# design 1

Design 1, cell sizes after repair:
(6 px per micron)
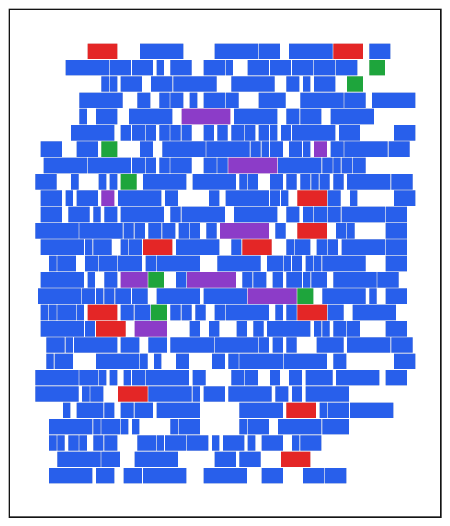

### src/rtl/display_pkg.sv
// Shared segment encodings for the multiplexed 7-segment display.
// Segment vectors are active-low, bit 0 = a through bit 6 = g.
package display_pkg;

    localparam int SEG_BITS  = 7;
    localparam int BIT_SEG_A = 0;
    localparam int BIT_SEG_B = 1;
    localparam int BIT_SEG_C = 2;
    localparam int BIT_SEG_D = 3;
    localparam int BIT_SEG_E = 4;
    localparam int BIT_SEG_F = 5;
    localparam int BIT_SEG_G = 6;

    localparam logic [SEG_BITS-1:0] SEG_0       = 7'b1000000;
    localparam logic [SEG_BITS-1:0] SEG_1       = 7'b1111001;
    localparam logic [SEG_BITS-1:0] SEG_2       = 7'b0100100;
    localparam logic [SEG_BITS-1:0] SEG_3       = 7'b0110000;
    localparam logic [SEG_BITS-1:0] SEG_4       = 7'b0011001;
    localparam logic [SEG_BITS-1:0] SEG_5       = 7'b0010010;
    localparam logic [SEG_BITS-1:0] SEG_6       = 7'b0000010;
    localparam logic [SEG_BITS-1:0] SEG_7       = 7'b1111000;
    localparam logic [SEG_BITS-1:0] SEG_8       = 7'b0000000;
    localparam logic [SEG_BITS-1:0] SEG_9       = 7'b0010000;
    localparam logic [SEG_BITS-1:0] SEG_A       = 7'b0001000;
    localparam logic [SEG_BITS-1:0] SEG_B       = 7'b0000011;
    localparam logic [SEG_BITS-1:0] SEG_C       = 7'b1000110;
    localparam logic [SEG_BITS-1:0] SEG_D       = 7'b0100001;
    localparam logic [SEG_BITS-1:0] SEG_E       = 7'b0000110;
    localparam logic [SEG_BITS-1:0] SEG_F       = 7'b0001110;
    localparam logic [SEG_BITS-1:0] SEG_APAGADO = 7'b1111111;

endpackage

### src/rtl/decodificador_7seg.sv
// Combinational nibble to active-low 7-segment decoder.
// Values 10..15 show letters only when modo_hex is set; apagar forces blank.
module decodificador_7seg
    import display_pkg::*;
(
    input  logic [3:0]          nibble,
    input  logic                modo_hex,
    input  logic                apagar,
    output logic [SEG_BITS-1:0] segmentos
);

    always_comb begin
        segmentos = SEG_APAGADO;
        if (!apagar) begin
            case (nibble)
                4'h0: segmentos = SEG_0;
                4'h1: segmentos = SEG_1;
                4'h2: segmentos = SEG_2;
                4'h3: segmentos = SEG_3;
                4'h4: segmentos = SEG_4;
                4'h5: segmentos = SEG_5;
                4'h6: segmentos = SEG_6;
                4'h7: segmentos = SEG_7;
                4'h8: segmentos = SEG_8;
                4'h9: segmentos = SEG_9;
                4'hA: segmentos = modo_hex ? SEG_A : SEG_APAGADO;
                4'hB: segmentos = modo_hex ? SEG_B : SEG_APAGADO;
                4'hC: segmentos = modo_hex ? SEG_C : SEG_APAGADO;
                4'hD: segmentos = modo_hex ? SEG_D : SEG_APAGADO;
                4'hE: segmentos = modo_hex ? SEG_E : SEG_APAGADO;
                default: segmentos = modo_hex ? SEG_F : SEG_APAGADO;
            endcase
        end
    end

endmodule

### src/rtl/display_mux.sv
// Time-multiplexed 7-segment driver with frame-synchronous value updates.
// Optional leading-zero blanking is enabled by defining DISPLAY_ZERO_BLANK_EN.
module display_mux
    import display_pkg::*;
#(
    parameter int N_DIGITOS     = 4,
    parameter int DIV_VARREDURA = 50000,
    parameter int MODO_HEX      = 0
) (
    input  logic                   clk,
    input  logic                   rst,
    input  logic [4*N_DIGITOS-1:0] digitos,
    input  logic [N_DIGITOS-1:0]   pontos,
    input  logic                   carregar,
    output logic [6:0]             segmentos,
    output logic                   ponto,
    output logic [N_DIGITOS-1:0]   anodos,
    output logic                   quadro
);

    localparam int PRESC_W = (DIV_VARREDURA > 1) ? $clog2(DIV_VARREDURA) : 1;
    localparam int IDX_W   = (N_DIGITOS > 1) ? $clog2(N_DIGITOS) : 1;
    localparam logic [PRESC_W-1:0] PRESC_MAX = PRESC_W'(DIV_VARREDURA - 1);
    localparam logic [IDX_W-1:0]   IDX_MAX   = IDX_W'(N_DIGITOS - 1);

    logic [PRESC_W-1:0]     presc_q, presc_d;
    logic [IDX_W-1:0]       idx_q, idx_d;
    logic [4*N_DIGITOS-1:0] disp_dig_q, disp_dig_d;
    logic [N_DIGITOS-1:0]   disp_pts_q, disp_pts_d;
    logic [4*N_DIGITOS-1:0] pend_dig_q, pend_dig_d;
    logic [N_DIGITOS-1:0]   pend_pts_q, pend_pts_d;
    logic                   pend_flag_q, pend_flag_d;
    logic [6:0]             segmentos_q, segmentos_d;
    logic                   ponto_q, ponto_d;
    logic [N_DIGITOS-1:0]   anodos_q, anodos_d;

    logic       wrap;
    logic       fim_quadro;
    logic [3:0] nibble_sel;
    logic       apagar;
    logic [6:0] seg_dec;

    // Apply happens before the load so a coincident strobe lands in pending.
    always_comb begin
        wrap        = (presc_q == PRESC_MAX);
        fim_quadro  = wrap && (idx_q == IDX_MAX);
        presc_d     = wrap ? '0 : presc_q + PRESC_W'(1);
        idx_d       = idx_q;
        disp_dig_d  = disp_dig_q;
        disp_pts_d  = disp_pts_q;
        pend_dig_d  = pend_dig_q;
        pend_pts_d  = pend_pts_q;
        pend_flag_d = pend_flag_q;
        if (wrap) begin
            idx_d = (idx_q == IDX_MAX) ? '0 : idx_q + IDX_W'(1);
        end
        if (fim_quadro && pend_flag_q) begin
            disp_dig_d  = pend_dig_q;
            disp_pts_d  = pend_pts_q;
            pend_flag_d = 1'b0;
        end
        if (carregar) begin
            pend_dig_d  = digitos;
            pend_pts_d  = pontos;
            pend_flag_d = 1'b1;
        end
    end

    assign nibble_sel = disp_dig_q[{idx_q, 2'b00} +: 4];

`ifdef DISPLAY_ZERO_BLANK_EN
    logic [N_DIGITOS-1:0] mascara_apagar;
    logic                 ainda_zero;

    // Blanking runs from the top position down and stops at the first
    // significant nibble or lit point; position 0 always shows.
    always_comb begin
        mascara_apagar = '0;
        ainda_zero     = 1'b1;
        for (int i = N_DIGITOS - 1; i >= 1; i--) begin
            ainda_zero = ainda_zero && (disp_dig_q[4*i +: 4] == 4'h0) && !disp_pts_q[i];
            mascara_apagar[i] = ainda_zero;
        end
    end

    assign apagar = mascara_apagar[idx_q];
`else
    assign apagar = 1'b0;
`endif

    decodificador_7seg u_decodificador (
        .nibble    (nibble_sel),
        .modo_hex  (MODO_HEX != 0),
        .apagar    (apagar),
        .segmentos (seg_dec)
    );

    always_comb begin
        segmentos_d = seg_dec;
        ponto_d     = ~disp_pts_q[idx_q];
        anodos_d    = ~(N_DIGITOS'(1) << idx_q);
    end

    always_ff @(posedge clk) begin
        if (rst) begin
            presc_q     <= '0;
            idx_q       <= '0;
            disp_dig_q  <= '0;
            disp_pts_q  <= '0;
            pend_dig_q  <= '0;
            pend_pts_q  <= '0;
            pend_flag_q <= 1'b0;
            segmentos_q <= SEG_APAGADO;
            ponto_q     <= 1'b1;
            anodos_q    <= '1;
        end else begin
            presc_q     <= presc_d;
            idx_q       <= idx_d;
            disp_dig_q  <= disp_dig_d;
            disp_pts_q  <= disp_pts_d;
            pend_dig_q  <= pend_dig_d;
            pend_pts_q  <= pend_pts_d;
            pend_flag_q <= pend_flag_d;
            segmentos_q <= segmentos_d;
            ponto_q     <= ponto_d;
            anodos_q    <= anodos_d;
        end
    end

    // Held low while rst is asserted even if the prescaler is still at wrap.
    assign quadro    = fim_quadro && !rst;
    assign segmentos = segmentos_q;
    assign ponto     = ponto_q;
    assign anodos    = anodos_q;

endmodule

### config.mk
export PLATFORM = sky130hd
export DESIGN_NAME = display_mux
export DESIGN_NICKNAME = d
export VERILOG_FILES = /design/src/rtl/display_pkg.sv /design/src/rtl/decodificador_7seg.sv /design/src/rtl/display_mux.sv
export SDC_FILE = /design/constraint.sdc
export NUM_CORES = 1
export LEC_CHECK = 0
export ABC_AREA = 0
export CAP_MARGIN = 20
export CORE_ASPECT_RATIO = 1.2
export CORE_MARGIN = 4
export CORE_UTILIZATION = 60
export CTS_BUF_LIST = sky130_fd_sc_hd__clkbuf_2 sky130_fd_sc_hd__clkbuf_4 sky130_fd_sc_hd__clkbuf_8
export DETAILED_ROUTE_END_ITERATION = 10
export PLACE_DENSITY = 0.87
export REMOVE_ABC_BUFFERS = 1
export SLEW_MARGIN = 15
export SYNTH_ARGS = -nofsm -noshare
export SYNTH_HDL_FRONTEND = slang
export SYNTH_SLANG_ARGS = --single-unit
export TNS_END_PERCENT = 50
### constraint.sdc
create_clock -name clk -period 5.2 [get_ports clk]
set_clock_uncertainty 0.2 [all_clocks]
set_input_delay 0.52 -clock clk [delete_from_list [all_inputs] [get_ports clk]]
set_output_delay 0.52 -clock clk [all_outputs]
set_load 0.02 [all_outputs]
# design 2

===== config.mk =====
export PLATFORM = sky130hd
export DESIGN_NAME = alu_multicycle
export DESIGN_NICKNAME = d
export VERILOG_FILES = /design/src/rtl/alu_pkg.sv /design/src/rtl/alu_iter_core.sv /design/src/rtl/alu_multicycle.sv
export SDC_FILE = /design/constraint.sdc
export NUM_CORES = 1
export LEC_CHECK = 0
export ABC_AREA = 0
export CAP_MARGIN = 20
export CORE_UTILIZATION = 30
export CTS_BUF_LIST = sky130_fd_sc_hd__clkbuf_2 sky130_fd_sc_hd__clkbuf_4 sky130_fd_sc_hd__clkbuf_8
export DETAILED_ROUTE_END_ITERATION = 8
export PLACE_DENSITY_LB_ADDON = 0.15
export SLEW_MARGIN = 20
export SYNTH_ARGS = -nofsm -noshare
export SYNTH_HDL_FRONTEND = slang
export SYNTH_SLANG_ARGS = --single-unit

===== constraint.sdc =====
create_clock -name clk -period 11.42 [get_ports clk]
set_clock_uncertainty 0.05 [all_clocks]
set_input_delay 2.855 -clock clk [delete_from_list [all_inputs] [get_ports clk]]
set_output_delay 2.855 -clock clk [all_outputs]
set_load 0.02 [all_outputs]

===== src/rtl/alu_pkg.sv =====
// rtl/alu_pkg.sv - opcode/state enums and op classification for alu_multicycle
//
// Purpose: shared types for the multi-cycle ALU.
//   alu_op_e     : 4-bit opcode carried on ALUSelect
//   alu_state_e  : top-level FSM state
//   isMultiCycle : true for ops that run on the iterative core
package alu_pkg;

  typedef enum logic [3:0] {
    OP_ADD     = 4'd0,
    OP_SUB     = 4'd1,
    OP_MUL     = 4'd2,
    OP_AND     = 4'd3,
    OP_OR      = 4'd4,
    OP_XOR     = 4'd5,
    OP_NOT     = 4'd6,
    OP_SLL     = 4'd7,
    OP_SRL     = 4'd8,
    OP_SRA     = 4'd9,
    OP_MULU    = 4'd10,
    OP_DIV     = 4'd11,
    OP_DIVU    = 4'd12,
    OP_REM     = 4'd13,
    OP_REMU    = 4'd14,
    OP_ILLEGAL = 4'd15
  } alu_op_e;

  typedef enum logic [1:0] {
    ST_IDLE     = 2'd0,
    ST_MUL_ITER = 2'd1,
    ST_DIV_ITER = 2'd2,
    ST_DONE     = 2'd3
  } alu_state_e;

  function automatic logic isMultiCycle(input alu_op_e op);
    return op inside {OP_MUL, OP_MULU, OP_DIV, OP_DIVU, OP_REM, OP_REMU};
  endfunction

endpackage


===== src/rtl/alu_iter_core.sv =====
// rtl/alu_iter_core.sv - shared radix-2 shift-add multiplier / restoring divider
//
// Purpose: unsigned iterative datapath used for MUL/MULU/DIV*/REM*.
//   Works on magnitudes only; the caller applies signs.
// Ports:
//   i_clk, i_reset : clock, synchronous active-high reset
//   i_start        : load operands and begin W iterations
//   i_mode         : 0 = multiply, 1 = divide
//   i_opa, i_opb   : multiplier/multiplicand or dividend/divisor magnitudes
//   o_done         : high during the final iteration cycle
//   o_res_hi/lo    : value the registers take at the end of this cycle
//                    (multiply: product hi/lo; divide: remainder/quotient)
module alu_iter_core #(
  parameter int W = 32
) (
  input  logic         i_clk,
  input  logic         i_reset,
  input  logic         i_start,
  input  logic         i_mode,
  input  logic [W-1:0] i_opa,
  input  logic [W-1:0] i_opb,
  output logic         o_done,
  output logic [W-1:0] o_res_hi,
  output logic [W-1:0] o_res_lo
);

  localparam int CW = $clog2(W);
  localparam logic [CW-1:0] LAST = CW'(W - 1);

  // r_hi: product accumulator / partial remainder
  // r_lo: multiplier being shifted out / dividend shifted out, quotient shifted in
  logic [W-1:0]  r_hi;
  logic [W-1:0]  r_lo;
  logic [W-1:0]  r_opb;
  logic          r_mode;
  logic          r_busy;
  logic [CW-1:0] r_cnt;

  logic [W:0]    w_mul_sum;
  logic [W:0]    w_div_shift;
  logic [W:0]    w_div_diff;
  logic [W-1:0]  w_nxt_hi;
  logic [W-1:0]  w_nxt_lo;

  always_comb begin
    w_mul_sum   = {1'b0, r_hi} + (r_lo[0] ? {1'b0, r_opb} : '0);
    w_div_shift = {r_hi, r_lo[W-1]};
    w_div_diff  = w_div_shift - {1'b0, r_opb};
    w_nxt_hi    = '0;
    w_nxt_lo    = '0;
    if (!r_mode) begin
      // Shift the sum right one bit into the low half as the multiplier leaves it.
      w_nxt_hi = w_mul_sum[W:1];
      w_nxt_lo = {w_mul_sum[0], r_lo[W-1:1]};
    end else if (!w_div_diff[W]) begin
      // No borrow: divisor fits, keep the difference and set the quotient bit.
      w_nxt_hi = w_div_diff[W-1:0];
      w_nxt_lo = {r_lo[W-2:0], 1'b1};
    end else begin
      w_nxt_hi = w_div_shift[W-1:0];
      w_nxt_lo = {r_lo[W-2:0], 1'b0};
    end
  end

  assign o_done   = r_busy && (r_cnt == LAST);
  assign o_res_hi = w_nxt_hi;
  assign o_res_lo = w_nxt_lo;

  always_ff @(posedge i_clk) begin
    if (i_reset) begin
      r_hi   <= '0;
      r_lo   <= '0;
      r_opb  <= '0;
      r_mode <= 1'b0;
      r_busy <= 1'b0;
      r_cnt  <= '0;
    end else if (i_start) begin
      r_hi   <= '0;
      r_lo   <= i_opa;
      r_opb  <= i_opb;
      r_mode <= i_mode;
      r_busy <= 1'b1;
      r_cnt  <= '0;
    end else if (r_busy) begin
      r_hi <= w_nxt_hi;
      r_lo <= w_nxt_lo;
      if (r_cnt == LAST) begin
        r_busy <= 1'b0;
        r_cnt  <= '0;
      end else begin
        r_cnt <= r_cnt + 1'b1;
      end
    end
  end

endmodule


===== src/rtl/alu_multicycle.sv =====
// rtl/alu_multicycle.sv - multi-cycle integer ALU with valid/ready handshakes
//
// Purpose: single-cycle logic/arith/shift ops plus iterative signed/unsigned
//   multiply, divide and remainder. One op in flight; inReady is high only in IDLE.
// Ports:
//   clk, reset             : clock, synchronous active-high reset
//   inValid/inReady        : op handshake (accepted when both high)
//   inputA, inputB         : operands
//   ALUSelect              : opcode (alu_op_e); nonzero bits above [3:0] decode as illegal
//   outValid/outReady      : result handshake
//   dataOut, dataOutHigh   : primary / secondary result
//   divByZero              : divide-class op had B == 0
module alu_multicycle
  import alu_pkg::*;
#(
  parameter int dataWidth   = 32,
  parameter int selectWidth = 4
) (
  input  logic                   clk,
  input  logic                   reset,
  input  logic                   inValid,
  output logic                   inReady,
  input  logic [dataWidth-1:0]   inputA,
  input  logic [dataWidth-1:0]   inputB,
  input  logic [selectWidth-1:0] ALUSelect,
  output logic                   outValid,
  input  logic                   outReady,
  output logic [dataWidth-1:0]   dataOut,
  output logic [dataWidth-1:0]   dataOutHigh,
  output logic                   divByZero
);

  localparam int shiftWidth = $clog2(dataWidth);

  alu_state_e           r_state;
  logic                 r_in_ready;
  logic                 r_out_valid;
  logic [dataWidth-1:0] r_data_out;
  logic [dataWidth-1:0] r_data_out_high;
  logic                 r_div_by_zero;
  logic                 r_sign_a;
  logic                 r_sign_b;
  logic                 r_is_rem;
  logic                 r_b_zero;

  alu_op_e               w_op;
  logic                  w_signed_op;
  logic                  w_sign_a;
  logic                  w_sign_b;
  logic [dataWidth-1:0]  w_mag_a;
  logic [dataWidth-1:0]  w_mag_b;
  logic [shiftWidth-1:0] w_shamt;
  logic [dataWidth-1:0]  w_single_res;
  logic                  w_core_start;
  logic                  w_core_mode;
  logic                  w_core_done;
  logic [dataWidth-1:0]  w_core_hi;
  logic [dataWidth-1:0]  w_core_lo;
  logic [2*dataWidth-1:0] w_prod;
  logic [2*dataWidth-1:0] w_prod_fix;
  logic [dataWidth-1:0]  w_quo_fix;
  logic [dataWidth-1:0]  w_rem_fix;

  assign inReady     = r_in_ready;
  assign outValid    = r_out_valid;
  assign dataOut     = r_data_out;
  assign dataOutHigh = r_data_out_high;
  assign divByZero   = r_div_by_zero;

  // Opcode bits above the enum width must be zero for a legal op.
  assign w_op = ((ALUSelect >> 4) != '0) ? OP_ILLEGAL : alu_op_e'(ALUSelect[3:0]);

  assign w_signed_op = (w_op == OP_MUL) || (w_op == OP_DIV) || (w_op == OP_REM);
  assign w_sign_a    = w_signed_op && inputA[dataWidth-1];
  assign w_sign_b    = w_signed_op && inputB[dataWidth-1];
  // Most-negative operand negates to itself, which is the correct unsigned magnitude.
  assign w_mag_a     = w_sign_a ? -inputA : inputA;
  assign w_mag_b     = w_sign_b ? -inputB : inputB;
  assign w_shamt     = inputB[shiftWidth-1:0];

  assign w_core_start = (r_state == ST_IDLE) && inValid && isMultiCycle(w_op);
  assign w_core_mode  = !((w_op == OP_MUL) || (w_op == OP_MULU));

  always_comb begin
    w_single_res = '0;
    case (w_op)
      OP_ADD: w_single_res = inputA + inputB;
      OP_SUB: w_single_res = inputA - inputB;
      OP_AND: w_single_res = inputA & inputB;
      OP_OR:  w_single_res = inputA | inputB;
      OP_XOR: w_single_res = inputA ^ inputB;
      OP_NOT: w_single_res = ~inputA;
      OP_SLL: w_single_res = inputA << w_shamt;
      OP_SRL: w_single_res = inputA >> w_shamt;
      OP_SRA: w_single_res = $signed(inputA) >>> w_shamt;
      default: w_single_res = '0;
    endcase
  end

  alu_iter_core #(
    .W(dataWidth)
  ) u_iter_core (
    .i_clk    (clk),
    .i_reset  (reset),
    .i_start  (w_core_start),
    .i_mode   (w_core_mode),
    .i_opa    (w_mag_a),
    .i_opb    (w_mag_b),
    .o_done   (w_core_done),
    .o_res_hi (w_core_hi),
    .o_res_lo (w_core_lo)
  );

  // Sign fix-up applied to the core's final-cycle value as it is registered.
  // Overflow (most-negative / -1) falls out naturally: magnitude quotient is
  // 2^(W-1), and negating it yields the same bit pattern.
  assign w_prod     = {w_core_hi, w_core_lo};
  assign w_prod_fix = (r_sign_a ^ r_sign_b) ? -w_prod : w_prod;
  assign w_quo_fix  = r_b_zero ? '1 : ((r_sign_a ^ r_sign_b) ? -w_core_lo : w_core_lo);
  // With B == 0 the magnitude remainder is |A|, so this restores A itself.
  assign w_rem_fix  = r_sign_a ? -w_core_hi : w_core_hi;

  always_ff @(posedge clk) begin
    if (reset) begin
      r_state         <= ST_IDLE;
      r_in_ready      <= 1'b1;
      r_out_valid     <= 1'b0;
      r_data_out      <= '0;
      r_data_out_high <= '0;
      r_div_by_zero   <= 1'b0;
      r_sign_a        <= 1'b0;
      r_sign_b        <= 1'b0;
      r_is_rem        <= 1'b0;
      r_b_zero        <= 1'b0;
    end else begin
      case (r_state)
        ST_IDLE: begin
          if (inValid) begin
            r_in_ready <= 1'b0;
            r_sign_a   <= w_sign_a;
            r_sign_b   <= w_sign_b;
            r_is_rem   <= (w_op == OP_REM) || (w_op == OP_REMU);
            r_b_zero   <= (inputB == '0);
            if (isMultiCycle(w_op)) begin
              r_state <= w_core_mode ? ST_DIV_ITER : ST_MUL_ITER;
            end else begin
              r_state         <= ST_DONE;
              r_out_valid     <= 1'b1;
              r_data_out      <= w_single_res;
              r_data_out_high <= '0;
              r_div_by_zero   <= 1'b0;
            end
          end
        end
        ST_MUL_ITER: begin
          if (w_core_done) begin
            r_state         <= ST_DONE;
            r_out_valid     <= 1'b1;
            r_data_out      <= w_prod_fix[dataWidth-1:0];
            r_data_out_high <= w_prod_fix[2*dataWidth-1:dataWidth];
            r_div_by_zero   <= 1'b0;
          end
        end
        ST_DIV_ITER: begin
          if (w_core_done) begin
            r_state         <= ST_DONE;
            r_out_valid     <= 1'b1;
            r_data_out      <= r_is_rem ? w_rem_fix : w_quo_fix;
            r_data_out_high <= r_is_rem ? w_quo_fix : w_rem_fix;
            r_div_by_zero   <= r_b_zero;
          end
        end
        ST_DONE: begin
          if (outReady) begin
            r_state     <= ST_IDLE;
            r_in_ready  <= 1'b1;
            r_out_valid <= 1'b0;
          end
        end
        default: begin
          r_state     <= ST_IDLE;
          r_in_ready  <= 1'b1;
          r_out_valid <= 1'b0;
        end
      endcase
    end
  end

endmodule



## Gallery

Signal wires by layer.
picture 1
(1.5 px per micron) Two of the layers only.
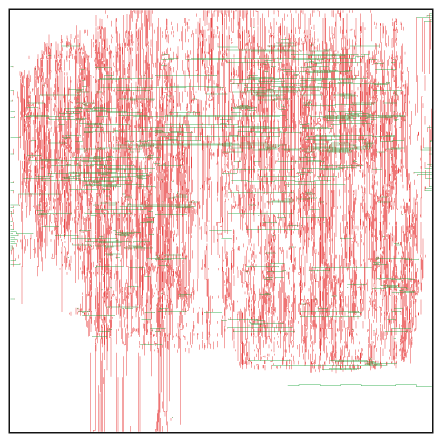
picture 2
(6 px per micron) Two of the layers only.
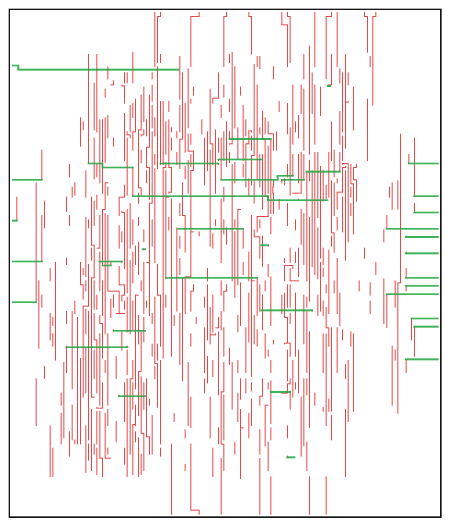
- picture 2 = design 1
- picture 1 = design 2
The one with the largest die is picture 1.
The one with the most wire is picture 1.

Key to picture 2:
Key: red = met2 [wire length 3130 microns]; green = met3 [wire length 259 microns]

Design 1, placed standard cells:
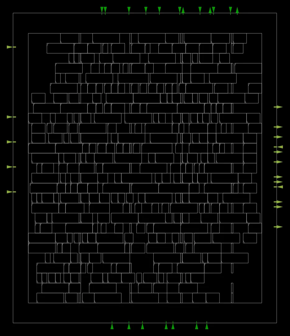
Well Taps: 58
fillcell total: 359
Flops: 71

About 'cell sizes after repair' of design 1:
Key: blue = drive 1 or less [cells 320, share 92%, most used dfxtp_1]; red = drive 6 and up [cells 12, share 3.4%, most used clkbuf_8]; purple = drive 2 [cells 9, share 2.6%, most used mux4_2]; green = drive 3 to 4 [cells 7, share 2.0%, most used buf_4]
Finished Cell Area: 0.00348 sq mm
area delta synth->final: 19.3%

==> run_results.csv, design 1 <==
group,metric,value,unit
outcome,outcome,"complete, no violations",
setup_path,critical_path_arrival,2960,ps
power,p_int,0.818,mW
drt,drtAntennaViolNets,0,
global_route,track_usage,21.6,%
power,vdd.ir_drop.worst,0.222,mV
timing,hold_slack,271,ps
clocking,path_clk_slew,60,ps
logic_synthesis,ys_sh_xor,3.90,%
min_path,hold_end,"disp_dig_q[8]$_SDFFE_PP0P_",
clocking,cts_resized,0,
place,pre_cts_ws,1900,ps
timing,finalSetupViolCount,0,
floorplanning,dieWidth,71.7,microns
timing,rsz0062_at_grt,"no",
power,powerSeq,0.567,mW
timing,period_minus_slack,3680,ps
setup_path,r2r_slack,2420,ps
layout,final_common_cell,"dfxtp_1",
[design 1: state kept, by name, summed over array words and instances (netlist names)]
register,cells
disp_dig_q,16
anodos,4
pend_pts_q,4
presc_q,16
pend_dig_q,16
ponto,1
pend_flag_q,1
disp_pts_q,4
idx_q,2
segmentos,7
[design 1: layer usage]
| layer | track usage (%) | share of wire, % | vias up | wire (microns) |
|---|---|---|---|---|
| li1 | - | - | 1171 | - |
| met1 | 25.0 | 41 | 1122 | 2430 |
| met2 | 36.3 | 53 | 54 | 3130 |
| met3 | 5.63 | 4.4 | 13 | 259 |
| met4 | 10.9 | 2.1 | 0 | 122 |
| met5 | 0 | 0 | - | 0 |
[design 1: area by class of cell]
type | count | area, sq um | share of cell area [%]
flip-flops and latches | 71 | 1420 | 40.8
multi-input cells | 214 | 1390 | 39.8
repair buffers | 39 | 380 | 10.9
clock buffers | 15 | 188 | 5.39
well taps | 58 | 72.6 | 2.08
inverters | 9 | 33.8 | 0.970
[design 1: worst max-delay path, delay by kind of cell, from the launching register on]
family	cells	cell delay (ps)
adders and majority gates	1	210
buffers and inverters	1	620
DFF	1	400
and+or+nand+nor	3	1390
Design 2, port wiring:
(1 px per micron)
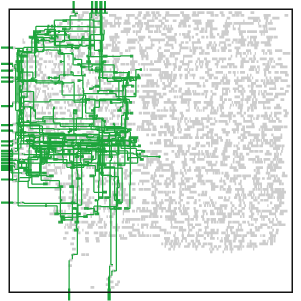
Key: green = inputA [bits 32, direction input, edge 22 west, 7 north, 3 south, end cells 269, buffers 46, wire 8450 microns]
I/O pins: 139
Port Buf Inserts: 138

==> run_results.csv, design 2 <==
group,metric,value,unit
power,vdd.ir_drop.worst,0.0977,mV
logic_synthesis,ys_seq_share,15.0,%
floorplanning,dieHeight,281,microns
floorplanning,dieWidth,281,microns
global_route,track_usage,28.6,%
drt,wirelength,116,mm
clocking,path_clk_slew,100,ps
outcome,outcome,"complete, no violations",
floorplanning,core_area,0.0773,sq mm
drt,dr.pass1.iters,6,
power,comb_power_share,67.3,%
setup_path,path_buffers,2,
layout,final_common_cell,"nor2_1",
place,dpl.hpwl,90.7,mm
power,power.total,3.83,mW
setup_path,critPathMaxFanout,19,
logic_synthesis,logic_family,"AND-OR/OR-AND gates",
logic_synthesis,avgSynthCellArea,7.09,sq um
clocking,cts.path.max_buffers,2,
clocking,cts_sinks,176,
## design 2: metal layers
layer  GRT usage, %  vias to the layer above
met1           38.9                    12294
met3           3.15                      206
met2           45.1                     1033
met4           13.4                        2
met5              0                        -
li1               -                    12136
## design 2: Yosys cell counts (all sizes together), types with 21 or more instances
library cell and number:
xnor2 176, dfxtp 176, o21ai 277, a211oi 95
and2 55, nor2 406, a221oi 24, a21o 54
buf 60, nand3 52, a31oi 46, nand2b 37
a21oi 241, o31ai 30, clkbuf 165, xor2 59
nand2 296, o221ai 40, inv 139, a22oi 33
ha 169, o211ai 56, a311oi 21, o21a 26
or3 45, nor3 52, nand4 26, mux2i 130
## design 2: area by class of cell
class	instances	area [sq um]
timing repair buffer	218	1960
multi-input combinational	2756	18400
inverter	143	537
antenna	3	7.51
fill	8547	51200
clock buffer	23	304
sequential	176	3530
clock inverter	7	56.3
tap	1040	1300
## design 2: logic make-up after synthesis
family,Yosys count
AND-OR/OR-AND,1119
adder cells (fa/ha/maj),172
multiplexers,152
buffers and inverters,371
XOR/XNOR,235
flip-flops,176
AND/OR/NAND/NOR,1078

# design 3

Design 3, port wiring:
(4 px per micron)
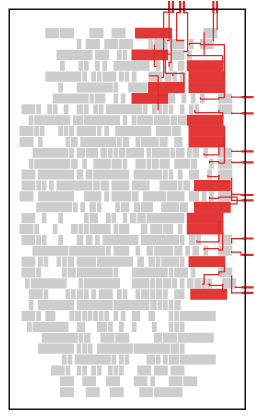

<file path="src/rtl/nibble_serial_adder_pkg.sv">
// Shared types and constants for the nibble-serial adder.
package nibble_serial_adder_pkg;

  localparam int unsigned NIBBLE_W = 4;

  typedef enum logic [1:0] {
    IDLE = 2'd0,
    RUN  = 2'd1,
    DONE = 2'd2
  } state_t;

endpackage

</file>
<file path="src/rtl/nibble_serial_adder_cla.sv">
// 4-bit carry-lookahead slice; c_out[i] is the carry out of bit i.
module CLA
  import nibble_serial_adder_pkg::*;
(
  input  logic [NIBBLE_W-1:0] a,
  input  logic [NIBBLE_W-1:0] b,
  input  logic                c_in,
  output logic [NIBBLE_W-1:0] s,
  output logic [NIBBLE_W-1:0] c_out
);

  logic [NIBBLE_W-1:0] g;
  logic [NIBBLE_W-1:0] p;

  assign g = a & b;
  assign p = a ^ b;

  // Lookahead carries expanded from generate/propagate terms.
  always_comb begin
    c_out[0] = g[0] | (p[0] & c_in);
    c_out[1] = g[1] | (p[1] & g[0]) | (p[1] & p[0] & c_in);
    c_out[2] = g[2] | (p[2] & g[1]) | (p[2] & p[1] & g[0])
             | (p[2] & p[1] & p[0] & c_in);
    c_out[3] = g[3] | (p[3] & g[2]) | (p[3] & p[2] & g[1])
             | (p[3] & p[2] & p[1] & g[0]) | (p[3] & p[2] & p[1] & p[0] & c_in);
  end

  assign s = p ^ {c_out[2:0], c_in};

endmodule

</file>
<file path="src/rtl/nibble_serial_adder.sv">
// Serial adder: one nibble per cycle through a single CLA slice, valid/ready on both sides.
module nibble_serial_adder
  import nibble_serial_adder_pkg::*;
#(
  parameter int unsigned WIDTH = 16
) (
  input  logic             clk,
  input  logic             rst,
  input  logic             in_valid,
  output logic             in_ready,
  input  logic [WIDTH-1:0] a,
  input  logic [WIDTH-1:0] b,
  input  logic             cin,
  output logic             out_valid,
  input  logic             out_ready,
  output logic [WIDTH-1:0] sum,
  output logic             cout,
  output logic             overflow
);

  localparam int unsigned NIBBLES = WIDTH / NIBBLE_W;
  localparam int unsigned IDX_W   = $clog2(NIBBLES);

  state_t                  state;
  state_t                  state_next;
  logic [IDX_W-1:0]        idx;
  logic [WIDTH-1:0]        a_q;
  logic [WIDTH-1:0]        b_q;
  logic                    carry_q;
  logic                    accept_c;
  logic                    last_c;
  logic [NIBBLE_W-1:0]     slice_s;
  logic [NIBBLE_W-1:0]     slice_c;

  // Handshake flags decode directly from the state register.
  assign in_ready  = (state == IDLE);
  assign out_valid = (state == DONE);

  CLA u_cla (
    .a     (a_q[NIBBLE_W*idx +: NIBBLE_W]),
    .b     (b_q[NIBBLE_W*idx +: NIBBLE_W]),
    .c_in  (carry_q),
    .s     (slice_s),
    .c_out (slice_c)
  );

  // FSM state register.
  always_ff @(posedge clk or posedge rst) begin
    if (rst) state <= IDLE;
    else     state <= state_next;
  end

  // Next-state logic plus accept / last-nibble strobes.
  always_comb begin
    state_next = state;
    accept_c   = 1'b0;
    last_c     = 1'b0;
    case (state)
      IDLE: begin
        if (in_valid) begin
          accept_c   = 1'b1;
          state_next = RUN;
        end
      end
      RUN: begin
        if (idx == IDX_W'(NIBBLES - 1)) begin
          last_c     = 1'b1;
          state_next = DONE;
        end
      end
      DONE: begin
        if (out_ready) state_next = IDLE;
      end
      default: state_next = IDLE;
    endcase
  end

  // Operand capture and nibble-by-nibble result accumulation.
  always_ff @(posedge clk or posedge rst) begin
    if (rst) begin
      idx      <= '0;
      a_q      <= '0;
      b_q      <= '0;
      carry_q  <= 1'b0;
      sum      <= '0;
      cout     <= 1'b0;
      overflow <= 1'b0;
    end else if (accept_c) begin
      a_q     <= a;
      b_q     <= b;
      carry_q <= cin;
      idx     <= '0;
    end else if (state == RUN) begin
      sum[NIBBLE_W*idx +: NIBBLE_W] <= slice_s;
      carry_q <= slice_c[NIBBLE_W-1];
      if (last_c) begin
        // Top nibble: carry out goes to cout only; idx parks at 0 instead of wrapping.
        cout     <= slice_c[NIBBLE_W-1];
        overflow <= slice_c[NIBBLE_W-1] ^ slice_c[NIBBLE_W-2];
        idx      <= '0;
      end else begin
        idx <= idx + IDX_W'(1);
      end
    end
  end

endmodule
</file>
<file path="config.mk">
export PLATFORM = sky130hd
export DESIGN_NAME = nibble_serial_adder
export DESIGN_NICKNAME = d
export VERILOG_FILES = /design/src/rtl/nibble_serial_adder_pkg.sv /design/src/rtl/nibble_serial_adder_cla.sv /design/src/rtl/nibble_serial_adder.sv
export SDC_FILE = /design/constraint.sdc
export NUM_CORES = 1
export LEC_CHECK = 0
export ABC_AREA = 1
export CORE_ASPECT_RATIO = 1.75
export CORE_MARGIN = 2
export CORE_UTILIZATION = 51
export CTS_CLUSTER_SIZE = 30
export DETAILED_ROUTE_END_ITERATION = 7
export GPL_TIMING_DRIVEN = 0
export PLACE_DENSITY = 0.8
export SYNTH_ARGS = -nofsm -noshare
export SYNTH_HDL_FRONTEND = slang
export SYNTH_SLANG_ARGS = --single-unit
export TNS_END_PERCENT = 20
</file>
<file path="constraint.sdc">
create_clock -name clk -period 2.25 [get_ports clk]
set_input_delay 0.5625 -clock clk [delete_from_list [all_inputs] [get_ports clk]]
set_output_delay 0.5625 -clock clk [all_outputs]
set_load 0.005 [all_outputs]
</file>
# design 4

$ cat src/rtl/avalon_pio_ext_pkg.sv
// Shared definitions for the avalon_pio_ext GPIO block: register word offsets,
// capture-edge selection and the INFO word layout.
// Package only: no latency or backpressure of its own.
package pio_pkg;

    localparam int PIO_ADDR_W = 3;

    localparam logic [PIO_ADDR_W-1:0] PIO_REG_DATA     = 3'd0;
    localparam logic [PIO_ADDR_W-1:0] PIO_REG_DIR      = 3'd1;
    localparam logic [PIO_ADDR_W-1:0] PIO_REG_IRQ_MASK = 3'd2;
    localparam logic [PIO_ADDR_W-1:0] PIO_REG_EDGE_CAP = 3'd3;
    localparam logic [PIO_ADDR_W-1:0] PIO_REG_OUTSET   = 3'd4;
    localparam logic [PIO_ADDR_W-1:0] PIO_REG_OUTCLR   = 3'd5;
    localparam logic [PIO_ADDR_W-1:0] PIO_REG_OUTTGL   = 3'd6;
    localparam logic [PIO_ADDR_W-1:0] PIO_REG_INFO     = 3'd7;

    typedef enum logic [1:0] {
        EDGE_RISE = 2'd0,
        EDGE_FALL = 2'd1,
        EDGE_ANY  = 2'd2
    } edge_type_e;

    // INFO = {8'd0, edge[1:0], 6'd0, sync[3:0], 6'd0, width[5:0]}
    function automatic logic [31:0] pio_info_word(input int width, input int sync_stages,
                                                  input int edge_type);
        logic [31:0] w;
        w        = '0;
        w[5:0]   = width[5:0];
        w[15:12] = sync_stages[3:0];
        w[23:22] = edge_type[1:0];
        return w;
    endfunction

endpackage

$ cat src/rtl/avalon_pio_ext_if.sv
// Avalon-MM slave bus bundle for avalon_pio_ext (address, strobes, data, readdatavalid).
// Latency: wires only; the slave answers reads one cycle after avs_read.
// Backpressure: none, there is no waitrequest; every strobe is accepted in its cycle.
interface avalon_pio_ext_if;
    import pio_pkg::*;

    logic [PIO_ADDR_W-1:0] avs_address;
    logic                  avs_read;
    logic                  avs_write;
    logic [31:0]           avs_writedata;
    logic [31:0]           avs_readdata;
    logic                  avs_readdatavalid;

    modport master (
        output avs_address, avs_read, avs_write, avs_writedata,
        input  avs_readdata, avs_readdatavalid
    );

    modport slave (
        input  avs_address, avs_read, avs_write, avs_writedata,
        output avs_readdata, avs_readdatavalid
    );

endinterface

$ cat src/rtl/pio_bit_debounce.sv
// Single-bit debouncer: output follows the input only after CYCLES consecutive differing cycles.
// Latency: CYCLES cycles from a stable change at i_din to o_dout.
// Backpressure: none (free-running per clock).
// Ports: clk, reset (sync, active-high), i_din (synchronised bit), o_dout (debounced bit).
module pio_bit_debounce #(
    parameter int CYCLES = 16
) (
    input  logic clk,
    input  logic reset,
    input  logic i_din,
    output logic o_dout
);

    localparam int                CNT_W  = (CYCLES < 1) ? 1 : $clog2(CYCLES + 1);
    localparam logic [CNT_W-1:0]  RELOAD = CNT_W'(CYCLES);

    logic [CNT_W-1:0] r_cnt;
    logic             r_stable;

    // The counter only runs while input and stable value disagree; any agreement
    // reloads it, so a glitch shorter than CYCLES never reaches the output.
    always_ff @(posedge clk) begin
        if (reset) begin
            r_cnt    <= RELOAD;
            r_stable <= 1'b0;
        end else if (i_din == r_stable) begin
            r_cnt <= RELOAD;
        end else if (r_cnt == CNT_W'(1)) begin
            r_stable <= i_din;
            r_cnt    <= RELOAD;
        end else begin
            r_cnt <= r_cnt - 1'b1;
        end
    end

    assign o_dout = r_stable;

endmodule

$ cat src/rtl/avalon_pio_ext.sv
// Avalon-MM GPIO: per-bit direction, atomic set/clr/toggle, synchronised inputs, edge capture, masked irq.
// Latency: writes act on the strobe edge; reads return data 1 cycle later; inputs visible after SYNC_STAGES.
// Backpressure: none, no waitrequest; every read and write is accepted in the cycle it is strobed.
// Ports: clk, reset (sync, active-high), avs (Avalon slave modport), pio_in (async pads),
//        pio_out (output register), pio_oe (= direction register), irq (registered level).
// Optional: define PIO_DEBOUNCE_EN to insert a pio_bit_debounce per input bit after the synchroniser.
module avalon_pio_ext
    import pio_pkg::*;
#(
    parameter int               WIDTH           = 8,
    parameter int               SYNC_STAGES     = 2,
    parameter int               EDGE_TYPE       = 0,
    parameter logic [WIDTH-1:0] DIR_RESET       = '0,
    parameter logic [WIDTH-1:0] OUT_RESET       = '0,
    parameter int               DEBOUNCE_CYCLES = 16
) (
    input  logic             clk,
    input  logic             reset,
    avalon_pio_ext_if.slave  avs,
    input  logic [WIDTH-1:0] pio_in,
    output logic [WIDTH-1:0] pio_out,
    output logic [WIDTH-1:0] pio_oe,
    output logic             irq
);

    localparam edge_type_e  EDGE_SEL  = edge_type_e'(EDGE_TYPE[1:0]);
    localparam logic [31:0] INFO_WORD = pio_info_word(WIDTH, SYNC_STAGES, EDGE_TYPE);

    // Capture stays off until the input pipeline has been refilled after reset,
    // so a pin already high at release is not mistaken for an edge. With the
    // debouncer present its settling time is part of that pipeline.
`ifdef PIO_DEBOUNCE_EN
    localparam int ARM_CYCLES = SYNC_STAGES + 1 + DEBOUNCE_CYCLES;
`else
    localparam int ARM_CYCLES = SYNC_STAGES + 1;
`endif
    localparam int ARM_W = $clog2(ARM_CYCLES + 1);

    logic [SYNC_STAGES-1:0][WIDTH-1:0] r_sync;
    logic [WIDTH-1:0]                  r_prev;
    logic [WIDTH-1:0]                  r_out;
    logic [WIDTH-1:0]                  r_dir;
    logic [WIDTH-1:0]                  r_mask;
    logic [WIDTH-1:0]                  r_cap;
    logic                              r_irq;
    logic [31:0]                       r_rdata;
    logic                              r_rdv;
    logic [ARM_W-1:0]                  r_arm_cnt;

    logic [WIDTH-1:0] w_sync;
    logic [WIDTH-1:0] w_in;
    logic [WIDTH-1:0] w_wdata;
    logic [WIDTH-1:0] w_edge_raw;
    logic [WIDTH-1:0] w_new_edge;
    logic [WIDTH-1:0] w_cap_clr;
    logic             w_armed;
    logic [31:0]      w_rd_data;

    assign w_sync  = r_sync[SYNC_STAGES-1];
    assign w_wdata = avs.avs_writedata[WIDTH-1:0];
    assign w_armed = (r_arm_cnt == ARM_W'(ARM_CYCLES));

`ifdef PIO_DEBOUNCE_EN
    for (genvar g = 0; g < WIDTH; g++) begin : g_debounce
        pio_bit_debounce #(
            .CYCLES (DEBOUNCE_CYCLES)
        ) u_debounce (
            .clk    (clk),
            .reset  (reset),
            .i_din  (w_sync[g]),
            .o_dout (w_in[g])
        );
    end
`else
    assign w_in = w_sync;
`endif

    always_comb begin
        w_edge_raw = '0;
        case (EDGE_SEL)
            EDGE_RISE: w_edge_raw = w_in & ~r_prev;
            EDGE_FALL: w_edge_raw = ~w_in & r_prev;
            default:   w_edge_raw = w_in ^ r_prev;
        endcase
    end

    // Output-direction bits never capture; existing capture bits are left alone.
    assign w_new_edge = w_edge_raw & ~r_dir & {WIDTH{w_armed}};
    assign w_cap_clr  = (avs.avs_write && avs.avs_address == PIO_REG_EDGE_CAP) ? w_wdata : '0;

    always_comb begin
        w_rd_data = '0;
        case (avs.avs_address)
            PIO_REG_DATA:     w_rd_data[WIDTH-1:0] = (r_out & r_dir) | (w_in & ~r_dir);
            PIO_REG_DIR:      w_rd_data[WIDTH-1:0] = r_dir;
            PIO_REG_IRQ_MASK: w_rd_data[WIDTH-1:0] = r_mask;
            PIO_REG_EDGE_CAP: w_rd_data[WIDTH-1:0] = r_cap;
            PIO_REG_INFO:     w_rd_data            = INFO_WORD;
            default:          w_rd_data            = '0;
        endcase
    end

    always_ff @(posedge clk) begin
        if (reset) begin
            r_sync    <= '0;
            r_prev    <= '0;
            r_out     <= OUT_RESET;
            r_dir     <= DIR_RESET;
            r_mask    <= '0;
            r_cap     <= '0;
            r_irq     <= 1'b0;
            r_rdata   <= '0;
            r_rdv     <= 1'b0;
            r_arm_cnt <= '0;
        end else begin
            r_sync <= {r_sync[SYNC_STAGES-2:0], pio_in};
            r_prev <= w_in;

            if (!w_armed) begin
                r_arm_cnt <= r_arm_cnt + 1'b1;
            end

            // Read data is sampled from pre-write state, so a read colliding
            // with a write returns the old value.
            r_rdv <= avs.avs_read;
            if (avs.avs_read) begin
                r_rdata <= w_rd_data;
            end

            if (avs.avs_write) begin
                case (avs.avs_address)
                    PIO_REG_DATA:     r_out  <= w_wdata;
                    PIO_REG_DIR:      r_dir  <= w_wdata;
                    PIO_REG_IRQ_MASK: r_mask <= w_wdata;
                    PIO_REG_OUTSET:   r_out  <= r_out | w_wdata;
                    PIO_REG_OUTCLR:   r_out  <= r_out & ~w_wdata;
                    PIO_REG_OUTTGL:   r_out  <= r_out ^ w_wdata;
                    default: ;
                endcase
            end

            // A new edge in the same cycle as its W1C wins.
            r_cap <= (r_cap & ~w_cap_clr) | w_new_edge;
            r_irq <= |(r_cap & r_mask);
        end
    end

    // Gating with reset drops the valid of a read that was in flight when reset arrived.
    assign avs.avs_readdatavalid = r_rdv & ~reset;
    assign avs.avs_readdata      = r_rdata;
    assign pio_out               = r_out;
    assign pio_oe                = r_dir;
    assign irq                   = r_irq;

endmodule

$ cat src/flat_wrapper.sv
// flat-port wrapper written by rule: the top's interface ports become plain ports
module avalon_pio_ext_flat import pio_pkg::*;
#(
    parameter int               WIDTH           = 8,
    parameter int               SYNC_STAGES     = 2,
    parameter int               EDGE_TYPE       = 0,
    parameter logic [WIDTH-1:0] DIR_RESET       = '0,
    parameter logic [WIDTH-1:0] OUT_RESET       = '0,
    parameter int               DEBOUNCE_CYCLES = 16
)
  (clk, reset, pio_in, pio_out, pio_oe, irq, avs_avs_address, avs_avs_read, avs_avs_write, avs_avs_writedata, avs_avs_readdata, avs_avs_readdatavalid);
  avalon_pio_ext_if avs_i ();
  input  logic clk;
  input  logic reset;
  input  logic [WIDTH-1:0] pio_in;
  output logic [WIDTH-1:0] pio_out;
  output logic [WIDTH-1:0] pio_oe;
  output logic irq;
  input wire logic [$bits(avs_i.avs_address)-1:0] avs_avs_address;
  input wire logic [$bits(avs_i.avs_read)-1:0] avs_avs_read;
  input wire logic [$bits(avs_i.avs_write)-1:0] avs_avs_write;
  input wire logic [$bits(avs_i.avs_writedata)-1:0] avs_avs_writedata;
  output wire logic [$bits(avs_i.avs_readdata)-1:0] avs_avs_readdata;
  output wire logic [$bits(avs_i.avs_readdatavalid)-1:0] avs_avs_readdatavalid;
  assign avs_i.avs_address = avs_avs_address;
  assign avs_i.avs_read = avs_avs_read;
  assign avs_i.avs_write = avs_avs_write;
  assign avs_i.avs_writedata = avs_avs_writedata;
  assign avs_avs_readdata = avs_i.avs_readdata;
  assign avs_avs_readdatavalid = avs_i.avs_readdatavalid;
  avalon_pio_ext #(.WIDTH(WIDTH), .SYNC_STAGES(SYNC_STAGES), .EDGE_TYPE(EDGE_TYPE), .DIR_RESET(DIR_RESET), .OUT_RESET(OUT_RESET), .DEBOUNCE_CYCLES(DEBOUNCE_CYCLES)) u_core (.clk(clk), .reset(reset), .avs(avs_i), .pio_in(pio_in), .pio_out(pio_out), .pio_oe(pio_oe), .irq(irq));
endmodule
$ cat config.mk
export PLATFORM = sky130hd
export DESIGN_NAME = avalon_pio_ext_flat
export DESIGN_NICKNAME = d
export VERILOG_FILES = /design/src/rtl/avalon_pio_ext_pkg.sv /design/src/rtl/avalon_pio_ext_if.sv /design/src/rtl/pio_bit_debounce.sv /design/src/rtl/avalon_pio_ext.sv /design/src/flat_wrapper.sv
export SDC_FILE = /design/constraint.sdc
export NUM_CORES = 1
export LEC_CHECK = 0
export ABC_AREA = 1
export CELL_PAD_IN_SITES_DETAIL_PLACEMENT = 1
export CELL_PAD_IN_SITES_GLOBAL_PLACEMENT = 1
export CORE_AREA = 2 2 110 112
export CTS_CLUSTER_DIAMETER = 150
export DETAILED_ROUTE_END_ITERATION = 10
export DIE_AREA = 0 0 112 114
export PLACE_DENSITY = 0.83
export SYNTH_ARGS = -nofsm -noshare
export SYNTH_HDL_FRONTEND = slang
export SYNTH_SLANG_ARGS = --single-unit
export TNS_END_PERCENT = 5
$ cat constraint.sdc
create_clock -name clk -period 1.1 [get_ports clk]
set_input_delay 0.22 -clock clk [delete_from_list [all_inputs] [get_ports clk]]
set_output_delay 0.22 -clock clk [all_outputs]
set_load 0.02 [all_outputs]
Design 4, placed standard cells:
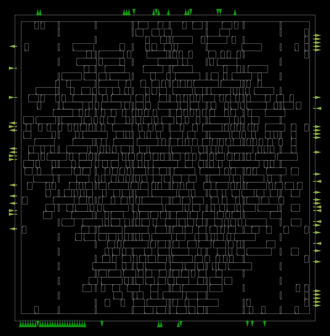
final core occ: 42.4%
Layout Cells excl Fill: 733
Flops: 69

==> run_results.csv, design 4 <==
group,metric,value,unit
timing,finalSetupViolCount,21,
clocking,cts-root-buf,"clkbuf_16",
global_route,antenna_found_initial,0,
outcome,outcome,"finished, violations left",
drt,routedLengthMet1,4.64,mm
timing,setup_ws,-125,ps
logic_synthesis,top_cell_area_share,38.1,%
place,dpl.hpwl,8.29,mm
layout,comb_share,38.1,%
logic_synthesis,edf_count,0,
setup_path,critPathMaxFanout,4,
layout,buffers,122,
logic_synthesis,ys_warn_count,0,
global_route,track_usage,18.5,%
outcome,violations,"setup timing",
==> design 4: what timing repair did <==
item / in CTS / in global routing
setup endpoints to repair: 67 / 45
gates cloned: 1 / 0
gates resized: 162 / 16
buffers inserted: 6 / 0
pin swaps: 12 / 11
==> design 4: sequential cells by signal, summed over array words and instances, names as in the netlist <==
| register | flops |
|---|---|
| u_core.r_mask | 8 |
| u_core.r_cap | 8 |
| u_core.r_prev | 8 |
| u_core.avs.avs_readdata | 9 |
| u_core.r_arm_cnt | 2 |
| u_core.pio_oe | 8 |
| u_core.pio_out | 8 |
| u_core.irq | 1 |
| u_core.r_rdv | 1 |
| u_core.w_in | 8 |
| u_core.r_sync | 8 |
==> design 4: cells by family after synthesis <==
| kind of cell | after synthesis |
|---|---|
| other | 1 |
| DFF | 69 |
| and+or+nand+nor | 216 |
| AOI/OAI and AO/OA | 64 |
| buffers and inverters | 101 |
| adders and majority gates | 17 |
| xor gates and xnor gates | 1 |
==> design 4: worst reg2reg max path: cells and delay by family, from the launching register on <==
kind / cells / cell delay, ps
compound gates: 1 / 150
fa+ha+maj: 1 / 270
buf+inv: 1 / 50
flops: 1 / 370
simple gates: 3 / 310
Design 3, placed standard cells:
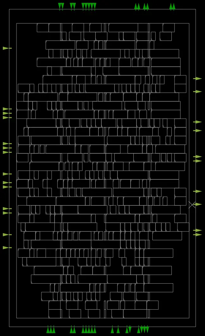
Flops: 55
final core occ: 69.5%

Notes on 'port wiring' of design 3 above:
Key: red = sum [bits 16, direction output, edge 10 east, 6 north, end cells 16, buffers 16, wire 277 microns]
I/O pins: 57
Port Buf Inserts: 56

==> run_results.csv, design 3 <==
group,metric,value,unit
outcome,outcome,"finished, violations left",
outcome,violations,"DRC",
floorplanning,dieHeight,99.6,microns
floorplanning,rows,34,
drt,routedLengthMet1,2.21,mm
setup_path,slowest_delay,450,ps
setup_path,critPathMaxFanout,12,
timing,setup_tns,0,ps
flow_run,warnings,32,
logic_synthesis,logic_family,"simple AND/OR/NAND/NOR gates",
layout,logic_area,0.00118,sq mm
logic_synthesis,top_cell_area_share,51.6,%
drt,drcViolationCount,1,
setup_path,critical_path.slowest_cell,"dfrtp_2",
floorplanning,dieWidth,58.6,microns
setup_path,r2r_slack,100,ps
setup_path,critical_path_arrival,2400,ps
logic_synthesis,ys_cells,324,
drt,dr.pass1.iters,6,
logic_synthesis,numSynthFlops,55,
clocking,htree_levels,2,
global_route,grtUsageMet3,4.29,%
setup_path,cp-endpoint,"sum[7]$_DFFE_PP0P_",
layout,final_cell_mix,"136 x nand2_1, 56 x clkdlybuf4s50_1, 53 x dfrtp_1, 20 x nor2_1, 15 x inv_1",
==> design 3: final cells by class <==
type	count	share of cell area (%)
Buffer	10	2.08
Clock buffer	6	2.08
Clock inverter	2	0.358
Inverter	22	2.40
Multi-Input combinational cell	237	33.9
Sequential cell	55	39.5
Tap cell	54	1.94
Timing Repair Buffer	62	17.7
==> design 3: logic make-up after synthesis <==
logic type,Yosys count
and+or+nand+nor,183
DFF,55
AOI/OAI and AO/OA,40
buffers and inverters,32
adders and majority gates,12
xor gates and xnor gates,2
==> design 3: registers in the layout, indices dropped and copies added (netlist names) <==
| name | cells |
|---|---|
| cout | 1 |
| b_q | 16 |
| a_q | 16 |
| sum | 16 |
| idx | 2 |
| state | 2 |
| overflow | 1 |
| carry_q | 1 |
==> design 3: worst max-delay path, delay by kind of cell, from the launching register on <==
family	cells	cell delay, ps
DFF	1	450
AOI/OAI and AO/OA	1	210
buffers and inverters	2	240
and+or+nand+nor	10	830
adders and majority gates	1	330
==> design 3: power breakdown <==
part,internal (mW),total [mW],switching (mW)
sequential,1.40,1.68,0.285
combinational,1.27,3.13,1.86
clock,0.218,0.540,0.322

==> gallery <==
Ports around the boundary.
image #1
(6 px per micron) Pins as bars across the die edge, other pins in grey.
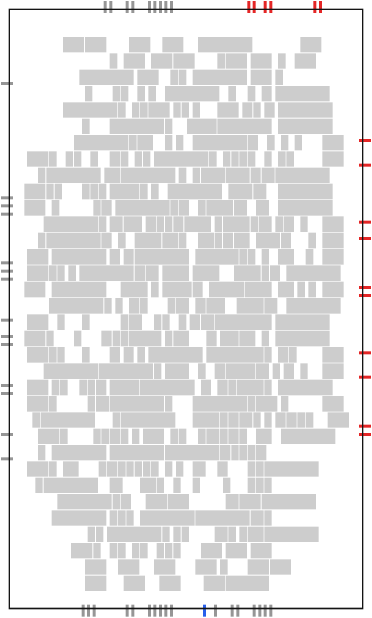
image #2
(4 px per micron) Pins as bars across the die edge, other pins in grey.
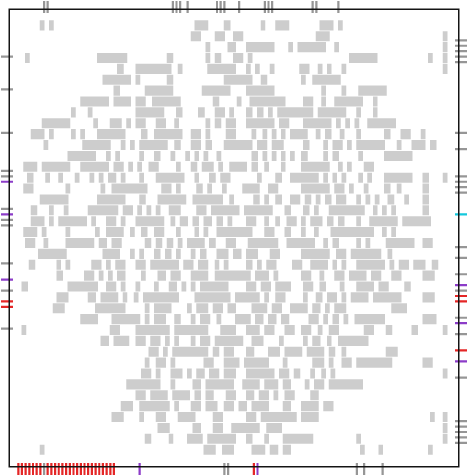
image #1 -> design 3
image #2 -> design 4
- largest die: image #2
- most pins: image #2

Key to image #2:
Key: purple = pio_out [pins 8, direction output, edge 3 east, 3 west, 2 south]; cyan = irq [pins 1, direction output, edge east]; red = avs_avs_writedata [pins 32, direction input, edge 27 south, 3 east, 2 west]


# design 5

Design 5, placed standard cells:
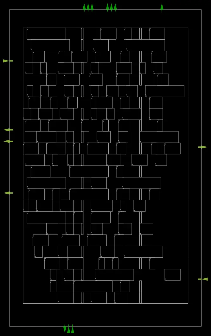

`src/rtl/ascon_dom_pkg.sv`:
```
// Shared constants, state codes and round-constant helper for the Ascon DOM round controller.
// Optional feature macro used by the controller: ASCON_CTRL_RND_HANDSHAKE_EN.
package ascon_dom_pkg;

  localparam int unsigned STATE_W = 2;
  localparam int unsigned RC_W    = 4;
  localparam int unsigned STAGE_W = 2;
  localparam int unsigned ROUND_W = 4;

  typedef logic [STATE_W-1:0] state_t;

  localparam state_t ST_IDLE  = 2'd0;
  localparam state_t ST_LOAD  = 2'd1;
  localparam state_t ST_ROUND = 2'd2;
  localparam state_t ST_DONE  = 2'd3;

  localparam logic [1:0] RCM_CLEAR = 2'b00;
  localparam logic [1:0] RCM_INC0  = 2'b01;
  localparam logic [1:0] RCM_INC6  = 2'b10;
  localparam logic [1:0] RCM_LOAD  = 2'b11;

  localparam int unsigned PA_ROUNDS = 12;
  localparam int unsigned PB_ROUNDS = 6;

  localparam logic [RC_W-1:0] PA_RC_START = 4'h0;
  localparam logic [RC_W-1:0] PB_RC_START = 4'h6;
  localparam logic [RC_W-1:0] RC_LAST     = 4'hB;

  // Round-constant index step, wrapping to the start index of the selected permutation.
  function automatic logic [RC_W-1:0] rc_next(input logic [RC_W-1:0] rc, input logic sel);
    logic [RC_W-1:0] nxt;
    if (rc == RC_LAST) nxt = sel ? PB_RC_START : PA_RC_START;
    else               nxt = rc + RC_W'(1);
    return nxt;
  endfunction

endpackage

```
`src/rtl/ascon_round_ctrl_dom_if.sv`:
```
// Control/status bundle between the permutation datapath parent and the round controller.
// rnd_valid_i only exists when ASCON_CTRL_RND_HANDSHAKE_EN is defined.
interface ascon_round_ctrl_dom_if;
  logic       start_i;
  logic       perm_sel_i;
`ifdef ASCON_CTRL_RND_HANDSHAKE_EN
  logic       rnd_valid_i;
`endif
  logic [1:0] rcmode_o;
  logic [3:0] constti_o;
  logic       round_upd_o;
  logic [1:0] stage_o;
  logic       rnd_req_o;
  logic       busy_o;
  logic       done_o;

`ifdef ASCON_CTRL_RND_HANDSHAKE_EN
  modport master (output start_i, perm_sel_i, rnd_valid_i,
                  input  rcmode_o, constti_o, round_upd_o, stage_o, rnd_req_o, busy_o, done_o);
  modport slave  (input  start_i, perm_sel_i, rnd_valid_i,
                  output rcmode_o, constti_o, round_upd_o, stage_o, rnd_req_o, busy_o, done_o);
`else
  modport master (output start_i, perm_sel_i,
                  input  rcmode_o, constti_o, round_upd_o, stage_o, rnd_req_o, busy_o, done_o);
  modport slave  (input  start_i, perm_sel_i,
                  output rcmode_o, constti_o, round_upd_o, stage_o, rnd_req_o, busy_o, done_o);
`endif
endinterface

```
`src/rtl/ascon_round_ctrl_dom.sv`:
```
// Sequencer for a DOM-masked Ascon permutation: drives the external round-constant generator,
// share-register update strobes and randomness requests. Stall support: ASCON_CTRL_RND_HANDSHAKE_EN.
module ascon_round_ctrl_dom #(
  parameter int unsigned ROUND_LAT = 2
) (
  input logic                  clk,
  input logic                  nRST,
  ascon_round_ctrl_dom_if.slave bus
);
  import ascon_dom_pkg::*;

  localparam logic [STAGE_W-1:0] STAGE_LAST = STAGE_W'(ROUND_LAT - 1);

  state_t               state_q, state_d;
  logic                 sel_q, sel_d;
  logic [RC_W-1:0]      rc_q, rc_d;
  logic [ROUND_W-1:0]   round_q, round_d;
  logic [STAGE_W-1:0]   stage_q, stage_d;
  logic [ROUND_W-1:0]   round_last;
  logic                 advance;

  logic [1:0]           rcmode;
  logic [RC_W-1:0]      constti;
  logic                 round_upd, rnd_req, busy, done;

`ifdef ASCON_CTRL_RND_HANDSHAKE_EN
  assign advance = bus.rnd_valid_i;
`else
  assign advance = 1'b1;
`endif

  assign round_last = sel_q ? ROUND_W'(PB_ROUNDS - 1) : ROUND_W'(PA_ROUNDS - 1);

  // State, selection, constant index and counters.
  always_ff @(posedge clk or negedge nRST) begin
    if (!nRST) begin
      state_q <= ST_IDLE;
      sel_q   <= 1'b0;
      rc_q    <= '0;
      round_q <= '0;
      stage_q <= '0;
    end else begin
      state_q <= state_d;
      sel_q   <= sel_d;
      rc_q    <= rc_d;
      round_q <= round_d;
      stage_q <= stage_d;
    end
  end

  // Next-state and decoded outputs; IDLE decodes to all-zero so reset clears outputs at once.
  always_comb begin
    state_d   = state_q;
    sel_d     = sel_q;
    rc_d      = rc_q;
    round_d   = round_q;
    stage_d   = stage_q;
    rcmode    = RCM_CLEAR;
    constti   = '0;
    round_upd = 1'b0;
    rnd_req   = 1'b0;
    busy      = 1'b1;
    done      = 1'b0;

    case (state_q)
      ST_IDLE: begin
        busy = 1'b0;
        if (bus.start_i) begin
          sel_d   = bus.perm_sel_i;
          state_d = ST_LOAD;
        end
      end
      ST_LOAD: begin
        rcmode  = RCM_LOAD;
        constti = sel_q ? PB_RC_START : PA_RC_START;
        rc_d    = constti;
        round_d = '0;
        stage_d = '0;
        state_d = ST_ROUND;
      end
      ST_ROUND: begin
        rcmode  = RCM_LOAD;
        constti = rc_q;
        if (advance) begin
          rnd_req = 1'b1;
          if (stage_q == STAGE_LAST) begin
            round_upd = 1'b1;
            rcmode    = sel_q ? RCM_INC6 : RCM_INC0;
            rc_d      = rc_next(rc_q, sel_q);
            stage_d   = '0;
            round_d   = round_q + ROUND_W'(1);
            if (round_q == round_last) state_d = ST_DONE;
          end else begin
            stage_d = stage_q + STAGE_W'(1);
          end
        end
      end
      ST_DONE: begin
        done    = 1'b1;
        state_d = ST_IDLE;
      end
      default: state_d = ST_IDLE;
    endcase
  end

  assign bus.rcmode_o    = rcmode;
  assign bus.constti_o   = constti;
  assign bus.round_upd_o = round_upd;
  assign bus.stage_o     = stage_q;
  assign bus.rnd_req_o   = rnd_req;
  assign bus.busy_o      = busy;
  assign bus.done_o      = done;

endmodule

```
`src/flat_wrapper.sv`:
```
// flat-port wrapper written by rule: the top's interface ports become plain ports
module ascon_round_ctrl_dom_flat import ascon_dom_pkg::*;
#(
  parameter int unsigned ROUND_LAT = 2
)
  (clk, nRST, bus_start_i, bus_perm_sel_i, bus_rcmode_o, bus_constti_o, bus_round_upd_o, bus_stage_o, bus_rnd_req_o, bus_busy_o, bus_done_o);
  ascon_round_ctrl_dom_if bus_i ();
  input logic clk;
  input logic nRST;
  input wire logic [$bits(bus_i.start_i)-1:0] bus_start_i;
  input wire logic [$bits(bus_i.perm_sel_i)-1:0] bus_perm_sel_i;
  output wire logic [$bits(bus_i.rcmode_o)-1:0] bus_rcmode_o;
  output wire logic [$bits(bus_i.constti_o)-1:0] bus_constti_o;
  output wire logic [$bits(bus_i.round_upd_o)-1:0] bus_round_upd_o;
  output wire logic [$bits(bus_i.stage_o)-1:0] bus_stage_o;
  output wire logic [$bits(bus_i.rnd_req_o)-1:0] bus_rnd_req_o;
  output wire logic [$bits(bus_i.busy_o)-1:0] bus_busy_o;
  output wire logic [$bits(bus_i.done_o)-1:0] bus_done_o;
  assign bus_i.start_i = bus_start_i;
  assign bus_i.perm_sel_i = bus_perm_sel_i;
  assign bus_rcmode_o = bus_i.rcmode_o;
  assign bus_constti_o = bus_i.constti_o;
  assign bus_round_upd_o = bus_i.round_upd_o;
  assign bus_stage_o = bus_i.stage_o;
  assign bus_rnd_req_o = bus_i.rnd_req_o;
  assign bus_busy_o = bus_i.busy_o;
  assign bus_done_o = bus_i.done_o;
  ascon_round_ctrl_dom #(.ROUND_LAT(ROUND_LAT)) u_core (.clk(clk), .nRST(nRST), .bus(bus_i));
endmodule
```
`config.mk`:
```
export PLATFORM = sky130hd
export DESIGN_NAME = ascon_round_ctrl_dom_flat
export DESIGN_NICKNAME = d
export VERILOG_FILES = /design/src/rtl/ascon_dom_pkg.sv /design/src/rtl/ascon_round_ctrl_dom_if.sv /design/src/rtl/ascon_round_ctrl_dom.sv /design/src/flat_wrapper.sv
export SDC_FILE = /design/constraint.sdc
export NUM_CORES = 1
export LEC_CHECK = 0
export CAP_MARGIN = 40
export CELL_PAD_IN_SITES_DETAIL_PLACEMENT = 2
export CELL_PAD_IN_SITES_GLOBAL_PLACEMENT = 2
export CORE_ASPECT_RATIO = 1.75
export CORE_MARGIN = 3
export CORE_UTILIZATION = 34
export CTS_CLUSTER_SIZE = 14
export DETAILED_ROUTE_END_ITERATION = 7
export GPL_TIMING_DRIVEN = 0
export PLACE_DENSITY = 0.94
export SETUP_SLACK_MARGIN = 0.1
export SLEW_MARGIN = 15
export SYNTH_ARGS = -nofsm -noshare
export SYNTH_HDL_FRONTEND = slang
export SYNTH_SLANG_ARGS = --single-unit
```
`constraint.sdc`:
```
create_clock -name clk -period 4.3 [get_ports clk]
set_input_delay 0.86 -clock clk [delete_from_list [all_inputs] [get_ports clk]]
set_output_delay 0.86 -clock clk [all_outputs]
set_load 0.02 [all_outputs]
```
# design 6

--- src/rtl/mouse_packet_tracker.sv ---
// PS/2 movement packet assembler: decodes validated mouse bytes into clamped X/Y, wheel Z and a commit pulse.
// Define MOUSE_WHEEL_EN for 4-byte IntelliMouse packets; without it packets are 3 bytes and MouseZ stays 0.
module mouse_packet_tracker #(
  parameter int MOUSE_LIMIT_X = 160,
  parameter int MOUSE_LIMIT_Y = 120,
  parameter int PKT_TIMEOUT   = 2_000_000
) (
  input  logic       CLK,
  input  logic       RESET,
  input  logic       STREAM_EN,
  input  logic [7:0] BYTE_IN,
  input  logic       BYTE_VALID,
  input  logic       BYTE_ERROR,
  output logic [3:0] MouseStatus,
  output logic [7:0] MouseX,
  output logic [7:0] MouseY,
  output logic [7:0] MouseZ,
  output logic       SendInterrupt
);

  localparam logic [2:0] IDLE   = 3'd0;
  localparam logic [2:0] B1     = 3'd1;
  localparam logic [2:0] B2     = 3'd2;
`ifdef MOUSE_WHEEL_EN
  localparam logic [2:0] B3     = 3'd3;
`endif
  localparam logic [2:0] COMMIT = 3'd4;

  localparam int TW = (PKT_TIMEOUT > 1) ? $clog2(PKT_TIMEOUT) : 1;
  localparam logic [TW-1:0] TIMER_LAST = TW'(PKT_TIMEOUT - 1);

  localparam logic [7:0] X_HOME = 8'(MOUSE_LIMIT_X / 2);
  localparam logic [7:0] Y_HOME = 8'(MOUSE_LIMIT_Y / 2);
  localparam logic signed [10:0] X_MAX = 11'(MOUSE_LIMIT_X - 1);
  localparam logic signed [10:0] Y_MAX = 11'(MOUSE_LIMIT_Y - 1);

  // Status byte minus the sync bit, which only matters while hunting for a packet start.
  typedef struct packed {
    logic y_ovf;
    logic x_ovf;
    logic y_sign;
    logic x_sign;
    logic m;
    logic r;
    logic l;
  } status_t;

  logic [2:0]    state;
  logic [TW-1:0] timer;
  status_t       status_q;
  logic [7:0]    dx_q;
  logic [7:0]    dy_q;
`ifdef MOUSE_WHEEL_EN
  logic [7:0]    dz_q;
`endif

  logic byte_ok;
  logic byte_bad;
  logic in_packet;

  logic signed [10:0] dx_ext;
  logic signed [10:0] dy_ext;
  logic signed [10:0] x_sum;
  logic signed [10:0] y_sum;
  logic [7:0]         x_next;
  logic [7:0]         y_next;

  assign byte_ok  = BYTE_VALID & ~BYTE_ERROR;
  assign byte_bad = BYTE_VALID & BYTE_ERROR;
`ifdef MOUSE_WHEEL_EN
  assign in_packet = (state == B1) || (state == B2) || (state == B3);
`else
  assign in_packet = (state == B1) || (state == B2);
`endif

  // Overflow saturates to +/-255; PS/2 Y is up-positive, the screen is down-positive.
  always_comb begin
    // NOTE: every always_comb output gets a default first so no path can infer a latch.
    dx_ext = status_q.x_ovf ? (status_q.x_sign ? -11'sd255 : 11'sd255)
                            : $signed({{3{status_q.x_sign}}, dx_q});
    dy_ext = status_q.y_ovf ? (status_q.y_sign ? -11'sd255 : 11'sd255)
                            : $signed({{3{status_q.y_sign}}, dy_q});
    x_sum  = $signed({3'b000, MouseX}) + dx_ext;
    y_sum  = $signed({3'b000, MouseY}) - dy_ext;
    x_next = x_sum[7:0];
    y_next = y_sum[7:0];
    if (x_sum < 0)          x_next = '0;
    else if (x_sum > X_MAX) x_next = X_MAX[7:0];
    if (y_sum < 0)          y_next = '0;
    else if (y_sum > Y_MAX) y_next = Y_MAX[7:0];
  end

  // NOTE: sequential state uses non-blocking assignments so every register sees pre-edge values.
  always_ff @(posedge CLK) begin
    if (RESET) begin
      state         <= IDLE;
      timer         <= '0;
      status_q      <= '0;
      dx_q          <= '0;
      dy_q          <= '0;
      MouseX        <= X_HOME;
      MouseY        <= Y_HOME;
      MouseStatus   <= '0;
      SendInterrupt <= 1'b0;
`ifdef MOUSE_WHEEL_EN
      dz_q          <= '0;
      MouseZ        <= '0;
`endif
    end else begin
      SendInterrupt <= 1'b0;
      if (!STREAM_EN) begin
        state <= IDLE;
        timer <= '0;
      end else if (in_packet && (byte_bad || (!BYTE_VALID && timer == TIMER_LAST))) begin
        // Corrupt byte or stalled packet: drop the partial packet, outputs untouched.
        state <= IDLE;
        timer <= '0;
      end else begin
        if (in_packet) timer <= BYTE_VALID ? '0 : timer + TW'(1);
        else           timer <= '0;
        case (state)
          IDLE: begin
            if (byte_ok && BYTE_IN[3]) begin
              status_q <= {BYTE_IN[7:4], BYTE_IN[2:0]};
              state    <= B1;
            end
          end
          B1: begin
            if (byte_ok) begin
              dx_q  <= BYTE_IN;
              state <= B2;
            end
          end
          B2: begin
            if (byte_ok) begin
              dy_q  <= BYTE_IN;
`ifdef MOUSE_WHEEL_EN
              state <= B3;
`else
              state <= COMMIT;
`endif
            end
          end
`ifdef MOUSE_WHEEL_EN
          B3: begin
            if (byte_ok) begin
              dz_q  <= BYTE_IN;
              state <= COMMIT;
            end
          end
`endif
          COMMIT: begin
            MouseX        <= x_next;
            MouseY        <= y_next;
            MouseStatus   <= {status_q.x_ovf | status_q.y_ovf, status_q.m, status_q.r, status_q.l};
            SendInterrupt <= 1'b1;
`ifdef MOUSE_WHEEL_EN
            MouseZ        <= MouseZ + dz_q;
`endif
            state         <= IDLE;
          end
          default: state <= IDLE;
        endcase
      end
    end
  end

`ifndef MOUSE_WHEEL_EN
  assign MouseZ = '0;
`endif

endmodule

--- config.mk ---
export PLATFORM = sky130hd
export DESIGN_NAME = mouse_packet_tracker
export DESIGN_NICKNAME = d
export VERILOG_FILES = /design/src/rtl/mouse_packet_tracker.sv
export SDC_FILE = /design/constraint.sdc
export NUM_CORES = 1
export LEC_CHECK = 0
export CAP_MARGIN = 20
export CORE_MARGIN = 2
export CORE_UTILIZATION = 45
export CTS_BUF_LIST = sky130_fd_sc_hd__clkbuf_16
export DETAILED_ROUTE_END_ITERATION = 8
export MAX_ROUTING_LAYER = met4
export PLACE_DENSITY = 0.66
export SLEW_MARGIN = 20
export SYNTH_ARGS = -nofsm -noshare
export SYNTH_HDL_FRONTEND = slang
export SYNTH_SLANG_ARGS = --single-unit
--- constraint.sdc ---
create_clock -name CLK -period 4.1 [get_ports CLK]
set_input_delay 0.615 -clock CLK [delete_from_list [all_inputs] [get_ports CLK]]
set_output_delay 0.615 -clock CLK [all_outputs]
set_load 0.1 [all_outputs]
Design 6, port wiring:
(3 px per micron)
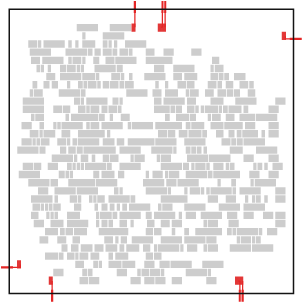
Key: red = MouseZ [bits 8, direction output, edge 3 north, 3 south, 1 east, 1 west, end cells 8, buffers 0, wire 34.9 microns]
I/O pins: 42
Port Buf Inserts: 33

Design 6, placed standard cells:
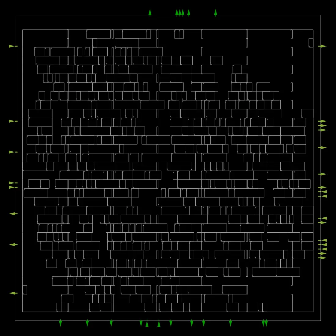
flop share of the area: 31.5%
Core Rows: 32

==> run_results.csv, design 6 <==
group,metric,value,unit
layout,drive_gt1_share,8.54,%
clocking,insertion_delay,330,ps
timing,hold_slack,448,ps
layout,final_nets,473,
outcome,outcome,"complete, no violations",
drt,wl_per_cell,14.4,microns
drt,dr.pass1.iters,4,
clocking,cts.path.max_buffers,2,
timing,worst_slew_pin_slew,974,ps
logic_synthesis,logic_family,"simple AND/OR/NAND/NOR gates",
timing,final.setup_skew,7.20,ps
layout,final_util,55.4,%
global_route,grt_max_degree,41,
logic_synthesis,async_reset_ff_share,0,%
place,place_inst,531,
global_route,track_usage,19.2,%
clocking,cts_sinks,68,
design 6: logic make-up (layout without fill, tap and decap cells):
| logic type | count (synthesis) | after routing |
|---|---|---|
| adder cells (fa/ha/maj) | 21 | 21 |
| flip-flops | 68 | 68 |
| AND-OR/OR-AND | 78 | 78 |
| AND/OR/NAND/NOR | 156 | 156 |
| other | 1 | 8 |
| XOR/XNOR | 32 | 32 |
| multiplexers | 23 | 23 |
| buffers and inverters | 33 | 59 |
design 6: where the power goes:
group | switching [mW] | internal (mW) | leakage (nW)
clock network | 0.301 | 0.474 | 0.146
logic | 0.0709 | 0.0304 | 0.976
registers | 0.00272 | 0.663 | 0.548
design 6: final timing paths:
path / from / slack, ps / endpoint / depth (start not counted)
worst max-delay path: status_q[6]$_SDFFE_PP0P_ / 1250 / MouseY[2]$_SDFFE_PP1P_ / 10
worst min-delay path: status_q[2]$_SDFFE_PP0P_ / 450 / MouseStatus[2]$_SDFFE_PP0P_ / 2
worst max register to register: status_q[6]$_SDFFE_PP0P_ / 1250 / MouseY[2]$_SDFFE_PP1P_ / 10
worst min register to register: status_q[2]$_SDFFE_PP0P_ / 450 / MouseStatus[2]$_SDFFE_PP0P_ / 2
Design 5, cell sizes after repair:
(8 px per micron)
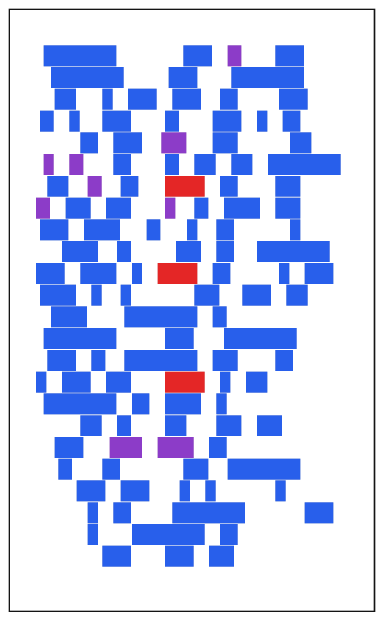
Key: red = drive 6 and up [cells 3, share 2.5%, most used clkbuf_8]; purple = drive 2 [cells 9, share 7.6%, most used buf_2]; blue = drive 1 or less [cells 106, share 90%, most used clkdlybuf4s50_1]
Finished Cell Area: 0.00116 sq mm
Plain + repair buffers: 18
area delta synth->final: 24.7%
final setup margin: 842 ps

Notes on 'placed standard cells' of design 5 above:
Core Rows: 24
Layout Cells excl Fill: 144
Well Taps: 26
final core occ: 45.3%

==> run_results.csv, design 5 <==
group,metric,value,unit
setup_path,startpoint_type,"register",
floorplanning,dieWidth,45.5,microns
floorplanning,initial_core_util,36.3,%
setup_path,path_cells,"inv_1 > ha_1 > buf_2 > buf_2 > o21ai_0 > a21oi_1 > clkdlybuf4s50_1",
timing,rsz0062_at_grt,"no",
flow_run,warnings,30,
layout,final_cell_mix,"15 x clkdlybuf4s50_1, 13 x dfrtp_1, 8 x inv_1, 7 x nand2_1, 7 x ha_1",
clocking,insertion_delay,250,ps
outcome,outcome,"complete, no violations",
place,globalplace.congestion,0.759,
floorplanning,dieHeight,75.1,microns
power,vdd.ir_drop.worst,0.485,mV
place,postPlaceCellArea,0.00111,sq mm
logic_synthesis,mux_area_share,3.37,%
logic_synthesis,synthCells,99,
floorplanning,die-area,0.00341,sq mm
logic_synthesis,yosys.area.top_type,"dfrtp_1",
clocking,cts_resized,0,
global_route,track_usage,19.7,%
layout,regArea,325,sq um
power,pwr_density_cell,758,mW/mm^2
## design 5: flip-flops by register name, summed over array words and instances, names as in the netlist
register,cells
u_core.bus.stage_o,2
u_core.rc_q,4
u_core.round_q,4
u_core.sel_q,1
u_core.state_q,2
## design 5: final cells by class
cell class	instances	area share, %
Tap cell	26	2.81
Clock buffer	3	3.57
Multi-Input combinational cell	73	47.5
Sequential cell	13	28.1
Clock inverter	1	0.433
Inverter	10	3.25
Timing Repair Buffer	15	13.0
Buffer	3	1.30
## design 5: power by group
part           internal (mW)  switching [mW]
combinational          0.220           0.333
clock                 0.0641          0.0489
sequential             0.159          0.0516
total                  0.444           0.433
## design 5: per-layer routing
layer  global-route usage [%]  wire length (microns)
met1                     21.4                   1190
met2                     37.8                   1740
met5                        0                      0
met4                     5.86                     40
met3                     2.15                     45
## design 5: critical path, delay by kind of cell (launching register included)
| family | cells | cell delay, ps |
|---|---|---|
| DFF | 1 | 410 |
| buffers and inverters | 4 | 1310 |
| adders and majority gates | 1 | 300 |
| AOI/OAI and AO/OA | 2 | 340 |
## design 5: stage by stage
stage               power (mW)  std cells
finish                   0.877        144
global placement         0.732        140
CTS                      0.888        144
global route             0.943        144
floorplan                0.549         99
detailed placement       0.762        140

==> gallery <==
Ports around the boundary.
shot_01.png
(8 px per micron) Pins as bars across the die edge, other pins in grey.
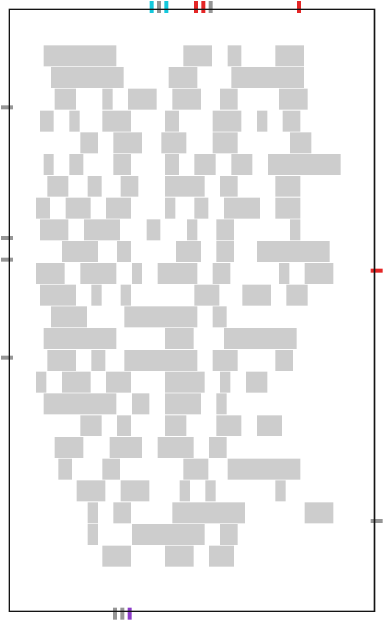
shot_02.png
(4 px per micron) Pins as bars across the die edge, other pins in grey.
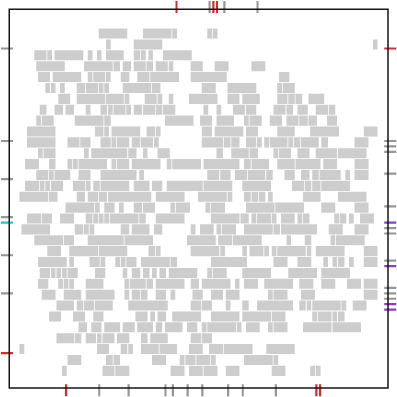
design 5 -> shot_01.png
design 6 -> shot_02.png
Of these, most pins: shot_02.png
Of these, largest die: shot_02.png

Key to shot_01.png:
Key: cyan = bus_stage_o [pins 2, direction output, edge north]; red = bus_constti_o [pins 4, direction output, edge 3 north, 1 east]; purple = bus_start_i [pins 1, direction input, edge south]
All pins by edge: 7 north, 4 west, 3 south, 2 east.


# design 7

`src/rtl/if_id_flush_reg.sv`:
```
// if_id_flush_reg: IF/ID pipeline register with stall, multi-source flush and counted bubble window; ports clk/reset/stall/eret_d/flush_req/instr_in/pc_in -> instr_out/pc_out/valid_out/busy (+bubble_cnt with IF_ID_BUBBLE_STAT_EN)
module if_id_flush_reg #(
  parameter int                 INSTR_W       = 32,
  parameter int                 PC_W          = 32,
  parameter logic [INSTR_W-1:0] NOP_WORD      = 32'h0000_0000,
  parameter logic [PC_W-1:0]    RESET_PC      = 32'h0000_3000,
  parameter int                 NUM_FLUSH     = 2,
  parameter int                 BUBBLE_CYCLES = 1
) (
  input  logic                 clk,
  input  logic                 reset,
  input  logic                 stall,
  input  logic                 eret_d,
  input  logic [NUM_FLUSH-1:0] flush_req,
  input  logic [INSTR_W-1:0]   instr_in,
  input  logic [PC_W-1:0]      pc_in,
  output logic [INSTR_W-1:0]   instr_out,
  output logic [PC_W-1:0]      pc_out,
  output logic                 valid_out,
  output logic                 busy
`ifdef IF_ID_BUBBLE_STAT_EN
  ,
  output logic [31:0]          bubble_cnt
`endif
);
  localparam int CW = BUBBLE_CYCLES > 2 ? $clog2(BUBBLE_CYCLES) : 1;
  localparam logic [CW-1:0] CNT_INIT = CW'(BUBBLE_CYCLES > 1 ? BUBBLE_CYCLES - 2 : 0);
  typedef enum logic [1:0] {IDLE = 2'd0, BUBBLE = 2'd1} state_t;
  state_t             state_q, state_d;
  logic [CW-1:0]      cnt_q, cnt_d;
  logic [INSTR_W-1:0] instr_q, instr_d;
  logic [PC_W-1:0]    pc_q, pc_d;
  logic               valid_q, valid_d;
  logic               busy_q, busy_d;
  logic               flush, legal, nop_load;
  assign flush    = eret_d | (|flush_req);
  assign legal    = (state_q == IDLE) || (state_q == BUBBLE);
  assign nop_load = legal && (flush || state_q == BUBBLE);
  always_comb begin
    state_d = state_q;
    cnt_d   = cnt_q;
    instr_d = instr_q;
    pc_d    = pc_q;
    valid_d = valid_q;
    busy_d  = busy_q;
    if (!legal) begin
      state_d = IDLE;
    end else if (flush) begin
      instr_d = NOP_WORD;
      valid_d = 1'b0;
      pc_d    = pc_in;
      state_d = BUBBLE_CYCLES > 1 ? BUBBLE : IDLE;
      cnt_d   = CNT_INIT;
      busy_d  = BUBBLE_CYCLES > 1;
    end else if (state_q == BUBBLE) begin
      instr_d = NOP_WORD;
      valid_d = 1'b0;
      state_d = cnt_q == '0 ? IDLE : BUBBLE;
      cnt_d   = cnt_q == '0 ? cnt_q : cnt_q - CW'(1);
      busy_d  = cnt_q != '0;
    end else if (!stall) begin
      instr_d = instr_in;
      pc_d    = pc_in;
      valid_d = 1'b1;
    end
  end
  always_ff @(posedge clk) begin
    if (reset) begin
      state_q <= IDLE;
      cnt_q   <= '0;
      instr_q <= NOP_WORD;
      pc_q    <= RESET_PC;
      valid_q <= 1'b0;
      busy_q  <= 1'b0;
    end else begin
      state_q <= state_d;
      cnt_q   <= cnt_d;
      instr_q <= instr_d;
      pc_q    <= pc_d;
      valid_q <= valid_d;
      busy_q  <= busy_d;
    end
  end
  always_comb begin
    instr_out = instr_q;
    pc_out    = pc_q;
    valid_out = valid_q;
    busy      = busy_q;
  end
`ifdef IF_ID_BUBBLE_STAT_EN
  logic [31:0] stat_q, stat_d;
  always_comb stat_d = (nop_load && stat_q != '1) ? stat_q + 32'd1 : stat_q;
  always_ff @(posedge clk) begin
    if (reset) stat_q <= '0;
    else stat_q <= stat_d;
  end
  assign bubble_cnt = stat_q;
`endif
endmodule
```
`config.mk`:
```
export PLATFORM = sky130hd
export DESIGN_NAME = if_id_flush_reg
export DESIGN_NICKNAME = d
export VERILOG_FILES = /design/src/rtl/if_id_flush_reg.sv
export SDC_FILE = /design/constraint.sdc
export NUM_CORES = 1
export LEC_CHECK = 0
export ABC_AREA = 1
export CAP_MARGIN = 40
export CORE_MARGIN = 1
export CORE_UTILIZATION = 42
export CTS_CLUSTER_SIZE = 30
export DETAILED_ROUTE_END_ITERATION = 8
export PLACE_DENSITY = 0.85
export SETUP_SLACK_MARGIN = 0.5
export SLEW_MARGIN = 20
export SYNTH_ARGS = -nofsm -noshare
export SYNTH_HDL_FRONTEND = slang
export SYNTH_SLANG_ARGS = --single-unit
```
`constraint.sdc`:
```
create_clock -name clk -period 2.2 [get_ports clk]
set_input_delay 0.44 -clock clk [delete_from_list [all_inputs] [get_ports clk]]
set_output_delay 0.44 -clock clk [all_outputs]
set_load 0.05 [all_outputs]
```
# design 8

[src/rtl/platform_pkg.sv]
// Shared platform types: reset cause encoding, sequencer states and count helpers.
package platform_pkg;

   localparam int unsigned RESET_COUNT_W = 8;

   typedef enum logic [1:0] {
      CAUSE_POR       = 2'd0,
      CAUSE_LOCK_LOSS = 2'd1,
      CAUSE_BUTTON    = 2'd2,
      CAUSE_SOFTWARE  = 2'd3
   } reset_cause_e;

   typedef enum logic [1:0] {
      ST_HOLD    = 2'd0,
      ST_RELEASE = 2'd1,
      ST_RUN     = 2'd2
   } seq_state_e;

   // Saturating increment for the reset counter
   function automatic logic [RESET_COUNT_W-1:0] sat_inc(input logic [RESET_COUNT_W-1:0] v);
      return (&v) ? v : v + RESET_COUNT_W'(1);
   endfunction

endpackage

[src/rtl/sync_debounce.sv]
// Multi-flop synchroniser followed by a consecutive-sample debouncer.
module sync_debounce #(
   parameter int unsigned SYNC_STAGES     = 2,
   parameter int unsigned DEBOUNCE_CYCLES = 16,
   parameter logic        RESET_LEVEL     = 1'b1
) (
   input  logic clk_i,
   input  logic rst_i,
   input  logic async_i,
   output logic level_o
);

   localparam int unsigned CNT_W = $clog2(DEBOUNCE_CYCLES + 1);

   logic [SYNC_STAGES-1:0] sync_q;
   logic                   synced;
   logic [CNT_W-1:0]       cnt_q;
   logic                   level_q;

   always_ff @(posedge clk_i) begin
      if (rst_i) sync_q <= {SYNC_STAGES{RESET_LEVEL}};
      else       sync_q <= SYNC_STAGES'({sync_q, async_i});
   end

   assign synced = sync_q[SYNC_STAGES-1];

   // Level flips only after DEBOUNCE_CYCLES consecutive disagreeing samples
   always_ff @(posedge clk_i) begin
      if (rst_i) begin
         cnt_q   <= '0;
         level_q <= RESET_LEVEL;
      end else if (synced == level_q) begin
         cnt_q <= '0;
      end else if (cnt_q == CNT_W'(DEBOUNCE_CYCLES - 1)) begin
         cnt_q   <= '0;
         level_q <= synced;
      end else begin
         cnt_q <= cnt_q + CNT_W'(1);
      end
   end

   assign level_o = level_q;

endmodule

[src/rtl/platform_reset_seq.sv]
// Platform reset sequencer: gathers lock/button/software causes and releases
// reset domains in order with a fixed gap, recording cause and reset count.
module platform_reset_seq
   import platform_pkg::*;
#(
   parameter int unsigned NUM_LOCKS       = 3,
   parameter int unsigned NUM_DOMAINS     = 4,
   parameter int unsigned STAGE_DELAY     = 8,
   parameter int unsigned SYNC_STAGES     = 2,
   parameter int unsigned DEBOUNCE_CYCLES = 16
) (
   input  logic                     clk_i,
   input  logic                     rst_i,
   input  logic [NUM_LOCKS-1:0]     locked_i,
   input  logic                     btn_rstn_i,
   input  logic                     sw_rst_req_i,
   output logic [NUM_DOMAINS-1:0]   rst_o,
   output logic                     all_released_o,
   output logic [1:0]               cause_o,
   output logic [RESET_COUNT_W-1:0] reset_count_o
);

   localparam int unsigned CNT_W = $clog2(STAGE_DELAY + 1);
   localparam int unsigned IDX_W = (NUM_DOMAINS > 1) ? $clog2(NUM_DOMAINS) : 1;

   if (STAGE_DELAY < SYNC_STAGES) begin : g_param_check
      $error("platform_reset_seq: STAGE_DELAY must be >= SYNC_STAGES");
   end

   logic [NUM_LOCKS-1:0] lock_synced;
   logic                 all_locked;
   logic                 btn_level;
   logic                 btn_pressed;
   logic                 trigger;

   for (genvar g = 0; g < NUM_LOCKS; g++) begin : g_lock_sync
      logic [SYNC_STAGES-1:0] sh_q;
      always_ff @(posedge clk_i) begin
         if (rst_i) sh_q <= '0;
         else       sh_q <= SYNC_STAGES'({sh_q, locked_i[g]});
      end
      assign lock_synced[g] = sh_q[SYNC_STAGES-1];
   end

   sync_debounce #(
      .SYNC_STAGES     (SYNC_STAGES),
      .DEBOUNCE_CYCLES (DEBOUNCE_CYCLES),
      .RESET_LEVEL     (1'b1)
   ) u_btn_db (
      .clk_i   (clk_i),
      .rst_i   (rst_i),
      .async_i (btn_rstn_i),
      .level_o (btn_level)
   );

   assign all_locked  = &lock_synced;
   assign btn_pressed = ~btn_level;
   assign trigger     = ~all_locked | btn_pressed | sw_rst_req_i;

   seq_state_e               state_q, state_d;
   logic [CNT_W-1:0]         cnt_q, cnt_d;
   logic [IDX_W-1:0]         idx_q, idx_d;
   logic [NUM_DOMAINS-1:0]   rst_q, rst_d;
   logic                     released_q, released_d;
   reset_cause_e             cause_q, cause_d;
   logic [RESET_COUNT_W-1:0] count_q, count_d;

   always_ff @(posedge clk_i) begin
      if (rst_i) begin
         state_q    <= ST_HOLD;
         cnt_q      <= CNT_W'(STAGE_DELAY);
         idx_q      <= '0;
         rst_q      <= '1;
         released_q <= 1'b0;
         cause_q    <= CAUSE_POR;
         count_q    <= '0;
      end else begin
         state_q    <= state_d;
         cnt_q      <= cnt_d;
         idx_q      <= idx_d;
         rst_q      <= rst_d;
         released_q <= released_d;
         cause_q    <= cause_d;
         count_q    <= count_d;
      end
   end

   // A trigger outranks any release scheduled for the same edge
   always_comb begin
      state_d    = state_q;
      cnt_d      = cnt_q;
      idx_d      = idx_q;
      rst_d      = rst_q;
      released_d = 1'b0;
      cause_d    = cause_q;
      count_d    = count_q;
      unique case (state_q)
         ST_HOLD: begin
            rst_d = '1;
            if (cnt_q != '0) begin
               cnt_d = cnt_q - CNT_W'(1);
            end else if (all_locked && !btn_pressed) begin
               state_d = ST_RELEASE;
               cnt_d   = CNT_W'(STAGE_DELAY);
               idx_d   = '0;
            end
         end
         ST_RELEASE, ST_RUN: begin
            if (trigger) begin
               state_d = ST_HOLD;
               cnt_d   = CNT_W'(STAGE_DELAY);
               idx_d   = '0;
               rst_d   = '1;
               count_d = sat_inc(count_q);
               if (!all_locked)     cause_d = CAUSE_LOCK_LOSS;
               else if (btn_pressed) cause_d = CAUSE_BUTTON;
               else                  cause_d = CAUSE_SOFTWARE;
            end else if (state_q == ST_RUN) begin
               rst_d      = '0;
               released_d = 1'b1;
            end else if (cnt_q != '0) begin
               cnt_d = cnt_q - CNT_W'(1);
            end else begin
               rst_d[idx_q] = 1'b0;
               if (idx_q == IDX_W'(NUM_DOMAINS - 1)) begin
                  state_d    = ST_RUN;
                  released_d = 1'b1;
               end else begin
                  idx_d = idx_q + IDX_W'(1);
                  cnt_d = CNT_W'(STAGE_DELAY);
               end
            end
         end
         default: state_d = ST_HOLD;
      endcase
   end

   assign rst_o          = rst_q;
   assign all_released_o = released_q;
   assign cause_o        = cause_q;
   assign reset_count_o  = count_q;

endmodule

[config.mk]
export PLATFORM = sky130hd
export DESIGN_NAME = platform_reset_seq
export DESIGN_NICKNAME = d
export VERILOG_FILES = /design/src/rtl/platform_pkg.sv /design/src/rtl/sync_debounce.sv /design/src/rtl/platform_reset_seq.sv
export SDC_FILE = /design/constraint.sdc
export NUM_CORES = 1
export LEC_CHECK = 0
export ABC_CLOCK_PERIOD_IN_PS = 3000
export CELL_PAD_IN_SITES_DETAIL_PLACEMENT = 0
export CELL_PAD_IN_SITES_GLOBAL_PLACEMENT = 1
export CORE_MARGIN = 1
export CORE_UTILIZATION = 44
export DETAILED_ROUTE_END_ITERATION = 6
export PLACE_DENSITY_LB_ADDON = 0.1
export REMOVE_ABC_BUFFERS = 1
export SYNTH_ARGS = -nofsm -noshare
export SYNTH_HDL_FRONTEND = slang
export SYNTH_HIERARCHICAL = 1
export SYNTH_SLANG_ARGS = --single-unit
[constraint.sdc]
create_clock -name clk_i -period 3 [get_ports clk_i]
set_input_delay 0.3 -clock clk_i [delete_from_list [all_inputs] [get_ports clk_i]]
set_output_delay 0.3 -clock clk_i [all_outputs]
set_load 0.01 [all_outputs]
Design 8, placed standard cells:
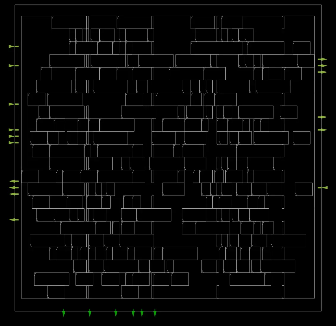
Well Taps: 48
Core Area: 0.00372 sq mm
Core Rows: 22
final core occ: 56.5%
fillcell total: 344

==> run_results.csv, design 8 <==
group,metric,value,unit
logic_synthesis,edf_count,0,
clocking,cts_setup_buffers,0,
timing,period_used_share,67.8,%
setup_path,cp-endpoint,"reset_count_o[5]$_SDFFE_PP0P_",
outcome,outcome,"complete, no violations",
logic_synthesis,avgSynthCellArea,9.03,sq um
min_path,hp-start,"u_btn_db/sync_q[0]$_SDFF_PP1_",
logic_synthesis,ys_seq_share,42.5,%
setup_path,critPathMaxFanout,10,
drt,drcViolationCount,0,
clocking,cts-root-buf,"clkbuf_8",
power,pwr_density_cell,538,mW/mm^2
setup_path,r2r_slack,970,ps
logic_synthesis,logic_family,"simple AND/OR/NAND/NOR gates",
setup_path,startpoint_type,"register",
setup_path,crit_cells,6,
setup_path,path_cells,"inv_1 > ha_1 > o21ai_1 > a2111oi_0 > xnor2_1 > nor2_1",
timing,rsz0062_at_grt,"no",
timing,relSlewSlack,58.2,%
floorplanning,ioPinCount,22,
drt,num_vias,1365,
==> design 8: area by class of cell <==
type / instances / area (sq um)
fillers: 344 / 1620
multi-input cells: 140 / 935
flip-flops and latches: 37 / 741
repair buffers: 22 / 218
clock buffers: 5 / 68.8
well taps: 48 / 60.1
clock inverters: 3 / 46.3
inverters: 8 / 30.0
==> design 8: state kept, by name, indices dropped and copies added (netlist names), 2 cells and up <==
register and count:
cause_o 2, u_btn_db/sync_q 2, rst_o 4, u_btn_db/cnt_q 5, state_q 2, cnt_q 4
reset_count_o 8, idx_q 2, g_lock_sync.sh_q 6
==> design 8: cells by family (layout without fill, tap and decap cells) <==
kind of cell,after synthesis,count (layout)
muxes,3,3
buffers and inverters,16,38
AOI/OAI and AO/OA,34,34
xor gates and xnor gates,9,9
and+or+nand+nor,82,82
DFF,37,37
adders and majority gates,12,12
==> design 8: layer usage <==
layer  GRT usage (%)  share of wire (%)  vias up
met3            5.28                4.4        7
met5               0                  0        -
met2            26.7                 46       27
met4            11.1                2.0        0
met1            20.3                 48      619
li1                -                  -      712
==> design 8: power breakdown <==
part	total [mW]	switching [mW]	internal, mW
registers	0.565	0.0422	0.522
logic	0.131	0.0676	0.0632
clock network	0.434	0.185	0.249
Design 7, signal wires by layer:
(6 px per micron) Two of the layers only.
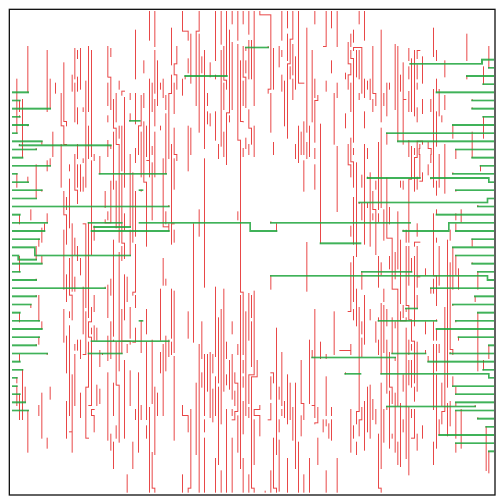
Key: red = met2 [wire length 3600 microns]; green = met3 [wire length 739 microns]
DRT Wirelength: 7.70 mm
via count: 2819
GRT Util Overall: 23.0%

Design 7, ports around the boundary:
(6 px per micron) Pins as bars across the die edge, other pins in grey.
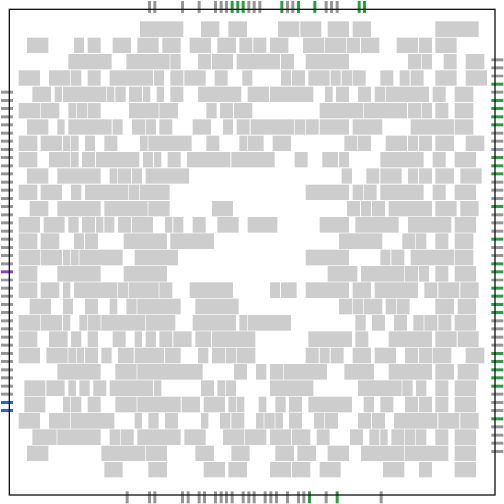
Key: purple = eret_d [pins 1, direction input, edge west]; green = instr_out [pins 32, direction output, edge 22 east, 8 north, 2 south]; blue = flush_req [pins 2, direction input, edge west]
Port Buf Inserts: 134
Die Y: 80.7 microns
Die W: 80.7 microns

==> run_results.csv, design 7 <==
group,metric,value,unit
outcome,outcome,"complete, no violations",
logic_synthesis,synth-adder-area-share,0,%
place,dpl.hpwl,4.92,mm
global_route,use_met1,31.9,%
floorplanning,initial_core_util,43.7,%
drt,route.met3.wl,738,microns
layout,comb_share,26.7,%
clocking,insertion_delay,320,ps
setup_path,worstRegToRegCells,2,
layout,synthToLayoutAreaGrowth,55.1,%
power,power.total,2.73,mW
clocking,cts_hold_buf,0,
layout,nonClkBufAreaFrac,33.6,%
setup_path,path_cells,"dlygate4sd2_1",
drt,dr.pass1.iters,4,
drt,drt-initial-drc-count,167,
setup_path,crit_cells,1,
clocking,cts_resized,65,
drt,routedLengthMet1,3.29,mm
layout,logic_gates,197,
setup_path,critical_path_class,"register to output port",
## design 7: power breakdown
part           internal (mW)  switching, mW
clock                  0.576          0.420
sequential              1.22         0.0228
combinational          0.185          0.312
## design 7: state kept, by name (all words and copies together) (netlist names)
register   count
instr_out     32
valid_out      1
pc_out        32
## design 7: worst min path at each step
stage,startpoint,endpoint,slack (ps),cells past startpoint
after CTS,reset,valid_out$_SDFFE_PP0P_,480,2
after global routing,reset,valid_out$_SDFFE_PP0P_,500,2
after detailed placement,instr_out[13]$_SDFFE_PP0P_,instr_out[13]$_SDFFE_PP0P_,480,2
final,instr_out[11]$_SDFFE_PP0P_,instr_out[11]$_SDFFE_PP0P_,480,2
after global placement,instr_out[5]$_SDFFE_PP0P_,instr_out[5]$_SDFFE_PP0P_,470,2
after floorplan,pc_in[12],pc_out[12]$_SDFFE_PP1P_,550,2
## design 7: Yosys cell counts (all sizes together)
cell type  count  area [sq um]
inv            3          11.3
nand4         96           601
buf           25           151
nand3          3          20.0
a21oi         62           310
nor2           2          15.0
clkbuf        16          60.1
dfxtp         65          1300
nand2         32           120
conb           1          3.75
o211ai         1          7.51

==> screenshots <==
Port wiring.
panel A
(4 px per micron)
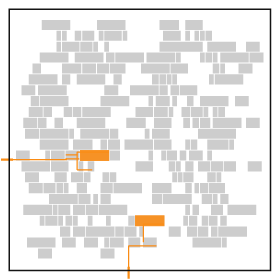
panel B
(3 px per micron)
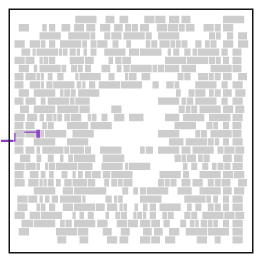
The one with the most cells is panel B.
The one with the largest die is panel B.
Design 8 is panel A.
Design 7 is panel B.

Key to panel B:
Key: purple = eret_d [bits 1, direction input, edge west, end cells 1, buffers 1, wire 8.20 microns]


# design 9

Design 9, signal wires by layer:
(6 px per micron) Two of the layers only.
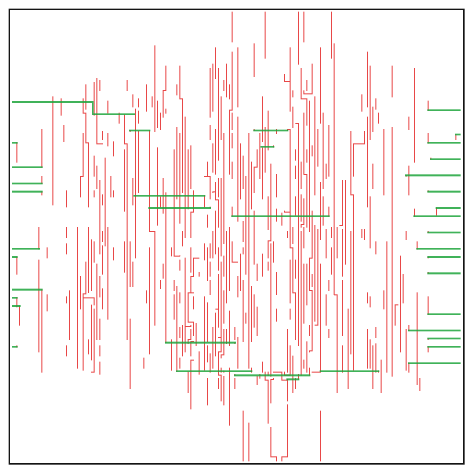

--- config.mk ---
export PLATFORM = sky130hd
export DESIGN_NAME = div_restoring
export DESIGN_NICKNAME = d
export VERILOG_FILES = /design/src/rtl/alu_pkg.sv /design/src/rtl/sub_nb.sv /design/src/rtl/div_restoring.sv
export SDC_FILE = /design/constraint.sdc
export NUM_CORES = 1
export LEC_CHECK = 0
export CAP_MARGIN = 15
export CORE_MARGIN = 4
export CORE_UTILIZATION = 50
export DETAILED_ROUTE_END_ITERATION = 10
export PLACE_DENSITY = 0.8
export SYNTH_ARGS = -nofsm -noshare
export SYNTH_HDL_FRONTEND = slang
export SYNTH_SLANG_ARGS = --single-unit
--- constraint.sdc ---
create_clock -name clk -period 4.4 [get_ports clk]
set_clock_uncertainty 0.05 [all_clocks]
set_input_delay 1.1 -clock clk [delete_from_list [all_inputs] [get_ports clk]]
set_output_delay 1.1 -clock clk [all_outputs]
set_load 0.005 [all_outputs]
--- src/rtl/alu_pkg.sv ---
// Shared ALU definitions: divider FSM state encoding and counter sizing helper.
package alu_pkg;

    localparam logic [1:0] S_IDLE = 2'd0;
    localparam logic [1:0] S_RUN  = 2'd1;
    localparam logic [1:0] S_DONE = 2'd2;

    // Width of an iteration counter that must hold values up to n-1.
    function automatic int unsigned count_width(input int unsigned n);
        return (n < 2) ? 1 : $clog2(n);
    endfunction

endpackage

--- src/rtl/sub_nb.sv ---
// Combinational ripple subtractor: diff = a + ~b + cin, no_borrow is the carry out.
module sub_nb #(
    parameter int unsigned W = 9
) (
    input  logic [W-1:0] a,
    input  logic [W-1:0] b,
    input  logic         cin,
    output logic [W-1:0] diff,
    output logic         no_borrow
);

    logic [W:0] carry;

    assign carry[0] = cin;

    for (genvar i = 0; i < W; i++) begin : g_bit
        assign diff[i]      = a[i] ^ ~b[i] ^ carry[i];
        assign carry[i + 1] = (a[i] & ~b[i]) | (a[i] & carry[i]) | (~b[i] & carry[i]);
    end

    assign no_borrow = carry[W];

endmodule

--- src/rtl/div_restoring.sv ---
// Iterative unsigned restoring divider, one quotient bit per clock, start/done handshake.
module div_restoring
    import alu_pkg::*;
#(
    parameter int unsigned N = 8
) (
    input  logic         clk,
    input  logic         rst,
    input  logic         start,
    input  logic [N-1:0] dividend,
    input  logic [N-1:0] divisor,
    output logic         busy,
    output logic         done,
    output logic [N-1:0] quotient,
    output logic [N-1:0] remainder,
    output logic         div_by_zero
);

    localparam int unsigned RW = N + 1;
    localparam int unsigned CW = count_width(N);

    logic [1:0]    state;
    logic [1:0]    state_nxt;
    logic [RW-1:0] r;
    logic [N-1:0]  q;
    logic [N-1:0]  d;
    logic [CW-1:0] cnt;

    logic [RW-1:0] rs;
    logic [RW-1:0] t;
    logic          no_borrow;
    logic [RW-1:0] r_step;
    logic [N-1:0]  q_step;
    logic          accept;
    logic          iterate;
    logic          div_zero_in;

    // Shift next dividend bit into the partial remainder, then trial-subtract the divisor.
    assign rs = (r << 1) | RW'(q[N-1]);

    sub_nb #(.W(RW)) u_sub (
        .a         (rs),
        .b         ({1'b0, d}),
        .cin       (1'b1),
        .diff      (t),
        .no_borrow (no_borrow)
    );

    // State register; busy/done are registered decodes of the next state.
    always_ff @(posedge clk or posedge rst) begin
        if (rst) begin
            state <= S_IDLE;
            busy  <= 1'b0;
            done  <= 1'b0;
        end else begin
            state <= state_nxt;
            busy  <= (state_nxt == S_RUN);
            done  <= (state_nxt == S_DONE);
        end
    end

    // Next-state logic.
    always_comb begin
        state_nxt = state;
        case (state)
            S_IDLE, S_DONE: begin
                if (start) begin
                    state_nxt = (divisor == '0) ? S_DONE : S_RUN;
                end else begin
                    state_nxt = S_IDLE;
                end
            end
            S_RUN: begin
                if (cnt == '0) begin
                    state_nxt = S_DONE;
                end
            end
            default: state_nxt = S_IDLE;
        endcase
    end

    // Datapath control and single-iteration results.
    always_comb begin
        accept      = 1'b0;
        iterate     = 1'b0;
        div_zero_in = (divisor == '0);
        r_step      = rs;
        q_step      = {q[N-2:0], 1'b0};
        if ((state == S_IDLE) || (state == S_DONE)) begin
            accept = start;
        end
        if (state == S_RUN) begin
            iterate = 1'b1;
        end
        if (no_borrow) begin
            r_step = t;
            q_step = {q[N-2:0], 1'b1};
        end
    end

    // Working and result registers; results only move at completion.
    always_ff @(posedge clk or posedge rst) begin
        if (rst) begin
            r           <= '0;
            q           <= '0;
            d           <= '0;
            cnt         <= '0;
            quotient    <= '0;
            remainder   <= '0;
            div_by_zero <= 1'b0;
        end else if (accept) begin
            if (div_zero_in) begin
                quotient    <= '1;
                remainder   <= dividend;
                div_by_zero <= 1'b1;
            end else begin
                r           <= '0;
                q           <= dividend;
                d           <= divisor;
                cnt         <= CW'(N - 1);
                div_by_zero <= 1'b0;
            end
        end else if (iterate) begin
            r <= r_step;
            q <= q_step;
            if (cnt == '0) begin
                quotient  <= q_step;
                remainder <= r_step[N-1:0];
            end else begin
                cnt <= cnt - CW'(1);
            end
        end
    end

endmodule

# design 10

## config.mk

```make
export PLATFORM = sky130hd
export DESIGN_NAME = uart_tx_param_flat
export DESIGN_NICKNAME = d
export VERILOG_FILES = /design/src/rtl/uart_tx_param_if.sv /design/src/rtl/uart_tx_param.sv /design/src/flat_wrapper.sv
export SDC_FILE = /design/constraint.sdc
export NUM_CORES = 1
export LEC_CHECK = 0
export ABC_AREA = 1
export CORE_ASPECT_RATIO = 0.8
export CORE_MARGIN = 5
export CORE_UTILIZATION = 40
export CTS_BUF_LIST = sky130_fd_sc_hd__clkbuf_4 sky130_fd_sc_hd__clkbuf_8 sky130_fd_sc_hd__clkbuf_16
export DETAILED_ROUTE_END_ITERATION = 8
export DONT_BUFFER_PORTS = 1
export PLACE_DENSITY = 0.56
export RECOVER_POWER = 100
export SETUP_SLACK_MARGIN = 0.3
export SYNTH_ARGS = -nofsm -noshare
export SYNTH_HDL_FRONTEND = slang
export SYNTH_SLANG_ARGS = --single-unit
```

## constraint.sdc

```tcl
create_clock -name clk -period 2.4 [get_ports clk]
set_input_delay 0.24 -clock clk [delete_from_list [all_inputs] [get_ports clk]]
set_output_delay 0.24 -clock clk [all_outputs]
set_load 0.1 [all_outputs]
```

## src/rtl/uart_tx_param_if.sv

```systemverilog
// ---------------------------------------------------------------------------
// uart_tx_param_if
// Character handshake between the core-side I/O register and the UART
// transmitter.
//   tx_data  : character to send, sampled when tx_valid && tx_ready
//   tx_valid : tx_data holds a character to send
//   tx_ready : transmitter holding register is empty
// master = core side (drives data/valid), slave = transmitter (drives ready).
// ---------------------------------------------------------------------------
interface uart_tx_param_if #(
  parameter int DATA_BITS = 8
);
  logic [DATA_BITS-1:0] tx_data;
  logic                 tx_valid;
  logic                 tx_ready;

  modport master (
    output tx_data,
    output tx_valid,
    input  tx_ready
  );

  modport slave (
    input  tx_data,
    input  tx_valid,
    output tx_ready
  );
endinterface

```

## src/rtl/uart_tx_param.sv

```systemverilog
// ---------------------------------------------------------------------------
// uart_tx_param
// Parametrised UART transmitter. Each frame is a start bit, DATA_BITS data
// bits LSB first, an optional parity bit and 1 or 2 stop bits, each bit
// lasting CLKS_PER_BIT clocks. A one-entry holding register behind a
// valid/ready handshake lets the next character be queued while a frame is
// on the line, so consecutive frames leave with no idle gap.
// Ports:
//   clk    : system clock, rising edge
//   reset  : asynchronous, active-low reset
//   tx_if  : slave side of the character handshake (tx_data/tx_valid/tx_ready)
//   txd    : registered serial line, idles high
//   busy   : FSM is outside IDLE
//   done   : one-cycle pulse in the last cycle of the final stop bit
// ---------------------------------------------------------------------------
module uart_tx_param #(
  parameter int DATA_BITS    = 8,
  parameter int CLKS_PER_BIT = 16,
  parameter int PARITY_EN    = 0,
  parameter int PARITY_ODD   = 0,
  parameter int STOP_BITS    = 1
) (
  input  logic           clk,
  input  logic           reset,
  uart_tx_param_if.slave tx_if,
  output logic           txd,
  output logic           busy,
  output logic           done
);

  localparam int BAUD_W = (CLKS_PER_BIT > 1) ? $clog2(CLKS_PER_BIT) : 1;
  localparam int BIT_W  = $clog2(DATA_BITS + 1);

  localparam logic [BAUD_W-1:0] BAUD_LAST = BAUD_W'(CLKS_PER_BIT - 1);
  localparam logic [BIT_W-1:0]  BIT_LAST  = BIT_W'(DATA_BITS - 1);
  localparam logic              STOP_LAST = (STOP_BITS == 2);
  localparam logic              PAR_ODD   = (PARITY_ODD != 0);
  localparam logic              HAS_PAR   = (PARITY_EN != 0);

  typedef enum logic [2:0] {IDLE, START, DATA, PARITY, STOP} state_t;

  state_t               state_q, state_d;
  logic [BAUD_W-1:0]    baud_q, baud_d;
  logic [BIT_W-1:0]     bit_q, bit_d;
  logic                 stop_q, stop_d;
  logic                 hold_vld_q, hold_vld_d;
  logic                 ready_q;
  logic                 txd_q, txd_d;
  logic [DATA_BITS-1:0] hold_q, hold_d;
  logic [DATA_BITS-1:0] shift_q, shift_d;
  logic                 par_q, par_d;

  logic bit_end;
  logic last_stop;
  logic accept;
  logic load;

  // Parity of the whole character, inverted for odd parity.
  function automatic logic char_parity(input logic [DATA_BITS-1:0] c);
    return (^c) ^ PAR_ODD;
  endfunction

  assign bit_end   = (baud_q == BAUD_LAST);
  assign last_stop = (state_q == STOP) && bit_end && (stop_q == STOP_LAST);
  // ready_q mirrors !hold_vld_q, so accept and load can never coincide.
  assign accept    = tx_if.tx_valid && ready_q;
  assign load      = hold_vld_q && ((state_q == IDLE) || last_stop);

  // State register: control state is reset, character data is not.
  always_ff @(posedge clk or negedge reset) begin
    if (!reset) begin
      state_q    <= IDLE;
      baud_q     <= '0;
      bit_q      <= '0;
      stop_q     <= 1'b0;
      hold_vld_q <= 1'b0;
      ready_q    <= 1'b1;
      txd_q      <= 1'b1;
    end else begin
      state_q    <= state_d;
      baud_q     <= baud_d;
      bit_q      <= bit_d;
      stop_q     <= stop_d;
      hold_vld_q <= hold_vld_d;
      ready_q    <= !hold_vld_d;
      txd_q      <= txd_d;
    end
  end

  always_ff @(posedge clk) begin
    hold_q  <= hold_d;
    shift_q <= shift_d;
    par_q   <= par_d;
  end

  // Next-state logic: FSM, bit timing counters and holding register.
  always_comb begin
    state_d    = state_q;
    baud_d     = baud_q;
    bit_d      = bit_q;
    stop_d     = stop_q;
    hold_d     = hold_q;
    hold_vld_d = hold_vld_q;
    shift_d    = shift_q;
    par_d      = par_q;

    if (accept) begin
      hold_d     = tx_if.tx_data;
      hold_vld_d = 1'b1;
    end

    // Parity is taken from the character at load, before any shifting.
    if (load) begin
      shift_d    = hold_q;
      par_d      = char_parity(hold_q);
      hold_vld_d = 1'b0;
    end

    unique case (state_q)
      IDLE: begin
        baud_d = '0;
        if (hold_vld_q) state_d = START;
      end
      START: begin
        if (bit_end) begin
          baud_d  = '0;
          bit_d   = '0;
          state_d = DATA;
        end else begin
          baud_d = baud_q + BAUD_W'(1);
        end
      end
      DATA: begin
        if (bit_end) begin
          baud_d  = '0;
          shift_d = shift_q >> 1;
          bit_d   = bit_q + BIT_W'(1);
          if (bit_q == BIT_LAST) begin
            stop_d  = 1'b0;
            state_d = HAS_PAR ? PARITY : STOP;
          end
        end else begin
          baud_d = baud_q + BAUD_W'(1);
        end
      end
      PARITY: begin
        if (bit_end) begin
          baud_d  = '0;
          stop_d  = 1'b0;
          state_d = STOP;
        end else begin
          baud_d = baud_q + BAUD_W'(1);
        end
      end
      STOP: begin
        if (bit_end) begin
          baud_d = '0;
          if (stop_q == STOP_LAST) begin
            state_d = hold_vld_q ? START : IDLE;
          end else begin
            stop_d = 1'b1;
          end
        end else begin
          baud_d = baud_q + BAUD_W'(1);
        end
      end
      default: begin
        baud_d  = '0;
        state_d = IDLE;
      end
    endcase
  end

  // Output logic: txd is decoded from the next state so the registered line
  // changes on the same edge as the FSM.
  always_comb begin
    txd_d = 1'b1;
    unique case (state_d)
      IDLE:    txd_d = 1'b1;
      START:   txd_d = 1'b0;
      DATA:    txd_d = shift_d[0];
      PARITY:  txd_d = par_d;
      STOP:    txd_d = 1'b1;
      default: txd_d = 1'b1;
    endcase
  end

  assign tx_if.tx_ready = ready_q;
  assign txd            = txd_q;
  assign busy           = (state_q != IDLE);
  assign done           = last_stop;

endmodule

```

## src/flat_wrapper.sv

```systemverilog
// flat-port wrapper written by rule: the top's interface ports become plain ports
module uart_tx_param_flat 
#(
  parameter int DATA_BITS    = 8,
  parameter int CLKS_PER_BIT = 16,
  parameter int PARITY_EN    = 0,
  parameter int PARITY_ODD   = 0,
  parameter int STOP_BITS    = 1
)
  (clk, reset, txd, busy, done, tx_if_tx_data, tx_if_tx_valid, tx_if_tx_ready);
  uart_tx_param_if #(.DATA_BITS(DATA_BITS)) tx_if_i ();
  input  logic clk;
  input  logic reset;
  output logic txd;
  output logic busy;
  output logic done;
  input wire logic [$bits(tx_if_i.tx_data)-1:0] tx_if_tx_data;
  input wire logic [$bits(tx_if_i.tx_valid)-1:0] tx_if_tx_valid;
  output wire logic [$bits(tx_if_i.tx_ready)-1:0] tx_if_tx_ready;
  assign tx_if_i.tx_data = tx_if_tx_data;
  assign tx_if_i.tx_valid = tx_if_tx_valid;
  assign tx_if_tx_ready = tx_if_i.tx_ready;
  uart_tx_param #(.DATA_BITS(DATA_BITS), .CLKS_PER_BIT(CLKS_PER_BIT), .PARITY_EN(PARITY_EN), .PARITY_ODD(PARITY_ODD), .STOP_BITS(STOP_BITS)) u_core (.clk(clk), .reset(reset), .tx_if(tx_if_i), .txd(txd), .busy(busy), .done(done));
endmodule
```

# design 11

===== src/rtl/control_unit_multicycle_v2.sv =====
// Multi-cycle instruction sequencer: FETCH/DECODE/EXECUTE/MEMORY/WRITEBACK with
// ready-based wait states, a latched opcode, a trap state for illegal opcodes and
// memory timeouts, and a retired-instruction counter.
module control_unit_multicycle_v2 #(
    parameter int OPCODE_W = 5,
    parameter int R_MAX    = 6,
    parameter int OP_BEQ   = 7,
    parameter int OP_BNE   = 8,
    parameter int OP_LOAD  = 9,
    parameter int OP_STORE = 10,
    parameter int OP_JUMP  = 11,
    parameter int TIMEOUT  = 15,
    parameter int CNT_W    = 16
) (
    input  logic                clk,
    input  logic                reset,
    input  logic [OPCODE_W-1:0] opcode,
    input  logic                imem_ready,
    input  logic                dmem_ready,
    output logic                imem_req,
    output logic                IR_enable,
    output logic                reg_enable,
    output logic                reg_write,
    output logic                ALU_src,
    output logic                immediate_signal,
    output logic                branch,
    output logic                jump,
    output logic                mem_enable,
    output logic                load,
    output logic                mem_write,
    output logic                PC_enable,
    output logic                instr_done,
    output logic                trap,
    output logic [1:0]          trap_cause,
    output logic [2:0]          state_out,
    output logic [CNT_W-1:0]    instr_count
);

    localparam int WAIT_W = (TIMEOUT > 0) ? $clog2(TIMEOUT + 1) : 1;

    localparam logic [OPCODE_W-1:0] R_MAX_C = OPCODE_W'(R_MAX);
    localparam logic [OPCODE_W-1:0] BEQ_C   = OPCODE_W'(OP_BEQ);
    localparam logic [OPCODE_W-1:0] BNE_C   = OPCODE_W'(OP_BNE);
    localparam logic [OPCODE_W-1:0] LOAD_C  = OPCODE_W'(OP_LOAD);
    localparam logic [OPCODE_W-1:0] STORE_C = OPCODE_W'(OP_STORE);
    localparam logic [OPCODE_W-1:0] JUMP_C  = OPCODE_W'(OP_JUMP);
    localparam logic [WAIT_W-1:0]   TMO_C   = WAIT_W'(TIMEOUT);

    typedef enum logic [2:0] {
        S_FETCH     = 3'd0,
        S_DECODE    = 3'd1,
        S_EXECUTE   = 3'd2,
        S_MEMORY    = 3'd3,
        S_WRITEBACK = 3'd4,
        S_TRAP      = 3'd5
    } state_t;

    typedef enum logic [2:0] {
        C_R, C_I, C_BR, C_LD, C_ST, C_JMP, C_ILL
    } cls_t;

    state_t              state_q, state_d;
    logic [OPCODE_W-1:0] opcode_q, opcode_d;
    logic [WAIT_W-1:0]   wait_q, wait_d;
    logic [1:0]          cause_q, cause_d;
    logic [CNT_W-1:0]    count_q, count_d;
    cls_t                cls;
    logic                timeout_hit;

    logic imem_req_c, ir_en_c, reg_en_c, reg_wr_c, alu_src_c, imm_c;
    logic branch_c, jump_c, mem_en_c, load_c, mem_wr_c, pc_en_c, trap_c;

    // Classify the latched opcode; R-type range takes priority over the MSB immediate rule
    always_comb begin
        cls = C_ILL;
        if (opcode_q <= R_MAX_C)                       cls = C_R;
        else if (opcode_q[OPCODE_W-1])                 cls = C_I;
        else if (opcode_q == BEQ_C || opcode_q == BNE_C) cls = C_BR;
        else if (opcode_q == LOAD_C)                   cls = C_LD;
        else if (opcode_q == STORE_C)                  cls = C_ST;
        else if (opcode_q == JUMP_C)                   cls = C_JMP;
    end

    assign timeout_hit = (TIMEOUT != 0) && (wait_q == TMO_C);

    // Next-state, wait counter and datapath enables; a ready arriving on the timeout cycle wins
    always_comb begin
        state_d    = state_q;
        opcode_d   = opcode_q;
        wait_d     = '0;
        cause_d    = cause_q;
        imem_req_c = 1'b0;
        ir_en_c    = 1'b0;
        reg_en_c   = 1'b0;
        reg_wr_c   = 1'b0;
        alu_src_c  = 1'b0;
        imm_c      = 1'b0;
        branch_c   = 1'b0;
        jump_c     = 1'b0;
        mem_en_c   = 1'b0;
        load_c     = 1'b0;
        mem_wr_c   = 1'b0;
        pc_en_c    = 1'b0;
        trap_c     = 1'b0;
        case (state_q)
            S_FETCH: begin
                imem_req_c = 1'b1;
                ir_en_c    = imem_ready;
                if (imem_ready) begin
                    opcode_d = opcode;
                    state_d  = S_DECODE;
                end else if (timeout_hit) begin
                    state_d = S_TRAP;
                    cause_d = 2'd2;
                end else begin
                    wait_d = wait_q + WAIT_W'(1);
                end
            end
            S_DECODE: begin
                reg_en_c = 1'b1;
                if (cls == C_ILL) begin
                    state_d = S_TRAP;
                    cause_d = 2'd1;
                end else begin
                    state_d = S_EXECUTE;
                end
            end
            S_EXECUTE: begin
                case (cls)
                    C_R:  begin alu_src_c = 1'b1; state_d = S_WRITEBACK; end
                    C_I:  begin imm_c = 1'b1; state_d = S_WRITEBACK; end
                    C_BR: begin
                        alu_src_c = 1'b1;
                        branch_c  = 1'b1;
                        pc_en_c   = 1'b1;
                        state_d   = S_FETCH;
                    end
                    C_JMP: begin
                        jump_c  = 1'b1;
                        pc_en_c = 1'b1;
                        state_d = S_FETCH;
                    end
                    C_LD, C_ST: begin alu_src_c = 1'b1; state_d = S_MEMORY; end
                    default: state_d = S_FETCH;
                endcase
            end
            S_MEMORY: begin
                mem_en_c = 1'b1;
                if (cls == C_LD) begin
                    load_c = 1'b1;
                    imm_c  = 1'b1;
                end else begin
                    mem_wr_c = 1'b1;
                end
                if (dmem_ready) begin
                    if (cls == C_LD) begin
                        state_d = S_WRITEBACK;
                    end else begin
                        pc_en_c = 1'b1;
                        state_d = S_FETCH;
                    end
                end else if (timeout_hit) begin
                    state_d = S_TRAP;
                    cause_d = 2'd2;
                end else begin
                    wait_d = wait_q + WAIT_W'(1);
                end
            end
            S_WRITEBACK: begin
                reg_en_c = 1'b1;
                reg_wr_c = 1'b1;
                pc_en_c  = 1'b1;
                state_d  = S_FETCH;
            end
            S_TRAP: begin
                trap_c = 1'b1;
            end
            default: state_d = S_FETCH;
        endcase
    end

    assign count_d = count_q + (pc_en_c ? CNT_W'(1) : CNT_W'(0));

    // State, latched opcode, wait counter, trap cause and retire counter
    always_ff @(posedge clk or negedge reset) begin
        if (!reset) begin
            state_q  <= S_FETCH;
            opcode_q <= '0;
            wait_q   <= '0;
            cause_q  <= 2'd0;
            count_q  <= '0;
        end else begin
            state_q  <= state_d;
            opcode_q <= opcode_d;
            wait_q   <= wait_d;
            cause_q  <= cause_d;
            count_q  <= count_d;
        end
    end

    assign imem_req         = reset & imem_req_c;
    assign IR_enable        = reset & ir_en_c;
    assign reg_enable       = reset & reg_en_c;
    assign reg_write        = reset & reg_wr_c;
    assign ALU_src          = reset & alu_src_c;
    assign immediate_signal = reset & imm_c;
    assign branch           = reset & branch_c;
    assign jump             = reset & jump_c;
    assign mem_enable       = reset & mem_en_c;
    assign load             = reset & load_c;
    assign mem_write        = reset & mem_wr_c;
    assign PC_enable        = reset & pc_en_c;
    assign instr_done       = reset & pc_en_c;
    assign trap             = reset & trap_c;
    assign trap_cause       = cause_q;
    assign state_out        = state_q;
    assign instr_count      = count_q;

endmodule


===== config.mk =====
export PLATFORM = sky130hd
export DESIGN_NAME = control_unit_multicycle_v2
export DESIGN_NICKNAME = d
export VERILOG_FILES = /design/src/rtl/control_unit_multicycle_v2.sv
export SDC_FILE = /design/constraint.sdc
export NUM_CORES = 1
export LEC_CHECK = 0
export CELL_PAD_IN_SITES_DETAIL_PLACEMENT = 1
export CELL_PAD_IN_SITES_GLOBAL_PLACEMENT = 2
export CORE_ASPECT_RATIO = 1.75
export CORE_MARGIN = 5
export CORE_UTILIZATION = 29
export CTS_CLUSTER_SIZE = 24
export DETAILED_ROUTE_END_ITERATION = 8
export PLACE_DENSITY_LB_ADDON = 0.1
export SLEW_MARGIN = 40
export SYNTH_ARGS = -nofsm -noshare
export SYNTH_HDL_FRONTEND = slang
export SYNTH_SLANG_ARGS = --single-unit

===== constraint.sdc =====
create_clock -name clk -period 2.75 [get_ports clk]
set_input_delay 0.4125 -clock clk [delete_from_list [all_inputs] [get_ports clk]]
set_output_delay 0.4125 -clock clk [all_outputs]
set_load 0.02 [all_outputs]

Design 11, placed standard cells:
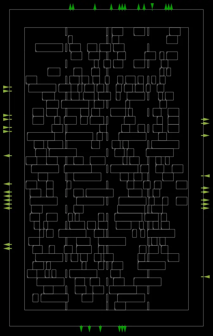
flop share of the area: 34.0%
final core occ: 42.0%
Core Rows: 35
Well Taps: 55
Core Area: 0.00526 sq mm

==> run_results.csv, design 11 <==
group,metric,value,unit
global_route,track_usage,13.1,%
layout,logic_gates,108,
outcome,outcome,"complete, no violations",
logic_synthesis,async_reset_ff_share,100,%
logic_synthesis,ys_sh_simple,21.8,%
clocking,insertion_delay,280,ps
logic_synthesis,numSynthFlops,30,
timing,hold_viol_final,0,
layout,regArea,751,sq um
floorplanning,ioPinCount,44,
logic_synthesis,synth-area-yosys,0.00155,sq mm
global_route,use_met1,13.9,%
clocking,cts-root-buf,"clkbuf_8",
setup_path,end_kind,"output port",
global_route,grt_pass1_wl,7.11,mm
global_route,met2_usage,24.2,%
power,p_int,1.19,mW
-- design 11: stage by stage --
step | hold slack [ps] | power, mW | area [sq um]
3_5_place_dp | 460 | 1.59 | 2120
3_3_place_gp | 460 | 1.56 | 2120
4_1_cts | 474 | 1.97 | 2210
5_1_grt | 500 | 2.06 | 2210
6_report | 469 | 1.93 | 2210
2_1_floorplan | 117 | 1.19 | 1550
-- design 11: sequential cells by signal (all words and copies together), names as in the netlist --
register,cells
instr_count,16
opcode_q,5
wait_q,4
state_out,3
trap_cause,2
-- design 11: final timing paths --
kind                            slack [ps]                 startpoint  depth (start not counted)                   endpoint
worst max-delay path                   130    opcode_q[2]$_DFFE_PN0P_                          5                 instr_done
worst min-delay path                   470  instr_count[15]$_DFF_PN0_                          1  instr_count[15]$_DFF_PN0_
worst max register to register         150    opcode_q[2]$_DFFE_PN0P_                          7  instr_count[15]$_DFF_PN0_
worst min register to register         470  instr_count[15]$_DFF_PN0_                          1  instr_count[15]$_DFF_PN0_
max in group asynchronous             1820                      reset                          3    opcode_q[3]$_DFFE_PN0P_
min in group asynchronous              530                      reset                          2  trap_cause[1]$_DFFE_PN0P_
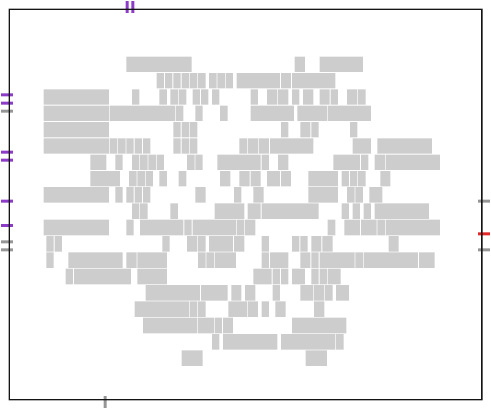
Design 10: ports around the boundary
(6 px per micron) Pins as bars across the die edge, other pins in grey.
Key: purple = tx_if_tx_data [pins 8, direction input, edge 6 west, 2 north]; red = busy [pins 1, direction output, edge east]
Die Y: 64.8 microns
Port Buf Inserts: 0
Die W: 78.5 microns

==> run_results.csv, design 10 <==
group,metric,value,unit
outcome,outcome,"complete, no violations",
min_path,hp-class,"input pin to register",
setup_path,required,2160,ps
clocking,cts_setup_buffers,0,
layout,buffers,4,
global_route,track_usage,12.8,%
timing,relSlewSlack,23.0,%
global_route,overflow,0,
drt,highest_layer,"met4",
logic_synthesis,synth.distinct_cells,32,
layout,final_util,47.3,%
logic_synthesis,ys_sh_simple,30.1,%
layout,n_clock_buffer,8,
setup_path,cp-endpoint,"done",
logic_synthesis,mux_area_share,0,%
place,globalplace.congestion,0.895,
setup_path,path_buffers,1,
power,pg_clk,0.451,mW
setup_path,crit_cells,4,
min_path,hold_end,"u_core.hold_q[0]$_DFFE_PP_",
logic_synthesis,ys_warn_count,0,
place,postPlaceCellArea,0.00157,sq mm
layout,final_common_cell,"nand2_1",
design 10: synth_stat cells:
cell / number / share of area (%)
o21ai_0: 1 / 0.33
buf_2: 1 / 0.33
inv_2: 4 / 1.0
o31ai_1: 2 / 1.0
nand3_4: 1 / 1.2
nand2_2: 2 / 0.83
clkinv_4: 1 / 0.58
nor2_2: 1 / 0.42
a21oi_2: 1 / 0.58
edfxtp_1: 8 / 16
dfrtp_1: 12 / 20
nand2_4: 1 / 0.75
nand3_2: 2 / 1.3
dfxtp_1: 9 / 12
xor2_1: 1 / 0.58
or2_0: 1 / 0.42
a21oi_1: 4 / 1.3
o22ai_1: 1 / 0.42
nor2_1: 11 / 2.7
nor3_1: 4 / 1.3
nor3_2: 1 / 0.67
o21ai_1: 13 / 4.3
inv_1: 20 / 5.0
and2_1: 1 / 0.42
nand2_1: 63 / 16
a22o_1: 1 / 0.58
or2_1: 1 / 0.42
ha_1: 2 / 1.7
dfstp_2: 2 / 3.5
buf_6: 1 / 0.75
nand3_1: 10 / 3.3
nor3b_1: 1 / 0.50
Design 9, port wiring:
(4 px per micron)
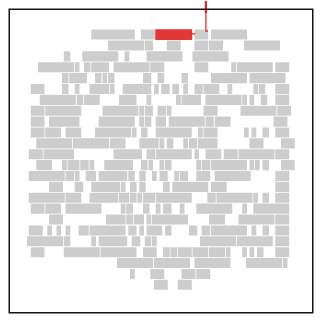
Key: red = busy [bits 1, direction output, edge north, end cells 1, buffers 1, wire 6.60 microns]
Port Buf Inserts: 37
I/O pins: 38

## Picture notes: 'signal wires by layer' of design 9
Key: red = met2 [wire length 2440 microns]; green = met3 [wire length 244 microns]
GRT Util Overall: 19.0%
Avg WL per Cell: 16.2 microns
DRT Wirelength: 4.80 mm

==> run_results.csv, design 9 <==
group,metric,value,unit
setup_path,end_kind,"register",
timing,setup_tns,0,ps
setup_path,critical_path_arrival,4310,ps
logic_synthesis,top_cell_area_share,52.7,%
layout,n_clock_buffer,5,
floorplanning,rows,24,
setup_path,startpoint_type,"register",
place,dpl.hpwl,3.44,mm
outcome,outcome,"complete, no violations",
layout,layout.cells.non_filler,296,
layout,nFlopsAndLatches,48,
drt,num_vias,1671,
layout,logic_gates,134,
flow_run,warnings,26,
clocking,cts.path.max_buffers,2,
clocking,numCtsBuffers,5,
logic_synthesis,synth-adder-area-share,7.80,%
design 9: where the power goes:
| group | switching [mW] | internal, mW |
|---|---|---|
| sequential | 0.152 | 0.663 |
| combinational | 0.527 | 0.543 |
| clock | 0.151 | 0.168 |
design 9: worst min-delay path by stage:
| stage | endpoint | slack, ps | startpoint |
|---|---|---|---|
| 5_1_grt | cnt[0]$_DFFE_PP0P_ | 460 | cnt[0]$_DFFE_PP0P_ |
| 6_report | cnt[0]$_DFFE_PP0P_ | 420 | cnt[0]$_DFFE_PP0P_ |
| 4_1_cts | cnt[0]$_DFFE_PP0P_ | 430 | cnt[0]$_DFFE_PP0P_ |
| 2_1_floorplan | cnt[0]$_DFFE_PP0P_ | 390 | cnt[0]$_DFFE_PP0P_ |
| 3_5_place_dp | cnt[0]$_DFFE_PP0P_ | 410 | cnt[0]$_DFFE_PP0P_ |
| 3_3_place_gp | cnt[0]$_DFFE_PP0P_ | 410 | cnt[0]$_DFFE_PP0P_ |
design 9: metal layers:
metal	wire (microns)	share of wire, %
met3	244	5.1
met2	2440	51
met5	0	0
met1	2090	44
met4	25	0.52

==> screenshots <==
Cell sizes after repair.
(6 px per micron)
(a)
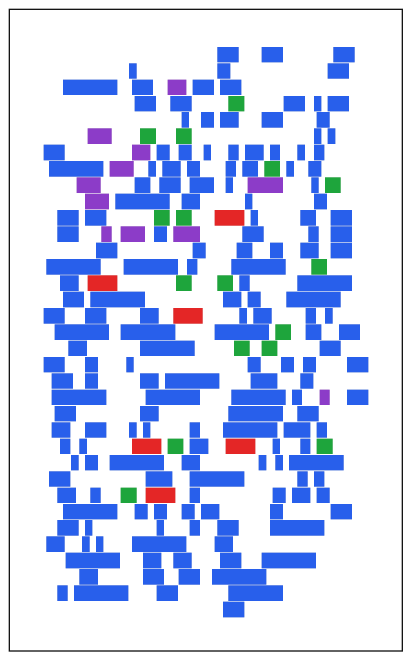
(b)
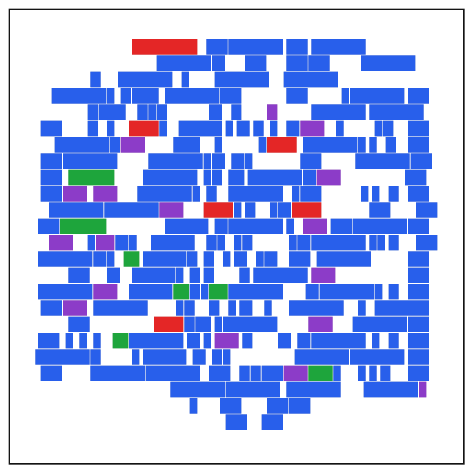
(c)
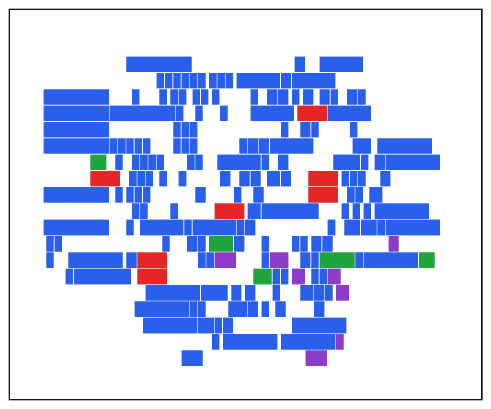
(b) is design 9.
(c) is design 10.
(a) is design 11.
- largest die: (a)

Key to (a):
Key: purple = drive 2 [cells 11, share 5.3%, most used mux2_2]; red = drive 6 and up [cells 6, share 2.9%, most used clkbuf_8]; green = drive 3 to 4 [cells 16, share 7.7%, most used buf_4]; blue = drive 1 or less [cells 176, share 84%, most used clkdlybuf4s50_1]


# design 12

Design 12, placed standard cells:
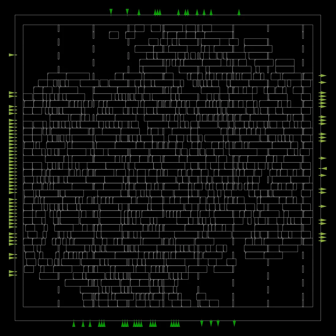

**src/rtl/serial_addsub.sv**
```systemverilog
// Multi-cycle adder/subtractor: CHUNK bits per clock, LSB first, carry registered between chunks.
// Define SERIAL_ADDSUB_SATURATE_EN to clamp s to the signed limit on overflow.
module serial_addsub #(
    parameter int WIDTH = 32,
    parameter int CHUNK = 4
) (
    input  logic             clk,
    input  logic             rst,
    input  logic             start,
    input  logic             op,
    input  logic [WIDTH-1:0] a,
    input  logic [WIDTH-1:0] b,
    output logic             busy,
    output logic             done,
    output logic [WIDTH-1:0] s,
    output logic             carry_out,
    output logic             overflow,
    output logic             zero,
    output logic             negative
);
    localparam int NCHUNK = WIDTH / CHUNK;
    localparam int CW     = (NCHUNK > 1) ? $clog2(NCHUNK) : 1;

    typedef enum logic [1:0] {IDLE, RUN, DONE} state_t;

    state_t           state_q, state_d;
    logic [WIDTH-1:0] a_q, b_q, res_q, res_d, s_d;
    logic             op_q, carry_q;
    logic [CW-1:0]    cnt_q;
    logic [WIDTH-1:0] s_q;
    logic             carry_out_q, overflow_q, zero_q, negative_q;
    logic             accept, last;
    logic [CHUNK-1:0] a_k, b_k;
    logic [CHUNK:0]   sum_k;
    logic             msb_cin, ovf_d;
    int               base;

    assign accept = start && (state_q == IDLE || state_q == DONE);
    assign last   = (cnt_q == CW'(NCHUNK - 1));

    always_ff @(posedge clk) begin
        if (rst) state_q <= IDLE;
        else     state_q <= state_d;
    end

    always_comb begin
        state_d = state_q;
        case (state_q)
            IDLE:    state_d = accept ? RUN : IDLE;
            RUN:     state_d = last ? DONE : RUN;
            DONE:    state_d = accept ? RUN : IDLE;
            default: state_d = IDLE;
        endcase
    end

    always_comb begin
        busy = 1'b0;
        done = 1'b0;
        case (state_q)
            RUN:     busy = 1'b1;
            DONE:    done = 1'b1;
            default: ;
        endcase
    end

    // Carry into the word MSB is recovered from the top sum bit of the last chunk.
    always_comb begin
        base    = int'(cnt_q) * CHUNK;
        a_k     = a_q[base +: CHUNK];
        b_k     = b_q[base +: CHUNK] ^ {CHUNK{op_q}};
        sum_k   = {1'b0, a_k} + {1'b0, b_k} + (CHUNK + 1)'(carry_q);
        msb_cin = sum_k[CHUNK-1] ^ a_k[CHUNK-1] ^ b_k[CHUNK-1];
        ovf_d   = msb_cin ^ sum_k[CHUNK];
        res_d   = res_q;
        res_d[base +: CHUNK] = sum_k[CHUNK-1:0];
        s_d     = res_d;
`ifdef SERIAL_ADDSUB_SATURATE_EN
        if (ovf_d)
            s_d = a_q[WIDTH-1] ? {1'b1, {(WIDTH-1){1'b0}}} : {1'b0, {(WIDTH-1){1'b1}}};
`endif
    end

    always_ff @(posedge clk) begin
        if (rst) begin
            a_q         <= '0;
            b_q         <= '0;
            op_q        <= 1'b0;
            carry_q     <= 1'b0;
            cnt_q       <= '0;
            res_q       <= '0;
            s_q         <= '0;
            carry_out_q <= 1'b0;
            overflow_q  <= 1'b0;
            zero_q      <= 1'b0;
            negative_q  <= 1'b0;
        end else if (accept) begin
            a_q     <= a;
            b_q     <= b;
            op_q    <= op;
            carry_q <= op;
            cnt_q   <= '0;
        end else if (state_q == RUN) begin
            res_q   <= res_d;
            carry_q <= sum_k[CHUNK];
            cnt_q   <= cnt_q + 1'b1;
            if (last) begin
                s_q         <= s_d;
                carry_out_q <= sum_k[CHUNK];
                overflow_q  <= ovf_d;
                zero_q      <= (s_d == '0);
                negative_q  <= s_d[WIDTH-1];
            end
        end
    end

    assign s         = s_q;
    assign carry_out = carry_out_q;
    assign overflow  = overflow_q;
    assign zero      = zero_q;
    assign negative  = negative_q;
endmodule

```
**config.mk**
```make
export PLATFORM = sky130hd
export DESIGN_NAME = serial_addsub
export DESIGN_NICKNAME = d
export VERILOG_FILES = /design/src/rtl/serial_addsub.sv
export SDC_FILE = /design/constraint.sdc
export NUM_CORES = 1
export LEC_CHECK = 0
export CORE_MARGIN = 3
export CORE_UTILIZATION = 48
export CTS_CLUSTER_SIZE = 24
export DETAILED_ROUTE_END_ITERATION = 10
export GPL_ROUTABILITY_DRIVEN = 0
export GPL_TIMING_DRIVEN = 1
export PLACE_DENSITY = 0.86
export SKIP_LAST_GASP = 1
export SLEW_MARGIN = 20
export SYNTH_ARGS = -nofsm -noshare
export SYNTH_HDL_FRONTEND = slang
export SYNTH_SLANG_ARGS = --single-unit
```
**constraint.sdc**
```tcl
create_clock -name clk -period 4.29 [get_ports clk]
set_clock_uncertainty 0.15 [all_clocks]
set_input_delay 0.858 -clock clk [delete_from_list [all_inputs] [get_ports clk]]
set_output_delay 0.858 -clock clk [all_outputs]
set_load 0.1 [all_outputs]
```
# design 13

File: config.mk
export PLATFORM = sky130hd
export DESIGN_NAME = bq_bandpass_mc
export DESIGN_NICKNAME = d
export VERILOG_FILES = /design/src/rtl/bq_bandpass_mc_pkg.sv /design/src/rtl/bq_bandpass_mc_mac.sv /design/src/rtl/bq_bandpass_mc.sv
export SDC_FILE = /design/constraint.sdc
export NUM_CORES = 2
export LEC_CHECK = 0
export ABC_CLOCK_PERIOD_IN_PS = 34400
export CAP_MARGIN = 15
export CORE_ASPECT_RATIO = 1.25
export CORE_UTILIZATION = 37
export DETAILED_ROUTE_END_ITERATION = 7
export GPL_ROUTABILITY_DRIVEN = 0
export PLACE_DENSITY = 0.52
export SYNTH_ARGS = -nofsm -noshare
export SYNTH_HDL_FRONTEND = slang
export SYNTH_SLANG_ARGS = --single-unit
File: constraint.sdc
create_clock -name clk -period 34.4 [get_ports clk]
set_input_delay 6.88 -clock clk [delete_from_list [all_inputs] [get_ports clk]]
set_output_delay 6.88 -clock clk [all_outputs]
set_load 0.005 [all_outputs]
File: src/rtl/bq_bandpass_mc_pkg.sv
// bq_pkg: FSM states, tap indices and the round/saturate helper shared by the
// bq_bandpass_mc datapath.
package bq_pkg;
  typedef enum logic [1:0] {S_IDLE, S_MAC, S_STORE, S_OUT} bq_state_e;
  localparam logic [2:0] TAP_B0 = 3'd0;
  localparam logic [2:0] TAP_B1 = 3'd1;
  localparam logic [2:0] TAP_B2 = 3'd2;
  localparam logic [2:0] TAP_A1 = 3'd3;
  localparam logic [2:0] TAP_A2 = 3'd4;
  localparam int COEF_W_DEF = 18;
  localparam int COEF_ONE = 1 << (COEF_W_DEF - 2);
  function automatic int coef_one(input int cw);
    return 1 << (cw - 2);
  endfunction
  // Round half up, drop the Q fraction bits, then clip to a dw-bit signed range.
  function automatic logic signed [63:0] rnd_sat(input logic signed [63:0] v, input int sh,
                                                  input int dw, output logic clip);
    logic signed [63:0] r, hi, lo;
    r = (v + (64'sd1 <<< (sh - 1))) >>> sh;
    hi = (64'sd1 <<< (dw - 1)) - 64'sd1;
    lo = -hi - 64'sd1;
    clip = r > hi || r < lo;
    return r > hi ? hi : r < lo ? lo : r;
  endfunction
endpackage

File: src/rtl/bq_bandpass_mc_mac.sv
// bq_mac: signed multiplier feeding an accumulator with restart and add/subtract select.
module bq_mac #(
  parameter int DATA_W = 16,
  parameter int COEF_W = 18,
  parameter int ACC_W = DATA_W + COEF_W + 4
) (
  input  logic clk,
  input  logic rst_n,
  input  logic en_i,
  input  logic clr_i,
  input  logic sub_i,
  input  logic signed [DATA_W-1:0] a_i,
  input  logic signed [COEF_W-1:0] b_i,
  output logic signed [ACC_W-1:0] acc_o
);
  logic signed [ACC_W-1:0] acc_q, acc_d, p;
  always_comb begin
    p = ACC_W'(a_i) * ACC_W'(b_i);
    acc_d = (clr_i ? '0 : acc_q) + (sub_i ? -p : p);
  end
  always_ff @(posedge clk or negedge rst_n) begin
    if (!rst_n) acc_q <= '0;
    else if (en_i) acc_q <= acc_d;
  end
  assign acc_o = acc_q;
endmodule

File: src/rtl/bq_bandpass_mc.sv
// bq_bandpass_mc: multi-channel cascaded direct-form-I biquads sharing one MAC.
// Define BQ_SAT_CNT_EN to add the saturating sat_cnt clip counter output.
module bq_bandpass_mc
  import bq_pkg::*;
#(
  parameter int DATA_W = 16,
  parameter int COEF_W = 18,
  parameter int NUM_CH = 2,
  parameter int NUM_STAGES = 2,
  parameter int ACC_W = DATA_W + COEF_W + 4
) (
  input  logic clk,
  input  logic rst_n,
  input  logic in_valid,
  output logic in_ready,
  input  logic [$clog2(NUM_CH)-1:0] in_ch,
  input  logic [DATA_W-1:0] in_data,
  output logic out_valid,
  input  logic out_ready,
  output logic [$clog2(NUM_CH)-1:0] out_ch,
  output logic [DATA_W-1:0] out_data,
  input  logic cfg_we,
  input  logic [$clog2(NUM_STAGES*5)-1:0] cfg_addr,
  input  logic [COEF_W-1:0] cfg_wdata,
  output logic cfg_busy,
  input  logic state_clr,
`ifdef BQ_SAT_CNT_EN
  output logic [15:0] sat_cnt,
`endif
  output logic sat_flag
);
  localparam int CW = $clog2(NUM_CH);
  localparam int SW = NUM_STAGES > 1 ? $clog2(NUM_STAGES) : 1;
  localparam int AW = $clog2(NUM_STAGES * 5);
  localparam int LAST = NUM_STAGES - 1;
  localparam logic [COEF_W-1:0] ONE = COEF_W'(coef_one(COEF_W));
  bq_state_e state_q, state_d;
  logic [2:0] tap_q;
  logic [SW-1:0] stg_q;
  logic [CW-1:0] ch_q, out_ch_q;
  logic signed [DATA_W-1:0] x_q, out_data_q;
  logic sat_q;
  logic [COEF_W-1:0] coef_q [NUM_STAGES*5];
  logic signed [DATA_W-1:0] x1_q [NUM_CH][NUM_STAGES];
  logic signed [DATA_W-1:0] x2_q [NUM_CH][NUM_STAGES];
  logic signed [DATA_W-1:0] y1_q [NUM_CH][NUM_STAGES];
  logic signed [DATA_W-1:0] y2_q [NUM_CH][NUM_STAGES];
  logic [AW-1:0] cidx;
  logic signed [DATA_W-1:0] opnd, y;
  logic signed [63:0] y64;
  logic signed [ACC_W-1:0] acc;
  logic clip;
  always_ff @(posedge clk or negedge rst_n) begin
    if (!rst_n) state_q <= S_IDLE;
    else state_q <= state_d;
  end
  // Out-of-range channels are consumed in IDLE without leaving it.
  always_comb begin
    state_d = state_q;
    case (state_q)
      S_IDLE:  if (in_valid && 32'(in_ch) < NUM_CH) state_d = S_MAC;
      S_MAC:   if (tap_q == TAP_A2) state_d = S_STORE;
      S_STORE: state_d = 32'(stg_q) == LAST ? S_OUT : S_MAC;
      S_OUT:   if (out_ready) state_d = S_IDLE;
      default: state_d = S_IDLE;
    endcase
    if (state_clr) state_d = S_IDLE;
  end
  always_comb begin
    in_ready = state_q == S_IDLE;
    cfg_busy = state_q != S_IDLE;
    out_valid = state_q == S_OUT;
  end
  always_comb begin
    cidx = AW'(stg_q) * AW'(5) + AW'(tap_q);
    opnd = tap_q == TAP_B0 ? x_q :
           tap_q == TAP_B1 ? x1_q[ch_q][stg_q] :
           tap_q == TAP_B2 ? x2_q[ch_q][stg_q] :
           tap_q == TAP_A1 ? y1_q[ch_q][stg_q] : y2_q[ch_q][stg_q];
    y64 = rnd_sat(64'(acc), COEF_W - 2, DATA_W, clip);
    y = DATA_W'(y64);
  end
  bq_mac #(.DATA_W(DATA_W), .COEF_W(COEF_W), .ACC_W(ACC_W)) u_mac (
    .clk   (clk),
    .rst_n (rst_n),
    .en_i  (state_q == S_MAC),
    .clr_i (tap_q == TAP_B0),
    .sub_i (tap_q >= TAP_A1),
    .a_i   (opnd),
    .b_i   ($signed(coef_q[cidx])),
    .acc_o (acc)
  );
  always_ff @(posedge clk or negedge rst_n) begin
    if (!rst_n) for (int i = 0; i < NUM_STAGES * 5; i++) coef_q[i] <= i % 5 == 0 ? ONE : '0;
    else if (cfg_we && !cfg_busy && 32'(cfg_addr) < NUM_STAGES * 5) coef_q[cfg_addr] <= cfg_wdata;
  end
  always_ff @(posedge clk or negedge rst_n) begin
    if (!rst_n) begin
      x1_q <= '{default: '0};
      x2_q <= '{default: '0};
      y1_q <= '{default: '0};
      y2_q <= '{default: '0};
    end else if (state_clr) begin
      x1_q <= '{default: '0};
      x2_q <= '{default: '0};
      y1_q <= '{default: '0};
      y2_q <= '{default: '0};
    end else if (state_q == S_STORE) begin
      x2_q[ch_q][stg_q] <= x1_q[ch_q][stg_q];
      x1_q[ch_q][stg_q] <= x_q;
      y2_q[ch_q][stg_q] <= y1_q[ch_q][stg_q];
      y1_q[ch_q][stg_q] <= y;
    end
  end
  // Each stage's rounded output becomes the next stage's input in x_q.
  always_ff @(posedge clk or negedge rst_n) begin
    if (!rst_n) begin
      tap_q <= '0;
      stg_q <= '0;
      ch_q <= '0;
      x_q <= '0;
      out_ch_q <= '0;
      out_data_q <= '0;
      sat_q <= 1'b0;
    end else begin
      tap_q <= state_q == S_MAC ? tap_q + 3'd1 : '0;
      if (state_q == S_IDLE) begin
        ch_q <= in_ch;
        x_q <= $signed(in_data);
        stg_q <= '0;
      end
      if (state_q == S_STORE) begin
        x_q <= y;
        stg_q <= stg_q + SW'(1);
      end
      if (state_q == S_STORE && 32'(stg_q) == LAST) begin
        out_ch_q <= ch_q;
        out_data_q <= y;
      end
      sat_q <= !state_clr && (sat_q || (state_q == S_STORE && clip));
    end
  end
  assign out_ch = out_ch_q;
  assign out_data = out_data_q;
  assign sat_flag = sat_q;
`ifdef BQ_SAT_CNT_EN
  logic [15:0] cnt_q;
  always_ff @(posedge clk or negedge rst_n) begin
    if (!rst_n) cnt_q <= '0;
    else if (state_clr) cnt_q <= '0;
    else if (state_q == S_STORE && clip && cnt_q != 16'hFFFF) cnt_q <= cnt_q + 16'd1;
  end
  assign sat_cnt = cnt_q;
`endif
endmodule
Design 13, signal wires by layer:
(1.5 px per micron) Two of the layers only.
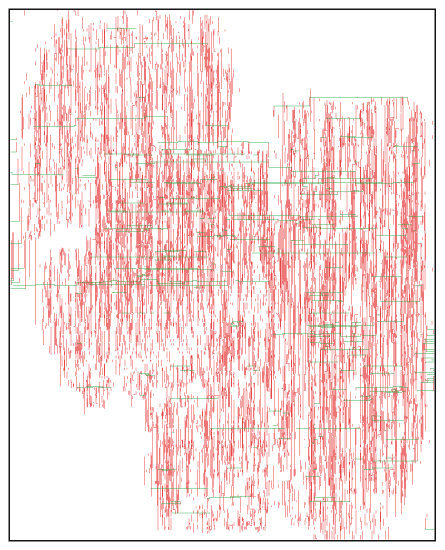
Key: red = met2 [wire length 52.6 mm]; green = met3 [wire length 4000 microns]
DRT Wirelength: 101 mm
via count: 25073

==> run_results.csv, design 13 <==
group,metric,value,unit
setup_path,r2r_start,"tap_q[2]$_DFF_PN0_",
layout,final_nets,3771,
layout,nFillCells,9398,
outcome,outcome,"complete, no violations",
layout,layout.cells.non_filler,4644,
layout,drive_gt1_share,15.5,%
timing,final.setup_skew,32.7,ps
setup_path,critical_path_class,"register to register",
setup_path,slowest_delay,1100,ps
floorplanning,initial_core_util,37.4,%
global_route,overflow,0,
timing,setup_ws,21730,ps
layout,logic_area,0.0217,sq mm
drt,vias_per_cell,5.40,
setup_path,critPathMaxFanout,33,
logic_synthesis,top_cells_by_area,"dfrtp_1 35%, fa_1 16%, mux2_2 6.3%",
floorplanning,dieWidth,283,microns
min_path,hp-class,"register to register",
setup_path,end_kind,"register",
logic_synthesis,synth.most_common_cell,"dfrtp_1",
-- design 13: sequential cells by signal, summed over array words and instances, names as in the netlist --
signal and count:
tap_q 3, out_ch 1, state_q 2, u_mac.acc_o 38
sat_flag 1, stg_q 1, x1_q 64, ch_q 1
coef_q 180, y1_q 64, out_data 16, y2_q 64
x2_q 64, x_q 16
-- design 13: critical path: cells and delay by family (launching register included) --
| family | cells | cell delay (ps) |
|---|---|---|
| adder cells (fa/ha/maj) | 9 | 4300 |
| AND-OR/OR-AND | 11 | 3790 |
| AND/OR/NAND/NOR | 10 | 2790 |
| multiplexers | 2 | 620 |
| flip-flops | 1 | 490 |
| XOR/XNOR | 2 | 340 |
| buffers and inverters | 3 | 150 |
-- design 13: cells by family after synthesis --
kind of cell,count (synthesis),share of synthesized area [%]
DFF,515,35.3
buffers and inverters,552,5.72
and+or+nand+nor,681,8.48
adders and majority gates,426,20.6
AOI/OAI and AO/OA,624,12.5
muxes,384,14.6
xor gates and xnor gates,117,2.83
-- design 13: layout make-up --
type,instances,area share [%]
timing repair buffer,129,2.80
inverter,366,3.38
tap,1300,4.00
clock buffer,80,3.89
multi-input combinational,2232,53.5
clock inverter,22,0.721
sequential,515,31.7
Design 12, port wiring:
(2 px per micron)
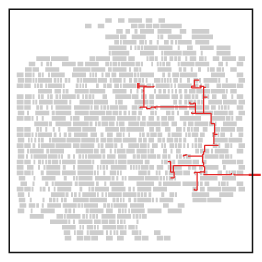
Key: red = busy [bits 1, direction output, edge east, end cells 1, buffers 2, wire 224 microns]
I/O pins: 106
Port Buf Inserts: 105

## Picture notes: 'placed standard cells' of design 12
flop share of the area: 34.2%
Core Rows: 41
Core Area: 0.0128 sq mm
Flops: 138
Layout Cells excl Fill: 1019

==> run_results.csv, design 12 <==
group,metric,value,unit
min_path,hp-class,"register to register",
global_route,first_global_vias,5276,
outcome,outcome,"complete, no violations",
logic_synthesis,top_cells_by_area,"dfxtp_1 44%, nand2_1 10%, a21oi_1 8.1%",
logic_synthesis,synth-area-yosys,0.00633,sq mm
timing,slew_violations,0,
layout,drive_gt1_share,9.80,%
clocking,cts_hold_buf,0,
setup_path,path_cells,"buf_4 > mux4_2 > mux2i_1 > fa_1 > fa_1 > xor2_4 > a311oi_1 > a211o_1 > or4_4 > nor4_2 > a31o_1",
timing,fmax,0.245,GHz
drt,routedLengthMet1,6.52,mm
drt,highest_layer,"met4",
drt,wl_met2,7.67,mm
logic_synthesis,logic_family,"simple AND/OR/NAND/NOR gates",
setup_path,critical_path.slowest_cell,"dfxtp_1",
timing,rsz0062_at_grt,"no",
logic_synthesis,ys_seq_share,43.6,%
layout,final_cell_mix,"168 x nand2_1, 137 x dfxtp_1, 103 x a21oi_1, 103 x clkdlybuf4s50_1, 81 x nor2_1",
global_route,track_usage,22.0,%
drt,vias_per_cell,5.52,
logic_synthesis,async_reset_ff_share,0,%
layout,final_nets,914,
-- design 12: worst max-delay path: cells and delay by family (launching register included) --
kind,cells,cell delay (ps)
mux,2,350
buf+inv,1,320
flops,1,570
compound gates,3,620
simple gates,2,680
fa+ha+maj,2,990
xor+xnor,1,370
-- design 12: synth_stat cells, drive strengths merged, types with 3 or more instances --
master and n:
nand2 168, buf 19, ha 10, dfxtp 138
nor2 81, a22oi 3, a21oi 103, nand3 3
or4 3, a211oi 42, mux4 16, o311ai 3
inv 9, clkbuf 43, nor3b 3, xnor2 7
and2 4, o211ai 4, mux2i 16, nor4 6
nor2b 7, or3 3, o21ai 14, xor2 3
nor3 17
-- design 12: layout make-up --
type	instances	area (sq um)	area share (%)
multi-input cells	547	3290	40.8
flip-flops and latches	138	2760	34.2
repair buffers	120	1160	14.4
clock buffers	22	464	5.75
well taps	172	215	2.67
clock inverters	10	140	1.74
inverters	10	37.5	0.465
-- design 12: flip-flops by register name (all words and copies together) (netlist names) --
| name | flops |
|---|---|
| overflow | 1 |
| cnt_q | 3 |
| carry_out | 1 |
| state_q | 2 |
| a_q | 32 |
| s | 32 |
| res_q | 32 |
| b_q | 32 |
| carry_q | 1 |
| op_q | 1 |
| zero | 1 |

# design 14

`config.mk`:
```
export PLATFORM = sky130hd
export DESIGN_NAME = change_dispenser
export DESIGN_NICKNAME = d
export VERILOG_FILES = /design/src/rtl/change_dispenser.sv
export SDC_FILE = /design/constraint.sdc
export NUM_CORES = 1
export LEC_CHECK = 0
export CAP_MARGIN = 20
export CELL_PAD_IN_SITES_DETAIL_PLACEMENT = 0
export CELL_PAD_IN_SITES_GLOBAL_PLACEMENT = 1
export CORE_MARGIN = 3
export CORE_UTILIZATION = 33
export CTS_BUF_LIST = sky130_fd_sc_hd__clkbuf_2 sky130_fd_sc_hd__clkbuf_4 sky130_fd_sc_hd__clkbuf_8
export CTS_CLUSTER_SIZE = 40
export DETAILED_ROUTE_END_ITERATION = 6
export PLACE_DENSITY_LB_ADDON = 0.3
export SYNTH_ARGS = -nofsm -noshare
export SYNTH_HDL_FRONTEND = slang
export SYNTH_SLANG_ARGS = --single-unit
```
`constraint.sdc`:
```
create_clock -name clock -period 2.65 [get_ports clock]
set_input_delay 0.3975 -clock clock [delete_from_list [all_inputs] [get_ports clock]]
set_output_delay 0.3975 -clock clock [all_outputs]
set_load 0.01 [all_outputs]
```
`src/rtl/change_dispenser.sv`:
```
// Greedy change dispenser: accepts a refund amount and emits coins largest-first
// on a valid/ack handshake. Optional CHANGE_STATS_EN builds the total_paid accumulator.
module change_dispenser (
  input  logic        clock,
  input  logic        reset,
  input  logic        req_valid,
  input  logic [7:0]  req_amount,
  output logic        busy,
  output logic        coin_valid,
  output logic [1:0]  coin_type,
  input  logic        coin_ack,
  output logic        done,
  output logic        shortfall,
  output logic [7:0]  remaining,
  input  logic        stock_load,
  input  logic [1:0]  stock_sel,
  input  logic [7:0]  stock_value,
  output logic [7:0]  stock0,
  output logic [7:0]  stock1,
  output logic [7:0]  stock2,
  output logic [7:0]  stock3,
  output logic [15:0] total_paid,
  output logic [1:0]  fsm_state
);

  typedef enum logic [1:0] {IDLE, SELECT, EMIT, DONE} state_t;

  state_t     state, state_next;
  logic [7:0] stock [4];
  logic       found;
  logic [1:0] sel_idx;

  function automatic logic [7:0] den(input logic [1:0] idx);
    case (idx)
      2'd0:    den = 8'd10;
      2'd1:    den = 8'd5;
      2'd2:    den = 8'd2;
      default: den = 8'd1;
    endcase
  endfunction

  // Descending scan so the lowest usable index (largest coin) wins.
  always_comb begin
    found   = 1'b0;
    sel_idx = 2'd0;
    for (int i = 3; i >= 0; i--) begin
      if (den(2'(i)) <= remaining && stock[i] != 8'd0) begin
        found   = 1'b1;
        sel_idx = 2'(i);
      end
    end
  end

  always_comb begin
    state_next = state;
    case (state)
      IDLE:    if (req_valid) state_next = SELECT;
      SELECT:  state_next = found ? EMIT : DONE;
      EMIT:    if (coin_ack) state_next = SELECT;
      default: state_next = IDLE;
    endcase
  end

  always_ff @(posedge clock) begin
    if (reset) state <= IDLE;
    else       state <= state_next;
  end

  // Handshake: a coin is consumed on any edge where coin_valid and coin_ack are
  // both high; coin_type holds steady from SELECT until that edge.
  always_ff @(posedge clock) begin
    if (reset) begin
      remaining <= 8'd0;
      shortfall <= 1'b0;
      coin_type <= 2'd0;
      for (int i = 0; i < 4; i++) stock[i] <= 8'd0;
    end else begin
      case (state)
        IDLE: begin
          if (req_valid) begin
            remaining <= req_amount;
            shortfall <= 1'b0;
          end else if (stock_load) begin
            stock[stock_sel] <= stock_value;
          end
        end
        SELECT: begin
          if (found) coin_type <= sel_idx;
          else       shortfall <= (remaining != 8'd0);
        end
        EMIT: begin
          if (coin_ack) begin
            stock[coin_type] <= stock[coin_type] - 8'd1;
            remaining        <= remaining - den(coin_type);
          end
        end
        default: ;
      endcase
    end
  end

`ifdef CHANGE_STATS_EN
  logic [15:0] total_q;
  always_ff @(posedge clock) begin
    if (reset)                          total_q <= 16'd0;
    else if (state == EMIT && coin_ack) total_q <= total_q + {8'd0, den(coin_type)};
  end
  assign total_paid = total_q;
`else
  assign total_paid = 16'd0;
`endif

  assign busy       = (state != IDLE);
  assign coin_valid = (state == EMIT);
  assign done       = (state == DONE);
  assign fsm_state  = state;
  assign stock0     = stock[0];
  assign stock1     = stock[1];
  assign stock2     = stock[2];
  assign stock3     = stock[3];

endmodule

```
# design 15

### config.mk
export PLATFORM = sky130hd
export DESIGN_NAME = seg_scan_ctrl_flat
export DESIGN_NICKNAME = d
export VERILOG_FILES = /design/src/rtl/seg_scan_if.sv /design/src/rtl/seg_scan_ctrl.sv /design/src/flat_wrapper.sv
export SDC_FILE = /design/constraint.sdc
export NUM_CORES = 1
export LEC_CHECK = 0
export ABC_AREA = 1
export CAP_MARGIN = 20
export CORE_UTILIZATION = 57
export DETAILED_ROUTE_END_ITERATION = 8
export GPL_ROUTABILITY_DRIVEN = 0
export PLACE_DENSITY = 0.84
export SLEW_MARGIN = 5
export SYNTH_ARGS = -nofsm -noshare
export SYNTH_HDL_FRONTEND = slang
export SYNTH_SLANG_ARGS = --single-unit
### constraint.sdc
create_clock -name clk -period 4.9 [get_ports clk]
set_clock_uncertainty 0.1 [all_clocks]
set_input_delay 1.47 -clock clk [delete_from_list [all_inputs] [get_ports clk]]
set_output_delay 1.47 -clock clk [all_outputs]
set_load 0.01 [all_outputs]
### src/rtl/seg_scan_if.sv
// Valid/ready word handshake between the producer (serial-receive or
// datapath logic) and the seg_scan_ctrl display scanner.
//   data_in    : packed hex word, nibble i belongs to digit i (digit 0 rightmost)
//   data_valid : producer holds a word on data_in until it is accepted
//   data_ready : scanner accepts data_in in this cycle
interface seg_scan_if #(
    parameter int NUM_DIGITS = 8
);
    logic [4*NUM_DIGITS-1:0] data_in;
    logic                    data_valid;
    logic                    data_ready;

    modport master (
        output data_in,
        output data_valid,
        input  data_ready
    );

    modport slave (
        input  data_in,
        input  data_valid,
        output data_ready
    );
endinterface

### src/rtl/seg_scan_ctrl.sv
// Time-multiplexed scan controller for common-anode 7-segment digits that
// share one hex-to-segment decoder. A word is captured into a shadow register
// through the bus handshake, and the digits are then lit one at a time for
// TICK_DIV cycles each. Leading zeros can be blanked.
//
// Ports:
//   clk        : system clock, rising edge
//   reset      : synchronous, active-high
//   bus        : word handshake (data_in / data_valid / data_ready)
//   display_en : 0 turns every digit off; scanning carries on underneath
//   nibble_out : nibble for the shared hex-to-segment decoder
//   digit_en_n : active-low anode enables, at most one bit low
//   blank      : 1 forces the segment bus off
//   frame_done : one-cycle pulse after the last digit's slot ends
//
// state | meaning
// ------+-----------------------------------------------------------
// IDLE  | no word loaded yet; ready always high, display dark
// SCAN  | word loaded; new words accepted only in a frame's last cycle
module seg_scan_ctrl #(
    parameter int NUM_DIGITS = 8,
    parameter int TICK_DIV   = 50000,
    parameter int LZ_BLANK   = 1
) (
    input  logic                  clk,
    input  logic                  reset,
    seg_scan_if.slave             bus,
    input  logic                  display_en,
    output logic [3:0]            nibble_out,
    output logic [NUM_DIGITS-1:0] digit_en_n,
    output logic                  blank,
    output logic                  frame_done
);
    localparam int IW = (NUM_DIGITS > 1) ? $clog2(NUM_DIGITS) : 1;
    localparam int CW = (TICK_DIV > 1) ? $clog2(TICK_DIV) : 1;
    localparam logic [IW-1:0] IDX_LAST = IW'(NUM_DIGITS - 1);
    localparam logic [CW-1:0] CNT_LAST = CW'(TICK_DIV - 1);

    typedef enum logic {IDLE, SCAN} state_t;

    state_t                  state_q, state_nxt;
    logic [CW-1:0]           cnt_q, cnt_nxt;
    logic [IW-1:0]           idx_q, idx_nxt;
    logic [4*NUM_DIGITS-1:0] shadow_q, shadow_nxt;

    logic                    tick, boundary, accept, visible, all_zero;
    logic [NUM_DIGITS-1:0]   lz_mask;
    logic [3:0]              nibble_nxt;
    logic [NUM_DIGITS-1:0]   en_n_nxt;

    // Only accepting at the frame boundary keeps a frame from mixing two words.
    assign tick           = (cnt_q == CNT_LAST);
    assign boundary       = tick && (idx_q == IDX_LAST);
    assign bus.data_ready = (state_q == IDLE) || boundary;
    assign accept         = bus.data_valid && bus.data_ready;

    always_comb begin
        state_nxt  = state_q;
        shadow_nxt = shadow_q;
        cnt_nxt    = tick ? '0 : cnt_q + CW'(1);
        idx_nxt    = idx_q;
        if (tick) begin
            idx_nxt = (idx_q == IDX_LAST) ? '0 : idx_q + IW'(1);
        end
        if (accept) begin
            shadow_nxt = bus.data_in;
            // In SCAN the accept already lands on the idx wrap, so only IDLE
            // needs to restart the counters.
            if (state_q == IDLE) begin
                state_nxt = SCAN;
                cnt_nxt   = '0;
                idx_nxt   = '0;
            end
        end
    end

    // lz_mask[i] is set when nibbles i..top are all zero; digit 0 never blanks.
    always_comb begin
        all_zero = 1'b1;
        lz_mask  = '0;
        for (int i = NUM_DIGITS - 1; i >= 1; i--) begin
            all_zero   = all_zero && (shadow_nxt[4*i +: 4] == 4'h0);
            lz_mask[i] = all_zero && (LZ_BLANK != 0);
        end
    end

    // Display outputs are built from next-state idx/shadow so they switch on
    // the same edge as the index itself.
    always_comb begin
        nibble_nxt = shadow_nxt[4*idx_nxt +: 4];
        visible    = (state_nxt == SCAN) && display_en && !lz_mask[idx_nxt];
        en_n_nxt   = '1;
        for (int i = 0; i < NUM_DIGITS; i++) begin
            if (visible && (idx_nxt == IW'(i))) begin
                en_n_nxt[i] = 1'b0;
            end
        end
    end

    always_ff @(posedge clk) begin
        if (reset) begin
            state_q    <= IDLE;
            cnt_q      <= '0;
            idx_q      <= '0;
            shadow_q   <= '0;
            nibble_out <= 4'h0;
            digit_en_n <= '1;
            blank      <= 1'b1;
            frame_done <= 1'b0;
        end else begin
            state_q    <= state_nxt;
            cnt_q      <= cnt_nxt;
            idx_q      <= idx_nxt;
            shadow_q   <= shadow_nxt;
            nibble_out <= nibble_nxt;
            digit_en_n <= en_n_nxt;
            blank      <= !visible;
            frame_done <= boundary;
        end
    end
endmodule

### src/flat_wrapper.sv
// flat-port wrapper written by rule: the top's interface ports become plain ports
module seg_scan_ctrl_flat 
#(
    parameter int NUM_DIGITS = 8,
    parameter int TICK_DIV   = 50000,
    parameter int LZ_BLANK   = 1
)
  (clk, reset, display_en, nibble_out, digit_en_n, blank, frame_done, bus_data_in, bus_data_valid, bus_data_ready);
  seg_scan_if #(.NUM_DIGITS(NUM_DIGITS)) bus_i ();
  input  logic clk;
  input  logic reset;
  input  logic display_en;
  output logic [3:0] nibble_out;
  output logic [NUM_DIGITS-1:0] digit_en_n;
  output logic blank;
  output logic frame_done;
  input wire logic [$bits(bus_i.data_in)-1:0] bus_data_in;
  input wire logic [$bits(bus_i.data_valid)-1:0] bus_data_valid;
  output wire logic [$bits(bus_i.data_ready)-1:0] bus_data_ready;
  assign bus_i.data_in = bus_data_in;
  assign bus_i.data_valid = bus_data_valid;
  assign bus_data_ready = bus_i.data_ready;
  seg_scan_ctrl #(.NUM_DIGITS(NUM_DIGITS), .TICK_DIV(TICK_DIV), .LZ_BLANK(LZ_BLANK)) u_core (.clk(clk), .reset(reset), .bus(bus_i), .display_en(display_en), .nibble_out(nibble_out), .digit_en_n(digit_en_n), .blank(blank), .frame_done(frame_done));
endmodule
# design 16

`src/rtl/comm_pkg.sv`:
```
`default_nettype none
// ============================================================================
// Module      : comm_pkg
// Description : Shared widths, timing defaults and state encoding for the
//               parallel comm buffer sequencer.
// Revision    : 1.0 - initial release
// ============================================================================
package comm_pkg;

    localparam int c_ADDR_W    = 9;
    localparam int c_DATA_W    = 4;
    localparam int c_DEPTH     = 256;
    localparam int c_SETUP_CYC = 2;
    localparam int c_PULSE_CYC = 2;
    localparam int c_HOLD_CYC  = 1;

    typedef enum logic [2:0] {
        ST_IDLE  = 3'd0,
        ST_SETUP = 3'd1,
        ST_PULSE = 3'd2,
        ST_HOLD  = 3'd3,
        ST_RESP  = 3'd4
    } seqState_t;

    // Largest of three phase lengths; sizes the shared phase counter.
    function automatic int maxOf3(input int a, input int b, input int c);
        int m;
        m = (a > b) ? a : b;
        m = (m > c) ? m : c;
        return m;
    endfunction

endpackage : comm_pkg
`default_nettype wire

```
`src/rtl/comm_paralel_seq_if.sv`:
```
`default_nettype none
// ============================================================================
// Module      : comm_paralel_seq_if
// Description : Command/response handshake plus the external buffer bus of
//               the sequencer. The slave modport is the sequencer; the master
//               modport is its environment (command source and buffer).
// Revision    : 1.0 - initial release
// ============================================================================
interface comm_paralel_seq_if
    import comm_pkg::*;
#(
    parameter int ADDR_W = c_ADDR_W,
    parameter int DATA_W = c_DATA_W
);
    logic              cmdValid;
    logic              cmdReady;
    logic              cmdWrite;
    logic [ADDR_W-1:0] cmdAddr;
    logic [DATA_W-1:0] cmdData;
    logic              rspValid;
    logic              rspErr;
    logic [DATA_W-1:0] rspData;
    logic [ADDR_W-1:0] busAddr;
    logic [DATA_W-1:0] busData;
    logic              storeStrb;
    logic              fetchStrb;
    logic [DATA_W-1:0] busIn;

    modport master (
        output cmdValid, cmdWrite, cmdAddr, cmdData, busIn,
        input  cmdReady, rspValid, rspErr, rspData,
        input  busAddr, busData, storeStrb, fetchStrb
    );

    modport slave (
        input  cmdValid, cmdWrite, cmdAddr, cmdData, busIn,
        output cmdReady, rspValid, rspErr, rspData,
        output busAddr, busData, storeStrb, fetchStrb
    );

endinterface : comm_paralel_seq_if
`default_nettype wire

```
`src/rtl/comm_phase_timer.sv`:
```
`default_nettype none
// ============================================================================
// Module      : comm_phase_timer
// Description : Shared down-counter for the SETUP/PULSE/HOLD phases. A start
//               with load N makes done high in the Nth cycle after the start
//               edge, i.e. in the last cycle of an N-cycle phase.
// Revision    : 1.0 - initial release
// ============================================================================
module comm_phase_timer #(
    parameter int CNT_W = 2
) (
    input  wire logic             clk,
    input  wire logic             rst_n,
    input  wire logic             start,
    input  wire logic [CNT_W-1:0] load,
    output logic                  done
);

    logic [CNT_W-1:0] r_count;
    logic             r_active;

    // Reload on start (start wins over an expiring phase), else count down.
    always_ff @(posedge clk or negedge rst_n) begin
        if (!rst_n) begin
            r_count  <= '0;
            r_active <= 1'b0;
        end else if (start) begin
            r_count  <= load - CNT_W'(1);
            r_active <= 1'b1;
        end else if (r_active) begin
            if (r_count == '0) begin
                r_active <= 1'b0;
            end else begin
                r_count <= r_count - CNT_W'(1);
            end
        end
    end

    assign done = r_active && (r_count == '0);

endmodule : comm_phase_timer
`default_nettype wire

```
`src/rtl/comm_paralel_seq.sv`:
```
`default_nettype none
// ============================================================================
// Module      : comm_paralel_seq
// Description : Turns single-nibble read/write commands into one timed
//               store/fetch strobe on the parallel comm buffer bus and
//               returns a one-cycle response (with fetched nibble on reads).
// Revision    : 1.0 - initial release
// ============================================================================
module comm_paralel_seq
    import comm_pkg::*;
#(
    parameter int ADDR_W    = c_ADDR_W,
    parameter int DATA_W    = c_DATA_W,
    parameter int DEPTH     = c_DEPTH,
    parameter int SETUP_CYC = c_SETUP_CYC,
    parameter int PULSE_CYC = c_PULSE_CYC,
    parameter int HOLD_CYC  = c_HOLD_CYC
) (
    input  wire logic          clk,
    input  wire logic          rst_n,
    comm_paralel_seq_if.slave  link
);

    localparam int                c_cntW       = $clog2(maxOf3(SETUP_CYC, PULSE_CYC, HOLD_CYC) + 1);
    // One extra bit so DEPTH == 2**ADDR_W still compares correctly.
    localparam logic [ADDR_W:0]   c_depthLimit = (ADDR_W + 1)'(DEPTH);
    localparam logic [c_cntW-1:0] c_setupLoad  = c_cntW'(SETUP_CYC);
    localparam logic [c_cntW-1:0] c_pulseLoad  = c_cntW'(PULSE_CYC);
    localparam logic [c_cntW-1:0] c_holdLoad   = c_cntW'(HOLD_CYC);

    seqState_t         r_state;
    logic              r_write;
    logic              w_accept;
    logic              w_inRange;
    logic [DATA_W-1:0] w_writeNibble;
    logic              w_timerStart;
    logic [c_cntW-1:0] w_timerLoad;
    logic              w_timerDone;

    assign w_accept      = link.cmdValid && link.cmdReady;
    assign w_inRange     = ({1'b0, link.cmdAddr} < c_depthLimit);
    assign w_writeNibble = link.cmdWrite ? link.cmdData : '0;

    // Reload the shared timer on entry to each timed phase.
    always_comb begin
        w_timerStart = 1'b0;
        w_timerLoad  = c_setupLoad;
        case (r_state)
            ST_IDLE: begin
                if (w_accept && w_inRange) begin
                    w_timerStart = 1'b1;
                    w_timerLoad  = c_setupLoad;
                end
            end
            ST_SETUP: begin
                if (w_timerDone) begin
                    w_timerStart = 1'b1;
                    w_timerLoad  = c_pulseLoad;
                end
            end
            ST_PULSE: begin
                if (w_timerDone) begin
                    w_timerStart = 1'b1;
                    w_timerLoad  = c_holdLoad;
                end
            end
            default: begin
                w_timerStart = 1'b0;
            end
        endcase
    end

    comm_phase_timer #(
        .CNT_W (c_cntW)
    ) u_phaseTimer (
        .clk   (clk),
        .rst_n (rst_n),
        .start (w_timerStart),
        .load  (w_timerLoad),
        .done  (w_timerDone)
    );

    // Sequencer FSM; every bus and response output is set on the edge that
    // enters the state it belongs to, so all outputs are registered.
    always_ff @(posedge clk or negedge rst_n) begin
        if (!rst_n) begin
            r_state        <= ST_IDLE;
            r_write        <= 1'b0;
            link.cmdReady  <= 1'b1;
            link.rspValid  <= 1'b0;
            link.rspErr    <= 1'b0;
            link.rspData   <= '0;
            link.busAddr   <= '0;
            link.busData   <= '0;
            link.storeStrb <= 1'b0;
            link.fetchStrb <= 1'b0;
        end else begin
            case (r_state)
                ST_IDLE: begin
                    if (w_accept) begin
                        r_write       <= link.cmdWrite;
                        link.cmdReady <= 1'b0;
                        if (w_inRange) begin
                            link.busAddr <= link.cmdAddr;
                            link.busData <= w_writeNibble;
                            r_state      <= ST_SETUP;
                        end else begin
                            // Out-of-range: respond next cycle, bus untouched.
                            link.rspValid <= 1'b1;
                            link.rspErr   <= 1'b1;
                            link.rspData  <= '0;
                            r_state       <= ST_RESP;
                        end
                    end
                end
                ST_SETUP: begin
                    if (w_timerDone) begin
                        link.storeStrb <= r_write;
                        link.fetchStrb <= !r_write;
                        r_state        <= ST_PULSE;
                    end
                end
                ST_PULSE: begin
                    if (w_timerDone) begin
                        link.storeStrb <= 1'b0;
                        link.fetchStrb <= 1'b0;
                        r_state        <= ST_HOLD;
                    end
                end
                ST_HOLD: begin
                    if (w_timerDone) begin
                        // busIn is captured on the last hold cycle.
                        link.rspValid <= 1'b1;
                        link.rspErr   <= 1'b0;
                        link.rspData  <= r_write ? '0 : link.busIn;
                        link.busAddr  <= '0;
                        link.busData  <= '0;
                        r_state       <= ST_RESP;
                    end
                end
                ST_RESP: begin
                    link.rspValid <= 1'b0;
                    link.rspErr   <= 1'b0;
                    link.rspData  <= '0;
                    link.cmdReady <= 1'b1;
                    r_state       <= ST_IDLE;
                end
                default: begin
                    r_state       <= ST_IDLE;
                    link.cmdReady <= 1'b1;
                end
            endcase
        end
    end

endmodule : comm_paralel_seq
`default_nettype wire

```
`src/flat_wrapper.sv`:
```
// flat-port wrapper written by rule: the top's interface ports become plain ports
module comm_paralel_seq_flat import comm_pkg::*;
#(
    parameter int ADDR_W    = c_ADDR_W,
    parameter int DATA_W    = c_DATA_W,
    parameter int DEPTH     = c_DEPTH,
    parameter int SETUP_CYC = c_SETUP_CYC,
    parameter int PULSE_CYC = c_PULSE_CYC,
    parameter int HOLD_CYC  = c_HOLD_CYC
)
  (clk, rst_n, link_cmdValid, link_cmdWrite, link_cmdAddr, link_cmdData, link_busIn, link_cmdReady, link_rspValid, link_rspErr, link_rspData, link_busAddr, link_busData, link_storeStrb, link_fetchStrb);
  comm_paralel_seq_if #(.ADDR_W(ADDR_W), .DATA_W(DATA_W)) link_i ();
  input  wire logic clk;
  input  wire logic rst_n;
  input wire logic [$bits(link_i.cmdValid)-1:0] link_cmdValid;
  input wire logic [$bits(link_i.cmdWrite)-1:0] link_cmdWrite;
  input wire logic [$bits(link_i.cmdAddr)-1:0] link_cmdAddr;
  input wire logic [$bits(link_i.cmdData)-1:0] link_cmdData;
  input wire logic [$bits(link_i.busIn)-1:0] link_busIn;
  output wire logic [$bits(link_i.cmdReady)-1:0] link_cmdReady;
  output wire logic [$bits(link_i.rspValid)-1:0] link_rspValid;
  output wire logic [$bits(link_i.rspErr)-1:0] link_rspErr;
  output wire logic [$bits(link_i.rspData)-1:0] link_rspData;
  output wire logic [$bits(link_i.busAddr)-1:0] link_busAddr;
  output wire logic [$bits(link_i.busData)-1:0] link_busData;
  output wire logic [$bits(link_i.storeStrb)-1:0] link_storeStrb;
  output wire logic [$bits(link_i.fetchStrb)-1:0] link_fetchStrb;
  assign link_i.cmdValid = link_cmdValid;
  assign link_i.cmdWrite = link_cmdWrite;
  assign link_i.cmdAddr = link_cmdAddr;
  assign link_i.cmdData = link_cmdData;
  assign link_i.busIn = link_busIn;
  assign link_cmdReady = link_i.cmdReady;
  assign link_rspValid = link_i.rspValid;
  assign link_rspErr = link_i.rspErr;
  assign link_rspData = link_i.rspData;
  assign link_busAddr = link_i.busAddr;
  assign link_busData = link_i.busData;
  assign link_storeStrb = link_i.storeStrb;
  assign link_fetchStrb = link_i.fetchStrb;
  comm_paralel_seq #(.ADDR_W(ADDR_W), .DATA_W(DATA_W), .DEPTH(DEPTH), .SETUP_CYC(SETUP_CYC), .PULSE_CYC(PULSE_CYC), .HOLD_CYC(HOLD_CYC)) u_core (.clk(clk), .rst_n(rst_n), .link(link_i));
endmodule
```
`config.mk`:
```
export PLATFORM = sky130hd
export DESIGN_NAME = comm_paralel_seq_flat
export DESIGN_NICKNAME = d
export VERILOG_FILES = /design/src/rtl/comm_pkg.sv /design/src/rtl/comm_paralel_seq_if.sv /design/src/rtl/comm_phase_timer.sv /design/src/rtl/comm_paralel_seq.sv /design/src/flat_wrapper.sv
export SDC_FILE = /design/constraint.sdc
export NUM_CORES = 1
export LEC_CHECK = 0
export CORE_AREA = 2 2 63 65
export CTS_CLUSTER_SIZE = 8
export DETAILED_ROUTE_END_ITERATION = 7
export DIE_AREA = 0 0 65 67
export PLACE_DENSITY = 0.75
export SYNTH_ARGS = -nofsm -noshare
export SYNTH_HDL_FRONTEND = slang
export SYNTH_HIERARCHICAL = 1
export SYNTH_SLANG_ARGS = --single-unit
```
`constraint.sdc`:
```
create_clock -name clk -period 1.7 [get_ports clk]
set_input_delay 0.34 -clock clk [delete_from_list [all_inputs] [get_ports clk]]
set_output_delay 0.34 -clock clk [all_outputs]
set_load 0.005 [all_outputs]
```

==> gallery <==
Signal wires by layer.
Plate I
(4 px per micron) Two of the layers only.
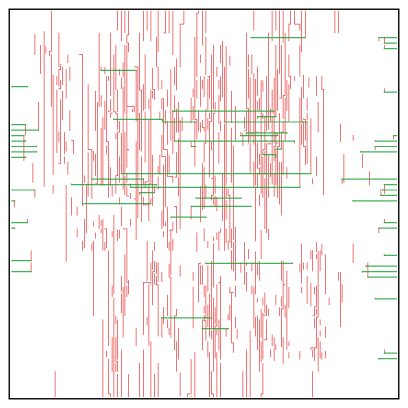
Plate II
(8 px per micron) Two of the layers only.
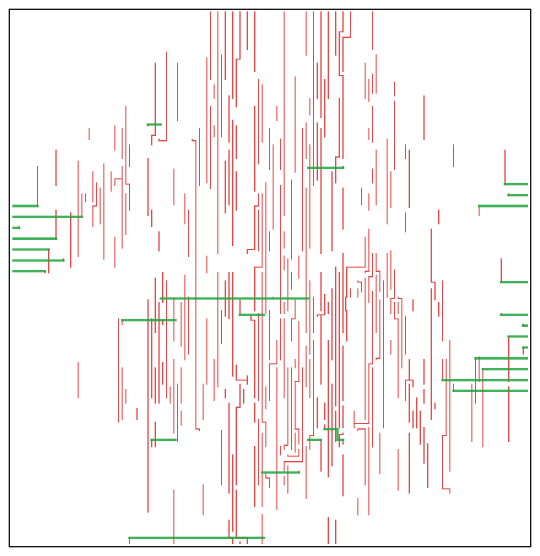
Plate III
(6 px per micron) Two of the layers only.
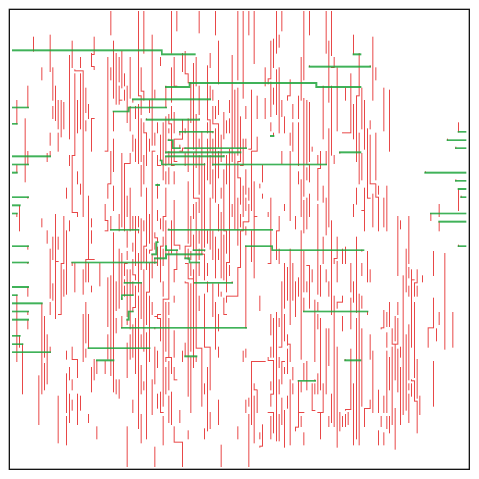
Plate III comes from design 15.
Plate I comes from design 14.
Plate II comes from design 16.
Of these, largest die: Plate I

Design 14, port wiring:
(3 px per micron)
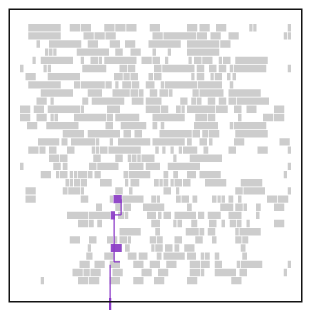
Key: purple = coin_ack [bits 1, direction input, edge south, end cells 3, buffers 1, wire 36.6 microns]
I/O pins: 87
Port Buf Inserts: 70

Design 14, placed standard cells:
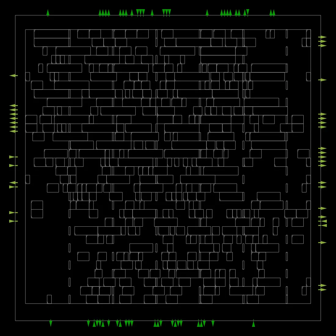
final core occ: 49.4%
fillcell total: 779

==> run_results.csv, design 14 <==
group,metric,value,unit
power,power_frac_clock,27.4,%
outcome,outcome,"complete, no violations",
logic_synthesis,yosys.area.top_type,"edfxtp_1",
timing,hold_viol_final,0,
drt,vias_per_cell,4.98,
layout,final_nets,405,
drt,wl_met2,3.87,mm
clocking,cts_hold_buf,0,
layout,logic_gates,193,
setup_path,critPathMaxFanout,4,
setup_path,r2r_slack,100,ps
logic_synthesis,synth.most_common_cell,"nor2_1",
setup_path,cp-endpoint,"stock[2][7]$_SDFFCE_PN0P_",
floorplanning,taps,102,
clocking,cts.path.max_buffers,2,
min_path,hp-start,"remaining[6]$_SDFFE_PP0P_",
setup_path,path_buffers,1,
layout,largest_cell_class,"combinational gates",
global_route,antenna_found_initial,0,
clocking,cts_setup_buffers,0,
drt,route.met3.wl,541,microns
[design 14: stage by stage]
stage          power (mW)  setup WS [ps]
6_report             2.01           99.8
3_5_place_dp         1.46          -31.5
4_1_cts              2.00           11.7
5_1_grt              2.11          0.296
3_3_place_gp         1.45         -0.942
2_1_floorplan        1.20           84.3
[design 14: cells by family after synthesis]
group / share of synthesized area (%)
xor gates and xnor gates: 2.20
DFF: 46.1
AOI/OAI and AO/OA: 13.6
muxes: 7.37
other: 0.137
adders and majority gates: 3.02
buffers and inverters: 8.83
and+or+nand+nor: 18.7
[design 14: layer usage]
| metal | global-route usage [%] | up-vias |
|---|---|---|
| met5 | 0 | - |
| met4 | 3.56 | 0 |
| met3 | 3.97 | 6 |
| met2 | 27.2 | 82 |
| met1 | 22.6 | 1134 |
| li1 | - | 1162 |
[design 14: power by group through the flow]
stage | Combinational, mW | Clock [mW] | Sequential [mW]
3_5_place_dp | 0.544 | 0 | 0.912
3_3_place_gp | 0.539 | 0 | 0.911
6_report | 0.560 | 0.549 | 0.898
4_1_cts | 0.548 | 0.558 | 0.896
5_1_grt | 0.614 | 0.589 | 0.906
2_1_floorplan | 0.283 | 0 | 0.917
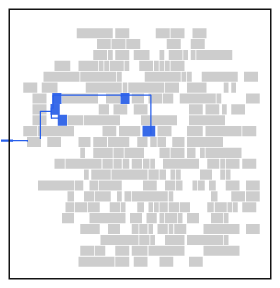
Design 16: port wiring
(4 px per micron)
Key: blue = link_cmdWrite [bits 1, direction input, edge west, end cells 5, buffers 1, wire 56.3 microns]
I/O pins: 43
Port Buf Inserts: 42

Design 16, ports around the boundary:
(8 px per micron) Pins as bars across the die edge, other pins in grey.
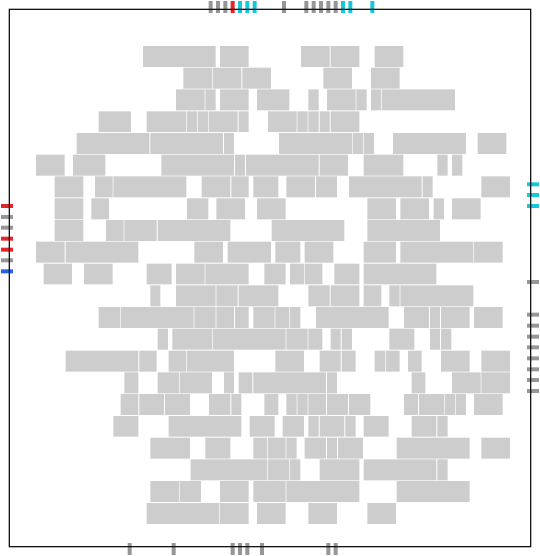
Key: cyan = link_busAddr [pins 9, direction output, edge 6 north, 3 east]; blue = link_cmdWrite [pins 1, direction input, edge west]; red = link_cmdData [pins 4, direction input, edge 3 west, 1 north]
All pins by edge: 16 north, 12 east, 8 south, 7 west.
Die W: 65 microns
Die Y: 67 microns

==> run_results.csv, design 16 <==
group,metric,value,unit
logic_synthesis,syn-cell-area,0.00142,sq mm
setup_path,path_cells,"nand2b_4 > nor2_4 > nand2_2 > or2_4 > a21oi_4 > nor2b_1 > a22o_1",
outcome,outcome,"complete, no violations",
power,p_seq_share,38.1,%
logic_synthesis,ys_sh_xor,0.617,%
layout,final_common_cell,"clkdlybuf4s50_1",
floorplanning,die-area,0.00436,sq mm
clocking,cts-root-buf,"clkbuf_8",
clocking,cts_resized,4,
layout,comb_share,29.9,%
clocking,cts_hold_buf,0,
min_path,hp-class,"input pin to asynchronous set/reset pin",
layout,drive_gt1_share,18.1,%
global_route,grtUsageMet3,3.55,%
timing,period_minus_slack,1680,ps
drt,route.met3.wl,147,microns
layout,inv_count,17,
layout,logic_area,629,sq um
setup_path,required,1870,ps
timing,hold_viol_final,0,
setup_path,reg2reg_to,"u_core/u_phaseTimer/r_count[1]$_DFFE_PN0P_",
floorplanning,taps,48,
layout,final_util,58.3,%
logic_synthesis,synth.distinct_cells,36,
drt,routedLengthMet1,1.51,mm
logic_synthesis,fp_nets,162,
logic_synthesis,ys_sh_simple,17.9,%
power,p_int,2.10,mW
setup_path,startpoint_type,"register",
## design 16: cells in the mapped netlist
library cell / instances / area [sq um]
a2111oi_0: 1 / 8.76
a211oi_1: 1 / 7.51
a21o_1: 2 / 15.0
a21o_4: 1 / 15.0
a21oi_1: 5 / 25.0
a22o_1: 3 / 26.3
a31o_2: 1 / 8.76
a31oi_1: 1 / 6.26
and3_1: 4 / 25.0
and3b_1: 2 / 17.5
and4b_1: 1 / 10.0
buf_2: 1 / 5.00
buf_6: 1 / 11.3
clkbuf_1: 4 / 15.0
dfrtp_1: 28 / 701
dfstp_2: 1 / 26.3
inv_1: 17 / 63.8
mux2_2: 3 / 33.8
mux2_4: 1 / 15.0
mux2i_1: 8 / 80.1
nand2_1: 21 / 78.8
nand2b_1: 2 / 12.5
nand3_1: 6 / 30.0
nand3b_1: 1 / 7.51
nand4bb_1: 1 / 11.3
nor2_1: 5 / 18.8
nor2b_1: 3 / 18.8
nor3_1: 1 / 5.00
o211a_1: 1 / 10.0
o21ai_0: 2 / 10.0
o221a_2: 1 / 11.3
o221ai_1: 4 / 35.0
o31a_1: 1 / 8.76
o41ai_1: 2 / 17.5
or2_2: 3 / 18.8
xnor2_1: 1 / 8.76
Design 15, cell sizes after repair:
(6 px per micron)
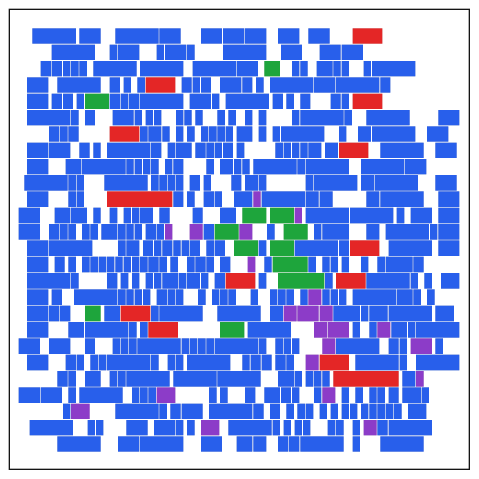
Key: red = drive 6 and up [cells 13, share 2.6%, most used clkbuf_8]; green = drive 3 to 4 [cells 12, share 2.4%, most used nand2_4]; purple = drive 2 [cells 22, share 4.5%, most used nor2_2]; blue = drive 1 or less [cells 446, share 90%, most used nand2_1]
Plain + repair buffers: 52
final setup margin: 1180 ps
area delta synth->final: 23.1%
Finished Cell Area: 0.00389 sq mm

Design 15, port wiring:
(4 px per micron)
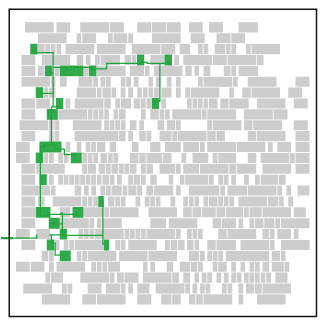
Key: green = bus_data_valid [bits 1, direction input, edge west, end cells 25, buffers 2, wire 173 microns]
Port Buf Inserts: 50
I/O pins: 51

==> run_results.csv, design 15 <==
group,metric,value,unit
outcome,outcome,"complete, no violations",
floorplanning,core_area,0.00520,sq mm
flow_run,warnings,26,
setup_path,startpoint_type,"register",
setup_path,slowest_delay,600,ps
clocking,cts_resized,0,
logic_synthesis,ys_cells,440,
global_route,track_usage,27.0,%
clocking,cts-root-buf,"clkbuf_8",
layout,logic_area,0.00153,sq mm
setup_path,r2r_slack,2250,ps
setup_path,cp-endpoint,"bus_data_ready",
logic_synthesis,fp_nets,479,
logic_synthesis,ys_sh_xor,1.39,%
drt,drt-initial-drc-count,168,
layout,inv_count,56,
layout,final_nets,528,
layout,drive_gt1_share,9.53,%
logic_synthesis,avgSynthCellArea,7.17,sq um
layout,seqAreaFraction,34.0,%
logic_synthesis,logic_family,"simple AND/OR/NAND/NOR gates",
design 15: where the power goes:
part / switching (mW) / leakage (nW) / internal (mW)
registers: 0.00703 / 0.540 / 0.560
clock network: 0.193 / 0.110 / 0.312
logic: 0.0866 / 1.03 / 0.0644
total: 0.287 / 1.68 / 0.936
design 15: stage by stage:
stage / total power, mW / utilization [%] / hold slack, ps
finish: 1.22 / 74.7 / 350
global route: 1.28 / 74.7 / 383
CTS: 1.23 / 74.7 / 354
detailed placement: 0.727 / 70.5 / 339
global placement: 0.724 / 70.5 / 330
floorplan: 0.673 / - / 318
design 15: routing by layer:
layer | track usage [%] | part of all wire, % | wire, microns | vias up
met5 | 0 | 0 | 0 | -
met4 | 13.1 | 1.6 | 117 | 0
met3 | 5.99 | 5.4 | 389 | 11
met2 | 43.1 | 48 | 3400 | 96
met1 | 34.3 | 45 | 3240 | 1317
li1 | - | - | - | 1497
design 15: worst register-to-register path: stages, from the launching register on:
cell      delay, ps
dfxtp_1         350
ha_1            220
nand3_2         140
nor2_2          140
nand3_2         120
nand2_4         240
nand2_4         320
o21ai_0         460
o21ai_0         150
a211oi_1        170
o21ai_0         110

# design 17

File: src/rtl/u_hat_packer_if.sv
// Decision-pair input and result-memory write bus for u_hat_packer.
// master = decoder/testbench side, slave = packer side.
interface u_hat_packer_if #(
    parameter int unsigned KMAX = 140,
    parameter int unsigned AW   = 11
);
    logic            pkt_start;
    logic [7:0]      K;
    logic            pair_valid;
    logic            u_hat_1;
    logic            u_hat_2;
    logic            info_1;
    logic            info_2;
    logic            pair_last;
    logic            busy;
    logic            wen;
    logic [AW-1:0]   waddr;
    logic [KMAX-1:0] wdata;
    logic            err;

    modport master (
        output pkt_start, K, pair_valid, u_hat_1, u_hat_2, info_1, info_2, pair_last,
        input  busy, wen, waddr, wdata, err
    );

    modport slave (
        input  pkt_start, K, pair_valid, u_hat_1, u_hat_2, info_1, info_2, pair_last,
        output busy, wen, waddr, wdata, err
    );
endinterface

File: src/rtl/u_hat_packer.sv
// Packs info-bit decisions LSB-first into a KMAX-bit word and writes one word per codeword
// to the result memory at an auto-incrementing address.
module u_hat_packer #(
    parameter int unsigned KMAX = 140,
    parameter int unsigned AW   = 11
) (
    input logic           clk,
    input logic           rst_n,
    u_hat_packer_if.slave bus
);
    localparam logic [7:0] KMaxC = 8'(KMAX);

    typedef enum logic [1:0] {StIdle, StCollect, StWrite} state_e;

    state_e          state_q, state_d;
    logic [7:0]      k_q, k_d;
    logic [7:0]      cnt_q, cnt_d;
    logic [KMAX-1:0] buf_q, buf_d;
    logic [KMAX-1:0] wdata_q, wdata_d;
    logic [AW-1:0]   waddr_q, waddr_d;
    logic            err_q, err_d;
    logic            wen_q, wen_d;
    logic            busy_q, busy_d;

    always_comb begin
        state_d = state_q;
        k_d     = k_q;
        cnt_d   = cnt_q;
        buf_d   = buf_q;
        wdata_d = wdata_q;
        waddr_d = waddr_q;
        err_d   = err_q;
        wen_d   = 1'b0;

        unique case (state_q)
            StIdle, StCollect: begin
                if (bus.pkt_start) begin
                    // Oversized K is clamped and flagged; abort in COLLECT discards the word.
                    k_d     = (bus.K > KMaxC) ? KMaxC : bus.K;
                    err_d   = (bus.K > KMaxC);
                    buf_d   = '0;
                    cnt_d   = '0;
                    state_d = StCollect;
                end else if (state_q == StCollect && bus.pair_valid) begin
                    if (bus.info_1) begin
                        if (cnt_d < k_q) begin
                            buf_d[cnt_d] = bus.u_hat_1;
                            cnt_d        = cnt_d + 8'd1;
                        end else begin
                            err_d = 1'b1;
                        end
                    end
                    if (bus.info_2) begin
                        if (cnt_d < k_q) begin
                            buf_d[cnt_d] = bus.u_hat_2;
                            cnt_d        = cnt_d + 8'd1;
                        end else begin
                            err_d = 1'b1;
                        end
                    end
                    if (bus.pair_last) begin
                        if (cnt_d != k_q) begin
                            err_d = 1'b1;
                        end
                        // Final pair lands in wdata on the same edge that raises wen.
                        wdata_d = buf_d;
                        wen_d   = 1'b1;
                        state_d = StWrite;
                    end
                end
            end
            StWrite: begin
                waddr_d = waddr_q + AW'(1);
                state_d = StIdle;
            end
            default: state_d = StIdle;
        endcase

        busy_d = (state_d != StIdle);
    end

    always_ff @(posedge clk or negedge rst_n) begin
        if (!rst_n) begin
            state_q <= StIdle;
            k_q     <= '0;
            cnt_q   <= '0;
            buf_q   <= '0;
            wdata_q <= '0;
            waddr_q <= '0;
            err_q   <= 1'b0;
            wen_q   <= 1'b0;
            busy_q  <= 1'b0;
        end else begin
            state_q <= state_d;
            k_q     <= k_d;
            cnt_q   <= cnt_d;
            buf_q   <= buf_d;
            wdata_q <= wdata_d;
            waddr_q <= waddr_d;
            err_q   <= err_d;
            wen_q   <= wen_d;
            busy_q  <= busy_d;
        end
    end

    assign bus.busy  = busy_q;
    assign bus.wen   = wen_q;
    assign bus.waddr = waddr_q;
    assign bus.wdata = wdata_q;
    assign bus.err   = err_q;
endmodule

File: src/flat_wrapper.sv
// flat-port wrapper written by rule: the top's interface ports become plain ports
module u_hat_packer_flat 
#(
    parameter int unsigned KMAX = 140,
    parameter int unsigned AW   = 11
)
  (clk, rst_n, bus_pkt_start, bus_K, bus_pair_valid, bus_u_hat_1, bus_u_hat_2, bus_info_1, bus_info_2, bus_pair_last, bus_busy, bus_wen, bus_waddr, bus_wdata, bus_err);
  u_hat_packer_if #(.KMAX(KMAX), .AW(AW)) bus_i ();
  input logic clk;
  input logic rst_n;
  input wire logic [$bits(bus_i.pkt_start)-1:0] bus_pkt_start;
  input wire logic [$bits(bus_i.K)-1:0] bus_K;
  input wire logic [$bits(bus_i.pair_valid)-1:0] bus_pair_valid;
  input wire logic [$bits(bus_i.u_hat_1)-1:0] bus_u_hat_1;
  input wire logic [$bits(bus_i.u_hat_2)-1:0] bus_u_hat_2;
  input wire logic [$bits(bus_i.info_1)-1:0] bus_info_1;
  input wire logic [$bits(bus_i.info_2)-1:0] bus_info_2;
  input wire logic [$bits(bus_i.pair_last)-1:0] bus_pair_last;
  output wire logic [$bits(bus_i.busy)-1:0] bus_busy;
  output wire logic [$bits(bus_i.wen)-1:0] bus_wen;
  output wire logic [$bits(bus_i.waddr)-1:0] bus_waddr;
  output wire logic [$bits(bus_i.wdata)-1:0] bus_wdata;
  output wire logic [$bits(bus_i.err)-1:0] bus_err;
  assign bus_i.pkt_start = bus_pkt_start;
  assign bus_i.K = bus_K;
  assign bus_i.pair_valid = bus_pair_valid;
  assign bus_i.u_hat_1 = bus_u_hat_1;
  assign bus_i.u_hat_2 = bus_u_hat_2;
  assign bus_i.info_1 = bus_info_1;
  assign bus_i.info_2 = bus_info_2;
  assign bus_i.pair_last = bus_pair_last;
  assign bus_busy = bus_i.busy;
  assign bus_wen = bus_i.wen;
  assign bus_waddr = bus_i.waddr;
  assign bus_wdata = bus_i.wdata;
  assign bus_err = bus_i.err;
  u_hat_packer #(.KMAX(KMAX), .AW(AW)) u_core (.clk(clk), .rst_n(rst_n), .bus(bus_i));
endmodule
File: config.mk
export PLATFORM = sky130hd
export DESIGN_NAME = u_hat_packer_flat
export DESIGN_NICKNAME = d
export VERILOG_FILES = /design/src/rtl/u_hat_packer_if.sv /design/src/rtl/u_hat_packer.sv /design/src/flat_wrapper.sv
export SDC_FILE = /design/constraint.sdc
export NUM_CORES = 1
export LEC_CHECK = 0
export CAP_MARGIN = 25
export CORE_ASPECT_RATIO = 1.25
export CORE_MARGIN = 4
export CORE_UTILIZATION = 57
export CTS_CLUSTER_SIZE = 25
export DETAILED_ROUTE_END_ITERATION = 10
export DONT_BUFFER_PORTS = 1
export HOLD_SLACK_MARGIN = 0.08
export PLACE_DENSITY = 0.8
export REMOVE_ABC_BUFFERS = 1
export SYNTH_ARGS = -nofsm -noshare
export SYNTH_HDL_FRONTEND = slang
export SYNTH_SLANG_ARGS = --single-unit
File: constraint.sdc
create_clock -name clk -period 6.15 [get_ports clk]
set_input_delay 1.23 -clock clk [delete_from_list [all_inputs] [get_ports clk]]
set_output_delay 1.23 -clock clk [all_outputs]
set_load 0.05 [all_outputs]
# design 18

**src/rtl/counter_run_controller.sv**
```systemverilog
// rtl/counter_run_controller.sv - run-control sequencer for a WIDTH-bit up-counter
//
// Sequences counting from 0 up to a terminal value latched at start.
// Supports one-shot and auto-reload modes, pause, and abort.
//
// Ports:
//   clk        - system clock, rising edge
//   reset      - synchronous, active-high reset
//   start      - level-sampled start request (honoured in IDLE/DONE)
//   stop       - abort to IDLE, clears count
//   pause      - holds count while high in RUN
//   mode       - 0 one-shot, 1 auto-reload; latched at accepted start
//   limit      - terminal count; latched at accepted start
//   count      - current count value
//   busy       - high while in RUN
//   tc         - terminal-count flag (RUN, not paused, count == latched limit)
//   err        - one-cycle pulse when start is rejected for limit == 0
//   period_cnt - completed auto-reload periods, wraps
module counter_run_controller #(
    parameter int WIDTH  = 4,
    parameter int PCNT_W = 8
) (
    input  logic              clk,
    input  logic              reset,
    input  logic              start,
    input  logic              stop,
    input  logic              pause,
    input  logic              mode,
    input  logic [WIDTH-1:0]  limit,
    output logic [WIDTH-1:0]  count,
    output logic              busy,
    output logic              tc,
    output logic              err,
    output logic [PCNT_W-1:0] period_cnt
);

    typedef enum logic [1:0] {
        IDLE = 2'd0,
        RUN  = 2'd1,
        DONE = 2'd2
    } state_t;

    state_t             state;
    state_t             state_d;
    logic [WIDTH-1:0]   lim_q;
    logic [WIDTH-1:0]   lim_d;
    logic               mode_q;
    logic               mode_d;
    logic [WIDTH-1:0]   count_d;
    logic [PCNT_W-1:0]  pcnt_d;
    logic               err_d;

    assign busy = (state == RUN);
    assign tc   = (state == RUN) && !pause && (count == lim_q);

    always_ff @(posedge clk) begin
        if (reset) begin
            state      <= IDLE;
            count      <= '0;
            lim_q      <= '0;
            mode_q     <= 1'b0;
            period_cnt <= '0;
            err        <= 1'b0;
        end else begin
            state      <= state_d;
            count      <= count_d;
            lim_q      <= lim_d;
            mode_q     <= mode_d;
            period_cnt <= pcnt_d;
            err        <= err_d;
        end
    end

    always_comb begin
        state_d = state;
        count_d = count;
        lim_d   = lim_q;
        mode_d  = mode_q;
        pcnt_d  = period_cnt;
        err_d   = 1'b0;

        // stop outranks start and tc, so a stop on the tc cycle never bumps period_cnt
        if (stop) begin
            state_d = IDLE;
            count_d = '0;
        end else begin
            unique case (state)
                IDLE, DONE: begin
                    if (start) begin
                        if (limit != '0) begin
                            state_d = RUN;
                            lim_d   = limit;
                            mode_d  = mode;
                            count_d = '0;
                            pcnt_d  = '0;
                        end else begin
                            err_d = 1'b1;
                        end
                    end
                end
                RUN: begin
                    if (tc) begin
                        if (mode_q) begin
                            count_d = '0;
                            pcnt_d  = period_cnt + PCNT_W'(1);
                        end else begin
                            state_d = DONE;
                        end
                    end else if (!pause) begin
                        // tc covers count == lim_q, so this never passes the limit
                        count_d = count + WIDTH'(1);
                    end
                end
                default: begin
                    state_d = IDLE;
                    count_d = '0;
                end
            endcase
        end
    end

endmodule
```
**config.mk**
```make
export PLATFORM = sky130hd
export DESIGN_NAME = counter_run_controller
export DESIGN_NICKNAME = d
export VERILOG_FILES = /design/src/rtl/counter_run_controller.sv
export SDC_FILE = /design/constraint.sdc
export NUM_CORES = 1
export LEC_CHECK = 0
export ABC_CLOCK_PERIOD_IN_PS = 2310
export CAP_MARGIN = 40
export CORE_UTILIZATION = 40
export DETAILED_ROUTE_END_ITERATION = 12
export PLACE_DENSITY = 0.76
export SKIP_CTS_REPAIR_TIMING = 1
export SLEW_MARGIN = 10
export SYNTH_ARGS = -nofsm -noshare
export SYNTH_HDL_FRONTEND = slang
export SYNTH_SLANG_ARGS = --single-unit
```
**constraint.sdc**
```tcl
create_clock -name clk -period 2.31 [get_ports clk]
set_clock_uncertainty 0.2 [all_clocks]
set_input_delay 0.3465 -clock clk [delete_from_list [all_inputs] [get_ports clk]]
set_output_delay 0.3465 -clock clk [all_outputs]
set_load 0.05 [all_outputs]
```
# design 19

==> src/rtl/platform_scheduler_if.sv <==
// Handshake bundle for platform_scheduler: frame strobe, level-load configuration
// port and the per-platform motion outputs read by the ball/player logic.
interface platform_scheduler_if #(
   parameter int NUM_PLAT = 4
);
   localparam int IW = $clog2(NUM_PLAT);

   logic                 frame_tick;
   logic                 cfg_we;
   logic [IW-1:0]        cfg_idx;
   logic [9:0]           cfg_xmin;
   logic [9:0]           cfg_xmax;
   logic [2:0]           cfg_speed;
   logic                 cfg_en;
   logic                 cfg_ack;
   logic [9:0]           plat_x   [NUM_PLAT];
   logic                 plat_dir [NUM_PLAT];
   logic signed [10:0]   plat_dx  [NUM_PLAT];
   logic                 busy;
   logic                 update_done;
   logic                 overrun;

   modport master (
      output frame_tick, cfg_we, cfg_idx, cfg_xmin, cfg_xmax, cfg_speed, cfg_en,
      input  cfg_ack, plat_x, plat_dir, plat_dx, busy, update_done, overrun
   );

   modport slave (
      input  frame_tick, cfg_we, cfg_idx, cfg_xmin, cfg_xmax, cfg_speed, cfg_en,
      output cfg_ack, plat_x, plat_dir, plat_dx, busy, update_done, overrun
   );
endinterface

==> src/rtl/platform_scheduler.sv <==
// Per-frame platform motion scheduler: one shared step/clamp datapath visits each platform in turn.
// Define PLAT_DWELL_EN to add per-platform dwell counters that pause DWELL frames at each bound.
module platform_scheduler #(
   parameter int NUM_PLAT = 4,
   parameter int DWELL    = 30,
   parameter int P0_XMIN  = 180,
   parameter int P0_XMAX  = 305
) (
   input  logic                 Clk,
   input  logic                 Reset_n,
   platform_scheduler_if.slave  bus
);
   localparam int              IW         = $clog2(NUM_PLAT);
   localparam logic [IW-1:0]   LAST_IDX   = IW'(NUM_PLAT - 1);
   localparam logic [IW:0]     NUM_PLAT_V = (IW + 1)'(NUM_PLAT);

   localparam logic [1:0] S_IDLE = 2'd0;
   localparam logic [1:0] S_SCAN = 2'd1;
   localparam logic [1:0] S_DONE = 2'd2;

   logic [1:0]          r_state;
   logic [IW-1:0]       r_idx;
   logic                r_busy;
   logic                r_cfg_ack;
   logic                r_update_done;
   logic                r_overrun;

   logic [9:0]          r_x     [NUM_PLAT];
   logic [9:0]          r_xmin  [NUM_PLAT];
   logic [9:0]          r_xmax  [NUM_PLAT];
   logic [2:0]          r_speed [NUM_PLAT];
   logic                r_en    [NUM_PLAT];
   logic                r_dir   [NUM_PLAT];
   logic signed [10:0]  r_dx    [NUM_PLAT];

`ifdef PLAT_DWELL_EN
   localparam logic [7:0] DWELL_V = 8'(DWELL);
   logic [7:0]          r_dwell [NUM_PLAT];
   logic [7:0]          w_dwell;
   logic [7:0]          w_new_dwell;
`endif

   logic                w_cfg_acc;
   logic                w_stall;
   logic                w_cur_en;
   logic                w_cur_dir;
   logic                w_new_dir;
   logic [9:0]          w_cur_x;
   logic [9:0]          w_cur_xmin;
   logic [9:0]          w_cur_xmax;
   logic [9:0]          w_new_x;
   logic [2:0]          w_cur_speed;
   logic [10:0]         w_nx;
   logic signed [10:0]  w_new_dx;

   // A write coinciding with frame_tick lands on the same edge the scan starts, before platform 0 is read.
   assign w_cfg_acc   = (r_state == S_IDLE) && bus.cfg_we && ({1'b0, bus.cfg_idx} < NUM_PLAT_V);

   assign w_cur_x     = r_x[r_idx];
   assign w_cur_xmin  = r_xmin[r_idx];
   assign w_cur_xmax  = r_xmax[r_idx];
   assign w_cur_speed = r_speed[r_idx];
   assign w_cur_en    = r_en[r_idx];
   assign w_cur_dir   = r_dir[r_idx];
`ifdef PLAT_DWELL_EN
   assign w_dwell     = r_dwell[r_idx];
`endif

   always_comb begin
      w_nx      = w_cur_dir ? ({1'b0, w_cur_x} + {8'd0, w_cur_speed})
                            : ({1'b0, w_cur_x} - {8'd0, w_cur_speed});
      w_new_x   = w_cur_x;
      w_new_dir = w_cur_dir;
`ifdef PLAT_DWELL_EN
      w_new_dwell = w_dwell;
      w_stall     = !w_cur_en || (w_cur_xmin >= w_cur_xmax) || (w_dwell != 8'd0);
      if (w_dwell != 8'd0)
         w_new_dwell = w_dwell - 8'd1;
`else
      w_stall     = !w_cur_en || (w_cur_xmin >= w_cur_xmax);
`endif
      if (!w_stall) begin
         if (w_cur_dir && (w_nx >= {1'b0, w_cur_xmax})) begin
            w_new_x   = w_cur_xmax;
            w_new_dir = 1'b0;
`ifdef PLAT_DWELL_EN
            w_new_dwell = DWELL_V;
`endif
         end else if (!w_cur_dir && ($signed(w_nx) <= $signed({1'b0, w_cur_xmin}))) begin
            // Signed compare so a step past x=0 still clamps to xmin.
            w_new_x   = w_cur_xmin;
            w_new_dir = 1'b1;
`ifdef PLAT_DWELL_EN
            w_new_dwell = DWELL_V;
`endif
         end else begin
            w_new_x = w_nx[9:0];
         end
      end
      w_new_dx = $signed({1'b0, w_new_x}) - $signed({1'b0, w_cur_x});
   end

   always_ff @(posedge Clk or negedge Reset_n) begin
      if (!Reset_n) begin
         r_state       <= S_IDLE;
         r_idx         <= '0;
         r_busy        <= 1'b0;
         r_cfg_ack     <= 1'b0;
         r_update_done <= 1'b0;
         r_overrun     <= 1'b0;
         for (int i = 0; i < NUM_PLAT; i++) begin
            r_x[i]     <= (i == 0) ? 10'(P0_XMIN) : 10'd0;
            r_xmin[i]  <= (i == 0) ? 10'(P0_XMIN) : 10'd0;
            r_xmax[i]  <= (i == 0) ? 10'(P0_XMAX) : 10'd0;
            r_speed[i] <= (i == 0) ? 3'd1 : 3'd0;
            r_en[i]    <= (i == 0);
            r_dir[i]   <= 1'b1;
            r_dx[i]    <= '0;
`ifdef PLAT_DWELL_EN
            r_dwell[i] <= 8'd0;
`endif
         end
      end else begin
         r_cfg_ack     <= w_cfg_acc;
         r_update_done <= 1'b0;
         r_overrun     <= bus.frame_tick && (r_state != S_IDLE);

         if (w_cfg_acc) begin
            r_xmin[bus.cfg_idx]  <= bus.cfg_xmin;
            r_xmax[bus.cfg_idx]  <= bus.cfg_xmax;
            r_speed[bus.cfg_idx] <= bus.cfg_speed;
            r_en[bus.cfg_idx]    <= bus.cfg_en;
            r_x[bus.cfg_idx]     <= bus.cfg_xmin;
            r_dir[bus.cfg_idx]   <= 1'b1;
            r_dx[bus.cfg_idx]    <= '0;
`ifdef PLAT_DWELL_EN
            r_dwell[bus.cfg_idx] <= 8'd0;
`endif
         end

         if (r_state == S_SCAN) begin
            r_x[r_idx]   <= w_new_x;
            r_dir[r_idx] <= w_new_dir;
            r_dx[r_idx]  <= w_new_dx;
`ifdef PLAT_DWELL_EN
            r_dwell[r_idx] <= w_new_dwell;
`endif
         end

         case (r_state)
            S_IDLE: begin
               if (bus.frame_tick) begin
                  r_state <= S_SCAN;
                  r_idx   <= '0;
                  r_busy  <= 1'b1;
               end
            end
            S_SCAN: begin
               if (r_idx == LAST_IDX)
                  r_state <= S_DONE;
               else
                  r_idx <= r_idx + 1'b1;
            end
            S_DONE: begin
               r_state       <= S_IDLE;
               r_busy        <= 1'b0;
               r_update_done <= 1'b1;
            end
            default: begin
               r_state <= S_IDLE;
               r_busy  <= 1'b0;
            end
         endcase
      end
   end

   assign bus.busy        = r_busy;
   assign bus.cfg_ack     = r_cfg_ack;
   assign bus.update_done = r_update_done;
   assign bus.overrun     = r_overrun;

   generate
      for (genvar gi = 0; gi < NUM_PLAT; gi++) begin : g_out
         assign bus.plat_x[gi]   = r_x[gi];
         assign bus.plat_dir[gi] = r_dir[gi];
         assign bus.plat_dx[gi]  = r_dx[gi];
      end
   endgenerate
endmodule

==> src/flat_wrapper.sv <==
// flat-port wrapper written by rule: the top's interface ports become plain ports
module platform_scheduler_flat 
#(
   parameter int NUM_PLAT = 4,
   parameter int DWELL    = 30,
   parameter int P0_XMIN  = 180,
   parameter int P0_XMAX  = 305
)
  (Clk, Reset_n, bus_frame_tick, bus_cfg_we, bus_cfg_idx, bus_cfg_xmin, bus_cfg_xmax, bus_cfg_speed, bus_cfg_en, bus_cfg_ack, bus_plat_x, bus_plat_dir, bus_plat_dx, bus_busy, bus_update_done, bus_overrun);
  platform_scheduler_if #(.NUM_PLAT(NUM_PLAT)) bus_i ();
  input  logic Clk;
  input  logic Reset_n;
  input wire logic [$bits(bus_i.frame_tick)-1:0] bus_frame_tick;
  input wire logic [$bits(bus_i.cfg_we)-1:0] bus_cfg_we;
  input wire logic [$bits(bus_i.cfg_idx)-1:0] bus_cfg_idx;
  input wire logic [$bits(bus_i.cfg_xmin)-1:0] bus_cfg_xmin;
  input wire logic [$bits(bus_i.cfg_xmax)-1:0] bus_cfg_xmax;
  input wire logic [$bits(bus_i.cfg_speed)-1:0] bus_cfg_speed;
  input wire logic [$bits(bus_i.cfg_en)-1:0] bus_cfg_en;
  output wire logic [$bits(bus_i.cfg_ack)-1:0] bus_cfg_ack;
  output wire logic [$bits(bus_i.plat_x)-1:0] bus_plat_x;
  output wire logic [$bits(bus_i.plat_dir)-1:0] bus_plat_dir;
  output wire logic [$bits(bus_i.plat_dx)-1:0] bus_plat_dx;
  output wire logic [$bits(bus_i.busy)-1:0] bus_busy;
  output wire logic [$bits(bus_i.update_done)-1:0] bus_update_done;
  output wire logic [$bits(bus_i.overrun)-1:0] bus_overrun;
  assign bus_i.frame_tick = bus_frame_tick;
  assign bus_i.cfg_we = bus_cfg_we;
  assign bus_i.cfg_idx = bus_cfg_idx;
  assign bus_i.cfg_xmin = bus_cfg_xmin;
  assign bus_i.cfg_xmax = bus_cfg_xmax;
  assign bus_i.cfg_speed = bus_cfg_speed;
  assign bus_i.cfg_en = bus_cfg_en;
  assign bus_cfg_ack = bus_i.cfg_ack;
  assign bus_plat_x = {>>{bus_i.plat_x}};
  assign bus_plat_dir = {>>{bus_i.plat_dir}};
  assign bus_plat_dx = {>>{bus_i.plat_dx}};
  assign bus_busy = bus_i.busy;
  assign bus_update_done = bus_i.update_done;
  assign bus_overrun = bus_i.overrun;
  platform_scheduler #(.NUM_PLAT(NUM_PLAT), .DWELL(DWELL), .P0_XMIN(P0_XMIN), .P0_XMAX(P0_XMAX)) u_core (.Clk(Clk), .Reset_n(Reset_n), .bus(bus_i));
endmodule
==> config.mk <==
export PLATFORM = sky130hd
export DESIGN_NAME = platform_scheduler_flat
export DESIGN_NICKNAME = d
export VERILOG_FILES = /design/src/rtl/platform_scheduler_if.sv /design/src/rtl/platform_scheduler.sv /design/src/flat_wrapper.sv
export SDC_FILE = /design/constraint.sdc
export NUM_CORES = 1
export LEC_CHECK = 0
export ABC_CLOCK_PERIOD_IN_PS = 23400
export CORE_MARGIN = 2
export CORE_UTILIZATION = 41
export CTS_CLUSTER_SIZE = 20
export DETAILED_ROUTE_END_ITERATION = 10
export GPL_TIMING_DRIVEN = 0
export PLACE_DENSITY = 0.58
export SLEW_MARGIN = 40
export SYNTH_ARGS = -nofsm -noshare
export SYNTH_HDL_FRONTEND = slang
export SYNTH_SLANG_ARGS = --single-unit
==> constraint.sdc <==
create_clock -name Clk -period 23.4 [get_ports Clk]
set_input_delay 7.02 -clock Clk [delete_from_list [all_inputs] [get_ports Clk]]
set_output_delay 7.02 -clock Clk [all_outputs]
set_load 0.005 [all_outputs]
# design 20

`config.mk`:
```
export PLATFORM = sky130hd
export DESIGN_NAME = uart_tx_arbiter
export DESIGN_NICKNAME = d
export VERILOG_FILES = /design/src/rtl/uart_tx_arbiter.sv
export SDC_FILE = /design/constraint.sdc
export NUM_CORES = 1
export LEC_CHECK = 0
export ABC_AREA = 1
export CAP_MARGIN = 30
export CORE_ASPECT_RATIO = 1.1
export CORE_MARGIN = 2
export CORE_UTILIZATION = 25
export CTS_CLUSTER_SIZE = 20
export DETAILED_ROUTE_END_ITERATION = 12
export DONT_BUFFER_PORTS = 1
export HOLD_SLACK_MARGIN = 0.05
export PLACE_DENSITY = 0.46
export SYNTH_ARGS = -nofsm -noshare
export SYNTH_HDL_FRONTEND = slang
export SYNTH_SLANG_ARGS = --single-unit
```
`constraint.sdc`:
```
create_clock -name clk -period 1.4 [get_ports clk]
set_input_delay 0.35 -clock clk [delete_from_list [all_inputs] [get_ports clk]]
set_output_delay 0.35 -clock clk [all_outputs]
set_load 0.02 [all_outputs]
```
`src/rtl/uart_tx_arbiter.sv`:
```
// Round-robin arbiter sharing one UART transmitter between two byte requesters.
// Optional watchdog on the transmitter handshake enabled by defining ARB_TIMEOUT_EN.
module uart_tx_arbiter #(
  parameter int unsigned DATA_W         = 8,
  parameter int unsigned GAP_CYCLES     = 2,
  parameter int unsigned TIMEOUT_CYCLES = 64
) (
  input  logic              clk,
  input  logic              rst,
  input  logic              req_1,
  input  logic [DATA_W-1:0] datain_1,
  output logic              ack_1,
  input  logic              req_2,
  input  logic [DATA_W-1:0] datain_2,
  output logic              ack_2,
  output logic              tx_start,
  output logic [DATA_W-1:0] tx_data,
  input  logic              tx_busy,
  output logic [1:0]        grant,
  output logic              busy,
  output logic              err
);

  localparam int unsigned GAP_W = (GAP_CYCLES > 0) ? $clog2(GAP_CYCLES + 1) : 1;

  typedef enum logic [1:0] {
    S_IDLE,
    S_WAIT_BUSY,
    S_WAIT_DONE,
    S_GAP
  } state_t;

  state_t            r_state, w_state_n;
  logic [GAP_W-1:0]  r_gap_cnt, w_gap_cnt_n;
  logic              r_last, w_last_n;  // 0 = ch1 served last, 1 = ch2
  logic              w_ack_1_n, w_ack_2_n, w_tx_start_n, w_err_n, w_busy_n;
  logic [1:0]        w_grant_n;
  logic [DATA_W-1:0] w_tx_data_n;

`ifdef ARB_TIMEOUT_EN
  localparam int unsigned WD_W = $clog2(TIMEOUT_CYCLES + 1);
  logic [WD_W-1:0] r_wd_cnt, w_wd_cnt_n;
  logic            w_wd_expired;

  assign w_wd_expired = (r_wd_cnt == WD_W'(TIMEOUT_CYCLES - 1));

  always_ff @(posedge clk) begin
    if (rst) r_wd_cnt <= '0;
    else     r_wd_cnt <= w_wd_cnt_n;
  end
`else
  logic w_unused_timeout;
  assign w_unused_timeout = |TIMEOUT_CYCLES;
`endif

  // Next-state and registered-output values
  always_comb begin
    w_state_n    = r_state;
    w_gap_cnt_n  = r_gap_cnt;
    w_last_n     = r_last;
    w_grant_n    = grant;
    w_tx_data_n  = tx_data;
    w_ack_1_n    = 1'b0;
    w_ack_2_n    = 1'b0;
    w_tx_start_n = 1'b0;
    w_err_n      = 1'b0;
`ifdef ARB_TIMEOUT_EN
    w_wd_cnt_n   = r_wd_cnt + WD_W'(1);
`endif

    case (r_state)
      S_IDLE: begin
`ifdef ARB_TIMEOUT_EN
        w_wd_cnt_n = '0;
`endif
        // Tie goes to the channel not served last
        if (req_1 && (!req_2 || r_last)) begin
          w_ack_1_n    = 1'b1;
          w_tx_start_n = 1'b1;
          w_tx_data_n  = datain_1;
          w_grant_n    = 2'b01;
          w_state_n    = S_WAIT_BUSY;
        end else if (req_2) begin
          w_ack_2_n    = 1'b1;
          w_tx_start_n = 1'b1;
          w_tx_data_n  = datain_2;
          w_grant_n    = 2'b10;
          w_state_n    = S_WAIT_BUSY;
        end
      end

      S_WAIT_BUSY: begin
        if (tx_busy) begin
          w_state_n = S_WAIT_DONE;
`ifdef ARB_TIMEOUT_EN
          w_wd_cnt_n = '0;
        end else if (w_wd_expired) begin
          w_err_n   = 1'b1;
          w_last_n  = grant[1];
          w_grant_n = 2'b00;
          w_state_n = S_IDLE;
`endif
        end
      end

      S_WAIT_DONE: begin
        if (!tx_busy) begin
          w_last_n  = grant[1];
          w_grant_n = 2'b00;
          if (GAP_CYCLES == 0) begin
            w_state_n = S_IDLE;
          end else begin
            w_gap_cnt_n = GAP_W'(GAP_CYCLES);
            w_state_n   = S_GAP;
          end
`ifdef ARB_TIMEOUT_EN
        end else if (w_wd_expired) begin
          w_err_n   = 1'b1;
          w_last_n  = grant[1];
          w_grant_n = 2'b00;
          w_state_n = S_IDLE;
`endif
        end
      end

      S_GAP: begin
        w_gap_cnt_n = r_gap_cnt - GAP_W'(1);
        if (r_gap_cnt <= GAP_W'(1)) w_state_n = S_IDLE;
      end

      default: w_state_n = S_IDLE;
    endcase

    w_busy_n = (w_state_n != S_IDLE);
  end

  always_ff @(posedge clk) begin
    if (rst) begin
      r_state   <= S_IDLE;
      r_gap_cnt <= '0;
      r_last    <= 1'b1;
      ack_1     <= 1'b0;
      ack_2     <= 1'b0;
      tx_start  <= 1'b0;
      tx_data   <= '0;
      grant     <= 2'b00;
      busy      <= 1'b0;
      err       <= 1'b0;
    end else begin
      r_state   <= w_state_n;
      r_gap_cnt <= w_gap_cnt_n;
      r_last    <= w_last_n;
      ack_1     <= w_ack_1_n;
      ack_2     <= w_ack_2_n;
      tx_start  <= w_tx_start_n;
      tx_data   <= w_tx_data_n;
      grant     <= w_grant_n;
      busy      <= w_busy_n;
      err       <= w_err_n;
    end
  end

endmodule

```
Design 19, port wiring:
(1.5 px per micron)
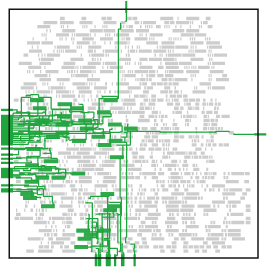
Key: green = bus_plat_x [bits 40, direction output, edge 28 west, 10 south, 1 east, 1 north, end cells 40, buffers 40, wire 2330 microns]
Port Buf Inserts: 120
I/O pins: 122

Design 19, placed standard cells:
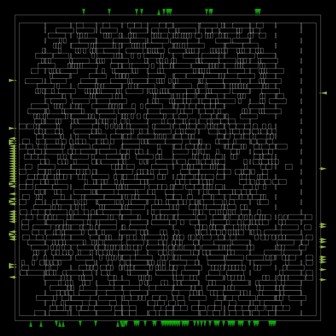
Core Area: 0.0253 sq mm
fillcell total: 2419
Well Taps: 330
Layout Cells excl Fill: 1639
flop share of the area: 37.3%

==> run_results.csv, design 19 <==
group,metric,value,unit
logic_synthesis,synth.distinct_cells,59,
floorplanning,die-area,0.0272,sq mm
clocking,cts_resized,0,
global_route,track_usage,27.2,%
clocking,cts_tree,"yes",
drt,drcViolationCount,0,
logic_synthesis,synth-area-yosys,0.0106,sq mm
layout,final_cell_mix,"365 x nand2_1, 174 x dfrtp_1, 119 x clkdlybuf4s50_1, 64 x o21ai_0, 60 x inv_1",
setup_path,crit_cells,32,
logic_synthesis,syn-cell-area,0.0106,sq mm
logic_synthesis,ys_cells,1154,
clocking,cts_sinks,192,
global_route,grt_max_degree,63,
logic_synthesis,ys_sh_xor,1.24,%
drt,wl_per_cell,21.8,microns
setup_path,path_buffers,5,
place,dpl.hpwl,26.0,mm
floorplanning,dieHeight,165,microns
global_route,antenna_found_initial,0,
outcome,outcome,"complete, no violations",
setup_path,cpLargestDelayFamily,"AND-OR/OR-AND gates",
setup_path,critPathMaxFanout,10,
logic_synthesis,synth-adder-area-share,6.70,%
==> design 19: per-layer routing <==
layer  track usage, %  part of all wire [%]  wire length, microns
met1             39.8                    46                 16500
met2             42.6                    47                 16700
met3             4.12                   5.5                  1970
met4             6.76                   1.6                   564
met5                0                     0                     0
==> design 19: flip-flops by register name, indices dropped and copies added, names as in the netlist <==
register,cells
u_core.bus.busy,1
u_core.bus.cfg_ack,1
u_core.bus.overrun,1
u_core.bus.plat_dir,4
u_core.bus.plat_dx,44
u_core.bus.plat_x,40
u_core.bus.update_done,1
u_core.r_en,4
u_core.r_idx,2
u_core.r_speed,12
u_core.r_state,2
u_core.r_xmax,40
u_core.r_xmin,40
==> design 19: final cells by class <==
cell class,count,share of cell area [%]
Buffer,63,2.11
Clock buffer,17,3.29
Clock inverter,15,1.54
Inverter,60,1.74
Multi-Input combinational cell,839,40.9
Sequential cell,192,37.3
Tap cell,330,3.19
Timing Repair Buffer,123,9.96
==> design 19: kinds of logic (layout without fill, tap and decap cells) <==
family	Yosys count	after routing
AOI/OAI and AO/OA	180	180
xor gates and xnor gates	15	15
adders and majority gates	56	56
buffers and inverters	123	278
DFF	192	192
muxes	69	69
and+or+nand+nor	519	519
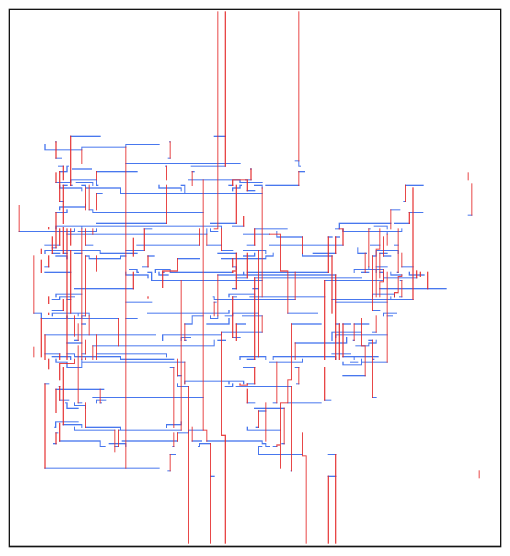
Design 20: signal wires by layer
(8 px per micron) Two of the layers only.
Key: red = met2 [wire length 793 microns]; blue = met1 [wire length 858 microns]
Avg WL per Cell: 10.6 microns
DRT Wirelength: 1.88 mm

==> run_results.csv, design 20 <==
group,metric,value,unit
outcome,outcome,"complete, no violations",
global_route,overflow,0,
clocking,cts_sinks,19,
logic_synthesis,syn-cell-area,901,sq um
timing,period_minus_slack,1150,ps
logic_synthesis,synthCells,130,
clocking,cts_setup_buffers,0,
timing,rsz0062_at_grt,"no",
clocking,cts.path.max_buffers,2,
global_route,first_global_vias,733,
setup_path,r2r_slack,270,ps
clocking,path_clk_slew,100,ps
global_route,use_met1,13.3,%
place,globalplace.congestion,0.702,
logic_synthesis,synth.distinct_cells,20,
clocking,cts_resized,0,
## design 20: layout make-up
class / instances / area (sq um)
timing repair buffer: 1 / 7.51
tap: 48 / 60.1
multi-input combinational: 77 / 369
inverter: 29 / 109
clock buffer: 4 / 26.3
sequential: 19 / 380
fill: 382 / 2430
## design 20: cell families (layout without fill, tap and decap cells)
kind of cell / count (synthesis) / in the layout
XOR/XNOR: 1 / 1
adder cells (fa/ha/maj): 1 / 1
AND/OR/NAND/NOR: 59 / 59
flip-flops: 19 / 19
other: 1 / 1
AND-OR/OR-AND: 15 / 15
buffers and inverters: 34 / 34
## design 20: flip-flops by register name (all words and copies together) (netlist names)
| signal | flops |
|---|---|
| ack_1 | 1 |
| grant | 2 |
| ack_2 | 1 |
| busy | 1 |
| r_gap_cnt | 2 |
| r_state | 2 |
| tx_data | 8 |
| r_last | 1 |
| tx_start | 1 |
## design 20: stage by stage
step                      area [sq um]  setup WS, ps  std cells  util (%)
after floorplan                    901           378        130         -
after global placement             926           294        174      27.3
after detailed placement           926           283        174      27.3
after CTS                          952           236        178      28.1
after global routing               952          85.1        178      28.1
final                              952           247        178      28.1
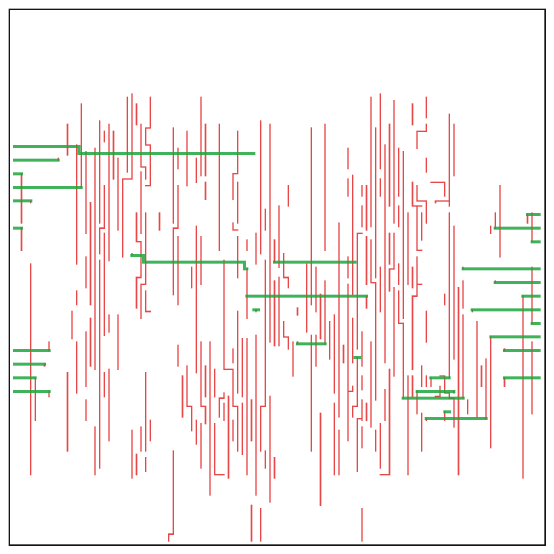
Design 18: signal wires by layer
(10 px per micron) Two of the layers only.
Key: green = met3 [wire length 143 microns]; red = met2 [wire length 1330 microns]
GRT Util Overall: 22.5%
via count: 1048

==> run_results.csv, design 18 <==
group,metric,value,unit
outcome,outcome,"complete, no violations",
clocking,htree_levels,1,
setup_path,reg2reg_to,"period_cnt[6]$_SDFFE_PP0P_",
drt,drtAntennaViolNets,0,
place,pre_cts_ws,-128,ps
layout,final_nets,168,
logic_synthesis,edf_count,0,
clocking,cts_tree,"yes",
logic_synthesis,top_cell_area_share,37.8,%
logic_synthesis,ff_type,"dfxtp_1",
min_path,holdPathStages,1,
logic_synthesis,synth.distinct_cells,44,
layout,layout.cells.non_filler,184,
timing,worst_slew_pin_slew,507,ps
timing,hold_slack,283,ps
timing,hold_viol_final,0,
drt,wl_per_cell,14.6,microns
logic_synthesis,numSynthFlops,20,
setup_path,critPathMaxFanout,8,
timing,period_used_share,95.9,%
drt,vias_per_cell,5.70,
setup_path,cpLargestDelayFamily,"buffers and inverters",
min_path,hold_end,"period_cnt[7]$_SDFFE_PP0P_",
drt,dr.pass1.iters,4,
logic_synthesis,async_reset_ff_share,0,%
timing,finalSetupViolCount,0,
layout,post-route-cell-area,0.00145,sq mm
layout,final_util,58.0,%
[design 18: area by class of cell]
type,count,area (sq um)
fill,240,1050
timing repair buffer,35,330
clock buffer,3,22.5
sequential,20,404
tap,30,37.5
inverter,2,7.51
multi-input combinational,94,647
[design 18: cells in the mapped netlist (all sizes together), types with 2 or more instances]
| master | number |
|---|---|
| a211oi | 2 |
| nor3b | 2 |
| inv | 2 |
| o211ai | 2 |
| mux2i | 6 |
| or3 | 3 |
| nand2b | 2 |
| ha | 2 |
| nor2 | 11 |
| or4 | 6 |
| clkbuf | 3 |
| nand2 | 10 |
| or2 | 2 |
| a21oi | 6 |
| nor3 | 3 |
| xor2 | 4 |
| nand3 | 8 |
| dfxtp | 20 |
| o21ai | 5 |
| a31oi | 2 |
[design 18: flip-flops by register name (all words and copies together) (netlist names)]
register,flops
lim_q,4
err,1
period_cnt,8
mode_q,1
count,4
state,2
Design 17, port wiring:
(1.5 px per micron)
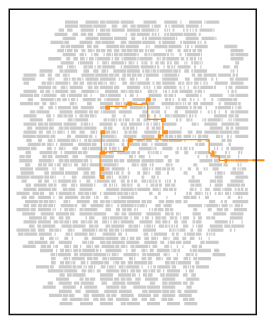
Key: orange = bus_pair_last [bits 1, direction input, edge east, end cells 14, buffers 0, wire 231 microns]
I/O pins: 171
Port Buf Inserts: 0

==> run_results.csv, design 17 <==
group,metric,value,unit
drt,num_vias,12718,
drt,vias_per_cell,6.39,
outcome,outcome,"complete, no violations",
timing,period_used_share,85.8,%
clocking,cts_resized,0,
place,globalplace.congestion,0.900,
timing,slew_violations,0,
layout,final_nets,1608,
logic_synthesis,common_cells,"312 x dfrtp_1, 249 x nand2_1, 244 x mux2i_1",
floorplanning,dieWidth,164,microns
logic_synthesis,top_cells_by_area,"dfrtp_1 45%, mux2i_1 14%, mux2_2 6.9%",
floorplanning,die-area,0.0331,sq mm
setup_path,cpLargestDelayFamily,"AND-OR/OR-AND gates",
layout,seqAreaFraction,42.2,%
layout,final_util,62.7,%
layout,layout.cells.non_filler,1989,
place,pre_cts_ws,957,ps
## design 17: worst register-to-register path, stage by stage, from the launching register on
cell and delay [ps]:
dfrtp_1 680, ha_1 350, a211oi_2 290, o21ai_4 130, a211oi_2 420, xnor2_1 280
inv_1 170, ha_1 330, a21o_1 180, a21o_1 170, a21oi_1 210, and4_1 240
a21oi_1 210, nor3_4 430, nand2_4 310, nor2_1 210, mux2i_1 390, mux2_2 220
## design 17: cell families after synthesis
| kind of cell | Yosys count |
|---|---|
| AOI/OAI and AO/OA | 303 |
| and+or+nand+nor | 474 |
| xor gates and xnor gates | 35 |
| DFF | 312 |
| buffers and inverters | 154 |
| muxes | 350 |
| adders and majority gates | 23 |
## design 17: layer usage
metal  share of wire [%]  global-route usage, %  routed length [microns]  vias up
met3                 7.9                   5.77                     3680      121
li1                    -                      -                        -     5653
met4                 5.3                   13.2                     2460        2
met5               0.015                      0                        7        -
met1                  38                   35.3                    18000     6402
met2                  49                   45.5                    22700      540


==> notes/layouts.md <==
Pictures saved along the way, in no particular order.

Cell sizes after repair.
image #1
(3 px per micron)
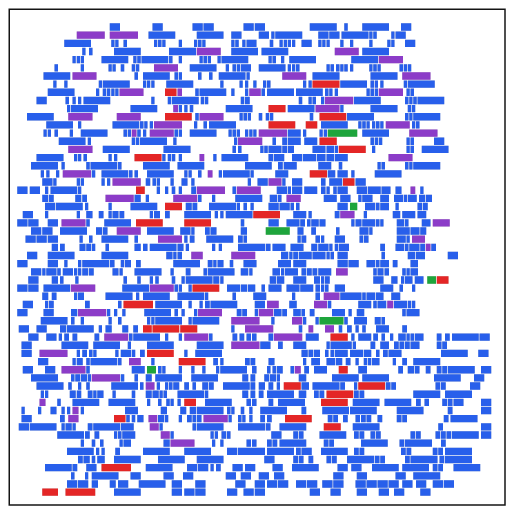
image #2
(6 px per micron)
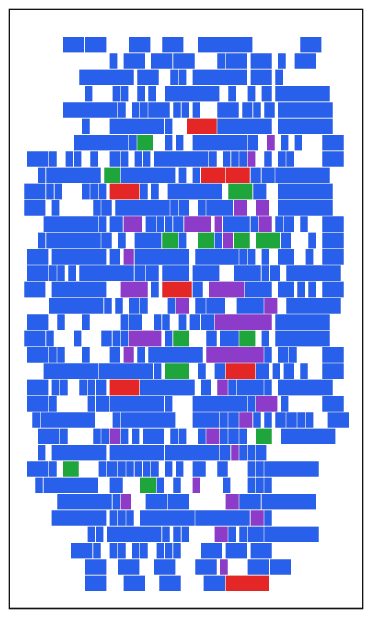
image #3
(8 px per micron)
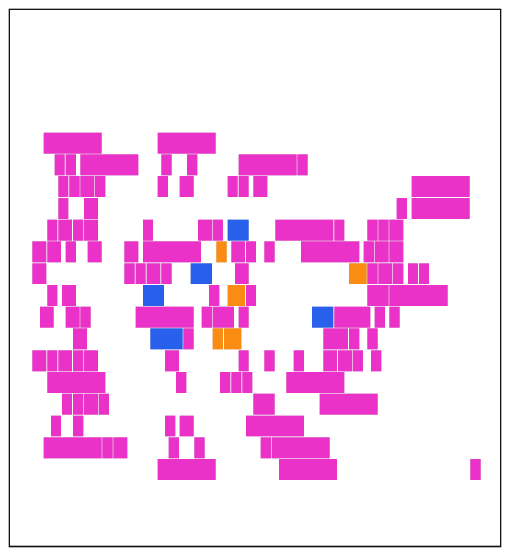
image #4
(8 px per micron)
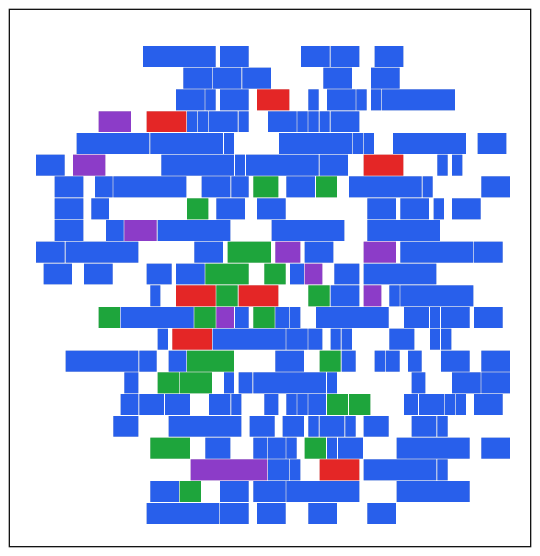
image #5
(1.5 px per micron)
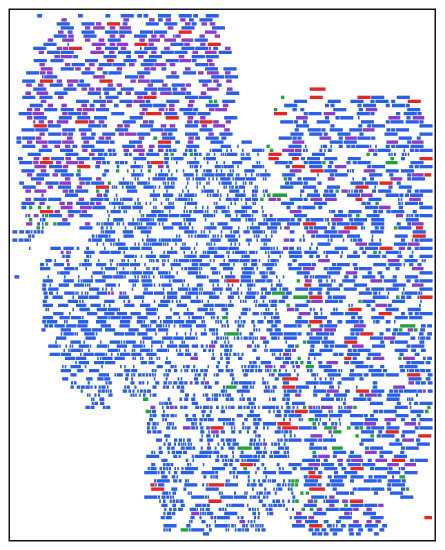
image #6
(4 px per micron)
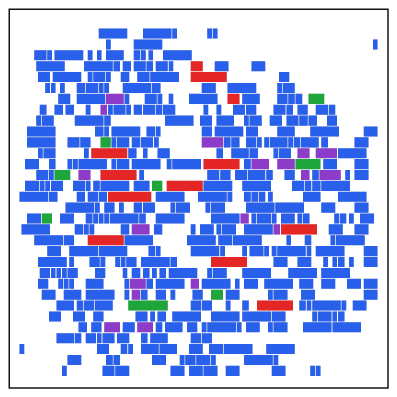
The one with the most cells is image #5.
The one with the largest die is image #5.
- image #6 = design 6
- image #4 = design 16
- image #3 = design 20
- image #1 = design 19
- image #2 = design 3
- image #5 = design 13


==> screenshots <==
Port wiring.
panel A
(4 px per micron)
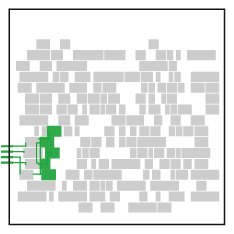
panel B
(1 px per micron)
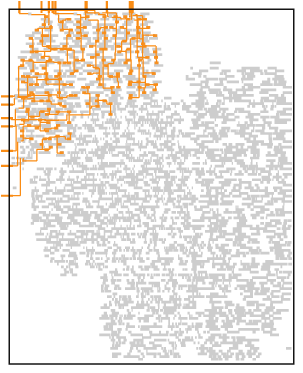
panel C
(4 px per micron)
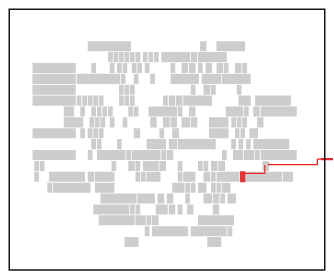
panel D
(3 px per micron)
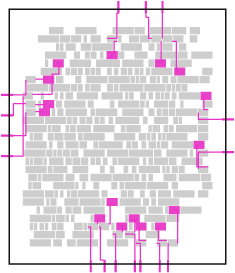
panel E
(4 px per micron)
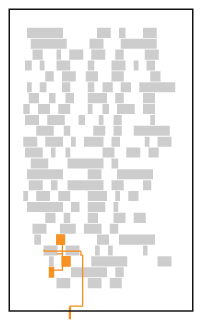
panel F
(4 px per micron)
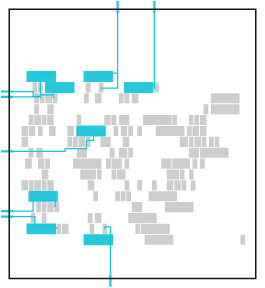
- smallest die: panel A
- largest die: panel B
design 13 -> panel B
design 18 -> panel A
design 20 -> panel F
design 5 -> panel E
design 1 -> panel D
design 10 -> panel C

No activity file was given, so power comes from the tool's default toggle rates.
